######## ac2_acc_bank ########
ac2_acc_bank, I/O nets highlighted:
(3 px per um)
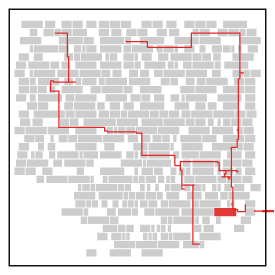

<file path="config.mk">
export PLATFORM = sky130hd
export DESIGN_NAME = ac2_acc_bank
export DESIGN_NICKNAME = d
export VERILOG_FILES = /design/src/rtl/ac2_acc_bank.sv
export SDC_FILE = /design/constraint.sdc
export NUM_CORES = 1
export LEC_CHECK = 0
export ABC_AREA = 0
export CAP_MARGIN = 40
export CORE_UTILIZATION = 49
export CTS_CLUSTER_DIAMETER = 50
export DETAILED_ROUTE_END_ITERATION = 8
export PLACE_DENSITY = 0.86
export SLEW_MARGIN = 15
export SYNTH_ARGS = -nofsm -noshare
export SYNTH_HDL_FRONTEND = slang
export SYNTH_SLANG_ARGS = --single-unit
</file>
<file path="constraint.sdc">
create_clock -name clk -period 4.8 [get_ports clk]
set_input_delay 0.96 -clock clk [delete_from_list [all_inputs] [get_ports clk]]
set_output_delay 0.96 -clock clk [all_outputs]
set_load 0.01 [all_outputs]
</file>
<file path="src/rtl/ac2_acc_bank.sv">
// ac2_acc_bank
//   Write-side accumulator bank for the AC2 datapath. Adder results are
//   stored into one of four lanes. All lanes are exposed in parallel so the
//   read mux can feed them back to the adder. A sequenced drain port streams
//   lanes 0..3 out over a valid/ready handshake and then clears the bank.
//
// Ports
//   clk, rst             clock, synchronous active-high reset
//   sum_in, sel_w_en     adder result and its destination lane
//   wr_valid             sum_in/sel_w_en valid this cycle
//   clear                zero all lanes and write counters (IDLE only)
//   drain_start          begin draining lanes 0..3 (IDLE only)
//   out_ready            downstream accepts dout
//   acc0..acc3           registered lane contents
//   dout, dout_idx       drained lane value and its index
//   out_valid, busy      high while draining
//   drain_done           one-cycle pulse after lane 3 is accepted
//   wr_drop              one-cycle pulse when a write is rejected
//
// state | meaning
// ------+--------------------------------------------------------------
// IDLE  | lanes accept writes; clear and drain_start are honoured
// DRAIN | lane[idx] presented on dout; writes are rejected with wr_drop
module ac2_acc_bank #(
  parameter  int M  = 16,
  parameter  int Pa = 8,
  localparam int W  = $clog2(M) + Pa + 1,
  localparam int CW = $clog2(M) + 1
) (
  input  logic         clk,
  input  logic         rst,
  input  logic [W-1:0] sum_in,
  input  logic [1:0]   sel_w_en,
  input  logic         wr_valid,
  input  logic         clear,
  input  logic         drain_start,
  input  logic         out_ready,
  output logic [W-1:0] acc0,
  output logic [W-1:0] acc1,
  output logic [W-1:0] acc2,
  output logic [W-1:0] acc3,
  output logic [W-1:0] dout,
  output logic [1:0]   dout_idx,
  output logic         out_valid,
  output logic         busy,
  output logic         drain_done,
  output logic         wr_drop
);

  typedef enum logic {
    IDLE  = 1'b0,
    DRAIN = 1'b1
  } state_e;

  state_e          state_q, state_d;
  logic [1:0]      idx_q, idx_d;
  logic [W-1:0]    lane_q [4];
  logic [W-1:0]    lane_d [4];
  logic [CW-1:0]   cnt_q  [4];
  logic [CW-1:0]   cnt_d  [4];
  logic            wr_drop_q, wr_drop_d;
  logic            drain_done_q, drain_done_d;

  always_ff @(posedge clk) begin
    if (rst) begin
      state_q      <= IDLE;
      idx_q        <= '0;
      wr_drop_q    <= 1'b0;
      drain_done_q <= 1'b0;
      for (int i = 0; i < 4; i++) begin
        lane_q[i] <= '0;
        cnt_q[i]  <= '0;
      end
    end else begin
      state_q      <= state_d;
      idx_q        <= idx_d;
      wr_drop_q    <= wr_drop_d;
      drain_done_q <= drain_done_d;
      for (int i = 0; i < 4; i++) begin
        lane_q[i] <= lane_d[i];
        cnt_q[i]  <= cnt_d[i];
      end
    end
  end

  always_comb begin
    state_d      = state_q;
    idx_d        = idx_q;
    wr_drop_d    = 1'b0;
    drain_done_d = 1'b0;
    for (int i = 0; i < 4; i++) begin
      lane_d[i] = lane_q[i];
      cnt_d[i]  = cnt_q[i];
    end

    case (state_q)
      IDLE: begin
        if (clear) begin
          // clear swallows a same-cycle write and drain_start silently
          for (int i = 0; i < 4; i++) begin
            lane_d[i] = '0;
            cnt_d[i]  = '0;
          end
        end else begin
          if (wr_valid) begin
            if (cnt_q[sel_w_en] < CW'(M)) begin
              lane_d[sel_w_en] = sum_in;
              cnt_d[sel_w_en]  = cnt_q[sel_w_en] + CW'(1);
            end else begin
              wr_drop_d = 1'b1;
            end
          end
          if (drain_start) begin
            state_d = DRAIN;
            idx_d   = 2'd0;
          end
        end
      end

      DRAIN: begin
        if (wr_valid) begin
          wr_drop_d = 1'b1;
        end
        if (out_ready) begin
          if (idx_q == 2'd3) begin
            for (int i = 0; i < 4; i++) begin
              lane_d[i] = '0;
              cnt_d[i]  = '0;
            end
            state_d      = IDLE;
            idx_d        = 2'd0;
            drain_done_d = 1'b1;
          end else begin
            idx_d = idx_q + 2'd1;
          end
        end
      end

      default: begin
        state_d = IDLE;
        idx_d   = 2'd0;
      end
    endcase
  end

  assign acc0       = lane_q[0];
  assign acc1       = lane_q[1];
  assign acc2       = lane_q[2];
  assign acc3       = lane_q[3];
  assign busy       = (state_q == DRAIN);
  assign out_valid  = busy;
  assign dout       = busy ? lane_q[idx_q] : '0;
  assign dout_idx   = busy ? idx_q : 2'd0;
  assign wr_drop    = wr_drop_q;
  assign drain_done = drain_done_q;

endmodule

</file>
######## cmplt_arb ########
`config.mk`:
```
export PLATFORM = sky130hd
export DESIGN_NAME = cmplt_arb
export DESIGN_NICKNAME = d
export VERILOG_FILES = /design/src/rtl/cmplt_arb.sv
export SDC_FILE = /design/constraint.sdc
export NUM_CORES = 1
export LEC_CHECK = 0
export CORE_ASPECT_RATIO = 0.9
export CORE_MARGIN = 8
export CORE_UTILIZATION = 45
export CTS_BUF_LIST = sky130_fd_sc_hd__clkbuf_16
export DETAILED_ROUTE_END_ITERATION = 10
export GPL_ROUTABILITY_DRIVEN = 0
export MAX_ROUTING_LAYER = met4
export PLACE_DENSITY = 0.87
export SETUP_SLACK_MARGIN = 0.3
export SLEW_MARGIN = 20
export SYNTH_ARGS = -nofsm -noshare
export SYNTH_HDL_FRONTEND = slang
export SYNTH_SLANG_ARGS = --single-unit
```
`constraint.sdc`:
```
create_clock -name clk -period 4 [get_ports clk]
set_input_delay 0.8 -clock clk [delete_from_list [all_inputs] [get_ports clk]]
set_output_delay 0.8 -clock clk [all_outputs]
set_load 0.1 [all_outputs]
```
`src/rtl/cmplt_arb.sv`:
```
// Round-robin arbiter sharing one signed/unsigned less-than comparator among NREQ requesters.
// Optional equality output rsp_eq is enabled by defining CMPLT_ARB_EQ_EN.
module cmplt_arb #(
  parameter int WIDTH    = 16,
  parameter int NREQ     = 4,
  parameter int ID_WIDTH = 2
) (
  input  logic                     clk,
  input  logic                     rst_n,
  input  logic [NREQ-1:0]          req_valid,
  output logic [NREQ-1:0]          req_ready,
  input  logic [NREQ*WIDTH-1:0]    req_a,
  input  logic [NREQ*WIDTH-1:0]    req_b,
  input  logic [NREQ-1:0]          req_signed,
  output logic                     rsp_valid,
  input  logic                     rsp_ready,
  output logic [ID_WIDTH-1:0]      rsp_id,
  output logic                     rsp_lt
`ifdef CMPLT_ARB_EQ_EN
  ,
  output logic                     rsp_eq
`endif
);

  // Handshakes: a transfer happens on a rising edge where valid and ready are both 1;
  // valid never waits on ready, and a holder keeps valid/data stable until the transfer.

  localparam logic [ID_WIDTH:0] NREQ_W = (ID_WIDTH + 1)'(NREQ);

  logic [ID_WIDTH-1:0] rr_ptr;
  logic                s1_valid;
  logic [WIDTH-1:0]    s1_a;
  logic [WIDTH-1:0]    s1_b;
  logic                s1_signed;
  logic [ID_WIDTH-1:0] s1_id;
  logic                s1_lt;

  logic                adv1;
  logic                adv2;
  logic                accept;
  logic                grant_found;
  logic [ID_WIDTH-1:0] grant_idx;
  logic [ID_WIDTH:0]   shamt;
  logic [2*NREQ-1:0]   dbl_valid;
  logic [NREQ-1:0]     rot_valid;
  logic [ID_WIDTH:0]   idx_sum;

  assign adv2 = ~rsp_valid | rsp_ready;
  assign adv1 = ~s1_valid | adv2;

  // Rotate the request vector so bit 0 is the requester just after rr_ptr.
  assign shamt     = {1'b0, rr_ptr} + (ID_WIDTH + 1)'(1);
  assign dbl_valid = {req_valid, req_valid};
  assign rot_valid = NREQ'(dbl_valid >> shamt);

  always_comb begin
    grant_found = 1'b0;
    grant_idx   = '0;
    idx_sum     = '0;
    for (int k = 0; k < NREQ; k++) begin
      if (!grant_found && rot_valid[k]) begin
        grant_found = 1'b1;
        idx_sum     = shamt + (ID_WIDTH + 1)'(k);
        if (idx_sum >= NREQ_W) begin
          idx_sum = idx_sum - NREQ_W;
        end
        grant_idx = ID_WIDTH'(idx_sum);
      end
    end
  end

  // rst_n gates ready so nothing is offered while the block is held in reset.
  assign accept = grant_found & adv1 & rst_n;

  always_comb begin
    req_ready = '0;
    if (grant_found && rst_n) begin
      req_ready[grant_idx] = adv1;
    end
  end

  always_ff @(posedge clk or negedge rst_n) begin
    if (!rst_n) begin
      s1_valid  <= 1'b0;
      s1_a      <= '0;
      s1_b      <= '0;
      s1_signed <= 1'b0;
      s1_id     <= '0;
      rr_ptr    <= ID_WIDTH'(NREQ - 1);
    end else begin
      if (adv1) begin
        s1_valid <= accept;
      end
      if (accept) begin
        s1_a      <= req_a[grant_idx*WIDTH +: WIDTH];
        s1_b      <= req_b[grant_idx*WIDTH +: WIDTH];
        s1_signed <= req_signed[grant_idx];
        s1_id     <= grant_idx;
        rr_ptr    <= grant_idx;
      end
    end
  end

  assign s1_lt = s1_signed ? ($signed(s1_a) < $signed(s1_b)) : (s1_a < s1_b);

  always_ff @(posedge clk or negedge rst_n) begin
    if (!rst_n) begin
      rsp_valid <= 1'b0;
      rsp_id    <= '0;
      rsp_lt    <= 1'b0;
`ifdef CMPLT_ARB_EQ_EN
      rsp_eq    <= 1'b0;
`endif
    end else if (adv2) begin
      rsp_valid <= s1_valid;
      if (s1_valid) begin
        rsp_id <= s1_id;
        rsp_lt <= s1_lt;
`ifdef CMPLT_ARB_EQ_EN
        rsp_eq <= (s1_a == s1_b);
`endif
      end
    end
  end

endmodule

```
ac2_acc_bank, cells by drive strength:
(6 px per um)
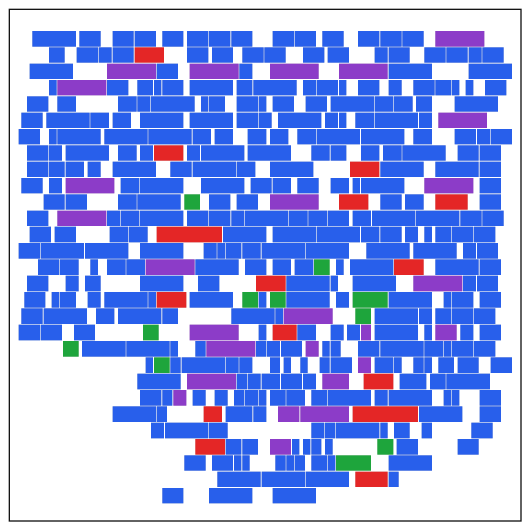
- drive 6 and up: red (cells 15)
- drive 2: purple (cells 26)
- drive 3 to 4: green (cells 11)
- drive 1 or less: blue (cells 349)
layout buffer count excluding clock buffers: 102
area overhead of the layout relative to synthesis: 35.7%
setup slack of the critical path after layout: 1.53 ns

## Picture notes: 'I/O nets highlighted' of ac2_acc_bank
- busy: red (bits 1; direction output; end cells 1; buffers 1; wire 287 um)
count of pins on the block boundary: 92
count of input and output buffers: 91

==> run summary, ac2_acc_bank <==
Physical implementation status

The flow ran to the end, and the final reports show no timing, DRC or antenna violations. In this run the clock root is driven by a clkbuf_8. Setup repair after global routing left no endpoint under its margin.

dfxtp_1 takes more of the synthesized area than any other cell. The post-layout utilization of the core stands at 0.706. The starting utilization of the core area stands at 0.520. The vertical die size stands at 85.0 um. The fraction of area in multi-input gates stands at 0.365. The worst-margin pin slew stands at 0.867 ns. Clock latency on the worst-skew pair, taken at its later pin, is 0.36 ns. The report gives the cell count of the worst hold path as 1. The async set-or-reset flop fraction in the synthesized netlist stands at 0. Across all stage logs, warnings added up to 26. In this run the post-CTS setup repair buffer count came out at 0.

The final report lists a non-filler cell total of 478.
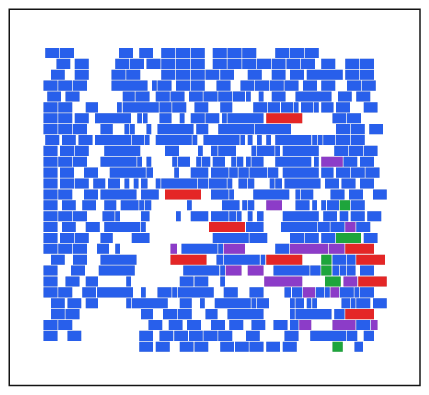
cmplt_arb: cells by drive strength
(4 px per um)
- drive 1 or less: blue (cells 397)
- drive 2: purple (cells 16)
- drive 3 to 4: green (cells 6)
- drive 6 and up: red (cells 9)
Post-Layout Inst Area: 4590 um2
layout buffer count excluding clock buffers: 150
area overhead of the layout relative to synthesis: 52.0%
setup slack of the critical path after layout: 0.712 ns

==> run summary, cmplt_arb <==
Physical implementation status

The run finished with clean final reports. The slowest stage of the critical path is the clkdlybuf4s50_1 cell. The mean post-synth cell area stands at 10.4 um2.

The final number of setup-violating endpoints stands at 0. The post-route fraction of the period consumed by the critical path stands at 0.822. In the final routed layout, each cell accounts on average for 17.1 um. The number of buffers inserted for hold repair after clock tree synthesis stands at 0.

The worst setup skew after layout stands at 0.00327 ns. By instance count after routing, the leading logic cell types are 141 x clkdlybuf4s50_1, 67 x mux2i_1, 44 x nand2_1, 40 x dfrtp_1, 31 x o221ai_1. In this run, the synthesized area fraction spent on AND-OR/OR-AND gates is recorded as 0.158. The antenna diode instance count stands at 0.

The count of max-cap constraint violations stands at 0. The relative area of clock buffers and inverters in the final design stands at 0.0300. Once placement completed, the tool counted placed cells totaling 510. The cell area after synthesis stands at 3020 um2. The inverter count of the layout excluding clock inverters stands at 16.

The met2 track demand over resource stands at 0.319. The report lists the power per cell area as 462 nW/um2. The combinational gate power stands at 1.07 mW. The number of buffers added by the clock tree synthesis step stands at 5. The detailed placement HPWL stands at 7240 um. In this run the most critical hold path is launched from s1_b[15]$_DFFE_PN0P_.

Using the TritonRoute via totals, the vias-per-cell ratio works out to 5.27. Timing would allow up to 304 MHz. The cell leakage power stands at 2.07 nW. After detailed routing, no signal wire sits above met4. Counting every net in the synthesized netlist gives 443. Multi-input logic gates represent a cell area share of 0.370. Of the total synthesized cell area, the portion taken by AND, OR, NAND and NOR gates is 0.104. Entering global routing, the biggest net connects 43 pins.

Per the synthesis report, the adder-cell share of the synthesized area is 0.0622. For this run, the leading register cell type out of synthesis is dfrtp_1. The buffer share of cell area stands at 0.333. After synthesis, the design contains 289 cells according to Yosys. The flip-flop and latch count after synthesis stands at 42. The worst-margin pin slew stands at 0.997 ns. In the setup report, the worst path falls into the class in -> out. In this run the critical register-to-register path is captured at s1_b[9]$_DFFE_PN0P_. The logic area stands at 1700 um2. The largest cell class by area is combinational gates. Per report_power, the Clock row totals 377 uW. The area of the synthesized netlist per yosys stat stands at 3020 um2. Setup repair after global routing left no endpoint under its margin. The routed design has 8850 um of wire.

The largest vdd supply drop stands at 0.212 mV. Looking at the clock tree report, the maximum root-to-sink buffer count equals 2. Per STA, the startpoint of the critical path is req_valid[2]. The post-layout utilization of the core stands at 0.700. Per the OpenROAD timing report, the critical path contains 6 cells. The number of warnings reported in the stage logs is 27. Detailed placement reports a standard cell area of 4450 um2. Per report_power, the top consumer among the power groups is combinational logic.

The part of the total power dissipated in the clock network stands at 0.178. The worst register-to-register path depth is 6.

######## keypad_scanner ########
keypad_scanner, placed standard cells:
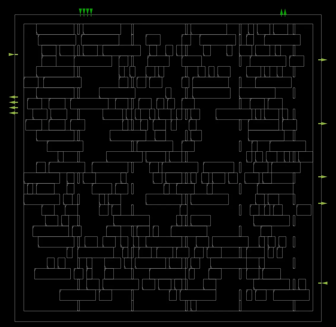

### src/rtl/keypad_pkg.sv
// Shared types and constants for the 4x4 keypad scanner and its decode helpers.
package keypad_pkg;

  localparam int ROWS       = 4;
  localparam int COLS       = 4;
  localparam int KEY_CODE_W = 4;
  localparam int CAND_W     = KEY_CODE_W + 1;

  typedef logic [CAND_W-1:0] cand_t;

  // MSB set means "no key seen"; real codes are {1'b0, row, col}
  localparam cand_t CAND_NONE = 5'b1_0000;

  typedef enum logic {
    RELEASED = 1'b0,
    PRESSED  = 1'b1
  } key_state_e;

  function automatic cand_t first_col(input logic [1:0] row, input logic [COLS-1:0] col_n);
    cand_t c;
    c = CAND_NONE;
    for (int i = COLS - 1; i >= 0; i--) begin
      if (!col_n[i]) c = {1'b0, row, 2'(i)};
    end
    return c;
  endfunction

endpackage

### src/rtl/sync_2ff.sv
// Two-flop synchronizer for asynchronous level inputs; 2-cycle latency.
module sync_2ff #(
  parameter int               WIDTH     = 1,
  parameter logic [WIDTH-1:0] RESET_VAL = '0
) (
  input  logic             clk,
  input  logic             nrst,
  input  logic [WIDTH-1:0] d_in,
  output logic [WIDTH-1:0] q_out
);

  logic [WIDTH-1:0] meta_q, meta_d;
  logic [WIDTH-1:0] sync_q, sync_d;

  always_comb begin
    meta_d = d_in;
    sync_d = meta_q;
  end

  always_ff @(posedge clk or negedge nrst) begin
    if (!nrst) begin
      meta_q <= RESET_VAL;
      sync_q <= RESET_VAL;
    end else begin
      meta_q <= meta_d;
      sync_q <= sync_d;
    end
  end

  assign q_out = sync_q;

endmodule

### src/rtl/keypad_scanner.sv
// 4x4 keypad row scanner with frame-level debounce and one valid pulse per accepted press.
// Optional auto-repeat of key_valid while held is enabled by defining KEYPAD_REPEAT_EN.
module keypad_scanner
  import keypad_pkg::*;
#(
  parameter int SCAN_CYCLES         = 100_000,
  parameter int DEBOUNCE_SCANS      = 4,
  parameter int REPEAT_DELAY_FRAMES = 500,
  parameter int REPEAT_RATE_FRAMES  = 100
) (
  input  logic                  clk,
  input  logic                  nrst,
  input  logic [COLS-1:0]       col_in,
  output logic [ROWS-1:0]       row_out,
  output logic [KEY_CODE_W-1:0] key_code,
  output logic                  key_valid,
  output logic                  key_held
);

  localparam int                DWELL_W    = $clog2(SCAN_CYCLES);
  localparam logic [DWELL_W-1:0] DWELL_LAST = DWELL_W'(SCAN_CYCLES - 1);
  localparam int                CNT_W      = $clog2(DEBOUNCE_SCANS + 1);
  localparam logic [CNT_W-1:0]  STABLE_MAX = CNT_W'(DEBOUNCE_SCANS);

  logic [COLS-1:0] col_sync;

  sync_2ff #(
    .WIDTH     (COLS),
    .RESET_VAL ({COLS{1'b1}})
  ) u_col_sync (
    .clk   (clk),
    .nrst  (nrst),
    .d_in  (col_in),
    .q_out (col_sync)
  );

  logic [DWELL_W-1:0]    dwell_q, dwell_d;
  logic [1:0]            row_idx_q, row_idx_d;
  logic [ROWS-1:0]       row_out_q, row_out_d;
  cand_t                 cand_q, cand_d;
  cand_t                 prev_cand_q, prev_cand_d;
  logic [CNT_W-1:0]      stable_q, stable_d;
  key_state_e            state_q, state_d;
  logic [KEY_CODE_W-1:0] key_code_q, key_code_d;
  logic                  key_valid_q, key_valid_d;
  logic                  key_held_q, key_held_d;

  logic  sample;
  logic  frame_end;
  logic  settled;
  cand_t cand_now;

`ifdef KEYPAD_REPEAT_EN
  localparam int RPT_MAX = (REPEAT_DELAY_FRAMES > REPEAT_RATE_FRAMES) ?
                           REPEAT_DELAY_FRAMES : REPEAT_RATE_FRAMES;
  localparam int RPT_W   = $clog2(RPT_MAX + 1);

  logic [RPT_W-1:0] rpt_cnt_q, rpt_cnt_d;
  logic             rpt_first_q, rpt_first_d;
  logic [RPT_W-1:0] rpt_next;
  logic [RPT_W-1:0] rpt_limit;
`endif

  always_comb begin
    dwell_d     = dwell_q;
    row_idx_d   = row_idx_q;
    row_out_d   = row_out_q;
    cand_d      = cand_q;
    prev_cand_d = prev_cand_q;
    stable_d    = stable_q;
    state_d     = state_q;
    key_code_d  = key_code_q;
    key_valid_d = 1'b0;
    key_held_d  = key_held_q;
`ifdef KEYPAD_REPEAT_EN
    rpt_cnt_d   = rpt_cnt_q;
    rpt_first_d = rpt_first_q;
    rpt_next    = rpt_cnt_q + RPT_W'(1);
    rpt_limit   = rpt_first_q ? RPT_W'(REPEAT_DELAY_FRAMES) : RPT_W'(REPEAT_RATE_FRAMES);
`endif

    sample    = (dwell_q == DWELL_LAST);
    frame_end = sample && (row_idx_q == 2'd3);
    // An earlier row's hit in this frame outranks anything found later
    cand_now  = (cand_q != CAND_NONE) ? cand_q : first_col(row_idx_q, col_sync);

    if (sample) begin
      dwell_d   = '0;
      row_idx_d = row_idx_q + 2'd1;
      row_out_d = {row_out_q[ROWS-2:0], row_out_q[ROWS-1]};
      cand_d    = frame_end ? CAND_NONE : cand_now;
    end else begin
      dwell_d = dwell_q + DWELL_W'(1);
    end

    if (frame_end) begin
      if (cand_now == prev_cand_q) begin
        stable_d = (stable_q == STABLE_MAX) ? STABLE_MAX : stable_q + CNT_W'(1);
      end else begin
        stable_d = CNT_W'(1);
      end
      prev_cand_d = cand_now;
    end

    settled = frame_end && (stable_d == STABLE_MAX);

    case (state_q)
      RELEASED: begin
        if (settled && (cand_now != CAND_NONE)) begin
          state_d     = PRESSED;
          key_code_d  = cand_now[KEY_CODE_W-1:0];
          key_held_d  = 1'b1;
          key_valid_d = 1'b1;
`ifdef KEYPAD_REPEAT_EN
          rpt_cnt_d   = '0;
          rpt_first_d = 1'b1;
`endif
        end
      end
      PRESSED: begin
        // A different stable key is ignored; only a settled release leaves
        if (settled && (cand_now == CAND_NONE)) begin
          state_d    = RELEASED;
          key_held_d = 1'b0;
`ifdef KEYPAD_REPEAT_EN
          rpt_cnt_d   = '0;
          rpt_first_d = 1'b1;
        end else if (frame_end) begin
          if (rpt_next == rpt_limit) begin
            key_valid_d = 1'b1;
            rpt_cnt_d   = '0;
            rpt_first_d = 1'b0;
          end else begin
            rpt_cnt_d = rpt_next;
          end
`endif
        end
      end
      default: state_d = RELEASED;
    endcase
  end

  always_ff @(posedge clk or negedge nrst) begin
    if (!nrst) begin
      dwell_q     <= '0;
      row_idx_q   <= 2'd0;
      row_out_q   <= 4'b1110;
      cand_q      <= CAND_NONE;
      prev_cand_q <= CAND_NONE;
      stable_q    <= '0;
      state_q     <= RELEASED;
      key_code_q  <= '0;
      key_valid_q <= 1'b0;
      key_held_q  <= 1'b0;
    end else begin
      dwell_q     <= dwell_d;
      row_idx_q   <= row_idx_d;
      row_out_q   <= row_out_d;
      cand_q      <= cand_d;
      prev_cand_q <= prev_cand_d;
      stable_q    <= stable_d;
      state_q     <= state_d;
      key_code_q  <= key_code_d;
      key_valid_q <= key_valid_d;
      key_held_q  <= key_held_d;
    end
  end

`ifdef KEYPAD_REPEAT_EN
  always_ff @(posedge clk or negedge nrst) begin
    if (!nrst) begin
      rpt_cnt_q   <= '0;
      rpt_first_q <= 1'b1;
    end else begin
      rpt_cnt_q   <= rpt_cnt_d;
      rpt_first_q <= rpt_first_d;
    end
  end
`endif

  assign row_out   = row_out_q;
  assign key_code  = key_code_q;
  assign key_valid = key_valid_q;
  assign key_held  = key_held_q;

endmodule

### config.mk
export PLATFORM = sky130hd
export DESIGN_NAME = keypad_scanner
export DESIGN_NICKNAME = d
export VERILOG_FILES = /design/src/rtl/keypad_pkg.sv /design/src/rtl/sync_2ff.sv /design/src/rtl/keypad_scanner.sv
export SDC_FILE = /design/constraint.sdc
export NUM_CORES = 1
export LEC_CHECK = 0
export CELL_PAD_IN_SITES_DETAIL_PLACEMENT = 1
export CELL_PAD_IN_SITES_GLOBAL_PLACEMENT = 2
export CORE_MARGIN = 2
export CORE_UTILIZATION = 42
export DETAILED_ROUTE_END_ITERATION = 7
export PLACE_DENSITY_LB_ADDON = 0.05
export SLEW_MARGIN = 10
export SYNTH_ARGS = -nofsm -noshare
export SYNTH_HDL_FRONTEND = slang
export SYNTH_SLANG_ARGS = --single-unit
### constraint.sdc
create_clock -name clk -period 5.3 [get_ports clk]
set_input_delay 1.06 -clock clk [delete_from_list [all_inputs] [get_ports clk]]
set_output_delay 1.06 -clock clk [all_outputs]
set_load 0.01 [all_outputs]
######## gray_code_conv_flat ########
File: config.mk
export PLATFORM = sky130hd
export DESIGN_NAME = gray_code_conv_flat
export DESIGN_NICKNAME = d
export VERILOG_FILES = /design/src/rtl/gray_code_conv_pkg.sv /design/src/rtl/gray_code_conv_if.sv /design/src/rtl/gray_step_monitor.sv /design/src/rtl/gray_code_conv.sv /design/src/flat_wrapper.sv
export SDC_FILE = /design/constraint.sdc
export NUM_CORES = 1
export LEC_CHECK = 0
export ABC_AREA = 1
export CAP_MARGIN = 20
export CORE_AREA = 2 2 40 42
export DETAILED_ROUTE_END_ITERATION = 8
export DIE_AREA = 0 0 42 44
export PLACE_DENSITY = 0.68
export SYNTH_ARGS = -nofsm -noshare
export SYNTH_HDL_FRONTEND = slang
export SYNTH_SLANG_ARGS = --single-unit
export TNS_END_PERCENT = 50
File: constraint.sdc
create_clock -name clk -period 1.5 [get_ports clk]
set_clock_uncertainty 0.1 [all_clocks]
set_input_delay 0.15 -clock clk [delete_from_list [all_inputs] [get_ports clk]]
set_output_delay 0.15 -clock clk [all_outputs]
set_load 0.03 [all_outputs]
File: src/rtl/gray_code_conv_pkg.sv
// Shared types and helpers for the binary/Gray converter.
// The helpers work on 32-bit words and mask the result to the active width.
package gray_code_pkg;

  localparam int GC_MAX_WIDTH = 32;

  typedef enum logic {
    MON_EMPTY,
    MON_PRIMED
  } mon_state_t;

  function automatic logic [GC_MAX_WIDTH-1:0] width_mask(input int unsigned width);
    if (width >= GC_MAX_WIDTH) return '1;
    return (32'd1 << width) - 32'd1;
  endfunction

  function automatic logic [GC_MAX_WIDTH-1:0] bin2gray(input logic [GC_MAX_WIDTH-1:0] bin,
                                                       input int unsigned width);
    logic [GC_MAX_WIDTH-1:0] b;
    b = bin & width_mask(width);
    return b ^ (b >> 1);
  endfunction

  // Prefix XOR from the MSB down; bits above the active width are zero, so
  // starting at the top of the 32-bit word gives the same result.
  function automatic logic [GC_MAX_WIDTH-1:0] gray2bin(input logic [GC_MAX_WIDTH-1:0] gray,
                                                       input int unsigned width);
    logic [GC_MAX_WIDTH-1:0] g;
    logic [GC_MAX_WIDTH-1:0] b;
    g = gray & width_mask(width);
    b = '0;
    b[GC_MAX_WIDTH-1] = g[GC_MAX_WIDTH-1];
    for (int i = GC_MAX_WIDTH - 2; i >= 0; i--) begin
      b[i] = b[i+1] ^ g[i];
    end
    return b;
  endfunction

  function automatic logic [5:0] popcount(input logic [GC_MAX_WIDTH-1:0] v);
    logic [5:0] count;
    count = '0;
    for (int i = 0; i < GC_MAX_WIDTH; i++) begin
      count = count + 6'(v[i]);
    end
    return count;
  endfunction

endpackage

File: src/rtl/gray_code_conv_if.sv
// Data/valid bundle between a stimulus source and the Gray converter.
interface gray_code_conv_if #(
  parameter int WIDTH = 4
);
  logic             in_valid;
  logic [WIDTH-1:0] binary_value;
  logic [WIDTH-1:0] gray_in;
  logic [WIDTH-1:0] gray_value;
  logic [WIDTH-1:0] binary_out;
  logic             out_valid;
  logic             step_err;

  modport master (
    output in_valid, binary_value, gray_in,
    input  gray_value, binary_out, out_valid, step_err
  );

  modport slave (
    input  in_valid, binary_value, gray_in,
    output gray_value, binary_out, out_valid, step_err
  );
endinterface

File: src/rtl/gray_step_monitor.sv
// Flags successive valid Gray samples that differ in more than one bit.
// The first sample after reset only primes the history.
module gray_step_monitor
  import gray_code_pkg::*;
#(
  parameter int WIDTH = 4
) (
  input  logic             clk,
  input  logic             rst_n,
  input  logic             sample_valid,
  input  logic [WIDTH-1:0] sample_gray,
  output logic             step_err
);

  mon_state_t       state_q, state_d;
  logic [WIDTH-1:0] prev_gray;
  logic             err_d;
  logic [5:0]       distance;

  assign distance = popcount(GC_MAX_WIDTH'(sample_gray ^ prev_gray));

  always_ff @(posedge clk) begin
    if (!rst_n) begin
      state_q   <= MON_EMPTY;
      prev_gray <= '0;
      step_err  <= 1'b0;
    end else begin
      state_q  <= state_d;
      step_err <= err_d;
      if (sample_valid) prev_gray <= sample_gray;
    end
  end

  // A repeated value (distance 0) is legal; only multi-bit jumps flag.
  always_comb begin
    state_d = state_q;
    err_d   = 1'b0;
    if (sample_valid) begin
      state_d = MON_PRIMED;
      if (state_q == MON_PRIMED && distance > 6'd1) err_d = 1'b1;
    end
  end

endmodule

File: src/rtl/gray_code_conv.sv
// Registered binary-to-Gray encoder and Gray-to-binary decoder, one cycle of
// latency each, with an adjacency monitor on the encoded stream.
module gray_code_conv
  import gray_code_pkg::*;
#(
  parameter int WIDTH = 4
) (
  input logic              clk,
  input logic              rst_n,
  gray_code_conv_if.slave  bus
);

  logic [GC_MAX_WIDTH-1:0] gray_full;
  logic [GC_MAX_WIDTH-1:0] bin_full;
  logic [WIDTH-1:0]        gray_next;
  logic [WIDTH-1:0]        bin_next;
  logic [WIDTH-1:0]        gray_q;
  logic [WIDTH-1:0]        bin_q;
  logic                    valid_q;
  logic                    unused_upper;

  assign gray_full = bin2gray(GC_MAX_WIDTH'(bus.binary_value), WIDTH);
  assign bin_full  = gray2bin(GC_MAX_WIDTH'(bus.gray_in), WIDTH);
  assign gray_next = gray_full[WIDTH-1:0];
  assign bin_next  = bin_full[WIDTH-1:0];
  // The helpers mask above WIDTH, so the upper word bits are always zero.
  assign unused_upper = &{1'b0, gray_full, bin_full};

  always_ff @(posedge clk) begin
    if (!rst_n) begin
      gray_q  <= '0;
      bin_q   <= '0;
      valid_q <= 1'b0;
    end else begin
      valid_q <= bus.in_valid;
      if (bus.in_valid) begin
        gray_q <= gray_next;
        bin_q  <= bin_next;
      end
    end
  end

  gray_step_monitor #(
    .WIDTH (WIDTH)
  ) u_step_monitor (
    .clk          (clk),
    .rst_n        (rst_n),
    .sample_valid (bus.in_valid),
    .sample_gray  (gray_next),
    .step_err     (bus.step_err)
  );

  assign bus.gray_value = gray_q;
  assign bus.binary_out = bin_q;
  assign bus.out_valid  = valid_q;

endmodule

File: src/flat_wrapper.sv
// flat-port wrapper written by rule: the top's interface ports become plain ports
module gray_code_conv_flat import gray_code_pkg::*;
#(
  parameter int WIDTH = 4
)
  (clk, rst_n, bus_in_valid, bus_binary_value, bus_gray_in, bus_gray_value, bus_binary_out, bus_out_valid, bus_step_err);
  gray_code_conv_if #(.WIDTH(WIDTH)) bus_i ();
  input logic clk;
  input logic rst_n;
  input wire logic [$bits(bus_i.in_valid)-1:0] bus_in_valid;
  input wire logic [$bits(bus_i.binary_value)-1:0] bus_binary_value;
  input wire logic [$bits(bus_i.gray_in)-1:0] bus_gray_in;
  output wire logic [$bits(bus_i.gray_value)-1:0] bus_gray_value;
  output wire logic [$bits(bus_i.binary_out)-1:0] bus_binary_out;
  output wire logic [$bits(bus_i.out_valid)-1:0] bus_out_valid;
  output wire logic [$bits(bus_i.step_err)-1:0] bus_step_err;
  assign bus_i.in_valid = bus_in_valid;
  assign bus_i.binary_value = bus_binary_value;
  assign bus_i.gray_in = bus_gray_in;
  assign bus_gray_value = bus_i.gray_value;
  assign bus_binary_out = bus_i.binary_out;
  assign bus_out_valid = bus_i.out_valid;
  assign bus_step_err = bus_i.step_err;
  gray_code_conv #(.WIDTH(WIDTH)) u_core (.clk(clk), .rst_n(rst_n), .bus(bus_i));
endmodule

==> screenshots <==
Metal layers overlaid.
picture 1
(6 px per um) Only two layers are drawn.
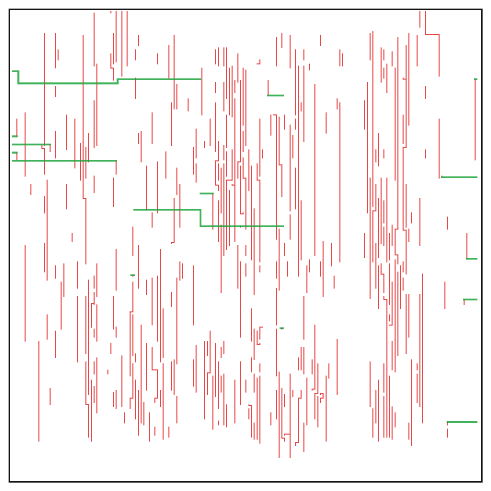
picture 2
(12 px per um) Only two layers are drawn.
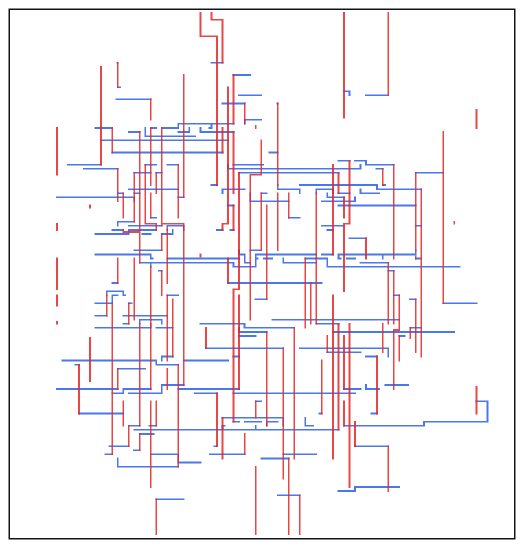
| picture | from |
|---|---|
| picture 2 | gray_code_conv_flat |
| picture 1 | keypad_scanner |

keypad_scanner, I/O nets highlighted:
(4 px per um)
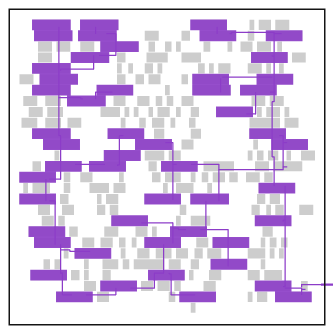
- nrst: purple (bits 1; direction input; end cells 51; buffers 2; wire 395 um)
count of pins on the block boundary: 16
count of input and output buffers: 15

## Picture notes: 'placed standard cells' of keypad_scanner
standard-cell rows: 27
number of filler cells placed in the layout: 605
Final Non-Filler Cells: 296
core area: 5440 um2
sequential cell count of the final layout: 51

==> run summary, keypad_scanner <==
Physical implementation status

The flow ran to the end, and the final reports show no timing, DRC or antenna violations. Once routing completed, OpenROAD measured the worst setup slack at 2.06 ns. The combinational gate power stands at 14.6 uW. In this run, the synthesized area fraction spent on AND-OR/OR-AND gates is recorded as 0.0891.

The buffer share of cell area stands at 0.0620. Looking at hold timing, the worst path starts from u_col_sync.meta_q[0]$_DFF_PN1_. The number of antenna violations at the first check in global routing came to 0. The total via count after detailed routing stands at 1588.

The routed via count divided by cell count stands at 5.36. The cell leakage power stands at 1.17 nW. The fraction of final layout cells sized beyond drive strength 1 stands at 0.147.

The vertical die size stands at 78.5 um. The report puts the hold buffer count at CTS at 0. After routing, the total negative slack on setup checks comes to 0 ns. In this run the layout overhead on the synthesized area is reported as 14.2%.

At the end of the flow the core is filled with cells to 0.490. The share of the final layout cell area in sequential cells stands at 0.485. The number of warnings in the stage logs stands at 27.
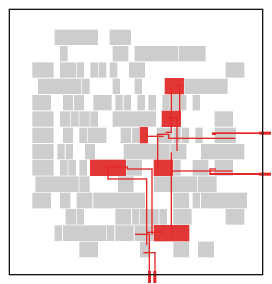
gray_code_conv_flat: I/O nets highlighted
(6 px per um)
- bus_binary_value: red (bits 4; direction input; end cells 6; buffers 6; wire 142 um)
count of pins on the block boundary: 21
count of input and output buffers: 20

==> run summary, gray_code_conv_flat <==
Physical implementation status

The run finished with clean final reports. The register-to-register path setup slack stands at 0.05 ns. After synthesis, the share of cell area in mux cells is 0. Counting along the longest clock path gives a buffer depth of 2. In this run the critical path is formed by xnor2_1, inv_1, fa_1, nand3b_1, a21oi_2.

The H-tree level count stands at 1. Counting every sink on the clock net gives 11. At the floorplan stage, the core utilization is reported as 0.375. The and-or/or-and share of the synthesized area stands at 0.120.

The worst setup path is launched from a register. The combined buffer and inverter count along the critical path stands at 1. The fraction of area in multi-input gates stands at 0.327. The register share after synthesis stands at 0.414.

For this run the aggregate overflow at the end of global routing stands at 0. Looking at hold timing, the worst path starts from bus_binary_value[1]. The post-layout minimum cycle time stands at 1.45 ns. The number of multi-input logic gates stands at 44. OpenSTA lists the critical path startpoint as u_core.bus.gray_value[0]$_SDFFE_PN0P_.

In this run, the synthesized area fraction spent on and/or/nand/nor cells is recorded as 0.202. Per the synthesis report, the dominant area consumer among library cells is dfxtp_1. For met2 alone, demand over resource in global routing was 0.234. The post-layout utilization of the core stands at 0.577. The registers of the reported paths see a clock transition of 0.07 ns. In the final report, the number of endpoints failing setup comes to 0. The number of buffers inserted for hold repair after clock tree synthesis stands at 0. The kind of cell with the highest combined delay along the critical path is adder cells. The inverter count of the layout excluding clock inverters stands at 13. The most used flip-flop cell after synthesis is dfxtp_1. The die width stands at 42 um. After detailed routing, the total wire length is 1090 um. TritonCTS built the clock tree. In this run, synthesis produced a sequential element count of 11.

The iteration count of the initial detailed-routing pass stands at 2. Measured against its own limit, the worst slew margin works out to 0.790. The number of design-rule violations left by the first detailed-router iteration stands at 4. Setup repair after global routing could not meet its margin everywhere. The number of cells in the yosys synthesis report stands at 70. The gate-level netlist out of Yosys references 14 unique cell types. The warning count from the yosys run stands at 0. The power report lists cell-internal power as 517 uW.

The insertion delay of the later-clocked pin in the worst-skew pair stands at 0.26 ns. The async set-or-reset flop fraction in the synthesized netlist stands at 0. The post-detailed-route DRC marker count stands at 0. Per the post-route antenna check, the number of violating nets is 0. Combinational cells consume a total of 215 uW. The post-synth tally of flip-flops with integrated enable stands at 0. The number of warnings in the stage logs stands at 27.

Registers take 226 um2. The worst hold path cell count stands at 5. The data required time reported for the critical path is 1.60 ns. In the final design database the tool counted 111 nets.

The worst register-to-register path ends at u_core.u_step_monitor.step_err$_SDFF_PN0_. The fraction of power spent switching nets stands at 0.306. The mean post-synth cell area stands at 7.60 um2. Looking at the group totals, the largest power group turns out to be registers.

The count of max-cap constraint violations stands at 0. The data arrival time reported for the critical path is 1.56 ns. The placed instances occupy a cell area of 778 um2.

The synthesized netlist handed to floorplanning was reported with a cell count of 70. Post-CTS repair changed the size of 14 cells.

######## alu_cmd_sequencer ########
<file path="src/rtl/alu_cmd_sequencer.sv">
// Command sequencer for the 8-bit ALU datapath.
// Owns a 4x8 register file; one command in flight at a time.
module alu_cmd_sequencer #(
  parameter int RESULT_LAT = 1
) (
  input  logic       clk,
  input  logic       reset,
  input  logic       cmd_valid,
  output logic       cmd_ready,
  input  logic       cmd_ld,
  input  logic [3:0] cmd_op,
  input  logic [1:0] cmd_srca,
  input  logic [1:0] cmd_srcb,
  input  logic       cmd_imm_en,
  input  logic [7:0] cmd_imm,
  input  logic [1:0] cmd_dst,
  output logic [7:0] alu_a,
  output logic [7:0] alu_b,
  output logic [3:0] alu_s,
  input  logic [7:0] alu_result,
  output logic       rsp_valid,
  output logic [7:0] rsp_data,
  input  logic       rsp_ready,
  output logic       busy,
  input  logic [1:0] rd_sel,
  output logic [7:0] rd_data
);

  typedef enum logic [1:0] {
    IDLE = 2'd0,
    EXEC = 2'd1,
    WAIT = 2'd2,
    RESP = 2'd3
  } state_e;

  localparam logic [2:0] CNT_INIT = 3'(RESULT_LAT);

  state_e          state_q, state_d;
  logic [2:0]      cnt_q, cnt_d;
  logic [3:0][7:0] regs_q, regs_d;
  logic [7:0]      alu_a_q, alu_a_d;
  logic [7:0]      alu_b_q, alu_b_d;
  logic [3:0]      alu_s_q, alu_s_d;
  logic [1:0]      dst_q, dst_d;
  logic [7:0]      rsp_q, rsp_d;
  logic            accept;
  logic            last_wait;

  assign accept    = cmd_valid & cmd_ready;
  assign last_wait = (state_q == WAIT) && (cnt_q == 3'd1);

  assign alu_a    = alu_a_q;
  assign alu_b    = alu_b_q;
  assign alu_s    = alu_s_q;
  assign rsp_data = rsp_q;
  assign rd_data  = regs_q[rd_sel];

  // State register; reset abandons any command in flight.
  always_ff @(posedge clk or negedge reset) begin
    if (!reset) state_q <= IDLE;
    else        state_q <= state_d;
  end

  // Next-state logic.
  always_comb begin
    state_d = state_q;
    unique case (state_q)
      IDLE: if (accept) state_d = cmd_ld ? RESP : EXEC;
      EXEC: state_d = WAIT;
      WAIT: if (last_wait) state_d = RESP;
      RESP: if (rsp_ready) state_d = IDLE;
      default: state_d = IDLE;
    endcase
  end

  // Handshake and status outputs; cmd_ready is held low in reset.
  always_comb begin
    cmd_ready = reset && (state_q == IDLE);
    rsp_valid = (state_q == RESP);
    busy      = (state_q != IDLE);
  end

  // Datapath next state: operand capture, wait counter, write-back.
  always_comb begin
    regs_d  = regs_q;
    alu_a_d = alu_a_q;
    alu_b_d = alu_b_q;
    alu_s_d = alu_s_q;
    dst_d   = dst_q;
    rsp_d   = rsp_q;
    cnt_d   = cnt_q;
    if (accept) begin
      if (cmd_ld) begin
        regs_d[cmd_dst] = cmd_imm;
        rsp_d           = cmd_imm;
      end else begin
        alu_a_d = regs_q[cmd_srca];
        alu_b_d = cmd_imm_en ? cmd_imm
                             : regs_q[cmd_srcb];
        alu_s_d = cmd_op;
        dst_d   = cmd_dst;
      end
    end
    if (state_q == EXEC) cnt_d = CNT_INIT;
    if (state_q == WAIT) cnt_d = cnt_q - 3'd1;
    if (last_wait) begin
      regs_d[dst_q] = alu_result;
      rsp_d         = alu_result;
    end
  end

  // Datapath registers.
  always_ff @(posedge clk or negedge reset) begin
    if (!reset) begin
      regs_q  <= '0;
      alu_a_q <= '0;
      alu_b_q <= '0;
      alu_s_q <= '0;
      dst_q   <= '0;
      rsp_q   <= '0;
      cnt_q   <= '0;
    end else begin
      regs_q  <= regs_d;
      alu_a_q <= alu_a_d;
      alu_b_q <= alu_b_d;
      alu_s_q <= alu_s_d;
      dst_q   <= dst_d;
      rsp_q   <= rsp_d;
      cnt_q   <= cnt_d;
    end
  end

endmodule

</file>
<file path="config.mk">
export PLATFORM = sky130hd
export DESIGN_NAME = alu_cmd_sequencer
export DESIGN_NICKNAME = d
export VERILOG_FILES = /design/src/rtl/alu_cmd_sequencer.sv
export SDC_FILE = /design/constraint.sdc
export NUM_CORES = 1
export LEC_CHECK = 0
export ABC_AREA = 0
export CAP_MARGIN = 20
export CELL_PAD_IN_SITES_DETAIL_PLACEMENT = 1
export CELL_PAD_IN_SITES_GLOBAL_PLACEMENT = 1
export CORE_ASPECT_RATIO = 1.2
export CORE_MARGIN = 5
export CORE_UTILIZATION = 36
export DETAILED_ROUTE_END_ITERATION = 8
export PLACE_DENSITY = 0.73
export RECOVER_POWER = 50
export SETUP_SLACK_MARGIN = 0.05
export SLEW_MARGIN = 20
export SYNTH_ARGS = -nofsm -noshare
export SYNTH_HDL_FRONTEND = slang
export SYNTH_SLANG_ARGS = --single-unit
</file>
<file path="constraint.sdc">
create_clock -name clk -period 1.5 [get_ports clk]
set_input_delay 0.15 -clock clk [delete_from_list [all_inputs] [get_ports clk]]
set_output_delay 0.15 -clock clk [all_outputs]
set_load 0.03 [all_outputs]
</file>
######## ifu ########
File: config.mk
export PLATFORM = sky130hd
export DESIGN_NAME = ifu
export DESIGN_NICKNAME = d
export VERILOG_FILES = /design/src/rtl/ifu.sv
export SDC_FILE = /design/constraint.sdc
export NUM_CORES = 1
export LEC_CHECK = 0
export CAP_MARGIN = 20
export CORE_MARGIN = 2
export CORE_UTILIZATION = 39
export CTS_CLUSTER_DIAMETER = 50
export DETAILED_ROUTE_END_ITERATION = 6
export PLACE_DENSITY = 0.78
export SLEW_MARGIN = 10
export SYNTH_ARGS = -nofsm -noshare
export SYNTH_HDL_FRONTEND = slang
export SYNTH_SLANG_ARGS = --single-unit
File: constraint.sdc
create_clock -name clk -period 2 [get_ports clk]
set_clock_uncertainty 0.15 [all_clocks]
set_input_delay 0.2 -clock clk [delete_from_list [all_inputs] [get_ports clk]]
set_output_delay 0.2 -clock clk [all_outputs]
set_load 0.02 [all_outputs]
File: src/rtl/ifu.sv
// Instruction fetch unit: owns the PC and fetches one word at a time.
// Redirects from execute squash any in-flight or held instruction.
module ifu #(
  parameter logic [31:0] RESET_PC = 32'h8000_0000,
  parameter logic [31:0] NOP_INST = 32'h0000_0013
) (
  input  logic        clk,
  input  logic        rst_n,
  output logic        imem_req_valid,
  input  logic        imem_req_ready,
  output logic [31:0] imem_req_addr,
  input  logic        imem_resp_valid,
  input  logic [31:0] imem_resp_data,
  input  logic        redirect_valid,
  input  logic [31:0] redirect_pc,
  output logic [31:0] inst,
  output logic        inst_valid,
  input  logic        inst_ready,
  output logic [31:0] pc
);

  typedef enum logic [1:0] {
    BOOT,
    FETCH,
    WAIT,
    HOLD
  } state_t;

  state_t      r_state;
  logic [31:0] r_pc;
  logic [31:0] r_inst;
  logic        r_kill;
  logic [31:0] w_tgt;
  logic        w_unused;

  assign w_tgt    = {redirect_pc[31:2], 2'b00};
  assign w_unused = &{1'b0, redirect_pc[1:0]};

  assign imem_req_valid = (r_state == FETCH);
  assign imem_req_addr  = {r_pc[31:2], 2'b00};
  assign pc             = r_pc;
  assign inst_valid     = (r_state == HOLD);
  assign inst           = (r_state == HOLD) ? r_inst : NOP_INST;

  always_ff @(posedge clk or negedge rst_n) begin
    if (!rst_n) begin
      r_state <= BOOT;
      r_pc    <= RESET_PC;
      r_inst  <= NOP_INST;
      r_kill  <= 1'b0;
    end else begin
      unique case (r_state)
        BOOT: begin
          r_state <= FETCH;
        end
        FETCH: begin
          // a redirect racing the handshake leaves the old request in flight
          r_kill <= redirect_valid;
          if (redirect_valid) r_pc <= w_tgt;
          if (imem_req_ready) r_state <= WAIT;
        end
        WAIT: begin
          if (redirect_valid) begin
            r_pc   <= w_tgt;
            r_kill <= 1'b1;
          end
          if (imem_resp_valid) begin
            if (r_kill || redirect_valid) begin
              r_kill  <= 1'b0;
              r_state <= FETCH;
            end else begin
              r_inst  <= imem_resp_data;
              r_state <= HOLD;
            end
          end
        end
        HOLD: begin
          if (redirect_valid) begin
            r_pc    <= w_tgt;
            r_state <= FETCH;
          end else if (inst_ready) begin
            r_pc    <= r_pc + 32'd4;
            r_state <= FETCH;
          end
        end
        default: r_state <= BOOT;
      endcase
    end
  end

endmodule

######## seq6_match ########
[config.mk]
export PLATFORM = sky130hd
export DESIGN_NAME = seq6_match
export DESIGN_NICKNAME = d
export VERILOG_FILES = /design/src/rtl/seq6_match.sv
export SDC_FILE = /design/constraint.sdc
export NUM_CORES = 1
export LEC_CHECK = 0
export ABC_CLOCK_PERIOD_IN_PS = 4900
export CAP_MARGIN = 10
export CORE_MARGIN = 4
export CORE_UTILIZATION = 54
export DETAILED_ROUTE_END_ITERATION = 12
export GPL_TIMING_DRIVEN = 0
export PLACE_DENSITY_LB_ADDON = 0.3
export SYNTH_ARGS = -nofsm -noshare
export SYNTH_HDL_FRONTEND = slang
export SYNTH_SLANG_ARGS = --single-unit
export TNS_END_PERCENT = 20
[constraint.sdc]
create_clock -name clk -period 4.9 [get_ports clk]
set_input_delay 0.735 -clock clk [delete_from_list [all_inputs] [get_ports clk]]
set_output_delay 0.735 -clock clk [all_outputs]
set_load 0.02 [all_outputs]
[src/rtl/seq6_match.sv]
// 6-bit sequential match generator: steps a counter from a loaded start value
// until it equals a latched target, then reports completion via start/done/ack.
module seq6_match #(
    parameter int STEP   = 1,
    parameter int MAXCYC = 64
) (
    input  logic       clk,
    input  logic       reset,
    input  logic       start,
    input  logic [5:0] start_val,
    input  logic [5:0] target,
    input  logic       wrap_en,
    input  logic       ack,
    output logic [5:0] count,
    output logic       busy,
    output logic       done,
    output logic       equal_n,
    output logic [1:0] status
);

    localparam int            CW       = (MAXCYC > 1) ? $clog2(MAXCYC) : 1;
    localparam logic [6:0]    STEP7    = 7'(STEP % 64);
    localparam logic [CW-1:0] CYC_LAST = CW'(MAXCYC - 1);

    localparam logic [1:0] ST_MATCH   = 2'd0;
    localparam logic [1:0] ST_TIMEOUT = 2'd1;
    localparam logic [1:0] ST_OVFL    = 2'd2;

    typedef enum logic [1:0] {IDLE, RUN, DONE} state_t;

    state_t        state_q, state_d;
    logic [5:0]    count_q, count_d;
    logic [5:0]    tgt_q, tgt_d;
    logic [CW-1:0] cyc_q, cyc_d;
    logic [1:0]    status_q, status_d;
    logic          busy_q, busy_d;
    logic          done_q, done_d;
    logic [6:0]    sum;

    always_ff @(posedge clk) begin
        if (reset) begin
            state_q  <= IDLE;
            count_q  <= '0;
            tgt_q    <= '0;
            cyc_q    <= '0;
            status_q <= ST_MATCH;
            busy_q   <= 1'b0;
            done_q   <= 1'b0;
        end else begin
            state_q  <= state_d;
            count_q  <= count_d;
            tgt_q    <= tgt_d;
            cyc_q    <= cyc_d;
            status_q <= status_d;
            busy_q   <= busy_d;
            done_q   <= done_d;
        end
    end

    // Carry out of the 7-bit sum marks a step past 63.
    assign sum = {1'b0, count_q} + STEP7;

    always_comb begin
        state_d  = state_q;
        count_d  = count_q;
        tgt_d    = tgt_q;
        cyc_d    = cyc_q;
        status_d = status_q;
        case (state_q)
            IDLE: begin
                if (start) begin
                    count_d = start_val;
                    tgt_d   = target;
                    cyc_d   = '0;
                    state_d = RUN;
                end
            end
            RUN: begin
                if (count_q == tgt_q) begin
                    status_d = ST_MATCH;
                    state_d  = DONE;
                end else if (cyc_q == CYC_LAST) begin
                    status_d = ST_TIMEOUT;
                    state_d  = DONE;
                end else if (!wrap_en && sum[6]) begin
                    status_d = ST_OVFL;
                    state_d  = DONE;
                end else begin
                    count_d = sum[5:0];
                    cyc_d   = cyc_q + CW'(1);
                end
            end
            DONE: begin
                if (ack) state_d = IDLE;
            end
            default: state_d = IDLE;
        endcase
    end

    // busy/done are decoded from the next state so they land in flops.
    always_comb begin
        busy_d  = (state_d == RUN);
        done_d  = (state_d == DONE);
        equal_n = ~&(count_q ~^ tgt_q);
    end

    assign count  = count_q;
    assign busy   = busy_q;
    assign done   = done_q;
    assign status = status_q;

endmodule

######## barrel_rotator_pipe_flat ########
**src/rtl/barrel_rotator_pipe_pkg.sv**
```systemverilog
// -----------------------------------------------------------------------------
// barrel_pkg: shared constants and helpers for the pipelined barrel rotator.
//
// Contents:
//   MODE_ROT/MODE_LSH/MODE_ASH/MODE_RSV  external 2-bit mode encodings
//   DIR_LEFT/DIR_RIGHT                   direction encodings
//   mode_t                               internal (carried) mode type
//   decode_mode()                        external mode -> internal mode
//
// Build option: BARREL_ARITH_EN
//   defined   : mode_t is 2 bits, arithmetic right shift is supported.
//   undefined : mode_t is a single "shift (1) vs rotate (0)" bit and
//               MODE_ASH decodes as a logical shift.
// -----------------------------------------------------------------------------
package barrel_pkg;

   localparam logic [1:0] MODE_ROT = 2'b00;
   localparam logic [1:0] MODE_LSH = 2'b01;
   localparam logic [1:0] MODE_ASH = 2'b10;
   localparam logic [1:0] MODE_RSV = 2'b11;

   localparam logic DIR_LEFT  = 1'b0;
   localparam logic DIR_RIGHT = 1'b1;

`ifdef BARREL_ARITH_EN
   localparam int MODE_W = 2;
`else
   localparam int MODE_W = 1;
`endif

   typedef logic [MODE_W-1:0] mode_t;

   // Reserved mode is folded into rotate once at the pipeline entry so the
   // stages only ever see the codes they implement.
   function automatic mode_t decode_mode(input logic [1:0] mode);
`ifdef BARREL_ARITH_EN
      return (mode == MODE_RSV) ? MODE_ROT : mode;
`else
      return mode_t'((mode == MODE_LSH) || (mode == MODE_ASH));
`endif
   endfunction

endpackage

```
**src/rtl/barrel_rotator_pipe_if.sv**
```systemverilog
// -----------------------------------------------------------------------------
// barrel_rotator_pipe_if: request/result handshake bundle of the rotator.
//
// Signals:
//   in_valid/in_ready    request handshake (producer -> rotator)
//   in_data/in_amt       operand and shift amount (0..WIDTH-1)
//   in_dir               1 = right, 0 = left
//   in_mode              00 rotate, 01 logical, 10 arithmetic, 11 rotate
//   out_valid/out_ready  result handshake (rotator -> consumer)
//   out_data             result word
//
// Modports: master = producer/consumer side, slave = rotator side.
// -----------------------------------------------------------------------------
interface barrel_rotator_pipe_if #(
   parameter int WIDTH = 8
);
   localparam int LOG2W = $clog2(WIDTH);

   logic             in_valid;
   logic             in_ready;
   logic [WIDTH-1:0] in_data;
   logic [LOG2W-1:0] in_amt;
   logic             in_dir;
   logic [1:0]       in_mode;
   logic             out_valid;
   logic             out_ready;
   logic [WIDTH-1:0] out_data;

   modport master (
      output in_valid, in_data, in_amt, in_dir, in_mode, out_ready,
      input  in_ready, out_valid, out_data
   );

   modport slave (
      input  in_valid, in_data, in_amt, in_dir, in_mode, out_ready,
      output in_ready, out_valid, out_data
   );

endinterface

```
**src/rtl/barrel_rotator_pipe_stage.sv**
```systemverilog
// -----------------------------------------------------------------------------
// barrel_stage: one log2 step of the barrel rotator plus its pipeline register.
//
// Shifts the incoming word by STEP positions when amount bit log2(STEP) is set,
// otherwise passes it through, then registers data/amt/dir/mode/valid.
// Registers load only when en (pipeline advance) is high.
//
// Ports:
//   clk, reset            clock, synchronous active-high reset (clears all)
//   en                    pipeline advance
//   vld_in .. mode_in     previous stage (or request) fields
//   vld_p .. mode_p       registered fields of this stage
//
// Build option: BARREL_ARITH_EN enables the sign-replicating right shift.
// -----------------------------------------------------------------------------
module barrel_stage
   import barrel_pkg::*;
#(
   parameter int WIDTH = 8,
   parameter int STEP  = 1,
   parameter int AMT_W = $clog2(WIDTH)
) (
   input  logic             clk,
   input  logic             reset,
   input  logic             en,
   input  logic             vld_in,
   input  logic [WIDTH-1:0] data_in,
   input  logic [AMT_W-1:0] amt_in,
   input  logic             dir_in,
   input  mode_t            mode_in,
   output logic             vld_p,
   output logic [WIDTH-1:0] data_p,
   output logic [AMT_W-1:0] amt_p,
   output logic             dir_p,
   output mode_t            mode_p
);

   localparam int BIT = $clog2(STEP);

   logic [WIDTH-1:0] shifted;

   function automatic logic [WIDTH-1:0] step_shift(input logic [WIDTH-1:0] d,
                                                   input logic dir,
                                                   input mode_t mode);
      logic            rot;
      logic [STEP-1:0] fill_l;
      logic [STEP-1:0] fill_r;
`ifdef BARREL_ARITH_EN
      logic signed [WIDTH-1:0] sd;
      rot = (mode == MODE_ROT);
`else
      rot = !mode[0];
`endif
      // Rotate refills from the opposite end; shifts refill with zeros.
      fill_l = rot ? d[WIDTH-1 -: STEP] : '0;
      fill_r = rot ? d[STEP-1:0] : '0;
      if (dir == DIR_LEFT) begin
         return {d[WIDTH-STEP-1:0], fill_l};
      end
`ifdef BARREL_ARITH_EN
      // MSB never changes in an arithmetic right step, so replicating the
      // current MSB at every stage equals replicating the original sign.
      if (mode == MODE_ASH) begin
         sd = d;
         return sd >>> STEP;
      end
`endif
      return {fill_r, d[WIDTH-1:STEP]};
   endfunction

   assign shifted = amt_in[BIT] ? step_shift(data_in, dir_in, mode_in) : data_in;

   always_ff @(posedge clk) begin
      if (reset) begin
         vld_p  <= 1'b0;
         data_p <= '0;
         amt_p  <= '0;
         dir_p  <= 1'b0;
         mode_p <= '0;
      end else if (en) begin
         vld_p  <= vld_in;
         data_p <= shifted;
         amt_p  <= amt_in;
         dir_p  <= dir_in;
         mode_p <= mode_in;
      end
   end

endmodule

```
**src/rtl/barrel_rotator_pipe.sv**
```systemverilog
// -----------------------------------------------------------------------------
// barrel_rotator_pipe: pipelined WIDTH-bit rotate / logical / arithmetic shifter.
//
// LOG2W register stages; stage k shifts by 2^k. Latency LOG2W edges, one
// request per cycle. The whole pipeline advances together when the output
// register is empty or being drained (in_ready = advance, combinational from
// out_ready). A stall freezes every stage, bubbles included.
//
// Ports:
//   clk    system clock (rising edge)
//   reset  synchronous active-high reset, flushes all in-flight requests
//   bus    barrel_rotator_pipe_if.slave (in_* request, out_* result)
//
// Build option: BARREL_ARITH_EN (mode 10 = arithmetic shift; otherwise logical).
// -----------------------------------------------------------------------------
module barrel_rotator_pipe
   import barrel_pkg::*;
#(
   parameter int WIDTH = 8
) (
   input  logic                  clk,
   input  logic                  reset,
   barrel_rotator_pipe_if.slave  bus
);

   localparam int LOG2W = $clog2(WIDTH);

   logic                        advance;
   logic [LOG2W:0]              vld_c;
   logic [LOG2W:0][WIDTH-1:0]   data_c;
   logic [LOG2W:0][LOG2W-1:0]   amt_c;
   logic [LOG2W:0]              dir_c;
   mode_t [LOG2W:0]             mode_c;
   logic                        unused_tail;

   assign advance   = !vld_c[LOG2W] || bus.out_ready;
   assign bus.in_ready  = advance;
   assign bus.out_valid = vld_c[LOG2W];
   assign bus.out_data  = data_c[LOG2W];

   // Entry point: an idle input simply loads a bubble into stage 0.
   assign vld_c[0]  = bus.in_valid;
   assign data_c[0] = bus.in_data;
   assign amt_c[0]  = bus.in_amt;
   assign dir_c[0]  = bus.in_dir;
   assign mode_c[0] = decode_mode(bus.in_mode);

   for (genvar k = 0; k < LOG2W; k++) begin : g_stage
      barrel_stage #(
         .WIDTH (WIDTH),
         .STEP  (1 << k),
         .AMT_W (LOG2W)
      ) u_stage (
         .clk     (clk),
         .reset   (reset),
         .en      (advance),
         .vld_in  (vld_c[k]),
         .data_in (data_c[k]),
         .amt_in  (amt_c[k]),
         .dir_in  (dir_c[k]),
         .mode_in (mode_c[k]),
         .vld_p   (vld_c[k+1]),
         .data_p  (data_c[k+1]),
         .amt_p   (amt_c[k+1]),
         .dir_p   (dir_c[k+1]),
         .mode_p  (mode_c[k+1])
      );
   end

   // Control fields of the last stage have no consumer.
   assign unused_tail = ^{amt_c[LOG2W], dir_c[LOG2W], mode_c[LOG2W]};

endmodule

```
**src/flat_wrapper.sv**
```systemverilog
// flat-port wrapper written by rule: the top's interface ports become plain ports
module barrel_rotator_pipe_flat import barrel_pkg::*;
#(
   parameter int WIDTH = 8
)
  (clk, reset, bus_in_valid, bus_in_data, bus_in_amt, bus_in_dir, bus_in_mode, bus_out_ready, bus_in_ready, bus_out_valid, bus_out_data);
  barrel_rotator_pipe_if #(.WIDTH(WIDTH)) bus_i ();
  input  logic clk;
  input  logic reset;
  input wire logic [$bits(bus_i.in_valid)-1:0] bus_in_valid;
  input wire logic [$bits(bus_i.in_data)-1:0] bus_in_data;
  input wire logic [$bits(bus_i.in_amt)-1:0] bus_in_amt;
  input wire logic [$bits(bus_i.in_dir)-1:0] bus_in_dir;
  input wire logic [$bits(bus_i.in_mode)-1:0] bus_in_mode;
  input wire logic [$bits(bus_i.out_ready)-1:0] bus_out_ready;
  output wire logic [$bits(bus_i.in_ready)-1:0] bus_in_ready;
  output wire logic [$bits(bus_i.out_valid)-1:0] bus_out_valid;
  output wire logic [$bits(bus_i.out_data)-1:0] bus_out_data;
  assign bus_i.in_valid = bus_in_valid;
  assign bus_i.in_data = bus_in_data;
  assign bus_i.in_amt = bus_in_amt;
  assign bus_i.in_dir = bus_in_dir;
  assign bus_i.in_mode = bus_in_mode;
  assign bus_i.out_ready = bus_out_ready;
  assign bus_in_ready = bus_i.in_ready;
  assign bus_out_valid = bus_i.out_valid;
  assign bus_out_data = bus_i.out_data;
  barrel_rotator_pipe #(.WIDTH(WIDTH)) u_core (.clk(clk), .reset(reset), .bus(bus_i));
endmodule
```
**config.mk**
```make
export PLATFORM = sky130hd
export DESIGN_NAME = barrel_rotator_pipe_flat
export DESIGN_NICKNAME = d
export VERILOG_FILES = /design/src/rtl/barrel_rotator_pipe_pkg.sv /design/src/rtl/barrel_rotator_pipe_if.sv /design/src/rtl/barrel_rotator_pipe_stage.sv /design/src/rtl/barrel_rotator_pipe.sv /design/src/flat_wrapper.sv
export SDC_FILE = /design/constraint.sdc
export NUM_CORES = 1
export LEC_CHECK = 0
export ABC_AREA = 1
export CAP_MARGIN = 20
export CORE_MARGIN = 1.5
export CORE_UTILIZATION = 48
export DETAILED_ROUTE_END_ITERATION = 10
export GPL_TIMING_DRIVEN = 1
export PLACE_DENSITY = 0.76
export SLEW_MARGIN = 20
export SYNTH_ARGS = -nofsm -noshare
export SYNTH_HDL_FRONTEND = slang
export SYNTH_SLANG_ARGS = --single-unit
```
**constraint.sdc**
```tcl
create_clock -name clk -period 1.1 [get_ports clk]
set_clock_uncertainty 0.05 [all_clocks]
set_input_delay 0.11 -clock clk [delete_from_list [all_inputs] [get_ports clk]]
set_output_delay 0.11 -clock clk [all_outputs]
set_load 0.005 [all_outputs]
```
######## multicycle_control ########
## src/rtl/multicycle_control.sv

```systemverilog
// Main control FSM for the multicycle MIPS-subset datapath: sequences fetch/decode/execute/
// memory/writeback, drives every datapath select and enable, and watches for stalled memory.
module multicycle_control #(
    parameter int TIMEOUT_CYCLES = 16
) (
    input  logic       clk,
    input  logic       reset_n,
    input  logic [5:0] Opcode,
    input  logic       Zero,
    input  logic       Mem_ready,
    output logic       PC_write,
    output logic [1:0] PC_src,
    output logic       IorD,
    output logic       Mem_read,
    output logic       Mem_write,
    output logic       IR_write,
    output logic       Reg_dst,
    output logic       Mem_to_reg,
    output logic       Reg_write,
    output logic       ALU_src_A,
    output logic [1:0] ALU_src_B,
    output logic       ALU_op,
    output logic       Funct_sel,
    output logic [5:0] Funct_ovr,
    output logic [3:0] State,
    output logic       Fault,
    output logic [1:0] Fault_cause
);
    localparam logic [5:0] OP_R = 6'b000000, OP_LW = 6'b100011, OP_SW = 6'b101011;
    localparam logic [5:0] OP_BEQ = 6'b000100, OP_J = 6'b000010;
    localparam logic [5:0] F_ADD = 6'b100000, F_SUB = 6'b100010;
    localparam int CW = (TIMEOUT_CYCLES > 0) ? $clog2(TIMEOUT_CYCLES + 1) : 1;
    localparam logic [CW:0] TO = TIMEOUT_CYCLES[CW:0];

    typedef enum logic [3:0] {
        IDLE = 4'd0, FETCH = 4'd1, DECODE = 4'd2, MEM_ADDR = 4'd3, MEM_RD = 4'd4,
        WB_MEM = 4'd5, MEM_WR = 4'd6, EXEC_R = 4'd7, WB_R = 4'd8, BRANCH = 4'd9,
        JUMP = 4'd10, FAULT = 4'd15
    } state_t;

    state_t        state, state_n;
    logic [1:0]    cause_n;
    logic [CW-1:0] cnt;
    logic [CW:0]   cnt_inc;
    logic          waiting, timeout;

    // A stalled cycle times out when it would bring the count to TIMEOUT_CYCLES;
    // Mem_ready in that cycle wins because waiting is then false.
    assign waiting = (state == FETCH || state == MEM_RD || state == MEM_WR) && !Mem_ready;
    assign cnt_inc = {1'b0, cnt} + {{CW{1'b0}}, 1'b1};
    assign timeout = (TIMEOUT_CYCLES != 0) && waiting && (cnt_inc >= TO);

    always_ff @(posedge clk) begin
        if (!reset_n) begin
            state       <= IDLE;
            cnt         <= '0;
            Fault       <= 1'b0;
            Fault_cause <= 2'b00;
        end else begin
            state <= state_n;
            if (state_n != state)
                cnt <= '0;
            else if (waiting && cnt != '1)
                cnt <= cnt + CW'(1);
            if (state_n == FAULT && state != FAULT) begin
                Fault       <= 1'b1;
                Fault_cause <= cause_n;
            end
        end
    end

    always_comb begin
        state_n = state;
        cause_n = 2'b00;
        case (state)
            IDLE:     state_n = FETCH;
            FETCH:    if (Mem_ready) state_n = DECODE;
                      else if (timeout) begin state_n = FAULT; cause_n = 2'b10; end
            DECODE: begin
                case (Opcode)
                    OP_R:         state_n = EXEC_R;
                    OP_LW, OP_SW: state_n = MEM_ADDR;
                    OP_BEQ:       state_n = BRANCH;
                    OP_J:         state_n = JUMP;
                    default: begin state_n = FAULT; cause_n = 2'b01; end
                endcase
            end
            MEM_ADDR: state_n = (Opcode == OP_LW) ? MEM_RD : MEM_WR;
            MEM_RD:   if (Mem_ready) state_n = WB_MEM;
                      else if (timeout) begin state_n = FAULT; cause_n = 2'b10; end
            MEM_WR:   if (Mem_ready) state_n = FETCH;
                      else if (timeout) begin state_n = FAULT; cause_n = 2'b10; end
            WB_MEM, WB_R, BRANCH, JUMP: state_n = FETCH;
            EXEC_R:   state_n = WB_R;
            FAULT:    state_n = FAULT;
            default:  state_n = IDLE;
        endcase
    end

    always_comb begin
        PC_write = 1'b0; PC_src = 2'b00; IorD = 1'b0; Mem_read = 1'b0; Mem_write = 1'b0;
        IR_write = 1'b0; Reg_dst = 1'b0; Mem_to_reg = 1'b0; Reg_write = 1'b0;
        ALU_src_A = 1'b0; ALU_src_B = 2'b00; ALU_op = 1'b0; Funct_sel = 1'b0;
        Funct_ovr = 6'b000000;
        State = state;
        case (state)
            FETCH: begin
                Mem_read = 1'b1; ALU_src_B = 2'b01; ALU_op = 1'b1;
                Funct_sel = 1'b1; Funct_ovr = F_ADD;
                IR_write = Mem_ready; PC_write = Mem_ready;
            end
            DECODE: begin
                ALU_src_B = 2'b11; ALU_op = 1'b1; Funct_sel = 1'b1; Funct_ovr = F_ADD;
            end
            MEM_ADDR: begin
                ALU_src_A = 1'b1; ALU_src_B = 2'b10; ALU_op = 1'b1;
                Funct_sel = 1'b1; Funct_ovr = F_ADD;
            end
            MEM_RD:  begin IorD = 1'b1; Mem_read = 1'b1; end
            WB_MEM:  begin Reg_write = 1'b1; Mem_to_reg = 1'b1; end
            MEM_WR:  begin IorD = 1'b1; Mem_write = 1'b1; end
            EXEC_R:  begin ALU_src_A = 1'b1; ALU_op = 1'b1; end
            WB_R:    begin Reg_write = 1'b1; Reg_dst = 1'b1; end
            BRANCH: begin
                ALU_src_A = 1'b1; ALU_op = 1'b1; Funct_sel = 1'b1; Funct_ovr = F_SUB;
                PC_src = 2'b01; PC_write = Zero;
            end
            JUMP:    begin PC_src = 2'b10; PC_write = 1'b1; end
            default: ;
        endcase
    end
endmodule

```

## config.mk

```make
export PLATFORM = sky130hd
export DESIGN_NAME = multicycle_control
export DESIGN_NICKNAME = d
export VERILOG_FILES = /design/src/rtl/multicycle_control.sv
export SDC_FILE = /design/constraint.sdc
export NUM_CORES = 1
export LEC_CHECK = 0
export ABC_CLOCK_PERIOD_IN_PS = 2600
export CAP_MARGIN = 20
export CORE_ASPECT_RATIO = 1.2
export CORE_UTILIZATION = 45
export DETAILED_ROUTE_END_ITERATION = 8
export PLACE_DENSITY_LB_ADDON = 0.1
export SLEW_MARGIN = 20
export SYNTH_ARGS = -nofsm -noshare
export SYNTH_HDL_FRONTEND = slang
export SYNTH_SLANG_ARGS = --single-unit
```

## constraint.sdc

```tcl
create_clock -name clk -period 2.6 [get_ports clk]
set_input_delay 0.39 -clock clk [delete_from_list [all_inputs] [get_ports clk]]
set_output_delay 0.39 -clock clk [all_outputs]
set_load 0.05 [all_outputs]
```

ifu, metal layers overlaid:
(4 px per um) Only two layers are drawn.
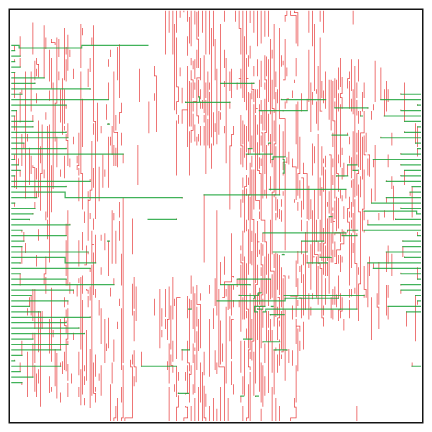
- met2: red (wire length 5700 um)
- met3: green (wire length 1160 um)
total wirelength of the detailed-routed design: 11600 um
Tot GR Track Use: 0.207
detailed-route via count: 3711
WL/cell: 16.5 um

==> run summary, ifu <==
Physical implementation status

The run finished with clean final reports. In the final timing run, aggregate negative setup slack is 0 ns. The tightest min-delay check is of the in -> async type. The worst setup path is captured at a register. The first global-routing pass estimated 17200 um of wire. In the Yosys report the total cell count is 399.

The count of buffers added by post-CTS timing repair for setup stands at 1. 273 cells are multi-input combinational gates. Across the placement rows, the number of tap cells is 133. The antenna diode instance count stands at 0.

Sorting the Yosys area breakdown by cell type puts at the top dfrtp_1. The filler cell count in the final layout stands at 795. The number of unique standard cell types used by synthesis stands at 47. Of the total standard cell area in the layout, the multi-input combinational portion is 0.308.

The cell-mix breakdown from Yosys lists the adder-cell area share as 0.0164. The report lists the cells along the critical path as inv_1, ha_4, inv_2, o22ai_4, buf_12, clkbuf_4, nor4_2, o31a_1. The buffer share of cell area stands at 0.364.

On the critical path the largest part of the delay comes from buffers and inverters. The cell area after synthesis stands at 3820 um2. Once the clock tree was built, the resizer swapped 79 gates to a different size. Across all register-to-register paths, the minimum setup slack is 0.02 ns.

Switching power as a fraction of the total was reported as 0.413. Sequential cells consume a total of 2.50 mW. The worst stage delay on the critical path stands at 0.42 ns.

Routed signal wires occupy layers up through met4. The layout stage reports a final design area of 6080 um2. Yosys mapped a number of flops with a built-in enable equal to 0. The post-place instance area stands at 5650 um2. The script parses the final routing iteration and logs DRC violations as 0. The capture point of the critical path was reported as pc[27]$_DFFE_PN0P_.

The remaining antenna violation count after routing stands at 0. CTS built an H-tree with a depth of 3. Of all power groups, the one with the highest power is combinational logic.

The met2 track demand over resource stands at 0.341. The capture point of the worst register-to-register path is recorded as pc[27]$_DFFE_PN0P_.
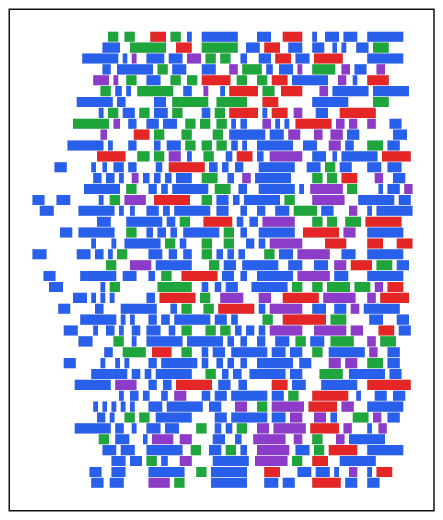
alu_cmd_sequencer: cells by drive strength
(4 px per um)
- drive 1 or less: blue (cells 335)
- drive 6 and up: red (cells 50)
- drive 2: purple (cells 75)
- drive 3 to 4: green (cells 107)
area overhead of the layout relative to synthesis: 62.3%
setup slack of the critical path after layout: -0.152 ns
Post-Layout Inst Area: 6440 um2
layout buffer count excluding clock buffers: 178

==> run summary, alu_cmd_sequencer <==
Physical implementation status

The warning tally printed by Yosys for this design is 0. In the synthesized netlist, the dominant kind of combinational cell is AND-OR/OR-AND gates. In this design, the largest share of critical-path delay is due to simple AND/OR/NAND/NOR gates. The register with the most flip-flops in the final layout is regs_q.

The filler cell count in the final layout stands at 1186. The total routed wire length on the met1 layer stands at 6680 um. At floorplan, the net count of the design was reported as 452. The hold slack stands at 0.383 ns. The antenna diode instance count stands at 0. The placeable core region stands at 10900 um2. After synthesis, the share of cell area in mux cells is 0.139. The worst path in the final design needs a cycle of 1.65 ns, including I/O delays and setup. The number of cells in the yosys synthesis report stands at 412. Across all layers, the routed design uses 4270 vias. The count of max-cap constraint violations stands at 0. The synthesized design contains 0 enable-type register cells.

The library cell used most frequently in the layout, excluding fill and tap cells, is buf_4. The path length in cells of the critical path stands at 6. The last timing report of the flow puts the setup violation total at 73. For this run, the detailed router reports a per-instance via density of 6.11. The async set-or-reset flop fraction in the synthesized netlist stands at 1.00.

STA lists the endpoint of the worst register-to-register path as regs_q[25]$_DFF_PN0_. Switching power as a fraction of the total was reported as 0.423. In this run the worst setup path terminates at regs_q[25]$_DFF_PN0_. In the global route stage, met3 resource usage came out at 0.0340.

By startpoint and endpoint, the worst setup path is classified as reg -> reg. The flow ran to the end, but the final reports show violations. The clock arrives with 0.0101 ns of skew.

The storage element area stands at 1680 um2. Per the synthesis report, the XOR/XNOR share of the synthesized area is 0. Per the area breakdown, the dominant cell category is combinational gates. The post-route fraction of the period consumed by the critical path stands at 1.10. Across all setup checks in the final design, the least slack found is -0.152 ns. The met2 layer wire length in the routed design stands at 8970 um. The required time reported for the critical path endpoint stands at 1.75 ns. Port buffering added 72 buffers.

After its last routability iteration, the placer logged a weighted congestion of 0.902. After detailed placement, the design holds a cell count of 644. Across all checked pins, the minimum headroom to the slew limit is 0.0477. The number of antenna violations at the first check in global routing stands at 0. The synthesized design spends more area on one cell type than any other, namely dfrtp_1. Sequential power for this build is 3.48 mW. The checks that failed: negative setup slack. The placed instances occupy a cell area of 5330 um2. The final layout reports a setup TNS of -4.69 ns. Overall power consumption after layout is estimated at 13.7 mW. The count of buffers added by post-CTS timing repair for setup stands at 23. The most used flip-flop cell after synthesis is dfrtp_1. The remaining antenna violation count after routing stands at 0. The number of sinks on the clock net stands at 67. The length of routed met3 wiring stands at 1080 um. Entering global routing, the biggest net connects 61 pins. The insertion delay of the later-clocked pin in the worst-skew pair stands at 0.34 ns.

The first-pass GRT wire length stands at 25700 um. The full die area stands at 13200 um2.
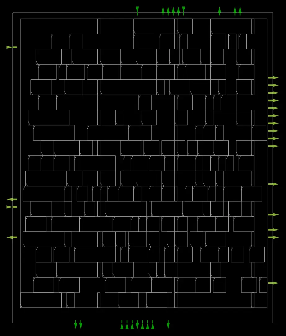
multicycle_control: placed standard cells
standard-cell rows: 19
core occupancy in the finished layout: 0.643
core area: 2280 um2
number of filler cells placed in the layout: 225
sequential cell count of the final layout: 12

==> run summary, multicycle_control <==
Physical implementation status

The run finished with clean final reports. The XOR/XNOR share of the synthesized area stands at 0.0408. The warning count from the yosys run stands at 0.

Setup repair after global routing left no endpoint under its margin. Counting pins that exceed their max-slew limit in the final report gives 0. By count the netlist is led by 19 x nor2_1, 13 x nand2_1, 12 x dfxtp_1, 6 x a21oi_1, 6 x nor4_1. In this run the vertical extent of the chip is 55.5 um. Per the run summary, max-cap violations total 0.

In this run the number of H-tree levels came out at 1. The endpoint of the worst hold path is reported as Fault$_SDFFE_PN0P_. Power spread over the standard cell area amounts to 650 nW/um2. The cell leakage power stands at 0.604 nW.

The hold violation count in the final report stands at 0. The final number of setup-violating endpoints stands at 0. In this run the worst path has a maximum fanout of 5. The worst hold path belongs to the class reg -> reg. The tree is rooted in a clkbuf_4. Of the total power, combinational logic draws 0.619. The critical path ends at cnt[2]$_SDFFE_PP0P_. In this design, the largest share of critical-path delay is due to AND-OR/OR-AND gates. The area fraction in mux cells stands at 0.0373. STA shows the worst reg2reg path with a cell count of 7. The share of total power in sequential cells stands at 0.232. The mapped netlist covers 1070 um2. The sequential power stands at 221 uW. Looking at the worst setup and hold paths, the clock pins of their registers show a slew of 0.07 ns. The timing report notes that buffer and inverter cells on the critical path total 0.

The power report attributes to the clock group a share of 0.149. The number of unique standard cell types used by synthesis stands at 48. The final weighted congestion in routability-driven placement stands at 0.813. From left edge to right edge, the die measures 46.6 um. For flop-to-flop paths, the worst setup slack is 0.31 ns. The area recorded from the Yosys report for this design is 1070 um2. The final layout contains 189 nets. Of all the cell area in the finished design, non-clock buffers hold 0.249. The clock period could shrink to 2.29 ns. The final worst-path setup slack stands at 0.306 ns. The clock arrives with 0.00288 ns of skew. The via count of the first global-routing pass is 1018. The finished cells cover 1470 um2. The antenna diode instance count stands at 0. The clock drives 12 sinks.

After synthesis, the share of flip-flops with an asynchronous set or reset is 0. The number of gates given a new drive strength after cts stands at 0. Looking at the clock tree report, the maximum root-to-sink buffer count equals 2. The path length in cells of the critical path stands at 7. Counting instances, the worst hold path has a depth of 1. The top cell type's share of synthesized area stands at 0.224. In the log, the iteration count for the first detailed-route pass is 4. The area growth from synthesis to final layout stands at 36.8%. The power spent charging and discharging nets stands at 462 uW. The post-route total power stands at 953 uW.
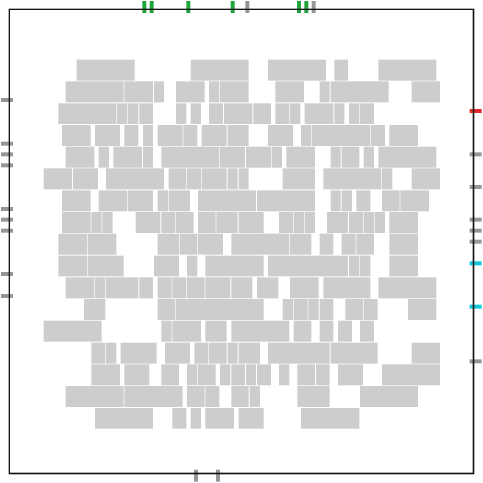
seq6_match: pin map
(8 px per um) Pins as bars across the die edge, other pins in grey.
- target: green (pins 6; direction input; edge north)
- busy: red (pins 1; direction output; edge east)
- status: cyan (pins 2; direction output; edge east)
- all pins by edge: 9 east, 9 west, 8 north, 2 south
overall die height: 57.8 um
count of input and output buffers: 26
die outline width: 57.8 um

==> run summary, seq6_match <==
Physical implementation status

Per the synthesis report, the simple-gate share of the synthesized area is 0.289. Looking at the setup timing report, the critical path kind is reg -> out. The number of design-rule violations left by the first detailed-router iteration stands at 70. The main area contributors are dfxtp_1 36%, nand2_1 7.0%, xor2_1 4.6%.

The startpoint identified for the worst register-to-register timing path is count[1]$_SDFFE_PP0P_. The flow ran to the end, and the final reports show no timing, DRC or antenna violations. The net count reported at finish stands at 208. The storage element area stands at 480 um2. The final timing report derives a shortest allowable period of 2.95 ns. Yosys shows that the main logic family after synthesis is simple AND/OR/NAND/NOR gates. The cell-mix breakdown from Yosys lists the adder-cell area share as 0.0187.

The gate count of the mapped netlist stands at 158. After global routing the overflow that remains totals 0. The accumulated negative setup slack stands at 0 ns.

The number of gates given a new drive strength after cts stands at 0. The longest incremental delay of any stage on the critical path is reported as 0.60 ns. Hold repair after CTS inserted 0 buffers.

The combined buffer and inverter count along the critical path stands at 4. The post-layout utilization of the core stands at 0.735. The number of nets handed over by synthesis was 177. The overall routed net length stands at 3510 um. The placement stage leaves a total instance area of 1640 um2.

The synthesis report names the predominant flop master as dfxtp_1. In the hold timing report, the worst path depth is 2. The power spent charging and discharging nets stands at 218 uW. Between clock sinks in the finished design, the worst skew comes to 0.0103 ns.
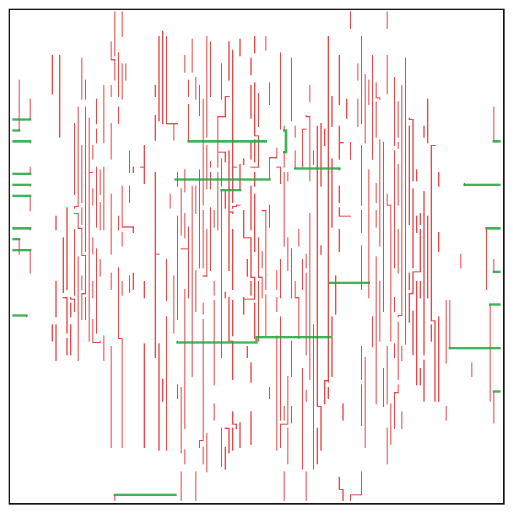
barrel_rotator_pipe_flat: metal layers overlaid
(8 px per um) Only two layers are drawn.
- met2: red (wire length 1920 um)
- met3: green (wire length 97.5 um)
Tot GR Track Use: 0.222
WL/cell: 11.7 um
total wirelength of the detailed-routed design: 3700 um
detailed-route via count: 1623

==> run summary, barrel_rotator_pipe_flat <==
Physical implementation status

The die width stands at 61.6 um. Per the timing report, the most critical flop-to-flop path finishes at u_core.g_stage[1].u_stage.amt_p[2]$_SDFFE_PP0P_. The kind of cell with the highest combined delay along the critical path is buffers and inverters. The maximum clock path buffer count stands at 2. The final worst-path setup slack stands at -0.114 ns. The post-layout minimum cycle time stands at 1.21 ns. Power comes to 2.61 mW. The path length in cells of the critical path stands at 6. The run finished, with violations left. STA classifies the critical path endpoint as a register. The cell area after synthesis stands at 1650 um2. The final weighted congestion in routability-driven placement stands at 0.855.

The global routing usage on met1 stands at 0.249. Setup slack on the worst path after placement came out at -0.298 ns. The final reports fail on negative setup slack. The final number of setup-violating endpoints stands at 27.

The count of cells along the worst register-to-register path stands at 6. The chip occupies 3800 um2. The number of buffers and inverters on the critical path is 4. The XOR/XNOR share of the synthesized area stands at 0. From synthesis to final layout, the design area changed by 38.0%.

Using the TritonRoute via totals, the vias-per-cell ratio works out to 5.12.

==> gallery <==
I/O nets highlighted.
image #1
(4 px per um)
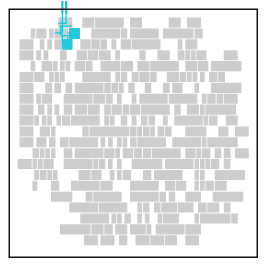
image #2
(3 px per um)
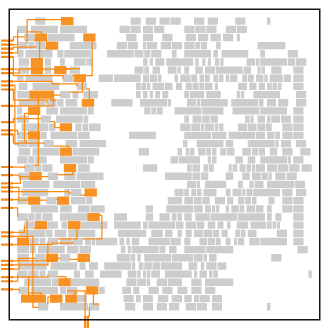
image #3
(4 px per um)
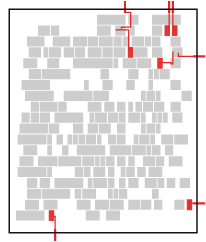
image #4
(2 px per um)
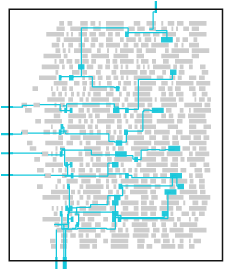
image #5
(4 px per um)
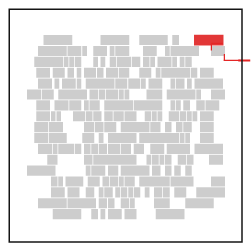
Of these, smallest die: image #3
Of these, largest die: image #4
- ifu = image #2
- alu_cmd_sequencer = image #4
- multicycle_control = image #3
- barrel_rotator_pipe_flat = image #1
- seq6_match = image #5

Key to image #3:
- Funct_ovr: red (bits 6; direction output; end cells 6; buffers 2; wire 45.5 um)


######## data_memory ########
data_memory, placed standard cells:
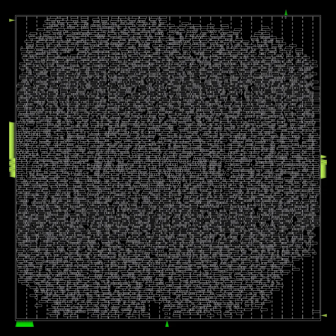

**src/rtl/dmem_pkg.sv**
```systemverilog
// -----------------------------------------------------------------------------
// dmem_pkg
// Shared definitions for the data memory slice.
//   F3_*          funct3 encodings for load/store size and signedness
//   byte_en_t     per-byte write strobe of one 32-bit word (bit n -> bits 8n+7:8n)
//   store_byte_en decodes a store's funct3 and byte lane into the strobe
// -----------------------------------------------------------------------------
package dmem_pkg;

   localparam logic [2:0] F3_B  = 3'b000;
   localparam logic [2:0] F3_H  = 3'b001;
   localparam logic [2:0] F3_W  = 3'b010;
   localparam logic [2:0] F3_BU = 3'b100;
   localparam logic [2:0] F3_HU = 3'b101;

   typedef logic [3:0] byte_en_t;

   // Only SB/SH/SW write. The unsigned load encodings (BU/HU) and the
   // reserved encodings produce an empty strobe, so the word is untouched.
   function automatic byte_en_t store_byte_en(input logic [2:0] f3,
                                               input logic [1:0] lane);
      byte_en_t be;
      case (f3)
         F3_B:    be = byte_en_t'(4'b0001 << lane);
         F3_H:    be = lane[1] ? 4'b1100 : 4'b0011;
         F3_W:    be = 4'b1111;
         default: be = 4'b0000;
      endcase
      return be;
   endfunction

endpackage

```
**src/rtl/dmem_load_align.sv**
```systemverilog
// -----------------------------------------------------------------------------
// dmem_load_align
// Combinational load formatter: picks the byte or halfword lane out of a
// stored word and sign- or zero-extends it to 32 bits.
// Ports:
//   word_i       in  32  stored word addressed by the load
//   lane_i       in   2  byte lane (bit 1 alone selects the halfword lane)
//   funct3_i     in   3  access size/sign
//   read_data_o  out 32  right-aligned, extended load result (0 for reserved funct3)
// -----------------------------------------------------------------------------
module dmem_load_align
   import dmem_pkg::*;
(
   input  logic [31:0] word_i,
   input  logic [1:0]  lane_i,
   input  logic [2:0]  funct3_i,
   output logic [31:0] read_data_o
);

   logic [7:0]  byte_sel;
   logic [15:0] half_sel;

   always_comb begin
      byte_sel = word_i[7:0];
      case (lane_i)
         2'd0:    byte_sel = word_i[7:0];
         2'd1:    byte_sel = word_i[15:8];
         2'd2:    byte_sel = word_i[23:16];
         default: byte_sel = word_i[31:24];
      endcase
      half_sel = lane_i[1] ? word_i[31:16] : word_i[15:0];
   end

   always_comb begin
      read_data_o = 32'h0;
      case (funct3_i)
         F3_B:    read_data_o = {{24{byte_sel[7]}}, byte_sel};
         F3_BU:   read_data_o = {24'h0, byte_sel};
         F3_H:    read_data_o = {{16{half_sel[15]}}, half_sel};
         F3_HU:   read_data_o = {16'h0, half_sel};
         F3_W:    read_data_o = word_i;
         default: read_data_o = 32'h0;
      endcase
   end

endmodule

```
**src/rtl/data_memory.sv**
```systemverilog
// -----------------------------------------------------------------------------
// data_memory
// Word-organised data RAM addressed by the ALU result (byte address).
// Combinational read, byte-masked write on the rising clock edge, whole array
// cleared by the asynchronous active-low reset.
// Ports:
//   clk           in   1   core clock
//   rst_n         in   1   asynchronous active-low reset (clears all words)
//   address       in  32   byte address; bits above AW+1 alias
//   write_data    in  32   store data, right-aligned
//   write_enable  in   1   store strobe
//   funct3        in   3   access size/sign
//   read_data     out 32   aligned, extended load result
//   misaligned    out  1   access not naturally aligned for its size
// Build option DATA_MEMORY_MISALIGN_CHECK_EN:
//   defined   - misaligned accesses flagged; such stores dropped, loads return 0
//   undefined - misaligned tied low; low address bits forced to alignment
// -----------------------------------------------------------------------------
module data_memory
   import dmem_pkg::*;
#(
   parameter int WORDS = 64
) (
   input  logic        clk,
   input  logic        rst_n,
   input  logic [31:0] address,
   input  logic [31:0] write_data,
   input  logic        write_enable,
   input  logic [2:0]  funct3,
   output logic [31:0] read_data,
   output logic        misaligned
);

   localparam int AW = $clog2(WORDS);

   logic [AW-1:0] idx;
   logic [1:0]    lane;
   logic          is_h;
   logic          is_w;
   logic          access_ok;
   byte_en_t      byte_en;
   logic [31:0]   wdata_lanes;
   logic [31:0]   word_rd [WORDS];
   logic [31:0]   aligned_rd;
   logic          unused_addr_hi;

   assign idx            = address[AW+1:2];
   assign unused_addr_hi = ^address[31:AW+2];
   assign is_h           = (funct3 == F3_H) || (funct3 == F3_HU);
   assign is_w           = (funct3 == F3_W);

`ifdef DATA_MEMORY_MISALIGN_CHECK_EN
   assign lane       = address[1:0];
   assign misaligned = (is_h && address[0]) || (is_w && (address[1:0] != 2'b00));
   assign access_ok  = !misaligned;
`else
   // Drop the low bits a naturally aligned access of this size cannot have.
   assign lane       = is_w ? 2'b00 : (is_h ? {address[1], 1'b0} : address[1:0]);
   assign misaligned = 1'b0;
   assign access_ok  = 1'b1;
`endif

   assign byte_en = (write_enable && access_ok) ? store_byte_en(funct3, lane) : 4'b0000;

   // Replicate the store data across lanes so each byte strobe picks its own copy.
   always_comb begin
      wdata_lanes = write_data;
      case (funct3)
         F3_B:    wdata_lanes = {4{write_data[7:0]}};
         F3_H:    wdata_lanes = {2{write_data[15:0]}};
         default: wdata_lanes = write_data;
      endcase
   end

   // One register per word so the asynchronous clear and per-byte update
   // stay local to each word.
   for (genvar gi = 0; gi < WORDS; gi++) begin : g_word
      logic [31:0] word_q;
      logic [31:0] word_d;

      always_comb begin
         word_d = word_q;
         if (idx == AW'(gi)) begin
            for (int b = 0; b < 4; b++) begin
               if (byte_en[b]) word_d[8*b +: 8] = wdata_lanes[8*b +: 8];
            end
         end
      end

      always_ff @(posedge clk or negedge rst_n) begin
         if (!rst_n) word_q <= 32'h0;
         else        word_q <= word_d;
      end

      assign word_rd[gi] = word_q;
   end

   dmem_load_align u_load_align (
      .word_i      (word_rd[idx]),
      .lane_i      (lane),
      .funct3_i    (funct3),
      .read_data_o (aligned_rd)
   );

   assign read_data = access_ok ? aligned_rd : 32'h0;

endmodule

```
**config.mk**
```make
export PLATFORM = sky130hd
export DESIGN_NAME = data_memory
export DESIGN_NICKNAME = d
export VERILOG_FILES = /design/src/rtl/dmem_pkg.sv /design/src/rtl/dmem_load_align.sv /design/src/rtl/data_memory.sv
export SDC_FILE = /design/constraint.sdc
export NUM_CORES = 2
export LEC_CHECK = 0
export ABC_AREA = 1
export CAP_MARGIN = 20
export CORE_UTILIZATION = 55
export CTS_CLUSTER_SIZE = 28
export DETAILED_ROUTE_END_ITERATION = 10
export GPL_ROUTABILITY_DRIVEN = 0
export GPL_TIMING_DRIVEN = 1
export PLACE_DENSITY = 0.68
export SETUP_SLACK_MARGIN = 0.15
export SLEW_MARGIN = 25
export SYNTH_ARGS = -nofsm -noshare
export SYNTH_HDL_FRONTEND = slang
export SYNTH_SLANG_ARGS = --single-unit
```
**constraint.sdc**
```tcl
create_clock -name clk -period 5.7 [get_ports clk]
set_clock_uncertainty 0.1 [all_clocks]
set_input_delay 1.14 -clock clk [delete_from_list [all_inputs] [get_ports clk]]
set_output_delay 1.14 -clock clk [all_outputs]
set_load 0.05 [all_outputs]
```
######## tank_input_sampler ########
### src/rtl/tank_input_sampler.sv
// tank_input_sampler: sync, debounce and priority-encode tank buttons, one sample per frame.
// Build option: define TANK_INPUT_DEBOUNCE_EN to include the per-key debounce counters.
module tank_input_sampler #(
    parameter int FRAME_DIV  = 833333,
    parameter int DEB_CYCLES = 250000
) (
    input  logic       clk,
    input  logic       rst_n,
    input  logic       key_up_n,
    input  logic       key_down_n,
    input  logic       key_left_n,
    input  logic       key_right_n,
    input  logic       key_fire_n,
    input  logic [1:0] game_state,
    output logic [2:0] direction_in,
    output logic       valid_take_direction,
    output logic       fire_req
);

    localparam logic [1:0] GS_PLAY    = 2'b01;
    localparam logic [1:0] GS_RESTART = 2'b10;

    localparam logic [2:0] DIR_UP    = 3'd0;
    localparam logic [2:0] DIR_DOWN  = 3'd1;
    localparam logic [2:0] DIR_LEFT  = 3'd2;
    localparam logic [2:0] DIR_RIGHT = 3'd3;
    localparam logic [2:0] DIR_STAND = 3'd4;

    localparam int FW = (FRAME_DIV > 2) ? $clog2(FRAME_DIV) : 1;

    if (FRAME_DIV < 2 || DEB_CYCLES < 1) begin : g_bad_param
        $error("tank_input_sampler: FRAME_DIV must be >= 2, DEB_CYCLES >= 1");
    end

    // Key order: 0 up, 1 down, 2 left, 3 right, 4 fire (all active-low).
    logic [4:0] raw_n;
    logic [4:0] sync1_q;
    logic [4:0] sync2_q;
    logic [4:0] stable_n;

    assign raw_n = {key_fire_n, key_right_n, key_left_n, key_down_n, key_up_n};

    always_ff @(posedge clk or negedge rst_n) begin
        if (!rst_n) begin
            sync1_q <= '1;
            sync2_q <= '1;
        end else begin
            sync1_q <= raw_n;
            sync2_q <= sync1_q;
        end
    end

`ifdef TANK_INPUT_DEBOUNCE_EN
    localparam int CW = $clog2(DEB_CYCLES + 1);

    logic [4:0]         stable_q;
    logic [4:0]         stable_d;
    logic [4:0][CW-1:0] cnt_q;
    logic [4:0][CW-1:0] cnt_d;

    always_comb begin
        stable_d = stable_q;
        cnt_d    = '0;
        for (int i = 0; i < 5; i++) begin
            if (sync2_q[i] != stable_q[i]) begin
                if (cnt_q[i] == CW'(DEB_CYCLES - 1)) begin
                    stable_d[i] = sync2_q[i];
                end else begin
                    cnt_d[i] = cnt_q[i] + 1'b1;
                end
            end
        end
    end

    always_ff @(posedge clk or negedge rst_n) begin
        if (!rst_n) begin
            stable_q <= '1;
            cnt_q    <= '0;
        end else begin
            stable_q <= stable_d;
            cnt_q    <= cnt_d;
        end
    end

    assign stable_n = stable_q;
`else
    assign stable_n = sync2_q;
`endif

    logic       fire_prev_q;
    logic       fire_edge;
    logic [3:0] pressed;
    logic [2:0] dir_enc;

    always_ff @(posedge clk or negedge rst_n) begin
        if (!rst_n) begin
            fire_prev_q <= 1'b1;
        end else begin
            fire_prev_q <= stable_n[4];
        end
    end

    assign fire_edge = fire_prev_q & ~stable_n[4];
    assign pressed   = ~stable_n[3:0];

    always_comb begin
        if (pressed[0]) begin
            dir_enc = DIR_UP;
        end else if (pressed[1]) begin
            dir_enc = DIR_DOWN;
        end else if (pressed[2]) begin
            dir_enc = DIR_LEFT;
        end else if (pressed[3]) begin
            dir_enc = DIR_RIGHT;
        end else begin
            dir_enc = DIR_STAND;
        end
    end

    logic [FW-1:0] frame_cnt_q;
    logic [FW-1:0] frame_cnt_d;
    logic          tick;
    logic          play;
    logic          restart;

    assign tick    = (frame_cnt_q == FW'(FRAME_DIV - 1));
    assign play    = (game_state == GS_PLAY);
    assign restart = (game_state == GS_RESTART);

    always_comb begin
        frame_cnt_d = frame_cnt_q + 1'b1;
        if (restart || tick) begin
            frame_cnt_d = '0;
        end
    end

    logic [2:0] dir_q;
    logic [2:0] dir_d;
    logic       valid_q;
    logic       valid_d;
    logic       fire_q;
    logic       fire_d;
    logic       fire_pend_q;
    logic       fire_pend_d;

    // A consuming tick takes the old pending bit; a same-cycle edge re-arms it.
    always_comb begin
        valid_d     = 1'b0;
        fire_d      = 1'b0;
        dir_d       = dir_q;
        fire_pend_d = fire_pend_q | fire_edge;
        if (tick) begin
            if (play) begin
                valid_d     = 1'b1;
                fire_d      = fire_pend_q;
                dir_d       = dir_enc;
                fire_pend_d = fire_edge;
            end else begin
                dir_d = DIR_STAND;
            end
        end
        if (restart) begin
            fire_pend_d = 1'b0;
        end
    end

    always_ff @(posedge clk or negedge rst_n) begin
        if (!rst_n) begin
            frame_cnt_q <= '0;
            dir_q       <= DIR_STAND;
            valid_q     <= 1'b0;
            fire_q      <= 1'b0;
            fire_pend_q <= 1'b0;
        end else begin
            frame_cnt_q <= frame_cnt_d;
            dir_q       <= dir_d;
            valid_q     <= valid_d;
            fire_q      <= fire_d;
            fire_pend_q <= fire_pend_d;
        end
    end

    assign direction_in         = dir_q;
    assign valid_take_direction = valid_q;
    assign fire_req             = fire_q;

endmodule

### config.mk
export PLATFORM = sky130hd
export DESIGN_NAME = tank_input_sampler
export DESIGN_NICKNAME = d
export VERILOG_FILES = /design/src/rtl/tank_input_sampler.sv
export SDC_FILE = /design/constraint.sdc
export NUM_CORES = 1
export LEC_CHECK = 0
export ABC_AREA = 1
export CORE_ASPECT_RATIO = 1.75
export CORE_MARGIN = 10
export CORE_UTILIZATION = 50
export CTS_CLUSTER_SIZE = 14
export DETAILED_ROUTE_END_ITERATION = 6
export PLACE_DENSITY = 0.76
export SYNTH_ARGS = -nofsm -noshare
export SYNTH_HDL_FRONTEND = slang
export SYNTH_SLANG_ARGS = --single-unit
export TNS_END_PERCENT = 5
### constraint.sdc
create_clock -name clk -period 4.2 [get_ports clk]
set_input_delay 0.84 -clock clk [delete_from_list [all_inputs] [get_ports clk]]
set_output_delay 0.84 -clock clk [all_outputs]
set_load 0.05 [all_outputs]
tank_input_sampler, pin map:
(4 px per um) Pins as bars across the die edge, other pins in grey.
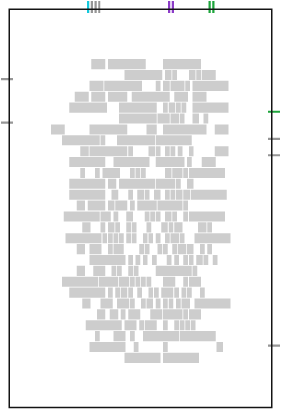
- direction_in: green (pins 3; direction output; edge 2 north, 1 east)
- game_state: purple (pins 2; direction input; edge north)
- key_right_n: cyan (pins 1; direction input; edge north)
- all pins by edge: 8 north, 4 east, 2 west
die outline width: 65.3 um
overall die height: 99.2 um
count of input and output buffers: 13

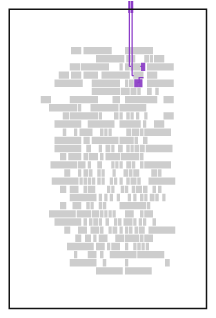
tank_input_sampler: I/O nets highlighted
(3 px per um)
- game_state: purple (bits 2; direction input; end cells 3; buffers 2; wire 45.2 um)
count of pins on the block boundary: 14

==> run summary, tank_input_sampler <==
Physical implementation status

Including well taps, the total number of placed cells is 264. The first-pass GRT wire length stands at 5740 um. In this run the remaining antenna-violating nets after routing total 0. After the last flow step, the layout net total stands at 237.

In this run the critical path is formed by clkdlybuf4s50_1. The non-clock buffer total of the final layout stands at 13. The die covers 6480 um2.

On the final layout, the worst hold slack is 0.353 ns. The path length in cells of the critical path stands at 1. In the hold report, the worst path ends at stable_n[0]$_DFF_PN1_.

Yosys shows that the main logic family after synthesis is simple AND/OR/NAND/NOR gates. The storage element area stands at 941 um2. The post-detailed-route DRC marker count stands at 0.

The post-route total power stands at 782 uW. Total global-route track usage over all layers is 0.112. The via count of the first global-routing pass came to 1394. Setup repair after global routing left no endpoint under its margin.

The run finished with clean final reports. TritonCTS built the clock tree. For reference, the mux area share after synthesis is 0.

The post-place instance area stands at 1950 um2. The filler cells instantiated in the layout total 325. Compared with the post-synthesis result, the final layout area differs by 15.4%. STA classifies the critical path startpoint as a register. The routed via count divided by cell count stands at 4.93. The area of the synthesized netlist per yosys stat stands at 1790 um2.
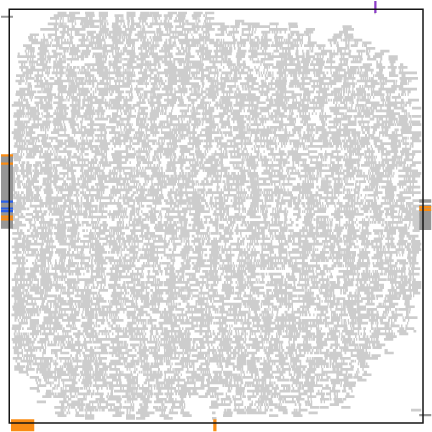
data_memory: pin map
(1 px per um) Pins as bars across the die edge, other pins in grey.
- funct3: blue (pins 3; direction input; edge west)
- misaligned: purple (pins 1; direction output; edge north)
- address: orange (pins 32; direction input; edge 26 south, 4 west, 2 east)
- all pins by edge: 55 west, 26 south, 21 east, 1 north
overall die height: 412 um
die outline width: 412 um
count of input and output buffers: 77

Notes on 'placed standard cells' of data_memory above:
core occupancy in the finished layout: 0.619
standard-cell rows: 150
tap cells: 2204

==> run summary, data_memory <==
Physical implementation status

The flow ran to the end, and the final reports show no timing, DRC or antenna violations. More flip-flops sit in one register than any other, and that register is g_word.word_q. Per the post-synthesis report, the number of cells in the design is 11500.

The via count of the first global-routing pass stands at 75400. The final worst-path setup slack stands at 0.149 ns. The overall routed net length stands at 305000 um. The final antenna diode tally reported by the flow is 4. The combined buffer and inverter count along the critical path stands at 8. The clock period could shrink to 5.55 ns. Setup repair after global routing left no endpoint under its margin. The final number of setup-violating endpoints stands at 0. The post-route total power stands at 32.7 mW. Following the worst setup path forward leads to its endpoint at read_data[17]. The largest vdd supply drop stands at 0.327 mV. The area of the synthesized netlist per yosys stat stands at 92600 um2.

The longest clock path from root to sink contains 3 buffers. The area fraction in mux cells stands at 0. Per the final layout report, the fraction of cells sized above drive strength 1 comes to 0.0784. The signal arrival time at the worst endpoint stands at 4.31 ns. The count of flip-flops and latches stands at 2048. Leaving out fill and tap cells, the most frequent cells in the layout are 5460 x nand2_1, 2048 x dfrtp_1, 1626 x o21ai_0, 468 x o21ai_1, 316 x nor2_1. Dividing the final minimum period by the clock period gives 0.974. Hold is met by 0.212 ns. The maximum achievable frequency stands at 180 MHz. The net count reported at finish stands at 11400. The worst-margin pin slew stands at 1.19 ns.

Among the non-sequential cells, simple AND/OR/NAND/NOR gates take the most area. The inverter count of the layout excluding clock inverters stands at 56. By area, the class that comes first in the final layout consists of flip-flops and latches. The length of routed met3 wiring stands at 34500 um.

Per the final report, the share of cell area in clock cells is 0.0689. The async set-or-reset flop fraction in the synthesized netlist stands at 1.00. The number of instances in the placed design stands at 13300. The largest fanout of any net on the critical path stands at 40. The number of flip-flops in the largest register stands at 2048. In this run the critical register-to-register path is captured at g_word[31].word_q[30]$_DFFE_PN0P_.

The met3 usage stands at 0.109. The relative slew slack stands at 0.203. The root buffer cell chosen for the clock tree is clkbuf_16. The number of clock-tree buffers in the layout stands at 311. The total routed wire length on the met1 layer stands at 124000 um.

######## spi_regfile_peripheral ########
spi_regfile_peripheral, metal layers overlaid:
(4 px per um) Only two layers are drawn.
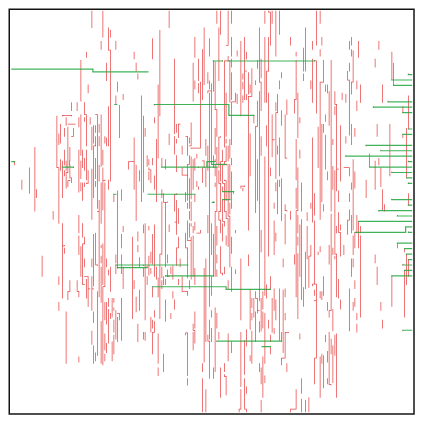

`config.mk`:
```
export PLATFORM = sky130hd
export DESIGN_NAME = spi_regfile_peripheral
export DESIGN_NICKNAME = d
export VERILOG_FILES = /design/src/rtl/spi_pkg.sv /design/src/rtl/spi_sync_edge.sv /design/src/rtl/spi_regfile_peripheral.sv
export SDC_FILE = /design/constraint.sdc
export NUM_CORES = 1
export LEC_CHECK = 0
export ABC_AREA = 1
export CAP_MARGIN = 5
export CORE_MARGIN = 2
export CORE_UTILIZATION = 40
export CTS_BUF_LIST = sky130_fd_sc_hd__clkbuf_4 sky130_fd_sc_hd__clkbuf_8
export CTS_CLUSTER_DIAMETER = 200
export DETAILED_ROUTE_END_ITERATION = 16
export HOLD_SLACK_MARGIN = 0.1
export SYNTH_ARGS = -nofsm -noshare
export SYNTH_HDL_FRONTEND = slang
export SYNTH_SLANG_ARGS = --single-unit
```
`constraint.sdc`:
```
create_clock -name clk -period 1.8 [get_ports clk]
set_input_delay 0.27 -clock clk [delete_from_list [all_inputs] [get_ports clk]]
set_output_delay 0.27 -clock clk [all_outputs]
set_load 0.02 [all_outputs]
```
`src/rtl/spi_pkg.sv`:
```
// Shared constants, FSM state type and frame-width helper for the SPI register-file peripheral.
package spi_pkg;

    localparam logic RW_WRITE = 1'b1;
    localparam logic RW_READ  = 1'b0;

    typedef enum logic [1:0] {
        IDLE,
        SHIFT,
        COMMIT
    } state_e;

    function automatic int frame_w(input int addr_w, input int data_w);
        return 1 + addr_w + data_w;
    endfunction

endpackage

```
`src/rtl/spi_sync_edge.sv`:
```
// Two-flop synchroniser for one asynchronous pin, with rise/fall detection on the synchronised level.
module spi_sync_edge #(
    parameter logic RST_VAL = 1'b0
) (
    input  logic clk,
    input  logic rst_n,
    input  logic d_in,
    output logic q,
    output logic rise,
    output logic fall
);

    logic meta_q, meta_d;
    logic sync_q, sync_d;
    logic prev_q, prev_d;

    always_comb begin
        meta_d = d_in;
        sync_d = meta_q;
        prev_d = sync_q;
    end

    always_ff @(posedge clk) begin
        if (!rst_n) begin
            meta_q <= RST_VAL;
            sync_q <= RST_VAL;
            prev_q <= RST_VAL;
        end else begin
            meta_q <= meta_d;
            sync_q <= sync_d;
            prev_q <= prev_d;
        end
    end

    assign q    = sync_q;
    assign rise = sync_q & ~prev_q;
    assign fall = ~sync_q & prev_q;

endmodule

```
`src/rtl/spi_regfile_peripheral.sv`:
```
// SPI mode-0 target exposing a NUM_REGS x DATA_W register file with write commit and frame-error pulses.
// Define SPI_READBACK_EN to build the SDO read path; otherwise sdo/sdo_oe are tied low.
module spi_regfile_peripheral
    import spi_pkg::*;
#(
    parameter int ADDR_W   = 7,
    parameter int DATA_W   = 8,
    parameter int NUM_REGS = 5
) (
    input  logic                         clk,
    input  logic                         rst_n,
    input  logic                         sclk,
    input  logic                         ncs,
    input  logic                         sdi,
    output logic                         sdo,
    output logic                         sdo_oe,
    output logic [NUM_REGS*DATA_W-1:0]   reg_q,
    output logic                         wr_strobe,
    output logic [ADDR_W-1:0]            wr_addr,
    output logic                         frame_err
);

    localparam int FRAME_W = frame_w(ADDR_W, DATA_W);
    localparam int CNT_W   = $clog2(FRAME_W + 2);
    localparam logic [CNT_W-1:0] CNT_FULL = CNT_W'(FRAME_W);
    localparam logic [CNT_W-1:0] CNT_SAT  = CNT_W'(FRAME_W + 1);

    logic sclk_rise, sclk_fall, sclk_lvl_unused;
    logic ncs_sync, ncs_rise, ncs_fall;
    logic sdi_sync, sdi_rise_unused, sdi_fall_unused;

    spi_sync_edge #(.RST_VAL(1'b0)) u_sync_sclk (
        .clk(clk), .rst_n(rst_n), .d_in(sclk),
        .q(sclk_lvl_unused), .rise(sclk_rise), .fall(sclk_fall)
    );
    spi_sync_edge #(.RST_VAL(1'b1)) u_sync_ncs (
        .clk(clk), .rst_n(rst_n), .d_in(ncs),
        .q(ncs_sync), .rise(ncs_rise), .fall(ncs_fall)
    );
    spi_sync_edge #(.RST_VAL(1'b0)) u_sync_sdi (
        .clk(clk), .rst_n(rst_n), .d_in(sdi),
        .q(sdi_sync), .rise(sdi_rise_unused), .fall(sdi_fall_unused)
    );

    state_e                            state_q, state_d;
    logic [CNT_W-1:0]                  bit_cnt_q, bit_cnt_d;
    logic [FRAME_W-1:0]                rx_q, rx_d, rx_next;
    logic [ADDR_W-1:0]                 pend_addr_q, pend_addr_d;
    logic [DATA_W-1:0]                 pend_data_q, pend_data_d;
    logic [NUM_REGS-1:0][DATA_W-1:0]   regs_q, regs_d;
    logic                              wr_strobe_q, wr_strobe_d;
    logic [ADDR_W-1:0]                 wr_addr_q, wr_addr_d;
    logic                              frame_err_q, frame_err_d;
    logic [1:0]                        arm_q, arm_d;

    logic              f_rw;
    logic [ADDR_W-1:0] f_addr;
    logic [DATA_W-1:0] f_data;
    logic              addr_ok;

    assign rx_next = {rx_q[FRAME_W-2:0], sdi_sync};
    assign f_rw    = rx_q[FRAME_W-1];
    assign f_addr  = rx_q[FRAME_W-2 -: ADDR_W];
    assign f_data  = rx_q[DATA_W-1:0];
    assign addr_ok = 32'(f_addr) < NUM_REGS;

    always_comb begin
        state_d     = state_q;
        bit_cnt_d   = bit_cnt_q;
        rx_d        = rx_q;
        pend_addr_d = pend_addr_q;
        pend_data_d = pend_data_q;
        regs_d      = regs_q;
        wr_strobe_d = 1'b0;
        wr_addr_d   = wr_addr_q;
        frame_err_d = 1'b0;
        // The synchroniser comes out of reset at ncs=1, so a frame already in
        // progress shows a spurious ncs fall two cycles later; ignore it.
        arm_d       = (arm_q == 2'd3) ? arm_q : arm_q + 2'd1;

        case (state_q)
            IDLE: begin
                if (ncs_fall && arm_q == 2'd3) state_d = SHIFT;
            end
            SHIFT: begin
                if (ncs_rise) begin
                    state_d   = IDLE;
                    bit_cnt_d = '0;
                    rx_d      = '0;
                    if (bit_cnt_q != CNT_FULL) begin
                        frame_err_d = 1'b1;
                    end else if (f_rw == RW_WRITE && addr_ok) begin
                        state_d     = COMMIT;
                        pend_addr_d = f_addr;
                        pend_data_d = f_data;
                    end
                end else if (sclk_rise && !ncs_sync) begin
                    rx_d = rx_next;
                    if (bit_cnt_q != CNT_SAT) bit_cnt_d = bit_cnt_q + CNT_W'(1);
                end
            end
            COMMIT: begin
                for (int i = 0; i < NUM_REGS; i++) begin
                    if (32'(pend_addr_q) == i) regs_d[i] = pend_data_q;
                end
                wr_strobe_d = 1'b1;
                wr_addr_d   = pend_addr_q;
                state_d     = ncs_fall ? SHIFT : IDLE;
            end
            default: state_d = IDLE;
        endcase
    end

    always_ff @(posedge clk) begin
        if (!rst_n) begin
            state_q     <= IDLE;
            bit_cnt_q   <= '0;
            rx_q        <= '0;
            pend_addr_q <= '0;
            pend_data_q <= '0;
            regs_q      <= '0;
            wr_strobe_q <= 1'b0;
            wr_addr_q   <= '0;
            frame_err_q <= 1'b0;
            arm_q       <= '0;
        end else begin
            state_q     <= state_d;
            bit_cnt_q   <= bit_cnt_d;
            rx_q        <= rx_d;
            pend_addr_q <= pend_addr_d;
            pend_data_q <= pend_data_d;
            regs_q      <= regs_d;
            wr_strobe_q <= wr_strobe_d;
            wr_addr_q   <= wr_addr_d;
            frame_err_q <= frame_err_d;
            arm_q       <= arm_d;
        end
    end

    assign reg_q     = regs_q;
    assign wr_strobe = wr_strobe_q;
    assign wr_addr   = wr_addr_q;
    assign frame_err = frame_err_q;

`ifdef SPI_READBACK_EN
    localparam logic [CNT_W-1:0] CNT_HDR = CNT_W'(1 + ADDR_W);

    logic [DATA_W-1:0] tx_q, tx_d, rd_val;
    logic              sdo_q, sdo_d;

    always_comb begin
        tx_d   = tx_q;
        sdo_d  = sdo_q;
        rd_val = '0;
        for (int i = 0; i < NUM_REGS; i++) begin
            if (32'(rx_next[ADDR_W-1:0]) == i) rd_val = regs_q[i];
        end
        if (state_q != SHIFT || ncs_rise) begin
            tx_d  = '0;
            sdo_d = 1'b0;
        end else if (sclk_rise && !ncs_sync && bit_cnt_q == CNT_HDR - CNT_W'(1)) begin
            // Write frames leave tx zero, so the data phase drives 0 for them.
            tx_d = (rx_next[ADDR_W] == RW_READ) ? rd_val : '0;
        end else if (sclk_fall) begin
            if (bit_cnt_q >= CNT_HDR && bit_cnt_q < CNT_FULL) begin
                sdo_d = tx_q[DATA_W-1];
                tx_d  = tx_q << 1;
            end else begin
                sdo_d = 1'b0;
            end
        end
    end

    always_ff @(posedge clk) begin
        if (!rst_n) begin
            tx_q  <= '0;
            sdo_q <= 1'b0;
        end else begin
            tx_q  <= tx_d;
            sdo_q <= sdo_d;
        end
    end

    assign sdo    = sdo_q;
    assign sdo_oe = !ncs_sync;
`else
    logic sclk_fall_unused;
    assign sclk_fall_unused = sclk_fall;
    assign sdo    = 1'b0;
    assign sdo_oe = 1'b0;
`endif

endmodule

```
######## uart_coord_receiver ########
File: config.mk
export PLATFORM = sky130hd
export DESIGN_NAME = uart_coord_receiver
export DESIGN_NICKNAME = d
export VERILOG_FILES = /design/src/rtl/uart_pkg.sv /design/src/rtl/uart_rx_byte.sv /design/src/rtl/uart_coord_receiver.sv
export SDC_FILE = /design/constraint.sdc
export NUM_CORES = 1
export LEC_CHECK = 0
export ABC_AREA = 1
export CORE_MARGIN = 4
export CORE_UTILIZATION = 30
export DETAILED_ROUTE_END_ITERATION = 8
export PLACE_DENSITY = 0.59
export SYNTH_ARGS = -nofsm -noshare
export SYNTH_HDL_FRONTEND = slang
export SYNTH_SLANG_ARGS = --single-unit
File: constraint.sdc
create_clock -name Clk -period 2.2 [get_ports Clk]
set_clock_uncertainty 0.1 [all_clocks]
set_input_delay 0.44 -clock Clk [delete_from_list [all_inputs] [get_ports Clk]]
set_output_delay 0.44 -clock Clk [all_outputs]
set_load 0.01 [all_outputs]
File: src/rtl/uart_pkg.sv
// rtl/uart_pkg.sv - shared UART constants, parser/receiver state types and key decode
package uart_pkg;

  localparam int NBITS         = 8;
  localparam int BAUD_9600_DIV = 325;

  localparam logic [7:0] ASCII_X     = 8'h58;
  localparam logic [7:0] ASCII_Y     = 8'h59;
  localparam logic [7:0] ASCII_Z     = 8'h5A;
  localparam logic [7:0] ASCII_COLON = 8'h3A;
  localparam logic [7:0] ASCII_LF    = 8'h0A;
  localparam logic [7:0] ASCII_CR    = 8'h0D;

  typedef enum logic [1:0] {
    P_KEY   = 2'd0,
    P_COLON = 2'd1,
    P_DATA  = 2'd2,
    P_TERM  = 2'd3
  } parse_state_t;

  typedef enum logic [1:0] {
    RX_IDLE  = 2'd0,
    RX_START = 2'd1,
    RX_DATA  = 2'd2,
    RX_STOP  = 2'd3
  } rx_state_t;

  typedef enum logic [1:0] {
    KEY_X    = 2'd0,
    KEY_Y    = 2'd1,
    KEY_Z    = 2'd2,
    KEY_NONE = 2'd3
  } key_t;

  // Map a received byte to the coordinate it selects; KEY_NONE for non-key bytes.
  function automatic key_t key_of(input logic [7:0] b);
    case (b)
      ASCII_X: key_of = KEY_X;
      ASCII_Y: key_of = KEY_Y;
      ASCII_Z: key_of = KEY_Z;
      default: key_of = KEY_NONE;
    endcase
  endfunction

endpackage

File: src/rtl/uart_rx_byte.sv
// rtl/uart_rx_byte.sv - Rx synchronizer and 8N1 oversampled byte receiver
module uart_rx_byte
  import uart_pkg::*;
#(
  parameter int OVERSAMPLE = 16
) (
  input  logic             clk,
  input  logic             rst_n,
  input  logic             tick,
  input  logic             rx,
  output logic [NBITS-1:0] rx_data,
  output logic             byte_valid,
  output logic             frame_err
);

  localparam int CW = $clog2(OVERSAMPLE);
  localparam int BW = $clog2(NBITS);
  localparam logic [CW-1:0] FULL_LAST = CW'(OVERSAMPLE - 1);
  localparam logic [CW-1:0] HALF_LAST = CW'(OVERSAMPLE / 2 - 1);
  localparam logic [BW-1:0] BIT_LAST  = BW'(NBITS - 1);

  logic             rx_meta;
  logic             rx_sync;
  logic             rx_prev;
  logic             fall;

  rx_state_t        state, state_d;
  logic [CW-1:0]    tick_cnt, tick_cnt_d;
  logic [BW-1:0]    bit_cnt, bit_cnt_d;
  logic [NBITS-1:0] shift, shift_d;
  logic [NBITS-1:0] data_d;
  logic             valid_d;
  logic             ferr_d;

  // Two-flop synchronizer plus one history flop for start-edge detection; idle line is high.
  always_ff @(posedge clk or negedge rst_n) begin
    if (!rst_n) begin
      rx_meta <= 1'b1;
      rx_sync <= 1'b1;
      rx_prev <= 1'b1;
    end else begin
      rx_meta <= rx;
      rx_sync <= rx_meta;
      rx_prev <= rx_sync;
    end
  end

  assign fall = rx_prev & ~rx_sync;

  // Receiver state and datapath registers.
  always_ff @(posedge clk or negedge rst_n) begin
    if (!rst_n) begin
      state      <= RX_IDLE;
      tick_cnt   <= '0;
      bit_cnt    <= '0;
      shift      <= '0;
      rx_data    <= '0;
      byte_valid <= 1'b0;
      frame_err  <= 1'b0;
    end else begin
      state      <= state_d;
      tick_cnt   <= tick_cnt_d;
      bit_cnt    <= bit_cnt_d;
      shift      <= shift_d;
      rx_data    <= data_d;
      byte_valid <= valid_d;
      frame_err  <= ferr_d;
    end
  end

  // Next-state: mid-bit sampling driven by the oversample tick, LSB first.
  always_comb begin
    state_d    = state;
    tick_cnt_d = tick_cnt;
    bit_cnt_d  = bit_cnt;
    shift_d    = shift;
    data_d     = rx_data;
    valid_d    = 1'b0;
    ferr_d     = 1'b0;
    case (state)
      RX_IDLE: begin
        if (fall) begin
          state_d    = RX_START;
          tick_cnt_d = '0;
        end
      end
      RX_START: begin
        if (tick) begin
          if (tick_cnt == HALF_LAST) begin
            tick_cnt_d = '0;
            bit_cnt_d  = '0;
            state_d    = rx_sync ? RX_IDLE : RX_DATA;
          end else begin
            tick_cnt_d = tick_cnt + 1'b1;
          end
        end
      end
      RX_DATA: begin
        if (tick) begin
          if (tick_cnt == FULL_LAST) begin
            tick_cnt_d = '0;
            shift_d    = {rx_sync, shift[NBITS-1:1]};
            if (bit_cnt == BIT_LAST) begin
              state_d = RX_STOP;
            end else begin
              bit_cnt_d = bit_cnt + 1'b1;
            end
          end else begin
            tick_cnt_d = tick_cnt + 1'b1;
          end
        end
      end
      RX_STOP: begin
        if (tick) begin
          if (tick_cnt == FULL_LAST) begin
            tick_cnt_d = '0;
            state_d    = RX_IDLE;
            if (rx_sync) begin
              valid_d = 1'b1;
              data_d  = shift;
            end else begin
              ferr_d = 1'b1;
            end
          end else begin
            tick_cnt_d = tick_cnt + 1'b1;
          end
        end
      end
      default: state_d = RX_IDLE;
    endcase
  end

endmodule

File: src/rtl/uart_coord_receiver.sv
// rtl/uart_coord_receiver.sv - parses "<K>:<6 bytes>\n" lines into X/Y/Z coordinate registers
module uart_coord_receiver
  import uart_pkg::*;
#(
  parameter int          OVERSAMPLE    = 16,
  parameter logic [15:0] TIMEOUT_TICKS = 16'd1600
) (
  input  logic        Clk,
  input  logic        Rst_n,
  input  logic        Tick,
  input  logic        Rx,
  output logic [47:0] x_coord,
  output logic [47:0] y_coord,
  output logic [47:0] z_coord,
  output logic [2:0]  coord_valid,
  output logic        frame_err,
  output logic        parse_err
);

  localparam logic [15:0] TIMEOUT_LAST = TIMEOUT_TICKS - 16'd1;

  logic [7:0]   rx_data;
  logic         byte_valid;

  parse_state_t pstate, pstate_d;
  key_t         key, key_d;
  logic [2:0]   count, count_d;
  logic [47:0]  buffer, buffer_d;
  logic [15:0]  timer, timer_d;
  logic         perr_d;
  logic         commit;
  logic [2:0]   valid_d;

  uart_rx_byte #(
    .OVERSAMPLE(OVERSAMPLE)
  ) u_rx (
    .clk       (Clk),
    .rst_n     (Rst_n),
    .tick      (Tick),
    .rx        (Rx),
    .rx_data   (rx_data),
    .byte_valid(byte_valid),
    .frame_err (frame_err)
  );

  // Parser state, payload buffer and inter-byte timeout counter.
  always_ff @(posedge Clk or negedge Rst_n) begin
    if (!Rst_n) begin
      pstate    <= P_KEY;
      key       <= KEY_X;
      count     <= '0;
      buffer    <= '0;
      timer     <= '0;
      parse_err <= 1'b0;
    end else begin
      pstate    <= pstate_d;
      key       <= key_d;
      count     <= count_d;
      buffer    <= buffer_d;
      timer     <= timer_d;
      parse_err <= perr_d;
    end
  end

  // Line parser; a received byte always takes priority over a coincident timeout.
  always_comb begin
    pstate_d = pstate;
    key_d    = key;
    count_d  = count;
    buffer_d = buffer;
    timer_d  = timer;
    perr_d   = 1'b0;
    commit   = 1'b0;
    if (byte_valid) begin
      timer_d = '0;
      case (pstate)
        P_KEY: begin
          if (key_of(rx_data) != KEY_NONE) begin
            key_d    = key_of(rx_data);
            pstate_d = P_COLON;
          end
        end
        P_COLON: begin
          if (rx_data == ASCII_COLON) begin
            pstate_d = P_DATA;
            count_d  = '0;
            buffer_d = '0;
          end else begin
            perr_d   = 1'b1;
            pstate_d = P_KEY;
          end
        end
        P_DATA: begin
          if (rx_data == ASCII_LF) begin
            perr_d   = 1'b1;
            pstate_d = P_KEY;
          end else begin
            buffer_d = {buffer[39:0], rx_data};
            count_d  = count + 3'd1;
            if (count == 3'd5) begin
              pstate_d = P_TERM;
            end
          end
        end
        P_TERM: begin
          if (rx_data == ASCII_LF) begin
            commit   = 1'b1;
            pstate_d = P_KEY;
          end else if (rx_data != ASCII_CR) begin
            perr_d   = 1'b1;
            pstate_d = P_KEY;
          end
        end
        default: pstate_d = P_KEY;
      endcase
    end else if (pstate != P_KEY && Tick) begin
      if (timer == TIMEOUT_LAST) begin
        perr_d   = 1'b1;
        pstate_d = P_KEY;
        buffer_d = '0;
        timer_d  = '0;
      end else begin
        timer_d = timer + 16'd1;
      end
    end
  end

  // One-hot commit strobe for the selected coordinate.
  always_comb begin
    valid_d = 3'b000;
    if (commit) begin
      case (key)
        KEY_X:   valid_d = 3'b001;
        KEY_Y:   valid_d = 3'b010;
        KEY_Z:   valid_d = 3'b100;
        default: valid_d = 3'b000;
      endcase
    end
  end

  // Coordinate registers load the buffer in the same cycle their valid bit pulses.
  always_ff @(posedge Clk or negedge Rst_n) begin
    if (!Rst_n) begin
      x_coord     <= '0;
      y_coord     <= '0;
      z_coord     <= '0;
      coord_valid <= '0;
    end else begin
      coord_valid <= valid_d;
      if (valid_d[0]) x_coord <= buffer;
      if (valid_d[1]) y_coord <= buffer;
      if (valid_d[2]) z_coord <= buffer;
    end
  end

endmodule
######## trivium_stream_gen_flat ########
<file path="src/rtl/trivium_stream_gen_if.sv">
// Keystream output channel: block payload with valid/ready handshake.
// The producer holds block_o/valid_o stable until the consumer asserts ready_i.
interface trivium_stream_gen_if #(
  parameter int DATA_WIDTH = 64
);
  logic [DATA_WIDTH-1:0] block_o;
  logic                  valid_o;
  logic                  ready_i;

  modport master (output block_o, output valid_o, input ready_i);
  modport slave  (input block_o, input valid_o, output ready_i);
endinterface

</file>
<file path="src/rtl/trivium_stream_gen.sv">
// Trivium keystream generator, UNROLL steps/clk; first block 1+288*INIT_ROUNDS/UNROLL+DATA_WIDTH/UNROLL cycles after start.
// A held output block (valid_o && !ready_i) freezes the core and fill buffer so no keystream bit is lost.
module trivium_stream_gen #(
  parameter int DATA_WIDTH  = 64,
  parameter int UNROLL      = 1,
  parameter int INIT_ROUNDS = 4,
  parameter int CNT_WIDTH   = 16
) (
  input  logic                 clk,
  input  logic                 rst,
  input  logic                 start,
  input  logic [79:0]          key,
  input  logic [79:0]          iv,
  input  logic [CNT_WIDTH-1:0] num_blocks,
  trivium_stream_gen_if.master strm,
  output logic                 busy_o,
  output logic                 end_block
);

  localparam int FILL_CYC = DATA_WIDTH / UNROLL;
  localparam int WARM_CYC = 288 * INIT_ROUNDS / UNROLL;
  localparam int FW       = (FILL_CYC > 1) ? $clog2(FILL_CYC) : 1;
  localparam int WW       = (WARM_CYC > 1) ? $clog2(WARM_CYC) : 1;
  localparam logic [FW-1:0] FILL_LAST = FW'(FILL_CYC - 1);
  localparam logic [WW-1:0] WARM_LAST = WW'(WARM_CYC - 1);

  typedef enum logic [2:0] {IDLE, LOAD, WARMUP, GEN, DONE} state_t;

  state_t                  state, state_nxt;
  logic [79:0]             key_q, iv_q;
  logic [CNT_WIDTH-1:0]    nb_q, blk_cnt, blk_cnt_inc;
  logic [287:0]            st, st_step;
  logic [288:0]            step_r;
  logic [UNROLL-1:0]       z_bits;
  logic [WW-1:0]           warm_cnt;
  logic [FW-1:0]           fill_cnt;
  logic [DATA_WIDTH-1:0]   fill_buf, fill_nxt, block_q;
  logic                    valid_q;
  logic                    accept, last_acc, out_free, fill_last;
  logic                    step_en, emit;

  // Bit i-1 of the vector holds Trivium state bit s_i; returns {z, next state}.
  function automatic logic [288:0] trv_step(input logic [287:0] s);
    logic t1, t2, t3, z;
    t1 = s[65] ^ s[92];
    t2 = s[161] ^ s[176];
    t3 = s[242] ^ s[287];
    z  = t1 ^ t2 ^ t3;
    t1 = t1 ^ (s[90] & s[91]) ^ s[170];
    t2 = t2 ^ (s[174] & s[175]) ^ s[263];
    t3 = t3 ^ (s[285] & s[286]) ^ s[68];
    return {z, s[286:177], t2, s[175:93], t1, s[91:0], t3};
  endfunction

  always_comb begin
    st_step = st;
    step_r  = '0;
    z_bits  = '0;
    for (int j = 0; j < UNROLL; j++) begin
      step_r    = trv_step(st_step);
      z_bits[j] = step_r[288];
      st_step   = step_r[287:0];
    end
  end

  always_comb begin
    fill_nxt = fill_buf;
    for (int c = 0; c < FILL_CYC; c++) begin
      if (fill_cnt == FW'(c)) fill_nxt[c*UNROLL +: UNROLL] = z_bits;
    end
  end

  assign accept      = valid_q && strm.ready_i;
  assign blk_cnt_inc = blk_cnt + CNT_WIDTH'(1);
  assign last_acc    = accept && (nb_q != '0) && (blk_cnt_inc == nb_q);
  assign out_free    = !valid_q || strm.ready_i;
  assign fill_last   = (fill_cnt == FILL_LAST);

  always_ff @(posedge clk or negedge rst) begin
    if (!rst) state <= IDLE;
    else      state <= state_nxt;
  end

  always_comb begin
    state_nxt = state;
    step_en   = 1'b0;
    emit      = 1'b0;
    case (state)
      IDLE:   if (start) state_nxt = LOAD;
      LOAD:   state_nxt = WARMUP;
      WARMUP: begin
        step_en = 1'b1;
        if (warm_cnt == WARM_LAST) state_nxt = GEN;
      end
      GEN: begin
        // The final acceptance ends the run before any further step.
        if (last_acc) begin
          state_nxt = DONE;
        end else begin
          step_en = !fill_last || out_free;
          emit    = fill_last && out_free;
        end
      end
      DONE:    state_nxt = IDLE;
      default: state_nxt = IDLE;
    endcase
  end

  always_ff @(posedge clk or negedge rst) begin
    if (!rst) begin
      key_q    <= '0;
      iv_q     <= '0;
      nb_q     <= '0;
      st       <= '0;
      warm_cnt <= '0;
      fill_cnt <= '0;
      fill_buf <= '0;
      block_q  <= '0;
      valid_q  <= 1'b0;
      blk_cnt  <= '0;
    end else begin
      if (state == IDLE && start) begin
        key_q <= key;
        iv_q  <= iv;
        nb_q  <= num_blocks;
      end
      if (state == LOAD) begin
        st       <= {3'b111, 108'b0, 4'b0, iv_q, 13'b0, key_q};
        warm_cnt <= '0;
        fill_cnt <= '0;
        blk_cnt  <= '0;
      end else if (step_en) begin
        st <= st_step;
      end
      if (state == WARMUP) warm_cnt <= warm_cnt + WW'(1);
      // The last chunk goes straight into the output register with the buffer.
      if (state == GEN && step_en) begin
        if (emit) begin
          block_q  <= fill_nxt;
          fill_cnt <= '0;
        end else begin
          fill_buf <= fill_nxt;
          fill_cnt <= fill_cnt + FW'(1);
        end
      end
      if (accept) blk_cnt <= blk_cnt_inc;
      if (emit)        valid_q <= 1'b1;
      else if (accept) valid_q <= 1'b0;
    end
  end

  assign strm.block_o = block_q;
  assign strm.valid_o = valid_q;
  assign busy_o       = (state != IDLE);
  assign end_block    = (state == DONE);

endmodule

</file>
<file path="src/flat_wrapper.sv">
// flat-port wrapper written by rule: the top's interface ports become plain ports
module trivium_stream_gen_flat 
#(
  parameter int DATA_WIDTH  = 64,
  parameter int UNROLL      = 1,
  parameter int INIT_ROUNDS = 4,
  parameter int CNT_WIDTH   = 16
)
  (clk, rst, start, key, iv, num_blocks, busy_o, end_block, strm_block_o, strm_valid_o, strm_ready_i);
  trivium_stream_gen_if #(.DATA_WIDTH(DATA_WIDTH)) strm_i ();
  input  logic clk;
  input  logic rst;
  input  logic start;
  input  logic [79:0] key;
  input  logic [79:0] iv;
  input  logic [CNT_WIDTH-1:0] num_blocks;
  output logic busy_o;
  output logic end_block;
  output wire logic [$bits(strm_i.block_o)-1:0] strm_block_o;
  output wire logic [$bits(strm_i.valid_o)-1:0] strm_valid_o;
  input wire logic [$bits(strm_i.ready_i)-1:0] strm_ready_i;
  assign strm_block_o = strm_i.block_o;
  assign strm_valid_o = strm_i.valid_o;
  assign strm_i.ready_i = strm_ready_i;
  trivium_stream_gen #(.DATA_WIDTH(DATA_WIDTH), .UNROLL(UNROLL), .INIT_ROUNDS(INIT_ROUNDS), .CNT_WIDTH(CNT_WIDTH)) u_core (.clk(clk), .rst(rst), .start(start), .key(key), .iv(iv), .num_blocks(num_blocks), .strm(strm_i), .busy_o(busy_o), .end_block(end_block));
endmodule
</file>
<file path="config.mk">
export PLATFORM = sky130hd
export DESIGN_NAME = trivium_stream_gen_flat
export DESIGN_NICKNAME = d
export VERILOG_FILES = /design/src/rtl/trivium_stream_gen_if.sv /design/src/rtl/trivium_stream_gen.sv /design/src/flat_wrapper.sv
export SDC_FILE = /design/constraint.sdc
export NUM_CORES = 1
export LEC_CHECK = 0
export ABC_AREA = 1
export CORE_MARGIN = 3
export CORE_UTILIZATION = 35
export DETAILED_ROUTE_END_ITERATION = 10
export PLACE_DENSITY = 0.61
export REMOVE_ABC_BUFFERS = 1
export SLEW_MARGIN = 10
export SYNTH_ARGS = -nofsm -noshare
export SYNTH_HDL_FRONTEND = slang
export SYNTH_SLANG_ARGS = --single-unit
</file>
<file path="constraint.sdc">
create_clock -name clk -period 2.9 [get_ports clk]
set_clock_uncertainty 0.2 [all_clocks]
set_input_delay 0.435 -clock clk [delete_from_list [all_inputs] [get_ports clk]]
set_output_delay 0.435 -clock clk [all_outputs]
set_load 0.01 [all_outputs]
</file>
######## param_serializer ########
<file path="config.mk">
export PLATFORM = sky130hd
export DESIGN_NAME = param_serializer
export DESIGN_NICKNAME = d
export VERILOG_FILES = /design/src/rtl/param_serializer.sv
export SDC_FILE = /design/constraint.sdc
export NUM_CORES = 1
export LEC_CHECK = 0
export ABC_AREA = 1
export ABC_CLOCK_PERIOD_IN_PS = 13300
export CORE_AREA = 2 2 257 259
export CTS_CLUSTER_DIAMETER = 80
export CTS_CLUSTER_SIZE = 20
export DETAILED_ROUTE_END_ITERATION = 12
export DIE_AREA = 0 0 259 261
export PLACE_DENSITY = 0.59
export SYNTH_ARGS = -nofsm -noshare
export SYNTH_HDL_FRONTEND = slang
export SYNTH_SLANG_ARGS = --single-unit
</file>
<file path="constraint.sdc">
create_clock -name clk_in -period 13.3 [get_ports clk_in]
set_input_delay 1.33 -clock clk_in [delete_from_list [all_inputs] [get_ports clk_in]]
set_output_delay 1.33 -clock clk_in [all_outputs]
set_load 0.01 [all_outputs]
</file>
<file path="src/rtl/param_serializer.sv">
// param_serializer
//   Transmit side of the parameter serial link. On an accepted start the
//   NWORDS x WIDTH parameter block is snapshotted, then sent as a framed
//   serial stream: 16-bit SYNC header, data words (word 0 first, MSB first),
//   an optional CRC-16-CCITT, one idle gap bit period and a one-cycle done.
//
//   Optional feature macro: PARAM_SERIALIZER_CRC_EN
//     defined   -> CRC-16-CCITT (poly 0x1021, init 0xFFFF) over data bits is
//                  appended after the data words.
//     undefined -> no CRC state or logic; the gap follows the data directly.
//
//   Handshake: start_in is a level request sampled only while the block is
//   idle (IDLE state or the DONE cycle); requests arriving while busy are
//   dropped, never queued. busy_out covers the whole frame including the
//   gap, and drops in the DONE cycle where done_out pulses.
//
// Ports
//   clk_in        system clock
//   rst_in        asynchronous reset, active-high
//   start_in      frame request
//   params_in     packed words, word k = params_in[k*WIDTH +: WIDTH]
//   busy_out      frame in progress
//   done_out      one-cycle end-of-frame pulse
//   ser_data_out  serial data, MSB first, changes at start of a bit period
//   ser_clk_out   bit clock, low first half / high second half of a period
//   ser_trig_out  frame enable, high during every transmitted bit
//   dbg_state     current FSM state (observation only)

module param_serializer #(
  parameter int          NWORDS = 12,
  parameter int          WIDTH  = 35,
  parameter int          CLKDIV = 4,
  parameter logic [15:0] SYNC   = 16'hA5C3
) (
  input  logic                      clk_in,
  input  logic                      rst_in,
  input  logic                      start_in,
  input  logic [NWORDS*WIDTH-1:0]   params_in,
  output logic                      busy_out,
  output logic                      done_out,
  output logic                      ser_data_out,
  output logic                      ser_clk_out,
  output logic                      ser_trig_out,
  output logic [2:0]                dbg_state
);

  localparam int DBITS = NWORDS * WIDTH;
`ifdef PARAM_SERIALIZER_CRC_EN
  localparam int CBITS = 16;
`else
  localparam int CBITS = 0;
`endif
  localparam int B   = 16 + DBITS + CBITS;   // total bits per frame
  localparam int BW  = $clog2(B + 1);
  localparam int PER = 2 * CLKDIV;           // clk_in cycles per bit
  localparam int DW  = $clog2(PER);
  localparam int SW  = 16 + DBITS;           // shadow holds SYNC + words

  localparam logic [2:0] S_IDLE = 3'd0;
  localparam logic [2:0] S_SYNC = 3'd1;
  localparam logic [2:0] S_DATA = 3'd2;
  localparam logic [2:0] S_CRC  = 3'd3;
  localparam logic [2:0] S_GAP  = 3'd4;
  localparam logic [2:0] S_DONE = 3'd5;

  logic [2:0]    state;
  logic [DW-1:0] div_cnt;
  logic [BW-1:0] bit_cnt;
  logic [SW-1:0] shadow;
  logic [DBITS-1:0] ordered;
  logic [BW-1:0] next_idx;
  logic          period_end;
  logic          last_bit;

`ifdef PARAM_SERIALIZER_CRC_EN
  logic [15:0] crc;

  function automatic logic [15:0] crc_step(input logic [15:0] c, input logic b);
    crc_step = {c[14:0], 1'b0} ^ ((c[15] ^ b) ? 16'h1021 : 16'h0000);
  endfunction
`endif

  // Word 0 is placed at the top of the shadow so a plain left shift emits
  // word 0 first, each word MSB first, right after the SYNC header.
  always_comb begin
    ordered = '0;
    for (int k = 0; k < NWORDS; k++) begin
      ordered[(NWORDS-1-k)*WIDTH +: WIDTH] = params_in[k*WIDTH +: WIDTH];
    end
  end

  assign next_idx   = bit_cnt + BW'(1);
  assign period_end = (div_cnt == DW'(PER - 1));
  assign last_bit   = (bit_cnt == BW'(B - 1));
  assign dbg_state  = state;

  always_ff @(posedge clk_in or posedge rst_in) begin
    if (rst_in) begin
      state        <= S_IDLE;
      div_cnt      <= '0;
      bit_cnt      <= '0;
      shadow       <= '0;
      busy_out     <= 1'b0;
      done_out     <= 1'b0;
      ser_data_out <= 1'b0;
      ser_clk_out  <= 1'b0;
      ser_trig_out <= 1'b0;
`ifdef PARAM_SERIALIZER_CRC_EN
      crc          <= '0;
`endif
    end else begin
      case (state)
        // The DONE cycle also accepts a start so a held request restarts
        // with only that single cycle between frames.
        S_IDLE, S_DONE: begin
          done_out <= 1'b0;
          if (start_in) begin
            state        <= S_SYNC;
            shadow       <= {SYNC, ordered};
            ser_data_out <= SYNC[15];
            ser_trig_out <= 1'b1;
            ser_clk_out  <= 1'b0;
            busy_out     <= 1'b1;
            div_cnt      <= '0;
            bit_cnt      <= '0;
`ifdef PARAM_SERIALIZER_CRC_EN
            crc          <= 16'hFFFF;
`endif
          end else begin
            state <= S_IDLE;
          end
        end

`ifdef PARAM_SERIALIZER_CRC_EN
        S_SYNC, S_DATA, S_CRC: begin
`else
        S_SYNC, S_DATA: begin
`endif
          if (!period_end) begin
            div_cnt <= div_cnt + DW'(1);
            // Rising edge lands on the first cycle of the second half.
            if (div_cnt == DW'(CLKDIV - 1)) ser_clk_out <= 1'b1;
          end else begin
            div_cnt     <= '0;
            ser_clk_out <= 1'b0;
            if (last_bit) begin
              bit_cnt      <= '0;
              state        <= S_GAP;
              ser_trig_out <= 1'b0;
              ser_data_out <= 1'b0;
            end else begin
              bit_cnt <= next_idx;
              // ser_data_out always mirrors shadow[SW-1]; advancing emits
              // the next bit in line.
              if (next_idx < BW'(SW)) begin
                ser_data_out <= shadow[SW-2];
                shadow       <= shadow << 1;
                if (next_idx == BW'(16)) state <= S_DATA;
`ifdef PARAM_SERIALIZER_CRC_EN
                if (next_idx >= BW'(16)) crc <= crc_step(crc, shadow[SW-2]);
`endif
              end
`ifdef PARAM_SERIALIZER_CRC_EN
              else begin
                // crc already folds in the last data bit; shift it out.
                ser_data_out <= crc[15];
                crc          <= {crc[14:0], 1'b0};
                if (next_idx == BW'(SW)) state <= S_CRC;
              end
`endif
            end
          end
        end

        S_GAP: begin
          if (period_end) begin
            div_cnt  <= '0;
            state    <= S_DONE;
            done_out <= 1'b1;
            busy_out <= 1'b0;
          end else begin
            div_cnt <= div_cnt + DW'(1);
          end
        end

        default: begin
          state        <= S_IDLE;
          div_cnt      <= '0;
          bit_cnt      <= '0;
          shadow       <= '0;
          busy_out     <= 1'b0;
          done_out     <= 1'b0;
          ser_data_out <= 1'b0;
          ser_clk_out  <= 1'b0;
          ser_trig_out <= 1'b0;
`ifdef PARAM_SERIALIZER_CRC_EN
          crc          <= '0;
`endif
        end
      endcase
    end
  end

endmodule
</file>
uart_coord_receiver, I/O nets highlighted:
(1.5 px per um)
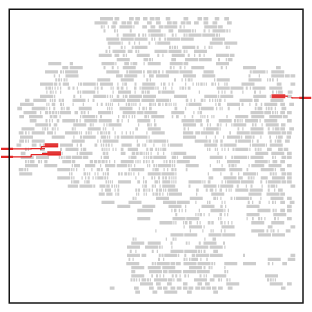
- coord_valid: red (bits 3; direction output; end cells 3; buffers 3; wire 83.9 um)
count of pins on the block boundary: 153
count of input and output buffers: 152

==> run summary, uart_coord_receiver <==
Physical implementation status

Among all cell types in the netlist, the one instantiated most often is nand2_1. The hold violation count in the final report stands at 0. In the post-synthesis netlist, the biggest area contributors are dfrtp_1 59%, nand2_1 12%, o21ai_0 5.7%. The total number of placement rows stands at 68. The H-tree level count stands at 1. The final timing report gives a worst setup slack of 0.160 ns. The routed design shows a wire length per standard cell of 15.1 um. The layout report lists the combined flip-flop and latch area as 6230 um2.

The required time reported for the critical path endpoint stands at 1.66 ns. The cell count after synthesis came out at 1161. The async set-or-reset flop fraction in the synthesized netlist stands at 1.00.

Per the final layout report, the fraction of cells sized above drive strength 1 comes to 0.0826. The worst setup path is captured at an output pin. TritonCTS built the clock tree. In the synthesized netlist, the cells that appear most often are 323 x nand2_1, 246 x dfrtp_1, 120 x o21ai_0, 98 x inv_1, 96 x nor2_1. The register share after synthesis stands at 0.595.

For reference, the most critical setup path is categorized as reg -> out. Ranked by total area, the top cell class in this layout is flip-flops and latches. Once placement completed, the tool counted placed cells totaling 1735. Counting the clock-network buffers in the layout gives 38. The run finished with clean final reports. The fraction of the mapped netlist area in adder cells stands at 0.0131. The filler cell count in the final layout stands at 3465. The placeable core region stands at 34500 um2. The slowest stage of the critical path is the clkdlybuf4s50_1 cell. In the final report, the number of pins over their slew limit comes to 0. According to the floorplan report, the die height is 195 um. The relative slew slack stands at 0.571. Note that the worst hold path type here is in -> reg. For this run, the script counts the antenna cells in the layout as 0.

The post-synth count of flops with an enable pin is 0. The global routing stage identified its most utilized layer as met2. The most critical setup path has its startpoint at x_coord[4]$_DFFE_PN0P_. Of the total standard cell area in the layout, the multi-input combinational portion is 0.260.

The routed via count divided by cell count stands at 4.57. Max fanout on the critical path was recorded as 2. The clock distribution power stands at 4.74 mW.

Of the total standard cell area in the layout, the sequential portion is 0.462. The post-route total power stands at 9.90 mW. In the hold timing report, the worst path depth is 1. Yosys shows that the main logic family after synthesis is simple AND/OR/NAND/NOR gates. The iteration count of the initial detailed-routing pass stands at 4. Per STA, the worst path accumulates the most delay in the family buffers and inverters.

Setup repair after global routing left no endpoint under its margin. Per the detail_route log, the uppermost layer with routed signals is met4. Dividing the synthesized area by the synthesized cell count gives 9.02 um2.

The top cell type in the final layout, fill and taps aside, is nand2_1. The area fraction of the largest cell type after synthesis is 0.588. Detailed-route iteration 0 reported a violation count of 579.
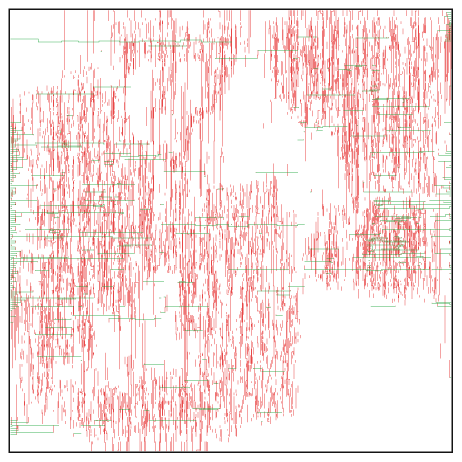
trivium_stream_gen_flat: metal layers overlaid
(1.5 px per um) Only two layers are drawn.
- met3: green (wire length 3840 um)
- met2: red (wire length 35.7 mm)
WL/cell: 15.7 um
total wirelength of the detailed-routed design: 77600 um
Tot GR Track Use: 0.169

==> run summary, trivium_stream_gen_flat <==
Physical implementation status

Across all setup checks in the final design, the least slack found is -0.0195 ns. The report gives the cell count of the worst hold path as 0. The report counts max-capacitance violations totalling 0. Per the OpenROAD floorplan log, the width of the die is 294 um. The and-or/or-and share of the synthesized area stands at 0.0454. Looking at the critical path, the single cell with the biggest stage delay is dfrtp_1. CTS reports a maximum clock tree buffer depth of 3. The warning count from the yosys run stands at 0.

In this run, power in the clock network comes to 9.51 mW. The net count reported at finish stands at 3999. Power comes to 36.9 mW. The via count of the first global-routing pass was 23200. The remaining antenna violation count after routing stands at 0. The relative slew slack stands at 0.446. The worst setup path is captured at a register.

The final weighted congestion recorded by global placement is 0.861. The synthesis run shows the most used standard cells to be 1327 x nand2_1, 629 x dfrtp_1, 340 x nand3_1, 299 x nor2_1, 250 x inv_1. The register-to-register path setup slack stands at -0.02 ns. The routed via count divided by cell count stands at 4.82. The number of non-filler instances in the completed layout stands at 4940. The fraction of final layout cells sized beyond drive strength 1 stands at 0.165. The required time reported for the critical path endpoint stands at 3.24 ns.

The antenna diode instance count stands at 2. Per the placement log, port buffering inserted 246 buffers. The run finished, with violations left. Endpoints with negative setup slack in the final report add up to 13.

The share of total power in sequential cells stands at 0.340. The non-clock buffer total of the final layout stands at 411. The post-place setup slack stands at -0.0151 ns. Setup repair after global routing could not meet its margin everywhere.

Of the synthesized area, sequential elements account for 0.541. After detailed routing, the met3 layer carries 3840 um of wire. The final layout contains a sequential cell count of 629.

In the layout the commonest cells are 1221 x nand2_1, 627 x dfrtp_1, 304 x nand3_1, 294 x nor2_1, 249 x inv_1. The main area contributors are dfrtp_1 54%, nand2_1 17%, mux2_2 6.2%. Among all cell types in the netlist, the one instantiated most often is nand2_1. The filler cell count in the final layout stands at 7934. Of the total power, the clock network draws 0.258. Of all power groups, the one with the highest power is combinational logic. Of all the cell area in the finished design, the clock network holds 0.0661. The skew report gives the latency at the later pin of the worst-skew pair as 0.61 ns. The signal on the critical path passes through ha_4, nand2_4, nor2_4, buf_6, nand2_2, nand2_2, nand2_2, nand2_2, nand2_1, nor2_1, nand2_1, nor2_4, nand2_4, buf_6, nand4_1, buf_6, clkbuf_16, buf_8, nand2_1, o21ai_1. The worst-margin pin slew stands at 0.829 ns. The number of multi-input logic gates stands at 2443. The number of buffers and inverters on the critical path is 5. The cell family contributing the most delay on the critical path is simple AND/OR/NAND/NOR gates. The clock transition at the register clock pins on the worst setup and hold paths after CTS stands at 0.06 ns. Post-synth the commonest register cell is dfrtp_1. The checks that failed: negative setup slack. The area fraction in mux cells stands at 0.0623. The XOR/XNOR share of the synthesized area stands at 0.00451. The number of cells in the yosys synthesis report stands at 3531. In the final layout, the clock buffer count is 100. The register with the most flip-flops in the layout has 288 of them. The fraction of the mapped netlist area in adder cells stands at 0.00258.
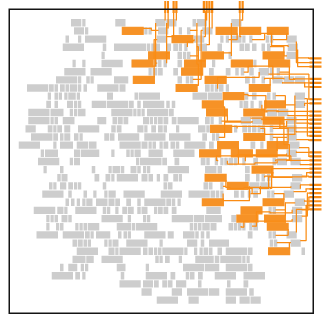
spi_regfile_peripheral: I/O nets highlighted
(3 px per um)
- reg_q: orange (bits 40; direction output; end cells 40; buffers 40; wire 921 um)
count of input and output buffers: 53
count of pins on the block boundary: 56

About 'metal layers overlaid' of spi_regfile_peripheral:
- met3: green (wire length 364 um)
- met2: red (wire length 3880 um)
total wirelength of the detailed-routed design: 8080 um
detailed-route via count: 3104
Tot GR Track Use: 0.166
WL/cell: 12.4 um

==> run summary, spi_regfile_peripheral <==
Physical implementation status

The flow ran to the end, and the final reports show no timing, DRC or antenna violations. The non-clock buffer total of the final layout stands at 58. The hold violation count in the final report stands at 0. Looking at hold timing, the worst path starts from u_sync_sdi.meta_q$_SDFF_PN0_. All stages included, the depth of the critical timing path comes to 1. The most critical setup path has its startpoint at reg_q[5]$_SDFFE_PN0P_. Per the gpl log, the routability congestion estimate is 0.814. The horizontal die dimension reported for this design is 101 um.

In the synthesized netlist the async set-or-reset flop fraction comes to 0. Summed over all combinational cells, the power is 117 uW. The met2 layer wire length in the routed design stands at 3880 um. The clock H-tree reported by CTS has 3 levels. The kind of cell with the highest combined delay along the critical path is buffers and inverters. The number of buffers inserted for hold repair after clock tree synthesis stands at 0. The number of design-rule violations left by the first detailed-router iteration stands at 142. For the worst reg-to-reg path, the endpoint reported by OpenROAD is pend_data_q[5]$_SDFFE_PN0P_. The fraction of final cell area spent on clock buffers and inverters in this run is 0.0454. Entering global routing, the biggest net connects 55 pins.

Global route summary, busiest routing layer listed as met2. The number of non-filler instances in the completed layout stands at 649. The fraction of area in multi-input gates stands at 0.325.

The register-to-register path setup slack stands at 0.27 ns. The required time reported for the critical path endpoint stands at 1.53 ns. The number of multi-input logic gates stands at 308. The synthesized design spends more area on one cell type than any other, namely dfxtp_1. For this design the total switching power over the nets is 902 uW.

The number of unique standard cell types used by synthesis stands at 31. After synthesis the cells add up to 3750 um2. The report puts the cell count of the worst reg-to-reg path at 7. For reference, the final report shows the max-slew violation count at 0. Summing all multiplexer cells gives an area fraction of 0. The top cell type's share of synthesized area stands at 0.518.

After synthesis, the largest family of logic cells by area is simple AND/OR/NAND/NOR gates. The mean post-synth cell area stands at 7.79 um2. In the final report, the number of endpoints failing setup comes to 0. By instance count, the leading cell after synthesis is nor2_1. For this run, design rule violations remaining after detail routing come to 0.

The area taken by sequential standard cells is reported as 1940 um2. The flip-flop and latch count after synthesis stands at 97. The fraction of final layout cells sized beyond drive strength 1 stands at 0.0855.

The number of clock-tree buffers in the layout stands at 9. Tap insertion was completed with 111 tapcells. The remaining antenna violation count after routing stands at 0. In this run the core area contains 35 standard-cell rows.

The number of buffers added by the clock tree synthesis step stands at 9. STA lists the startpoint of the worst register-to-register path as bit_cnt_q[0]$_SDFFE_PN0P_. The share of total power in sequential cells stands at 0.576. The worst setup path is launched from a register. The final layout report lists a filler cell count of 879. In this run the post-CTS setup repair buffer count came out at 0.

In the hold report, the worst path ends at u_sync_sdi.q$_SDFF_PN0_. Per the layout area report, the sequential fraction of cell area is 0.422. Counting every sink on the clock net gives 97. The via count of the first global-routing pass was 2826. The tree is rooted in a clkbuf_8. Sequential cells consume a total of 2.18 mW.

The count of flip-flops and latches stands at 97.
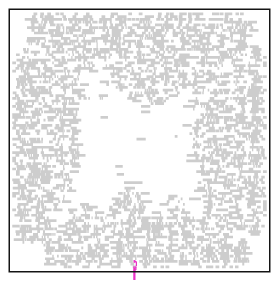
param_serializer: I/O nets highlighted
(1 px per um)
- start_in: magenta (bits 1; direction input; end cells 1; buffers 1; wire 14.1 um)
count of pins on the block boundary: 431
count of input and output buffers: 430

==> run summary, param_serializer <==
Physical implementation status

The flow ran to the end, and the final reports show no timing, DRC or antenna violations. The placed instances occupy a cell area of 27000 um2. The number of gates given a new drive strength after cts stands at 0.

In this run the horizontal extent of the chip is 259 um. The fraction of final layout cells sized beyond drive strength 1 stands at 0.0296. The number of nets at floorplan stands at 3034. For this run, the share of the core covered by cells in the final layout is 0.432. Per the CTS log, the root buffer master is clkbuf_16. The antenna diode instance count stands at 10. Yosys reports the multiplexer fraction of the synthesized area as 0. The cell leakage power stands at 14.1 nW. The critical path's slowest stage uses the library cell buf_4.

The number of clock-tree buffers in the layout stands at 37. The required time reported for the critical path endpoint stands at 13.84 ns. Dividing the detail-routed via count by the number of cells gives 5.30.

The fraction of the mapped netlist area in adder cells stands at 0.00279. The net count reported at finish stands at 3276. The remaining antenna violation count after routing stands at 0. The area growth from synthesis to final layout stands at 25.4%.

The via count of the first global-routing pass came to 19500. TritonRoute reported its final design rule violation total as 0. The timing report gives the worst reg2reg path a setup slack of 9.17 ns.

The highest layer touched by signal routing is met5. Of the total standard cell area in the layout, the multi-input combinational portion is 0.351. In this run, the synthesized area fraction spent on AND-OR/OR-AND gates is recorded as 0.169.

==> layout pictures side by side <==
Placed standard cells.
(a)
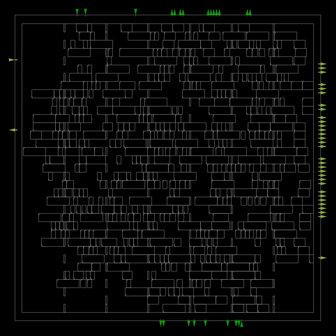
(b)
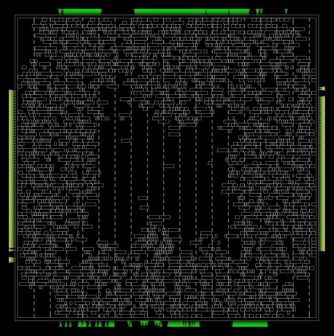
(c)
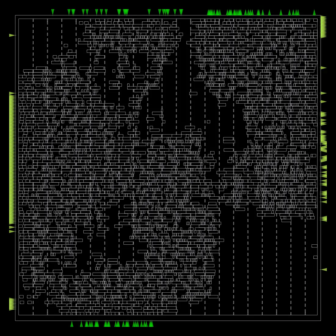
(d)
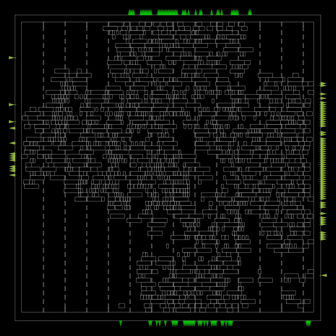
For spi_regfile_peripheral, see (a).
For trivium_stream_gen_flat, see (c).
For uart_coord_receiver, see (d).
For param_serializer, see (b).
The one with the fewest sequential cells is (a).
The one with the fewest cells is (a).


######## shift_sequencer ########
shift_sequencer, cells by drive strength:
(6 px per um)
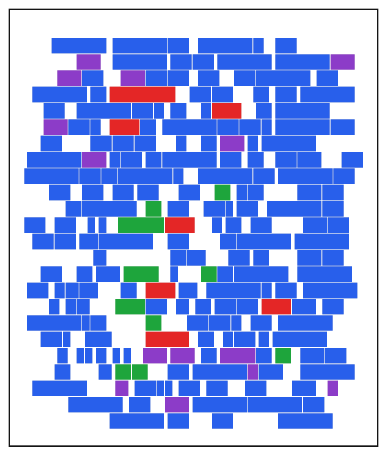

<file path="config.mk">
export PLATFORM = sky130hd
export DESIGN_NAME = shift_sequencer
export DESIGN_NICKNAME = d
export VERILOG_FILES = /design/src/rtl/shift_sequencer.sv
export SDC_FILE = /design/constraint.sdc
export NUM_CORES = 1
export LEC_CHECK = 0
export CAP_MARGIN = 20
export CORE_ASPECT_RATIO = 1.2
export CORE_MARGIN = 2
export CORE_UTILIZATION = 53
export CTS_BUF_LIST = sky130_fd_sc_hd__clkbuf_8
export CTS_CLUSTER_DIAMETER = 200
export DETAILED_ROUTE_END_ITERATION = 8
export GPL_ROUTABILITY_DRIVEN = 1
export PLACE_DENSITY = 0.82
export SLEW_MARGIN = 20
export SYNTH_ARGS = -nofsm -noshare
export SYNTH_HDL_FRONTEND = slang
export SYNTH_SLANG_ARGS = --single-unit
</file>
<file path="constraint.sdc">
create_clock -name clk -period 2.3 [get_ports clk]
set_input_delay 0.46 -clock clk [delete_from_list [all_inputs] [get_ports clk]]
set_output_delay 0.46 -clock clk [all_outputs]
set_load 0.05 [all_outputs]
</file>
<file path="src/rtl/shift_sequencer.sv">
`default_nettype none
// ============================================================================
// Module   : shift_sequencer
// Purpose  : Bit-serial SLL/SRL/SRA/ROL unit, one position per clock.
// Revision : 1.0 - initial release
// ============================================================================
module shift_sequencer #(
  parameter int WIDTH = 16,
  parameter int SHW   = 4
) (
  input  logic             clk,
  input  logic             rst_n,
  input  logic             start,
  input  logic [1:0]       op,
  input  logic [WIDTH-1:0] a,
  input  logic [SHW-1:0]   shamt,
  output logic             busy,
  output logic             done,
  output logic [WIDTH-1:0] result
);

  localparam logic [1:0] c_idle  = 2'd0;
  localparam logic [1:0] c_shift = 2'd1;
  localparam logic [1:0] c_done  = 2'd2;

  localparam logic [1:0] c_op_sll = 2'd0;
  localparam logic [1:0] c_op_srl = 2'd1;
  localparam logic [1:0] c_op_sra = 2'd2;

  localparam logic [SHW-1:0] c_cnt_one = {{(SHW-1){1'b0}}, 1'b1};

  logic [1:0]       r_state;
  logic [WIDTH-1:0] r_shreg;
  logic [SHW-1:0]   r_cnt;
  logic [1:0]       r_op;
  logic [WIDTH-1:0] r_result;
  logic [WIDTH-1:0] w_shifted;

  always_comb begin
    w_shifted = r_shreg;
    case (r_op)
      c_op_sll: w_shifted = {r_shreg[WIDTH-2:0], 1'b0};
      c_op_srl: w_shifted = {1'b0, r_shreg[WIDTH-1:1]};
      c_op_sra: w_shifted = {r_shreg[WIDTH-1], r_shreg[WIDTH-1:1]};
      default:  w_shifted = {r_shreg[WIDTH-2:0], r_shreg[WIDTH-1]};
    endcase
  end

  // Operands are latched at the start edge so later input changes cannot leak in.
  always_ff @(posedge clk or negedge rst_n) begin
    if (!rst_n) begin
      r_state  <= c_idle;
      r_shreg  <= '0;
      r_cnt    <= '0;
      r_op     <= c_op_sll;
      r_result <= '0;
    end else begin
      case (r_state)
        c_idle: begin
          if (start) begin
            r_shreg <= a;
            r_cnt   <= shamt;
            r_op    <= op;
            r_state <= c_shift;
          end
        end
        c_shift: begin
          if (r_cnt != '0) begin
            r_shreg <= w_shifted;
            r_cnt   <= r_cnt - c_cnt_one;
          end else begin
            r_result <= r_shreg;
            r_state  <= c_done;
          end
        end
        c_done:  r_state <= c_idle;
        default: r_state <= c_idle;
      endcase
    end
  end

  assign busy   = (r_state != c_idle);
  assign done   = (r_state == c_done);
  assign result = r_result;

endmodule
`default_nettype wire
</file>
######## des_decrypt ########
--- src/rtl/des_pkg.sv ---
// Shared DES constants: widths, permutation tables, S-boxes, decrypt key
// rotation schedule, FSM state type and the bit-permutation helpers.
package des_pkg;

   localparam int BLOCK_W = 64;
   localparam int KEY_W   = 64;

   typedef enum logic [1:0] {
      ST_IDLE  = 2'd0,
      ST_ROUND = 2'd1,
      ST_DONE  = 2'd2
   } state_e;

   // Table entries are DES bit numbers: bit 1 is the MSB of the source vector.
   localparam int IP_TBL [64] = '{
      58, 50, 42, 34, 26, 18, 10, 2, 60, 52, 44, 36, 28, 20, 12, 4,
      62, 54, 46, 38, 30, 22, 14, 6, 64, 56, 48, 40, 32, 24, 16, 8,
      57, 49, 41, 33, 25, 17,  9, 1, 59, 51, 43, 35, 27, 19, 11, 3,
      61, 53, 45, 37, 29, 21, 13, 5, 63, 55, 47, 39, 31, 23, 15, 7};

   localparam int FP_TBL [64] = '{
      40, 8, 48, 16, 56, 24, 64, 32, 39, 7, 47, 15, 55, 23, 63, 31,
      38, 6, 46, 14, 54, 22, 62, 30, 37, 5, 45, 13, 53, 21, 61, 29,
      36, 4, 44, 12, 52, 20, 60, 28, 35, 3, 43, 11, 51, 19, 59, 27,
      34, 2, 42, 10, 50, 18, 58, 26, 33, 1, 41,  9, 49, 17, 57, 25};

   localparam int E_TBL [48] = '{
      32,  1,  2,  3,  4,  5,  4,  5,  6,  7,  8,  9,
       8,  9, 10, 11, 12, 13, 12, 13, 14, 15, 16, 17,
      16, 17, 18, 19, 20, 21, 20, 21, 22, 23, 24, 25,
      24, 25, 26, 27, 28, 29, 28, 29, 30, 31, 32,  1};

   localparam int P_TBL [32] = '{
      16,  7, 20, 21, 29, 12, 28, 17,  1, 15, 23, 26,  5, 18, 31, 10,
       2,  8, 24, 14, 32, 27,  3,  9, 19, 13, 30,  6, 22, 11,  4, 25};

   localparam int PC1_TBL [56] = '{
      57, 49, 41, 33, 25, 17,  9,  1, 58, 50, 42, 34, 26, 18,
      10,  2, 59, 51, 43, 35, 27, 19, 11,  3, 60, 52, 44, 36,
      63, 55, 47, 39, 31, 23, 15,  7, 62, 54, 46, 38, 30, 22,
      14,  6, 61, 53, 45, 37, 29, 21, 13,  5, 28, 20, 12,  4};

   localparam int PC2_TBL [48] = '{
      14, 17, 11, 24,  1,  5,  3, 28, 15,  6, 21, 10,
      23, 19, 12,  4, 26,  8, 16,  7, 27, 20, 13,  2,
      41, 52, 31, 37, 47, 55, 30, 40, 51, 45, 33, 48,
      44, 49, 39, 56, 34, 53, 46, 42, 50, 36, 29, 32};

   // S-box contents, row-major: entry index = {row[1:0], col[3:0]}.
   localparam int SBOX [8][64] = '{
      '{14,4,13,1,2,15,11,8,3,10,6,12,5,9,0,7, 0,15,7,4,14,2,13,1,10,6,12,11,9,5,3,8,
        4,1,14,8,13,6,2,11,15,12,9,7,3,10,5,0, 15,12,8,2,4,9,1,7,5,11,3,14,10,0,6,13},
      '{15,1,8,14,6,11,3,4,9,7,2,13,12,0,5,10, 3,13,4,7,15,2,8,14,12,0,1,10,6,9,11,5,
        0,14,7,11,10,4,13,1,5,8,12,6,9,3,2,15, 13,8,10,1,3,15,4,2,11,6,7,12,0,5,14,9},
      '{10,0,9,14,6,3,15,5,1,13,12,7,11,4,2,8, 13,7,0,9,3,4,6,10,2,8,5,14,12,11,15,1,
        13,6,4,9,8,15,3,0,11,1,2,12,5,10,14,7, 1,10,13,0,6,9,8,7,4,15,14,3,11,5,2,12},
      '{7,13,14,3,0,6,9,10,1,2,8,5,11,12,4,15, 13,8,11,5,6,15,0,3,4,7,2,12,1,10,14,9,
        10,6,9,0,12,11,7,13,15,1,3,14,5,2,8,4, 3,15,0,6,10,1,13,8,9,4,5,11,12,7,2,14},
      '{2,12,4,1,7,10,11,6,8,5,3,15,13,0,14,9, 14,11,2,12,4,7,13,1,5,0,15,10,3,9,8,6,
        4,2,1,11,10,13,7,8,15,9,12,5,6,3,0,14, 11,8,12,7,1,14,2,13,6,15,0,9,10,4,5,3},
      '{12,1,10,15,9,2,6,8,0,13,3,4,14,7,5,11, 10,15,4,2,7,12,9,5,6,1,13,14,0,11,3,8,
        9,14,15,5,2,8,12,3,7,0,4,10,1,13,11,6, 4,3,2,12,9,5,15,10,11,14,1,7,6,0,8,13},
      '{4,11,2,14,15,0,8,13,3,12,9,7,5,10,6,1, 13,0,11,7,4,9,1,10,14,3,5,12,2,15,8,6,
        1,4,11,13,12,3,7,14,10,15,6,8,0,5,9,2, 6,11,13,8,1,4,10,7,9,5,0,15,14,2,3,12},
      '{13,2,8,4,6,15,11,1,10,9,3,14,5,0,12,7, 1,15,13,8,10,3,7,4,12,5,6,11,0,14,9,2,
        7,11,4,1,9,12,14,2,0,6,10,13,15,3,5,8, 2,1,14,7,4,10,8,13,15,12,9,0,3,5,6,11}};

   // Decrypt right-rotation schedule, one bit per round (bit 0 = round 1):
   // 1 means rotate by two, 0 means rotate by one. Rounds 1..15 follow
   // 1,2,2,2,2,2,2,1,2,2,2,2,2,2,1; the round-16 rotation is never used.
   localparam logic [15:0] DEC_ROT2 = 16'h3F7E;

   function automatic logic [63:0] ip_perm(input logic [63:0] x);
      logic [63:0] y;
      y = '0;
      for (int i = 0; i < 64; i++) y[63-i] = x[64-IP_TBL[i]];
      return y;
   endfunction

   function automatic logic [63:0] fp_perm(input logic [63:0] x);
      logic [63:0] y;
      y = '0;
      for (int i = 0; i < 64; i++) y[63-i] = x[64-FP_TBL[i]];
      return y;
   endfunction

   function automatic logic [55:0] pc1_perm(input logic [63:0] x);
      logic [55:0] y;
      y = '0;
      for (int i = 0; i < 56; i++) y[55-i] = x[64-PC1_TBL[i]];
      return y;
   endfunction

   function automatic logic [47:0] pc2_perm(input logic [55:0] x);
      logic [47:0] y;
      y = '0;
      for (int i = 0; i < 48; i++) y[47-i] = x[56-PC2_TBL[i]];
      return y;
   endfunction

   function automatic logic [47:0] e_expand(input logic [31:0] x);
      logic [47:0] y;
      y = '0;
      for (int i = 0; i < 48; i++) y[47-i] = x[32-E_TBL[i]];
      return y;
   endfunction

   function automatic logic [31:0] p_perm(input logic [31:0] x);
      logic [31:0] y;
      y = '0;
      for (int i = 0; i < 32; i++) y[31-i] = x[32-P_TBL[i]];
      return y;
   endfunction

   function automatic logic [27:0] rotr28(input logic [27:0] x, input logic by_two);
      return by_two ? {x[1:0], x[27:2]} : {x[0], x[27:1]};
   endfunction

endpackage

--- src/rtl/des_f.sv ---
// DES round function f(R, K) = P(S(E(R) xor K)); purely combinational.
module des_f
   import des_pkg::*;
(
   input  logic [31:0] r_i,
   input  logic [47:0] k_i,
   output logic [31:0] f_o
);

   logic [47:0] x;
   logic [31:0] s_out;
   logic [5:0]  six;

   // Expand, mix with subkey, substitute through the eight S-boxes, permute.
   always_comb begin
      // NOTE: every variable gets a value before any conditional/loop use so no latch is inferred.
      x     = e_expand(r_i) ^ k_i;
      s_out = '0;
      six   = '0;
      for (int j = 0; j < 8; j++) begin
         six             = x[47-6*j -: 6];
         s_out[31-4*j -: 4] = 4'(SBOX[j][{six[5], six[0], six[4:1]}]);
      end
      f_o = p_perm(s_out);
   end

endmodule

--- src/rtl/des_decrypt.sv ---
// Iterative DES decryption: one Feistel round per clock, 16 rounds per block,
// with an enable/done/ack handshake toward the controlling block.
module des_decrypt
   import des_pkg::*;
(
   input  logic               clk,
   input  logic               reset,
   input  logic [BLOCK_W-1:0] message,
   input  logic [KEY_W-1:0]   DESkey,
   input  logic               enable,
   input  logic               ack,
   output logic [BLOCK_W-1:0] decrypted,
   output logic               done
);

   state_e       state_q, state_d;
   logic [4:0]   cnt_q, cnt_d;
   logic [31:0]  l_q, l_d, r_q, r_d;
   logic [27:0]  c_q, c_d, d_q, d_d;
   logic [63:0]  dec_q, dec_d;
   logic         done_q, done_d;

   logic [47:0]  subkey;
   logic [31:0]  f_out;
   logic [31:0]  r_next;
   logic         rot2;

   // Subkey for the current round comes straight from the rotating C,D pair;
   // the first round sees them unrotated, which is K16.
   assign subkey = pc2_perm({c_q, d_q});
   assign r_next = l_q ^ f_out;
   assign rot2   = DEC_ROT2[cnt_q[3:0] - 4'd1];

   des_f u_f (
      .r_i (r_q),
      .k_i (subkey),
      .f_o (f_out)
   );

   // Next-state and datapath updates for IDLE / ROUND / DONE.
   always_comb begin
      state_d = state_q;
      cnt_d   = cnt_q;
      l_d     = l_q;
      r_d     = r_q;
      c_d     = c_q;
      d_d     = d_q;
      dec_d   = dec_q;
      done_d  = done_q;
      case (state_q)
         ST_IDLE: begin
            if (enable) begin
               {l_d, r_d} = ip_perm(message);
               {c_d, d_d} = pc1_perm(DESkey);
               cnt_d      = 5'd1;
               state_d    = ST_ROUND;
            end
         end
         ST_ROUND: begin
            l_d   = r_q;
            r_d   = r_next;
            c_d   = rotr28(c_q, rot2);
            d_d   = rotr28(d_q, rot2);
            cnt_d = cnt_q + 5'd1;
            if (cnt_q == 5'd16) begin
               // Halves are swapped before the final permutation.
               dec_d   = fp_perm({r_next, r_q});
               done_d  = 1'b1;
               state_d = ST_DONE;
            end
         end
         ST_DONE: begin
            if (ack) begin
               done_d  = 1'b0;
               state_d = ST_IDLE;
            end
         end
         default: state_d = ST_IDLE;
      endcase
   end

   // State and datapath registers; synchronous reset discards any partial block.
   always_ff @(posedge clk) begin
      // NOTE: registers use non-blocking assignments so all of them update from pre-edge values.
      if (reset) begin
         state_q <= ST_IDLE;
         cnt_q   <= '0;
         l_q     <= '0;
         r_q     <= '0;
         c_q     <= '0;
         d_q     <= '0;
         dec_q   <= '0;
         done_q  <= 1'b0;
      end else begin
         state_q <= state_d;
         cnt_q   <= cnt_d;
         l_q     <= l_d;
         r_q     <= r_d;
         c_q     <= c_d;
         d_q     <= d_d;
         dec_q   <= dec_d;
         done_q  <= done_d;
      end
   end

   assign decrypted = dec_q;
   assign done      = done_q;

endmodule

--- config.mk ---
export PLATFORM = sky130hd
export DESIGN_NAME = des_decrypt
export DESIGN_NICKNAME = d
export VERILOG_FILES = /design/src/rtl/des_pkg.sv /design/src/rtl/des_f.sv /design/src/rtl/des_decrypt.sv
export SDC_FILE = /design/constraint.sdc
export NUM_CORES = 1
export LEC_CHECK = 0
export CORE_MARGIN = 2
export CORE_UTILIZATION = 25
export CTS_CLUSTER_DIAMETER = 40
export DETAILED_ROUTE_END_ITERATION = 8
export PLACE_DENSITY = 0.5
export SKIP_LAST_GASP = 1
export SLEW_MARGIN = 0
export SYNTH_ARGS = -nofsm -noshare
export SYNTH_HDL_FRONTEND = slang
export SYNTH_SLANG_ARGS = --single-unit
--- constraint.sdc ---
create_clock -name clk -period 6.58 [get_ports clk]
set_input_delay 0.658 -clock clk [delete_from_list [all_inputs] [get_ports clk]]
set_output_delay 0.658 -clock clk [all_outputs]
set_load 0.02 [all_outputs]
######## drive_arbiter ########
--- config.mk ---
export PLATFORM = sky130hd
export DESIGN_NAME = drive_arbiter
export DESIGN_NICKNAME = d
export VERILOG_FILES = /design/src/rtl/drive_pkg.sv /design/src/rtl/hold_timer.sv /design/src/rtl/drive_arbiter.sv
export SDC_FILE = /design/constraint.sdc
export NUM_CORES = 1
export LEC_CHECK = 0
export CAP_MARGIN = 15
export CORE_ASPECT_RATIO = 0.75
export CORE_MARGIN = 5
export CORE_UTILIZATION = 64
export CTS_BUF_LIST = sky130_fd_sc_hd__clkbuf_16
export CTS_CLUSTER_SIZE = 16
export DETAILED_ROUTE_END_ITERATION = 8
export GPL_ROUTABILITY_DRIVEN = 0
export PLACE_DENSITY_LB_ADDON = 0.12
export REMOVE_ABC_BUFFERS = 1
export SETUP_SLACK_MARGIN = 0.1
export SLEW_MARGIN = 20
export SYNTH_ARGS = -nofsm -noshare
export SYNTH_HDL_FRONTEND = slang
export SYNTH_HIERARCHICAL = 1
export SYNTH_SLANG_ARGS = --single-unit
--- constraint.sdc ---
create_clock -name clk_50 -period 9.3 [get_ports clk_50]
set_input_delay 1.86 -clock clk_50 [delete_from_list [all_inputs] [get_ports clk_50]]
set_output_delay 1.86 -clock clk_50 [all_outputs]
set_load 0.03 [all_outputs]
--- src/rtl/drive_pkg.sv ---
// Shared encodings for the drive arbiter: motor directions, IR key codes, FSM states
// and the key-code classification helpers used by the FSM.
package drive_pkg;

    typedef enum logic [2:0] {
        DirStop  = 3'd0,
        DirFwd   = 3'd1,
        DirBack  = 3'd2,
        DirLeft  = 3'd3,
        DirRight = 3'd4
    } dir_e;

    typedef enum logic [2:0] {
        StIdle   = 3'd0,
        StManual = 3'd1,
        StTrack  = 3'd2,
        StSearch = 3'd3,
        StHalt   = 3'd4
    } state_e;

    localparam logic [7:0] IrAuto  = 8'h01;
    localparam logic [7:0] IrFwd   = 8'h02;
    localparam logic [7:0] IrLeft  = 8'h04;
    localparam logic [7:0] IrStop  = 8'h05;
    localparam logic [7:0] IrRight = 8'h06;
    localparam logic [7:0] IrBack  = 8'h08;

    localparam logic [1:0] SearchSpeed = 2'd1;

    function automatic logic ir_is_move(input logic [7:0] code);
        return (code == IrFwd) || (code == IrBack) || (code == IrLeft) || (code == IrRight);
    endfunction

    function automatic dir_e ir_to_dir(input logic [7:0] code);
        dir_e d;
        d = DirStop;
        case (code)
            IrFwd:   d = DirFwd;
            IrBack:  d = DirBack;
            IrLeft:  d = DirLeft;
            IrRight: d = DirRight;
            default: d = DirStop;
        endcase
        return d;
    endfunction

    // Camera codes 5..7 have no meaning and are treated as a stop request.
    function automatic dir_e sanitize_dir(input logic [2:0] raw);
        return (raw > 3'd4) ? DirStop : dir_e'(raw);
    endfunction

    function automatic int unsigned cnt_width(input int unsigned a, input int unsigned b);
        int unsigned m;
        int unsigned w;
        m = (a > b) ? a : b;
        w = $clog2(m);
        if (w < 1) w = 1;
        return w;
    endfunction

endpackage

--- src/rtl/hold_timer.sv ---
// Loadable down-counter that saturates at zero; o_expired is high whenever the count is zero.
module hold_timer #(
    parameter int unsigned Width = 8
) (
    input  logic             i_clk,
    input  logic             i_reset,
    input  logic             i_load,
    input  logic [Width-1:0] i_load_val,
    output logic             o_expired
);

    logic [Width-1:0] r_count;

    always_ff @(posedge i_clk) begin
        if (i_reset) begin
            r_count <= '0;
        end else if (i_load) begin
            r_count <= i_load_val;
        end else if (r_count != '0) begin
            r_count <= r_count - Width'(1);
        end
    end

    assign o_expired = (r_count == '0);

endmodule

--- src/rtl/drive_arbiter.sv ---
// Motor command arbiter: chooses between IR remote, camera tracking and a timed search sweep,
// and presents one registered direction/speed pair with a change strobe.
module drive_arbiter
    import drive_pkg::*;
#(
    parameter int unsigned MANUAL_HOLD = 25_000_000,
    parameter int unsigned LOST_HOLD   = 12_500_000
) (
    input  logic       clk_50,
    input  logic       reset,
    input  logic       ir_valid,
    input  logic [7:0] ir_button,
    input  logic [2:0] cam_direction,
    input  logic       orange_detected,
    input  logic [1:0] speed,
    output logic [2:0] motor_dir,
    output logic [1:0] motor_speed,
    output logic       cmd_valid,
    output logic [2:0] state,
    output logic       auto_en
);

    localparam int unsigned CntW = cnt_width(MANUAL_HOLD, LOST_HOLD);
    localparam logic [CntW-1:0] ManLoad  = CntW'(MANUAL_HOLD - 1);
    localparam logic [CntW-1:0] LostLoad = CntW'(LOST_HOLD - 1);

    state_e     r_state;
    dir_e       r_dir;
    logic [1:0] r_spd;
    logic       r_cmd_valid;
    logic       r_auto_en;
    dir_e       r_man_dir;

    state_e     w_state_d;
    dir_e       w_dir_d;
    logic [1:0] w_spd_d;
    logic       w_auto_d;
    dir_e       w_man_dir_d;
    logic       w_ir_stop;
    logic       w_ir_move;
    logic       w_ir_auto;
    logic       w_man_exp;
    logic       w_lost_exp;
    logic       w_man_load;
    logic       w_lost_load;

    assign w_ir_stop = ir_valid && (ir_button == IrStop);
    assign w_ir_move = ir_valid && ir_is_move(ir_button);
    assign w_ir_auto = ir_valid && (ir_button == IrAuto);

    hold_timer #(
        .Width (CntW)
    ) u_manual_timer (
        .i_clk      (clk_50),
        .i_reset    (reset),
        .i_load     (w_man_load),
        .i_load_val (ManLoad),
        .o_expired  (w_man_exp)
    );

    hold_timer #(
        .Width (CntW)
    ) u_lost_timer (
        .i_clk      (clk_50),
        .i_reset    (reset),
        .i_load     (w_lost_load),
        .i_load_val (LostLoad),
        .o_expired  (w_lost_exp)
    );

    // Events are taken in strict priority: STOP, movement, AUTO, timer expiry, target change.
    always_comb begin
        w_state_d   = r_state;
        w_auto_d    = r_auto_en;
        w_man_dir_d = r_man_dir;
        if (w_ir_stop) begin
            w_state_d = StHalt;
        end else if (w_ir_move) begin
            w_state_d   = StManual;
            w_man_dir_d = ir_to_dir(ir_button);
        end else if (w_ir_auto) begin
            w_auto_d = !r_auto_en;
            case (r_state)
                StIdle, StHalt: begin
                    if (w_auto_d) w_state_d = orange_detected ? StTrack : StSearch;
                    else          w_state_d = StIdle;
                end
                StTrack, StSearch: begin
                    if (!w_auto_d) w_state_d = StIdle;
                end
                default: ;
            endcase
        end else begin
            case (r_state)
                StManual: begin
                    if (w_man_exp) begin
                        if (r_auto_en) w_state_d = orange_detected ? StTrack : StSearch;
                        else           w_state_d = StIdle;
                    end
                end
                StTrack: begin
                    if (!orange_detected) w_state_d = StSearch;
                end
                StSearch: begin
                    if (w_lost_exp)           w_state_d = StIdle;
                    else if (orange_detected) w_state_d = StTrack;
                end
                StIdle: begin
                    if (r_auto_en && orange_detected) w_state_d = StTrack;
                end
                default: ;
            endcase
        end
    end

    assign w_man_load = w_ir_move;
    // Every entry into SEARCH starts a fresh search window, whatever the source state.
    assign w_lost_load = (w_state_d == StSearch) && (r_state != StSearch);

    always_comb begin
        w_dir_d = DirStop;
        w_spd_d = '0;
        case (w_state_d)
            StManual: begin
                w_dir_d = w_man_dir_d;
                w_spd_d = speed;
            end
            StTrack: begin
                w_dir_d = sanitize_dir(cam_direction);
                w_spd_d = speed;
            end
            StSearch: begin
                w_dir_d = DirRight;
                w_spd_d = SearchSpeed;
            end
            default: ;
        endcase
    end

    always_ff @(posedge clk_50) begin
        if (reset) begin
            r_state     <= StIdle;
            r_dir       <= DirStop;
            r_spd       <= '0;
            r_cmd_valid <= 1'b0;
            r_auto_en   <= 1'b0;
            r_man_dir   <= DirStop;
        end else begin
            r_state     <= w_state_d;
            r_dir       <= w_dir_d;
            r_spd       <= w_spd_d;
            r_cmd_valid <= (w_dir_d != r_dir) || (w_spd_d != r_spd);
            r_auto_en   <= w_auto_d;
            r_man_dir   <= w_man_dir_d;
        end
    end

    assign motor_dir   = r_dir;
    assign motor_speed = r_spd;
    assign cmd_valid   = r_cmd_valid;
    assign state       = r_state;
    assign auto_en     = r_auto_en;

endmodule

######## matrix_op_executor ########
[config.mk]
export PLATFORM = sky130hd
export DESIGN_NAME = matrix_op_executor
export DESIGN_NICKNAME = d
export VERILOG_FILES = /design/src/rtl/matrix_op_executor.sv
export SDC_FILE = /design/constraint.sdc
export NUM_CORES = 2
export LEC_CHECK = 0
export CAP_MARGIN = 25
export CORE_MARGIN = 1.5
export CORE_UTILIZATION = 62
export CTS_BUF_LIST = sky130_fd_sc_hd__clkbuf_4 sky130_fd_sc_hd__clkbuf_8 sky130_fd_sc_hd__clkbuf_16
export CTS_CLUSTER_SIZE = 16
export DETAILED_ROUTE_END_ITERATION = 8
export GPL_ROUTABILITY_DRIVEN = 0
export GPL_TIMING_DRIVEN = 0
export PLACE_DENSITY = 0.81
export SLEW_MARGIN = 20
export SYNTH_ARGS = -nofsm -noshare
export SYNTH_HDL_FRONTEND = slang
export SYNTH_SLANG_ARGS = --single-unit
[constraint.sdc]
create_clock -name clk -period 16.65 [get_ports clk]
set_input_delay 3.33 -clock clk [delete_from_list [all_inputs] [get_ports clk]]
set_output_delay 3.33 -clock clk [all_outputs]
set_load 0.005 [all_outputs]
[src/rtl/matrix_op_executor.sv]
// matrix_op_executor: reads operand slots from the matrix BRAM, runs
// ADD / SCALAR_MUL / TRANSPOSE / CONV and streams the result into slot 0.
package matrix_op_selector_pkg;
  typedef enum logic [2:0] {
    CALC_ADD        = 3'd0,
    CALC_SCALAR_MUL = 3'd1,
    CALC_TRANSPOSE  = 3'd2,
    CALC_CONV       = 3'd3
  } calc_type_t;
endpackage

module matrix_op_executor
  import matrix_op_selector_pkg::*;
#(
  parameter int BLOCK_SIZE = 1152,
  parameter int ADDR_WIDTH = 14,
  parameter int DATA_WIDTH = 32
) (
  input  logic                  clk,
  input  logic                  rst_n,
  input  logic                  start,
  input  logic [2:0]            op_type,
  input  logic [2:0]            matrix_a,
  input  logic [2:0]            matrix_b,
  input  logic [31:0]           scalar_in,
  output logic                  busy,
  output logic                  done,
  output logic [ADDR_WIDTH-1:0] bram_read_addr,
  input  logic [DATA_WIDTH-1:0] bram_data_out,
  output logic                  write_request,
  input  logic                  write_ready,
  output logic [2:0]            write_matrix_id,
  output logic [7:0]            write_rows,
  output logic [7:0]            write_cols,
  output logic [63:0]           write_name,
  output logic [DATA_WIDTH-1:0] write_data,
  output logic                  write_data_valid,
  input  logic                  write_done,
  input  logic                  writer_ready,
  output logic [31:0]           cycle_count
);

  typedef enum logic [3:0] {
    S_IDLE,
    S_RD_DIM,
    S_CHECK,
    S_LOAD_K,
    S_WR_REQ,
    S_WAIT_READY,
    S_STREAM,
    S_WAIT_DONE,
    S_DONE
  } state_t;

  // Per-element sub-phases while streaming
  localparam logic [1:0] P_RDA  = 2'd0;
  localparam logic [1:0] P_RDB  = 2'd1;
  localparam logic [1:0] P_CALC = 2'd2;
  localparam logic [1:0] P_OUT  = 2'd3;

  // "ANS" left-justified, zero padded; byte 0 in bits [63:56]
  localparam logic [63:0] ANS_NAME = 64'h414E530000000000;

  state_t state_q, state_d;
  logic [3:0] idx_q, idx_d;
  logic [1:0] ku_q, ku_d, kv_q, kv_d;
  logic [1:0] ph_q, ph_d;
  logic [7:0] r_q, r_d, c_q, c_d;
  logic [7:0] rows_a_q, rows_a_d, cols_a_q, cols_a_d;
  logic [7:0] rows_b_q, rows_b_d, cols_b_q, cols_b_d;
  logic [7:0] out_rows_q, out_rows_d, out_cols_q, out_cols_d;
  logic [2:0] op_q, op_d, a_id_q, a_id_d, b_id_q, b_id_d;
  logic [31:0] scalar_q, scalar_d;
  logic [DATA_WIDTH-1:0] a_q, a_d, res_q, res_d;
  logic [DATA_WIDTH-1:0] k_q [9];
  logic [DATA_WIDTH-1:0] k_d [9];
  logic [31:0] cnt_q, cnt_d;

  logic                  is_conv;
  logic [1:0]            first_ph;
  logic [ADDR_WIDTH-1:0] base_a, base_b, elem_off;
  logic [DATA_WIDTH-1:0] pix;

  assign is_conv  = (op_q == CALC_CONV);
  assign first_ph = is_conv ? P_CALC : P_RDA;
  assign base_a   = ADDR_WIDTH'(32'(a_id_q) * BLOCK_SIZE);
  assign base_b   = ADDR_WIDTH'(32'(b_id_q) * BLOCK_SIZE);
  assign elem_off = (op_q == CALC_TRANSPOSE)
    ? ADDR_WIDTH'(32'(c_q) * 32'(cols_a_q) + 32'(r_q))
    : ADDR_WIDTH'(32'(r_q) * 32'(cols_a_q) + 32'(c_q));
  assign pix = DATA_WIDTH'((32'(r_q) + 32'(ku_q)) * 32'd6
             + 32'(c_q) + 32'(kv_q) + 32'd1);

  assign busy             = (state_q != S_IDLE);
  assign done             = (state_q == S_DONE);
  assign write_request    = (state_q == S_WR_REQ) ||
                            (state_q == S_WAIT_READY) ||
                            (state_q == S_STREAM) ||
                            (state_q == S_WAIT_DONE);
  assign write_matrix_id  = 3'd0;
  assign write_rows       = out_rows_q;
  assign write_cols       = out_cols_q;
  assign write_name       = write_request ? ANS_NAME : 64'd0;
  assign write_data       = res_q;
  assign write_data_valid = (state_q == S_STREAM) &&
                            (ph_q == P_OUT) && writer_ready;
  assign cycle_count      = cnt_q;

  // BRAM read address for the current state / sub-step
  always_comb begin
    bram_read_addr = '0;
    case (state_q)
      S_RD_DIM: begin
        case (idx_q)
          4'd0:    bram_read_addr = base_a;
          4'd1:    bram_read_addr = base_a + ADDR_WIDTH'(1);
          4'd2:    bram_read_addr = base_b;
          4'd3:    bram_read_addr = base_b + ADDR_WIDTH'(1);
          default: bram_read_addr = '0;
        endcase
      end
      S_LOAD_K:
        bram_read_addr = base_a + ADDR_WIDTH'(4) + ADDR_WIDTH'(idx_q);
      S_STREAM: begin
        if (ph_q == P_RDA)
          bram_read_addr = base_a + ADDR_WIDTH'(4) + elem_off;
        else if (ph_q == P_RDB)
          bram_read_addr = base_b + ADDR_WIDTH'(4) + elem_off;
      end
      default: bram_read_addr = '0;
    endcase
  end

  // Next-state and datapath updates
  always_comb begin
    state_d    = state_q;
    idx_d      = idx_q;
    ku_d       = ku_q;
    kv_d       = kv_q;
    ph_d       = ph_q;
    r_d        = r_q;
    c_d        = c_q;
    rows_a_d   = rows_a_q;
    cols_a_d   = cols_a_q;
    rows_b_d   = rows_b_q;
    cols_b_d   = cols_b_q;
    out_rows_d = out_rows_q;
    out_cols_d = out_cols_q;
    op_d       = op_q;
    a_id_d     = a_id_q;
    b_id_d     = b_id_q;
    scalar_d   = scalar_q;
    a_d        = a_q;
    res_d      = res_q;
    k_d        = k_q;
    cnt_d      = cnt_q;
    unique case (state_q)
      S_IDLE: begin
        if (start) begin
          op_d     = op_type;
          a_id_d   = matrix_a;
          b_id_d   = matrix_b;
          scalar_d = scalar_in;
          cnt_d    = '0;
          idx_d    = '0;
          state_d  = S_RD_DIM;
        end
      end
      S_RD_DIM: begin
        idx_d = idx_q + 4'd1;
        case (idx_q)
          4'd1: rows_a_d = bram_data_out[7:0];
          4'd2: cols_a_d = bram_data_out[7:0];
          4'd3: rows_b_d = bram_data_out[7:0];
          4'd4: begin
            cols_b_d = bram_data_out[7:0];
            state_d  = S_CHECK;
          end
          default: ;
        endcase
      end
      S_CHECK: begin
        idx_d      = '0;
        out_rows_d = rows_a_q;
        out_cols_d = cols_a_q;
        state_d    = S_DONE;
        if (rows_a_q != 8'd0 && cols_a_q != 8'd0) begin
          case (op_q)
            CALC_ADD:
              if (rows_a_q == rows_b_q && cols_a_q == cols_b_q)
                state_d = S_WR_REQ;
            CALC_SCALAR_MUL:
              state_d = S_WR_REQ;
            CALC_TRANSPOSE: begin
              out_rows_d = cols_a_q;
              out_cols_d = rows_a_q;
              state_d    = S_WR_REQ;
            end
            CALC_CONV: begin
              out_rows_d = 8'd4;
              out_cols_d = 8'd4;
              if (rows_a_q == 8'd3 && cols_a_q == 8'd3)
                state_d = S_LOAD_K;
            end
            default: state_d = S_DONE;
          endcase
        end
      end
      S_LOAD_K: begin
        idx_d = idx_q + 4'd1;
        if (idx_q != 4'd0)
          k_d[idx_q - 4'd1] = bram_data_out;
        if (idx_q == 4'd9)
          state_d = S_WR_REQ;
      end
      S_WR_REQ: state_d = S_WAIT_READY;
      S_WAIT_READY: begin
        if (write_ready) begin
          state_d = S_STREAM;
          r_d     = '0;
          c_d     = '0;
          idx_d   = '0;
          ku_d    = '0;
          kv_d    = '0;
          res_d   = '0;
          ph_d    = first_ph;
        end
      end
      S_STREAM: begin
        unique case (ph_q)
          P_RDA: ph_d = P_RDB;
          P_RDB: begin
            a_d  = bram_data_out;
            ph_d = P_CALC;
          end
          P_CALC: begin
            if (is_conv) begin
              res_d = res_q + k_q[idx_q] * pix;
              idx_d = idx_q + 4'd1;
              if (kv_q == 2'd2) begin
                kv_d = '0;
                ku_d = ku_q + 2'd1;
              end else begin
                kv_d = kv_q + 2'd1;
              end
              if (idx_q == 4'd8)
                ph_d = P_OUT;
            end else begin
              case (op_q)
                CALC_ADD:
                  res_d = a_q + bram_data_out;
                CALC_SCALAR_MUL:
                  res_d = a_q * DATA_WIDTH'(scalar_q);
                default:
                  res_d = a_q;
              endcase
              ph_d = P_OUT;
            end
          end
          P_OUT: begin
            if (writer_ready) begin
              ph_d  = first_ph;
              idx_d = '0;
              ku_d  = '0;
              kv_d  = '0;
              if (is_conv)
                res_d = '0;
              if (c_q == out_cols_q - 8'd1) begin
                c_d = '0;
                if (r_q == out_rows_q - 8'd1)
                  state_d = S_WAIT_DONE;
                else
                  r_d = r_q + 8'd1;
              end else begin
                c_d = c_q + 8'd1;
              end
            end
          end
        endcase
      end
      S_WAIT_DONE: if (write_done) state_d = S_DONE;
      S_DONE:      state_d = S_IDLE;
      default:     state_d = S_IDLE;
    endcase
    if (state_q != S_IDLE && state_q != S_DONE)
      cnt_d = cnt_q + 32'd1;
  end

  // State and datapath registers
  always_ff @(posedge clk or negedge rst_n) begin
    if (!rst_n) begin
      state_q    <= S_IDLE;
      idx_q      <= '0;
      ku_q       <= '0;
      kv_q       <= '0;
      ph_q       <= '0;
      r_q        <= '0;
      c_q        <= '0;
      rows_a_q   <= '0;
      cols_a_q   <= '0;
      rows_b_q   <= '0;
      cols_b_q   <= '0;
      out_rows_q <= '0;
      out_cols_q <= '0;
      op_q       <= '0;
      a_id_q     <= '0;
      b_id_q     <= '0;
      scalar_q   <= '0;
      a_q        <= '0;
      res_q      <= '0;
      cnt_q      <= '0;
      for (int i = 0; i < 9; i++)
        k_q[i] <= '0;
    end else begin
      state_q    <= state_d;
      idx_q      <= idx_d;
      ku_q       <= ku_d;
      kv_q       <= kv_d;
      ph_q       <= ph_d;
      r_q        <= r_d;
      c_q        <= c_d;
      rows_a_q   <= rows_a_d;
      cols_a_q   <= cols_a_d;
      rows_b_q   <= rows_b_d;
      cols_b_q   <= cols_b_d;
      out_rows_q <= out_rows_d;
      out_cols_q <= out_cols_d;
      op_q       <= op_d;
      a_id_q     <= a_id_d;
      b_id_q     <= b_id_d;
      scalar_q   <= scalar_d;
      a_q        <= a_d;
      res_q      <= res_d;
      cnt_q      <= cnt_d;
      k_q        <= k_d;
    end
  end

endmodule


==> gallery <==
Placed standard cells.
shot_01.png
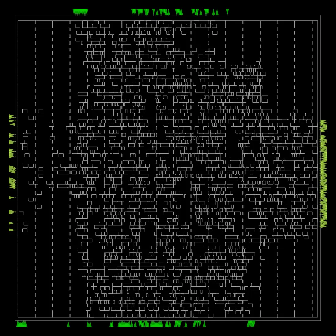
shot_02.png
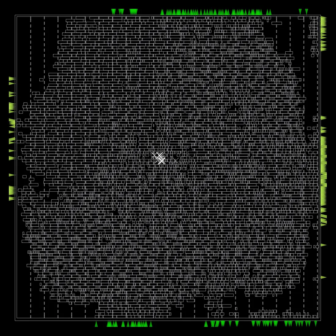
shot_03.png
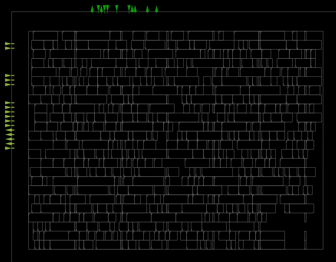
shot_04.png
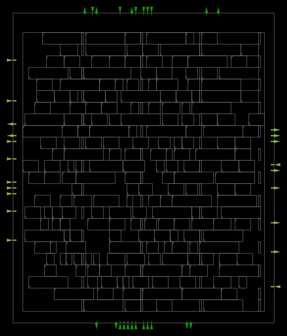
shot_04.png: shift_sequencer
shot_02.png: matrix_op_executor
shot_03.png: drive_arbiter
shot_01.png: des_decrypt

des_decrypt, cells by drive strength:
(2 px per um)
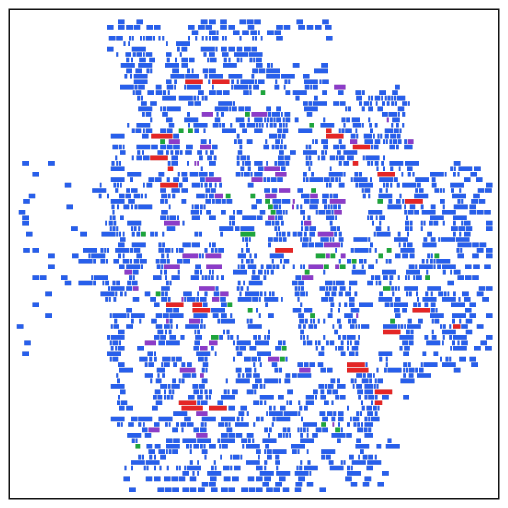
- drive 2: purple (cells 56)
- drive 1 or less: blue (cells 1849)
- drive 3 to 4: green (cells 37)
- drive 6 and up: red (cells 26)
Post-Layout Inst Area: 17400 um2
layout buffer count excluding clock buffers: 218
setup slack of the critical path after layout: 2.75 ns

==> run summary, des_decrypt <==
Physical implementation status

For this run, the slowest stage of the critical path takes 0.78 ns. The area of the synthesized netlist per yosys stat stands at 14400 um2. The flow ran to the end, and the final reports show no timing, DRC or antenna violations.

Counting flops and latches in the post-synthesis netlist gives 192. The required time reported for the critical path endpoint stands at 6.94 ns. The synthesis report gives the async set-or-reset register share as 0. Routing resource usage on met3 recorded by global route was 0.0313.

The cell area that synthesis handed to floorplanning was 14400 um2. Among cell families on the critical path, the largest total delay comes from simple AND/OR/NAND/NOR gates. Measured in cells, the most critical reg-to-reg path has a length of 9. The analysis attributes to cell leakage a power of 6.54 nW. The H-tree level count stands at 4. In this run the critical path is formed by xor2_1, ha_1, inv_1, nand2_1, nand3_1, a211oi_1, nor4_2, nor2_1, a2111oi_0. The final design was reported to hold multi-input combinational gates totalling 1488. Overall routing resource usage recorded by global route was 0.179. The maximum clock path buffer count stands at 2. The vertical die size stands at 244 um. The critical path in this run is classified as reg -> reg. The transition time recorded at the tightest slew-check pin is 1.27 ns.

The endpoint of the worst hold path is reported as decrypted[19]$_SDFFE_PP0P_. The root buffer cell chosen for the clock tree is clkbuf_16. By area the synthesized netlist is led by dfxtp_1 27%, nor2_1 6.4%, a21oi_1 6.1%. The number of buffers added by the clock tree synthesis step stands at 17.

Per the GRT congestion report, total overflow comes to 0. The warning count from the yosys run stands at 0. The power spent charging and discharging nets stands at 2.54 mW. The critical path runs through a total of 9 cells. After global routing, the most crowded layer is met2.
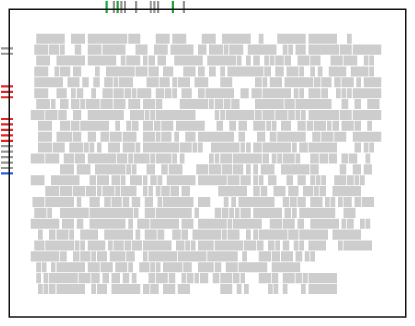
drive_arbiter: pin map
(4 px per um) Pins as bars across the die edge, other pins in grey.
- ir_button: red (pins 8; direction input; edge west)
- motor_dir: green (pins 3; direction output; edge north)
- orange_detected: blue (pins 1; direction input; edge west)
- all pins by edge: 16 west, 11 north
count of input and output buffers: 26
die outline width: 98.7 um
overall die height: 76.6 um

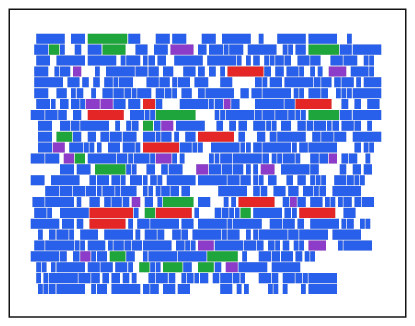
drive_arbiter: cells by drive strength
(4 px per um)
- drive 6 and up: red (cells 11)
- drive 2: purple (cells 19)
- drive 3 to 4: green (cells 18)
- drive 1 or less: blue (cells 479)
area overhead of the layout relative to synthesis: 20.8%
setup slack of the critical path after layout: 3.45 ns
Post-Layout Inst Area: 4570 um2
layout buffer count excluding clock buffers: 29

==> run summary, drive_arbiter <==
Physical implementation status

The async set-or-reset flop fraction in the synthesized netlist stands at 0. The number of unique standard cell types used by synthesis stands at 73. The path length in cells of the critical path stands at 9. TritonCTS built the clock tree. For this run, the register share of the synthesized area comes to 0.334. The logic area stands at 2580 um2. The post-layout minimum cycle time stands at 5.85 ns.

The XOR/XNOR share of the synthesized area stands at 0.104. The signal arrival time at the worst endpoint stands at 6.00 ns. Entering global routing, the biggest net connects 34 pins. The count of flip-flops and latches stands at 63. In the post-synthesis netlist, the cell with the most instances is dfxtp_1. The run finished with clean final reports.

In the final routed layout, each cell accounts on average for 15.1 um. The synthesized netlist occupies a cell area of 3780 um2. After detailed routing, the total wire length is 9110 um. Of the cells placed in the final design, the portion with a size suffix greater than 1 is 0.0911. The final layout report lists a filler cell count of 430. The hold slack stands at 0.542 ns. The relative area of clock buffers and inverters in the final design stands at 0.0649. The tree is rooted in a clkbuf_16. The gate count of the mapped netlist stands at 450. The worst setup path is launched from a primary input. Among the stages of the critical path, the cell type that occurs most often is nor2_1. The insertion delay of the later-clocked pin in the worst-skew pair stands at 0.33 ns. After layout, the design draws a total of 1.51 mW. Measured against its own limit, the worst slew margin works out to 0.290.

In this run, power in combinational logic comes to 716 uW. The post-synth tally of flip-flops with integrated enable stands at 0. Measured against the total synthesized area, the mux share comes to 0.0113. STA shows the worst min-delay path finishing at r_man_dir[2]$_SDFF_PP0_. The largest vdd supply drop stands at 0.277 mV.

The iteration count of the initial detailed-routing pass stands at 6. The worst hold path cell count stands at 2. The capture point of the critical path was reported as u_lost_timer/r_count[18]$_SDFFE_PP0P_. The floorplan step defined a core boundary enclosing 5770 um2. The top cell type's share of synthesized area stands at 0.334. The internal power stands at 892 uW. The number of clock-tree buffers in the layout stands at 9. The number of cells in the yosys synthesis report stands at 450. The antenna diode instance count stands at 0. The count of cells along the worst register-to-register path stands at 11. The fraction of the mapped netlist area in adder cells stands at 0.0132. The combined buffer and inverter count along the critical path stands at 2. The top cell types in the final layout, fill and taps aside, are 63 x dfxtp_1, 57 x nand2_1, 50 x conb_1, 33 x nor2_1, 31 x xnor2_1. The length of routed met3 wiring stands at 604 um. Per the repair_timing log after CTS, setup buffers inserted total 0. The script extracted a net switching power of 618 uW.
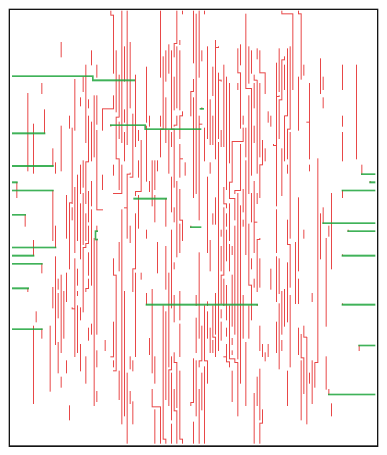
shift_sequencer: metal layers overlaid
(6 px per um) Only two layers are drawn.
- met3: green (wire length 150 um)
- met2: red (wire length 2510 um)
Tot GR Track Use: 0.238
WL/cell: 17.7 um

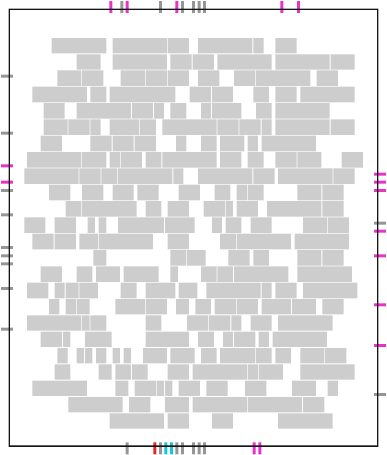
shift_sequencer: pin map
(6 px per um) Pins as bars across the die edge, other pins in grey.
- op: cyan (pins 2; direction input; edge south)
- result: magenta (pins 16; direction output; edge 7 east, 5 north, 2 west, 2 south)
- busy: red (pins 1; direction output; edge south)
- all pins by edge: 12 south, 11 west, 11 north, 9 east
overall die height: 72.6 um
die outline width: 61.1 um
count of input and output buffers: 42

## Picture notes: 'cells by drive strength' of shift_sequencer
- drive 6 and up: red (cells 7)
- drive 2: purple (cells 14)
- drive 3 to 4: green (cells 10)
- drive 1 or less: blue (cells 186)
setup slack of the critical path after layout: 0.0531 ns
layout buffer count excluding clock buffers: 48
area overhead of the layout relative to synthesis: 27.7%
Post-Layout Inst Area: 2650 um2

==> run summary, shift_sequencer <==
Physical implementation status

The layout summary lists the proportion of cells stronger than drive strength 1 as 0.143. The share of the final layout cell area in sequential cells stands at 0.378. Of the total synthesized cell area, the portion taken by full adders, half adders and majority gates is 0.00602.

Measured on the finished design, the core utilization comes to 0.718. The worst register-to-register path begins at r_cnt[0]$_DFFE_PN0P_. The fraction of cell area in multi-input combinational cells is reported as 0.367.

Traced cell by cell, the critical path runs through or2_2, clkdlybuf4s50_1. The number of warnings in the stage logs stands at 26. The run finished with clean final reports. In the post-synthesis netlist, the cell with the most instances is dfrtp_1. The post-detailed-route DRC marker count stands at 0.

The area fraction in mux cells stands at 0.170. The internal power stands at 2.47 mW. The signal arrival time at the worst endpoint stands at 1.79 ns. Summing over every cut layer, the via total after detailed routing is 1576. The clock drives 40 sinks.

The H-tree generated during clock tree synthesis spans 2 levels. The global routing usage on met1 stands at 0.299. The worst setup skew after layout stands at 0.00628 ns. The power spent charging and discharging nets stands at 1.93 mW. In the power breakdown, the biggest contributor is combinational logic.

Pin placement for this block handled 43 I/O pins. The placeable core region stands at 3690 um2. The area fraction in and, or, nand and nor cells after synthesis stands at 0.141. The warning count from the yosys run stands at 0. Once iteration 0 of detailed routing completed, the report listed 40 DRC markers. The commonest cells after synthesis are 40 x dfrtp_1, 17 x o21ai_0, 16 x o211ai_1, 15 x mux2i_1, 14 x or4b_1. A synthesized cell averages 12.0 um2.

The endpoint identified for the worst register-to-register timing path is result[5]$_DFFE_PN0P_. The number of non-filler instances in the completed layout stands at 269. Of the available clock period, the critical path in the final layout requires 0.977. The largest cell class by area is flip-flops and latches. The count of nets left with antenna violations once routing finished came out at 0. In this run, synthesis inferred 0 flip-flops with an integrated enable.

The register share after synthesis stands at 0.482.
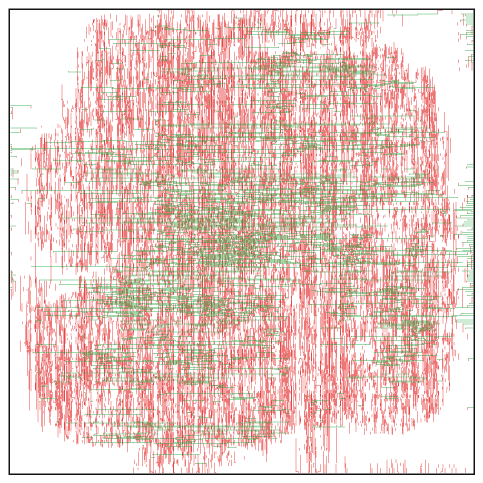
matrix_op_executor: metal layers overlaid
(1.5 px per um) Only two layers are drawn.
- met3: green (wire length 22.1 mm)
- met2: red (wire length 76.6 mm)
WL/cell: 22.9 um
detailed-route via count: 46000
Tot GR Track Use: 0.376

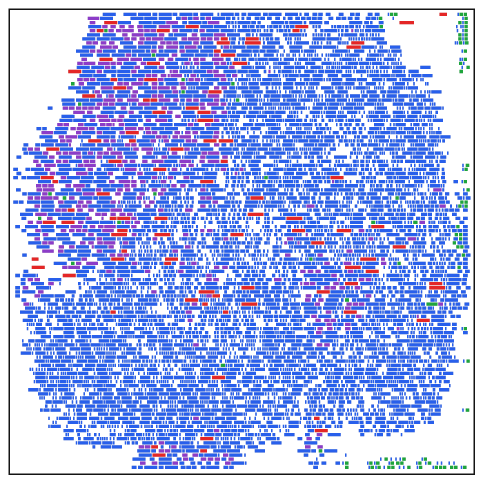
matrix_op_executor: cells by drive strength
(1.5 px per um)
- drive 1 or less: blue (cells 5687)
- drive 2: purple (cells 502)
- drive 6 and up: red (cells 95)
- drive 3 to 4: green (cells 90)
area overhead of the layout relative to synthesis: 10.3%
layout buffer count excluding clock buffers: 588
setup slack of the critical path after layout: 4.33 ns
Post-Layout Inst Area: 64000 um2

==> run summary, matrix_op_executor <==
Physical implementation status

The run finished, with violations left. The final reports fail on design-rule violations. Per the post-synthesis stats, the area per cell is 9.65 um2. The fraction of the mapped netlist area in adder cells stands at 0.345. The most critical setup path has its endpoint at write_data[31]$_DFFE_PN0P_. The placeable core region stands at 93000 um2. The largest part of the power goes to combinational logic. The post-layout minimum cycle time stands at 12.32 ns. The report lists the number of cells resized after CTS as 0. The final number of setup-violating endpoints stands at 0.

The worst-margin pin slew stands at 1.20 ns. Of all the cell area in the finished design, non-clock buffers hold 0.0606. The timing report shows the most common cell along the critical path to be fa_1. The critical path's slowest stage uses the library cell xor2_1. For the final database, setup skew stands at 0.0295 ns.

Warnings reported by Yosys during synthesis add up to 0. The total routed wire length on the met1 layer stands at 64000 um. For reference, the critical path is launched at r_q[0]$_DFFE_PN0P_. The combined buffer and inverter count along the critical path stands at 5. The count of input and output buffers stands at 186. The clock network power reported by the tool is 1.36 mW.

The cell type that accounts for the most area after synthesis is fa_1. The endpoint identified for the worst register-to-register timing path is write_data[31]$_DFFE_PN0P_. In the placement report, post-DP HPWL is listed as 137000 um. The clock buffers instantiated in the layout total 77.

The fraction of final layout cells sized beyond drive strength 1 stands at 0.108. After synthesis, the design contains 6013 cells according to Yosys. The post-layout utilization of the core stands at 0.688.

The met2 layer wire length in the routed design stands at 76600 um. The fraction of power consumed by combinational cells stands at 0.614. The tool flagged a number of max-cap violations equal to 0. The post-synth tally of flip-flops with integrated enable stands at 0. Per the layout report, the design carries 1044 non-clock inverters. The stat command in Yosys gives a chip area of 58000 um2. Counting pins that exceed their max-slew limit in the final report gives 0. Per the layout area report, the combinational fraction of cell area is 0.625. The register with the most flip-flops in the layout has 288 of them.

The post-placement cell area is 61900 um2. The starting utilization of the core area stands at 0.624. The number of non-filler instances in the completed layout stands at 7631. The count of flip-flops and latches stands at 503. TritonRoute reported its final design rule violation total as 23.


==> notes/layouts.md <==
Pictures saved along the way, in no particular order.

Cells by drive strength.
Plate I
(6 px per um)
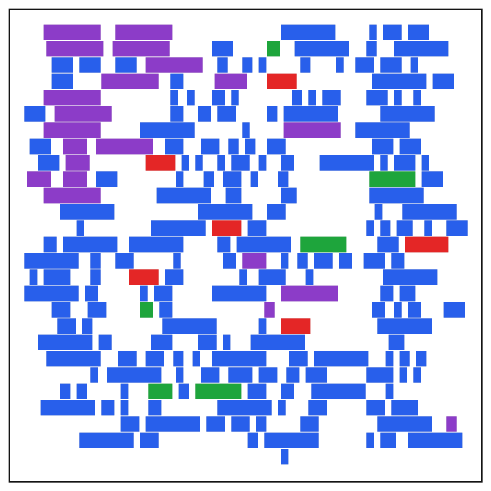
Plate II
(4 px per um)
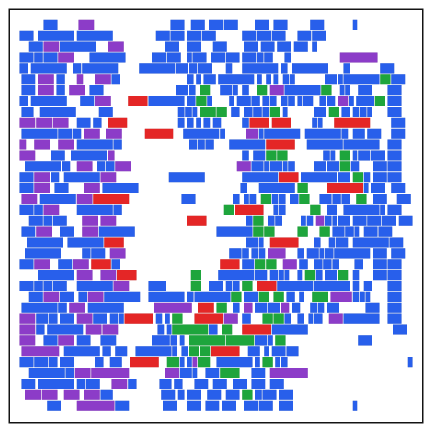
Plate III
(8 px per um)
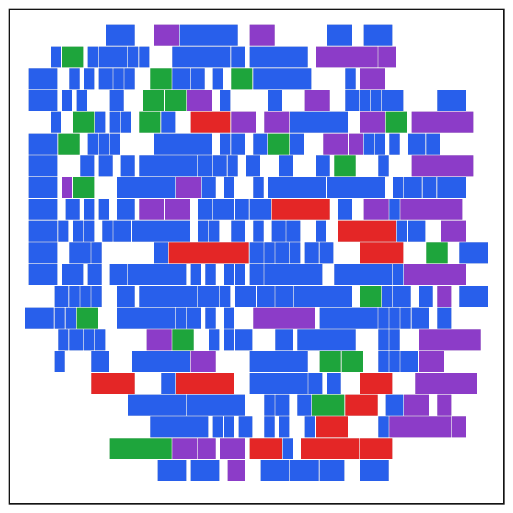
Plate IV
(2 px per um)
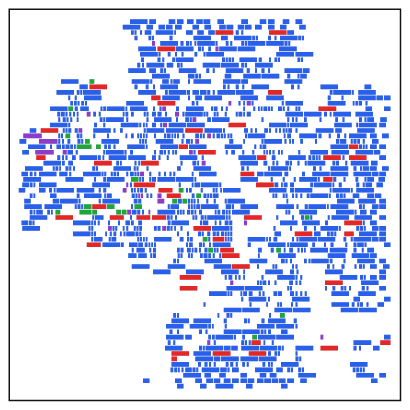
Plate V
(12 px per um)
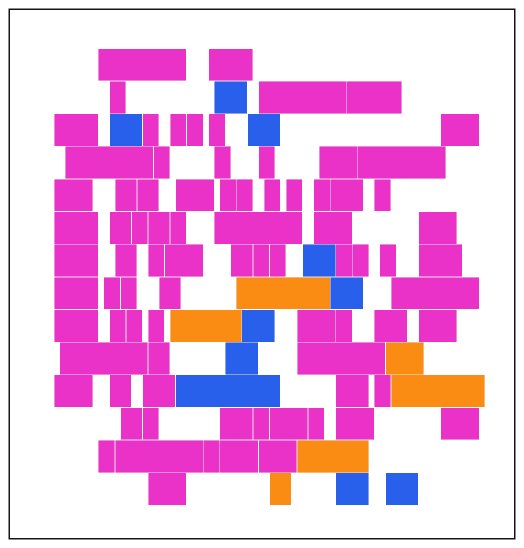
Plate VI
(4 px per um)
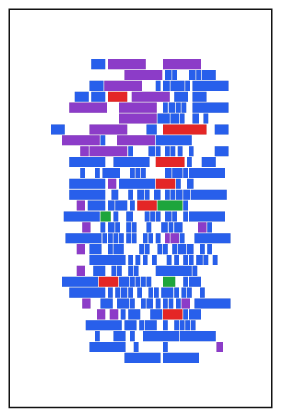
The one with the smallest die is Plate V.
| from | picture |
|---|---|
| barrel_rotator_pipe_flat | Plate III |
| uart_coord_receiver | Plate IV |
| tank_input_sampler | Plate VI |
| keypad_scanner | Plate I |
| gray_code_conv_flat | Plate V |
| ifu | Plate II |

Key to Plate IV:
- drive 1 or less: blue (cells 1222)
- drive 3 to 4: green (cells 25)
- drive 6 and up: red (cells 51)
- drive 2: purple (cells 34)


==> notes/layouts.md <==
Pictures saved along the way, in no particular order.

Metal layers overlaid.
panel A
(2 px per um) Only two layers are drawn.
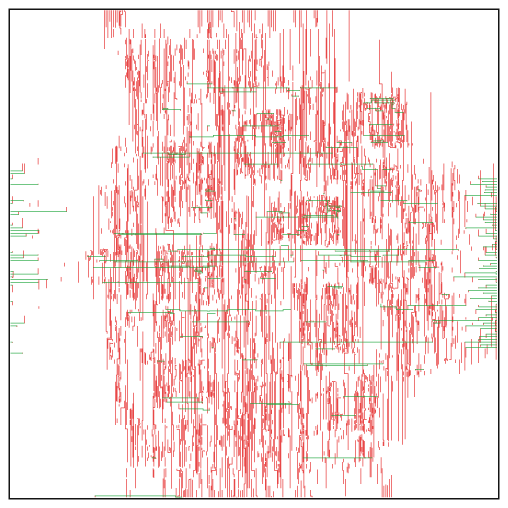
panel B
(4 px per um) Only two layers are drawn.
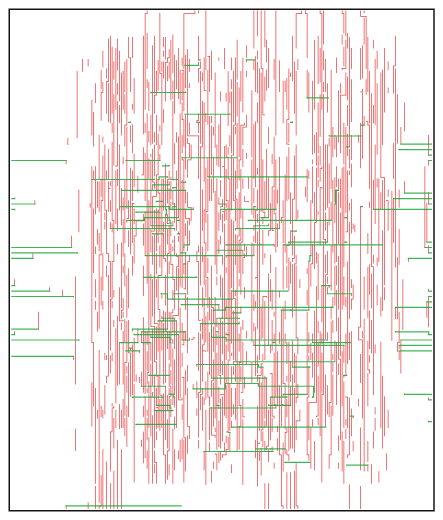
panel C
(6 px per um) Only two layers are drawn.
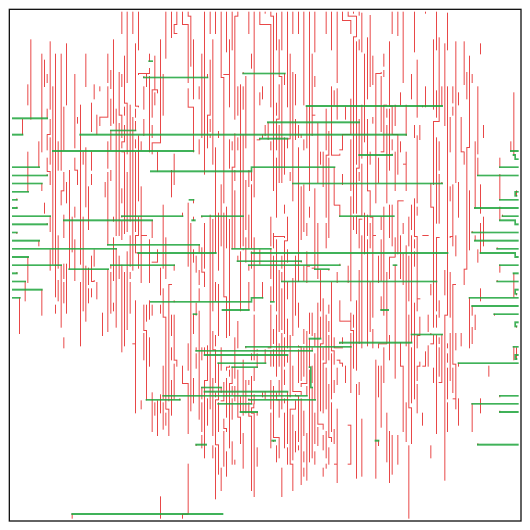
panel D
(1 px per um) Only two layers are drawn.
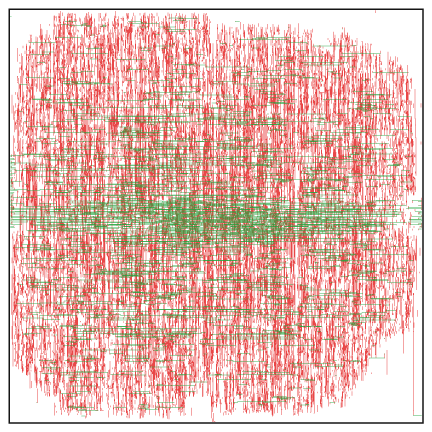
panel E
(4 px per um) Only two layers are drawn.
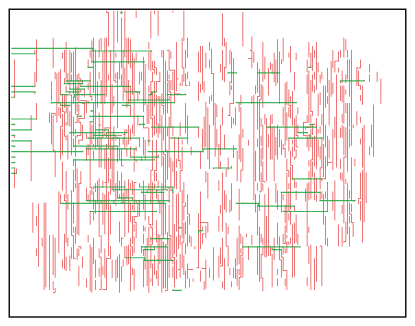
panel F
(4 px per um) Only two layers are drawn.
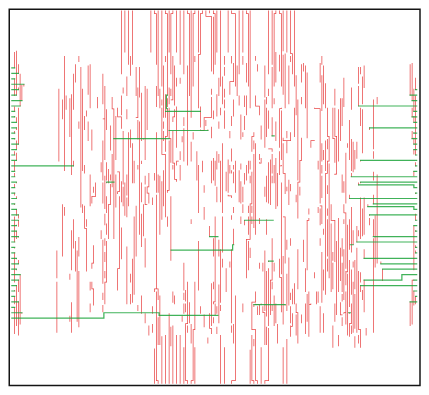
For cmplt_arb, see panel F.
For ac2_acc_bank, see panel C.
For drive_arbiter, see panel E.
For data_memory, see panel D.
For des_decrypt, see panel A.
For alu_cmd_sequencer, see panel B.

Power and IR drop assume default switching activity.
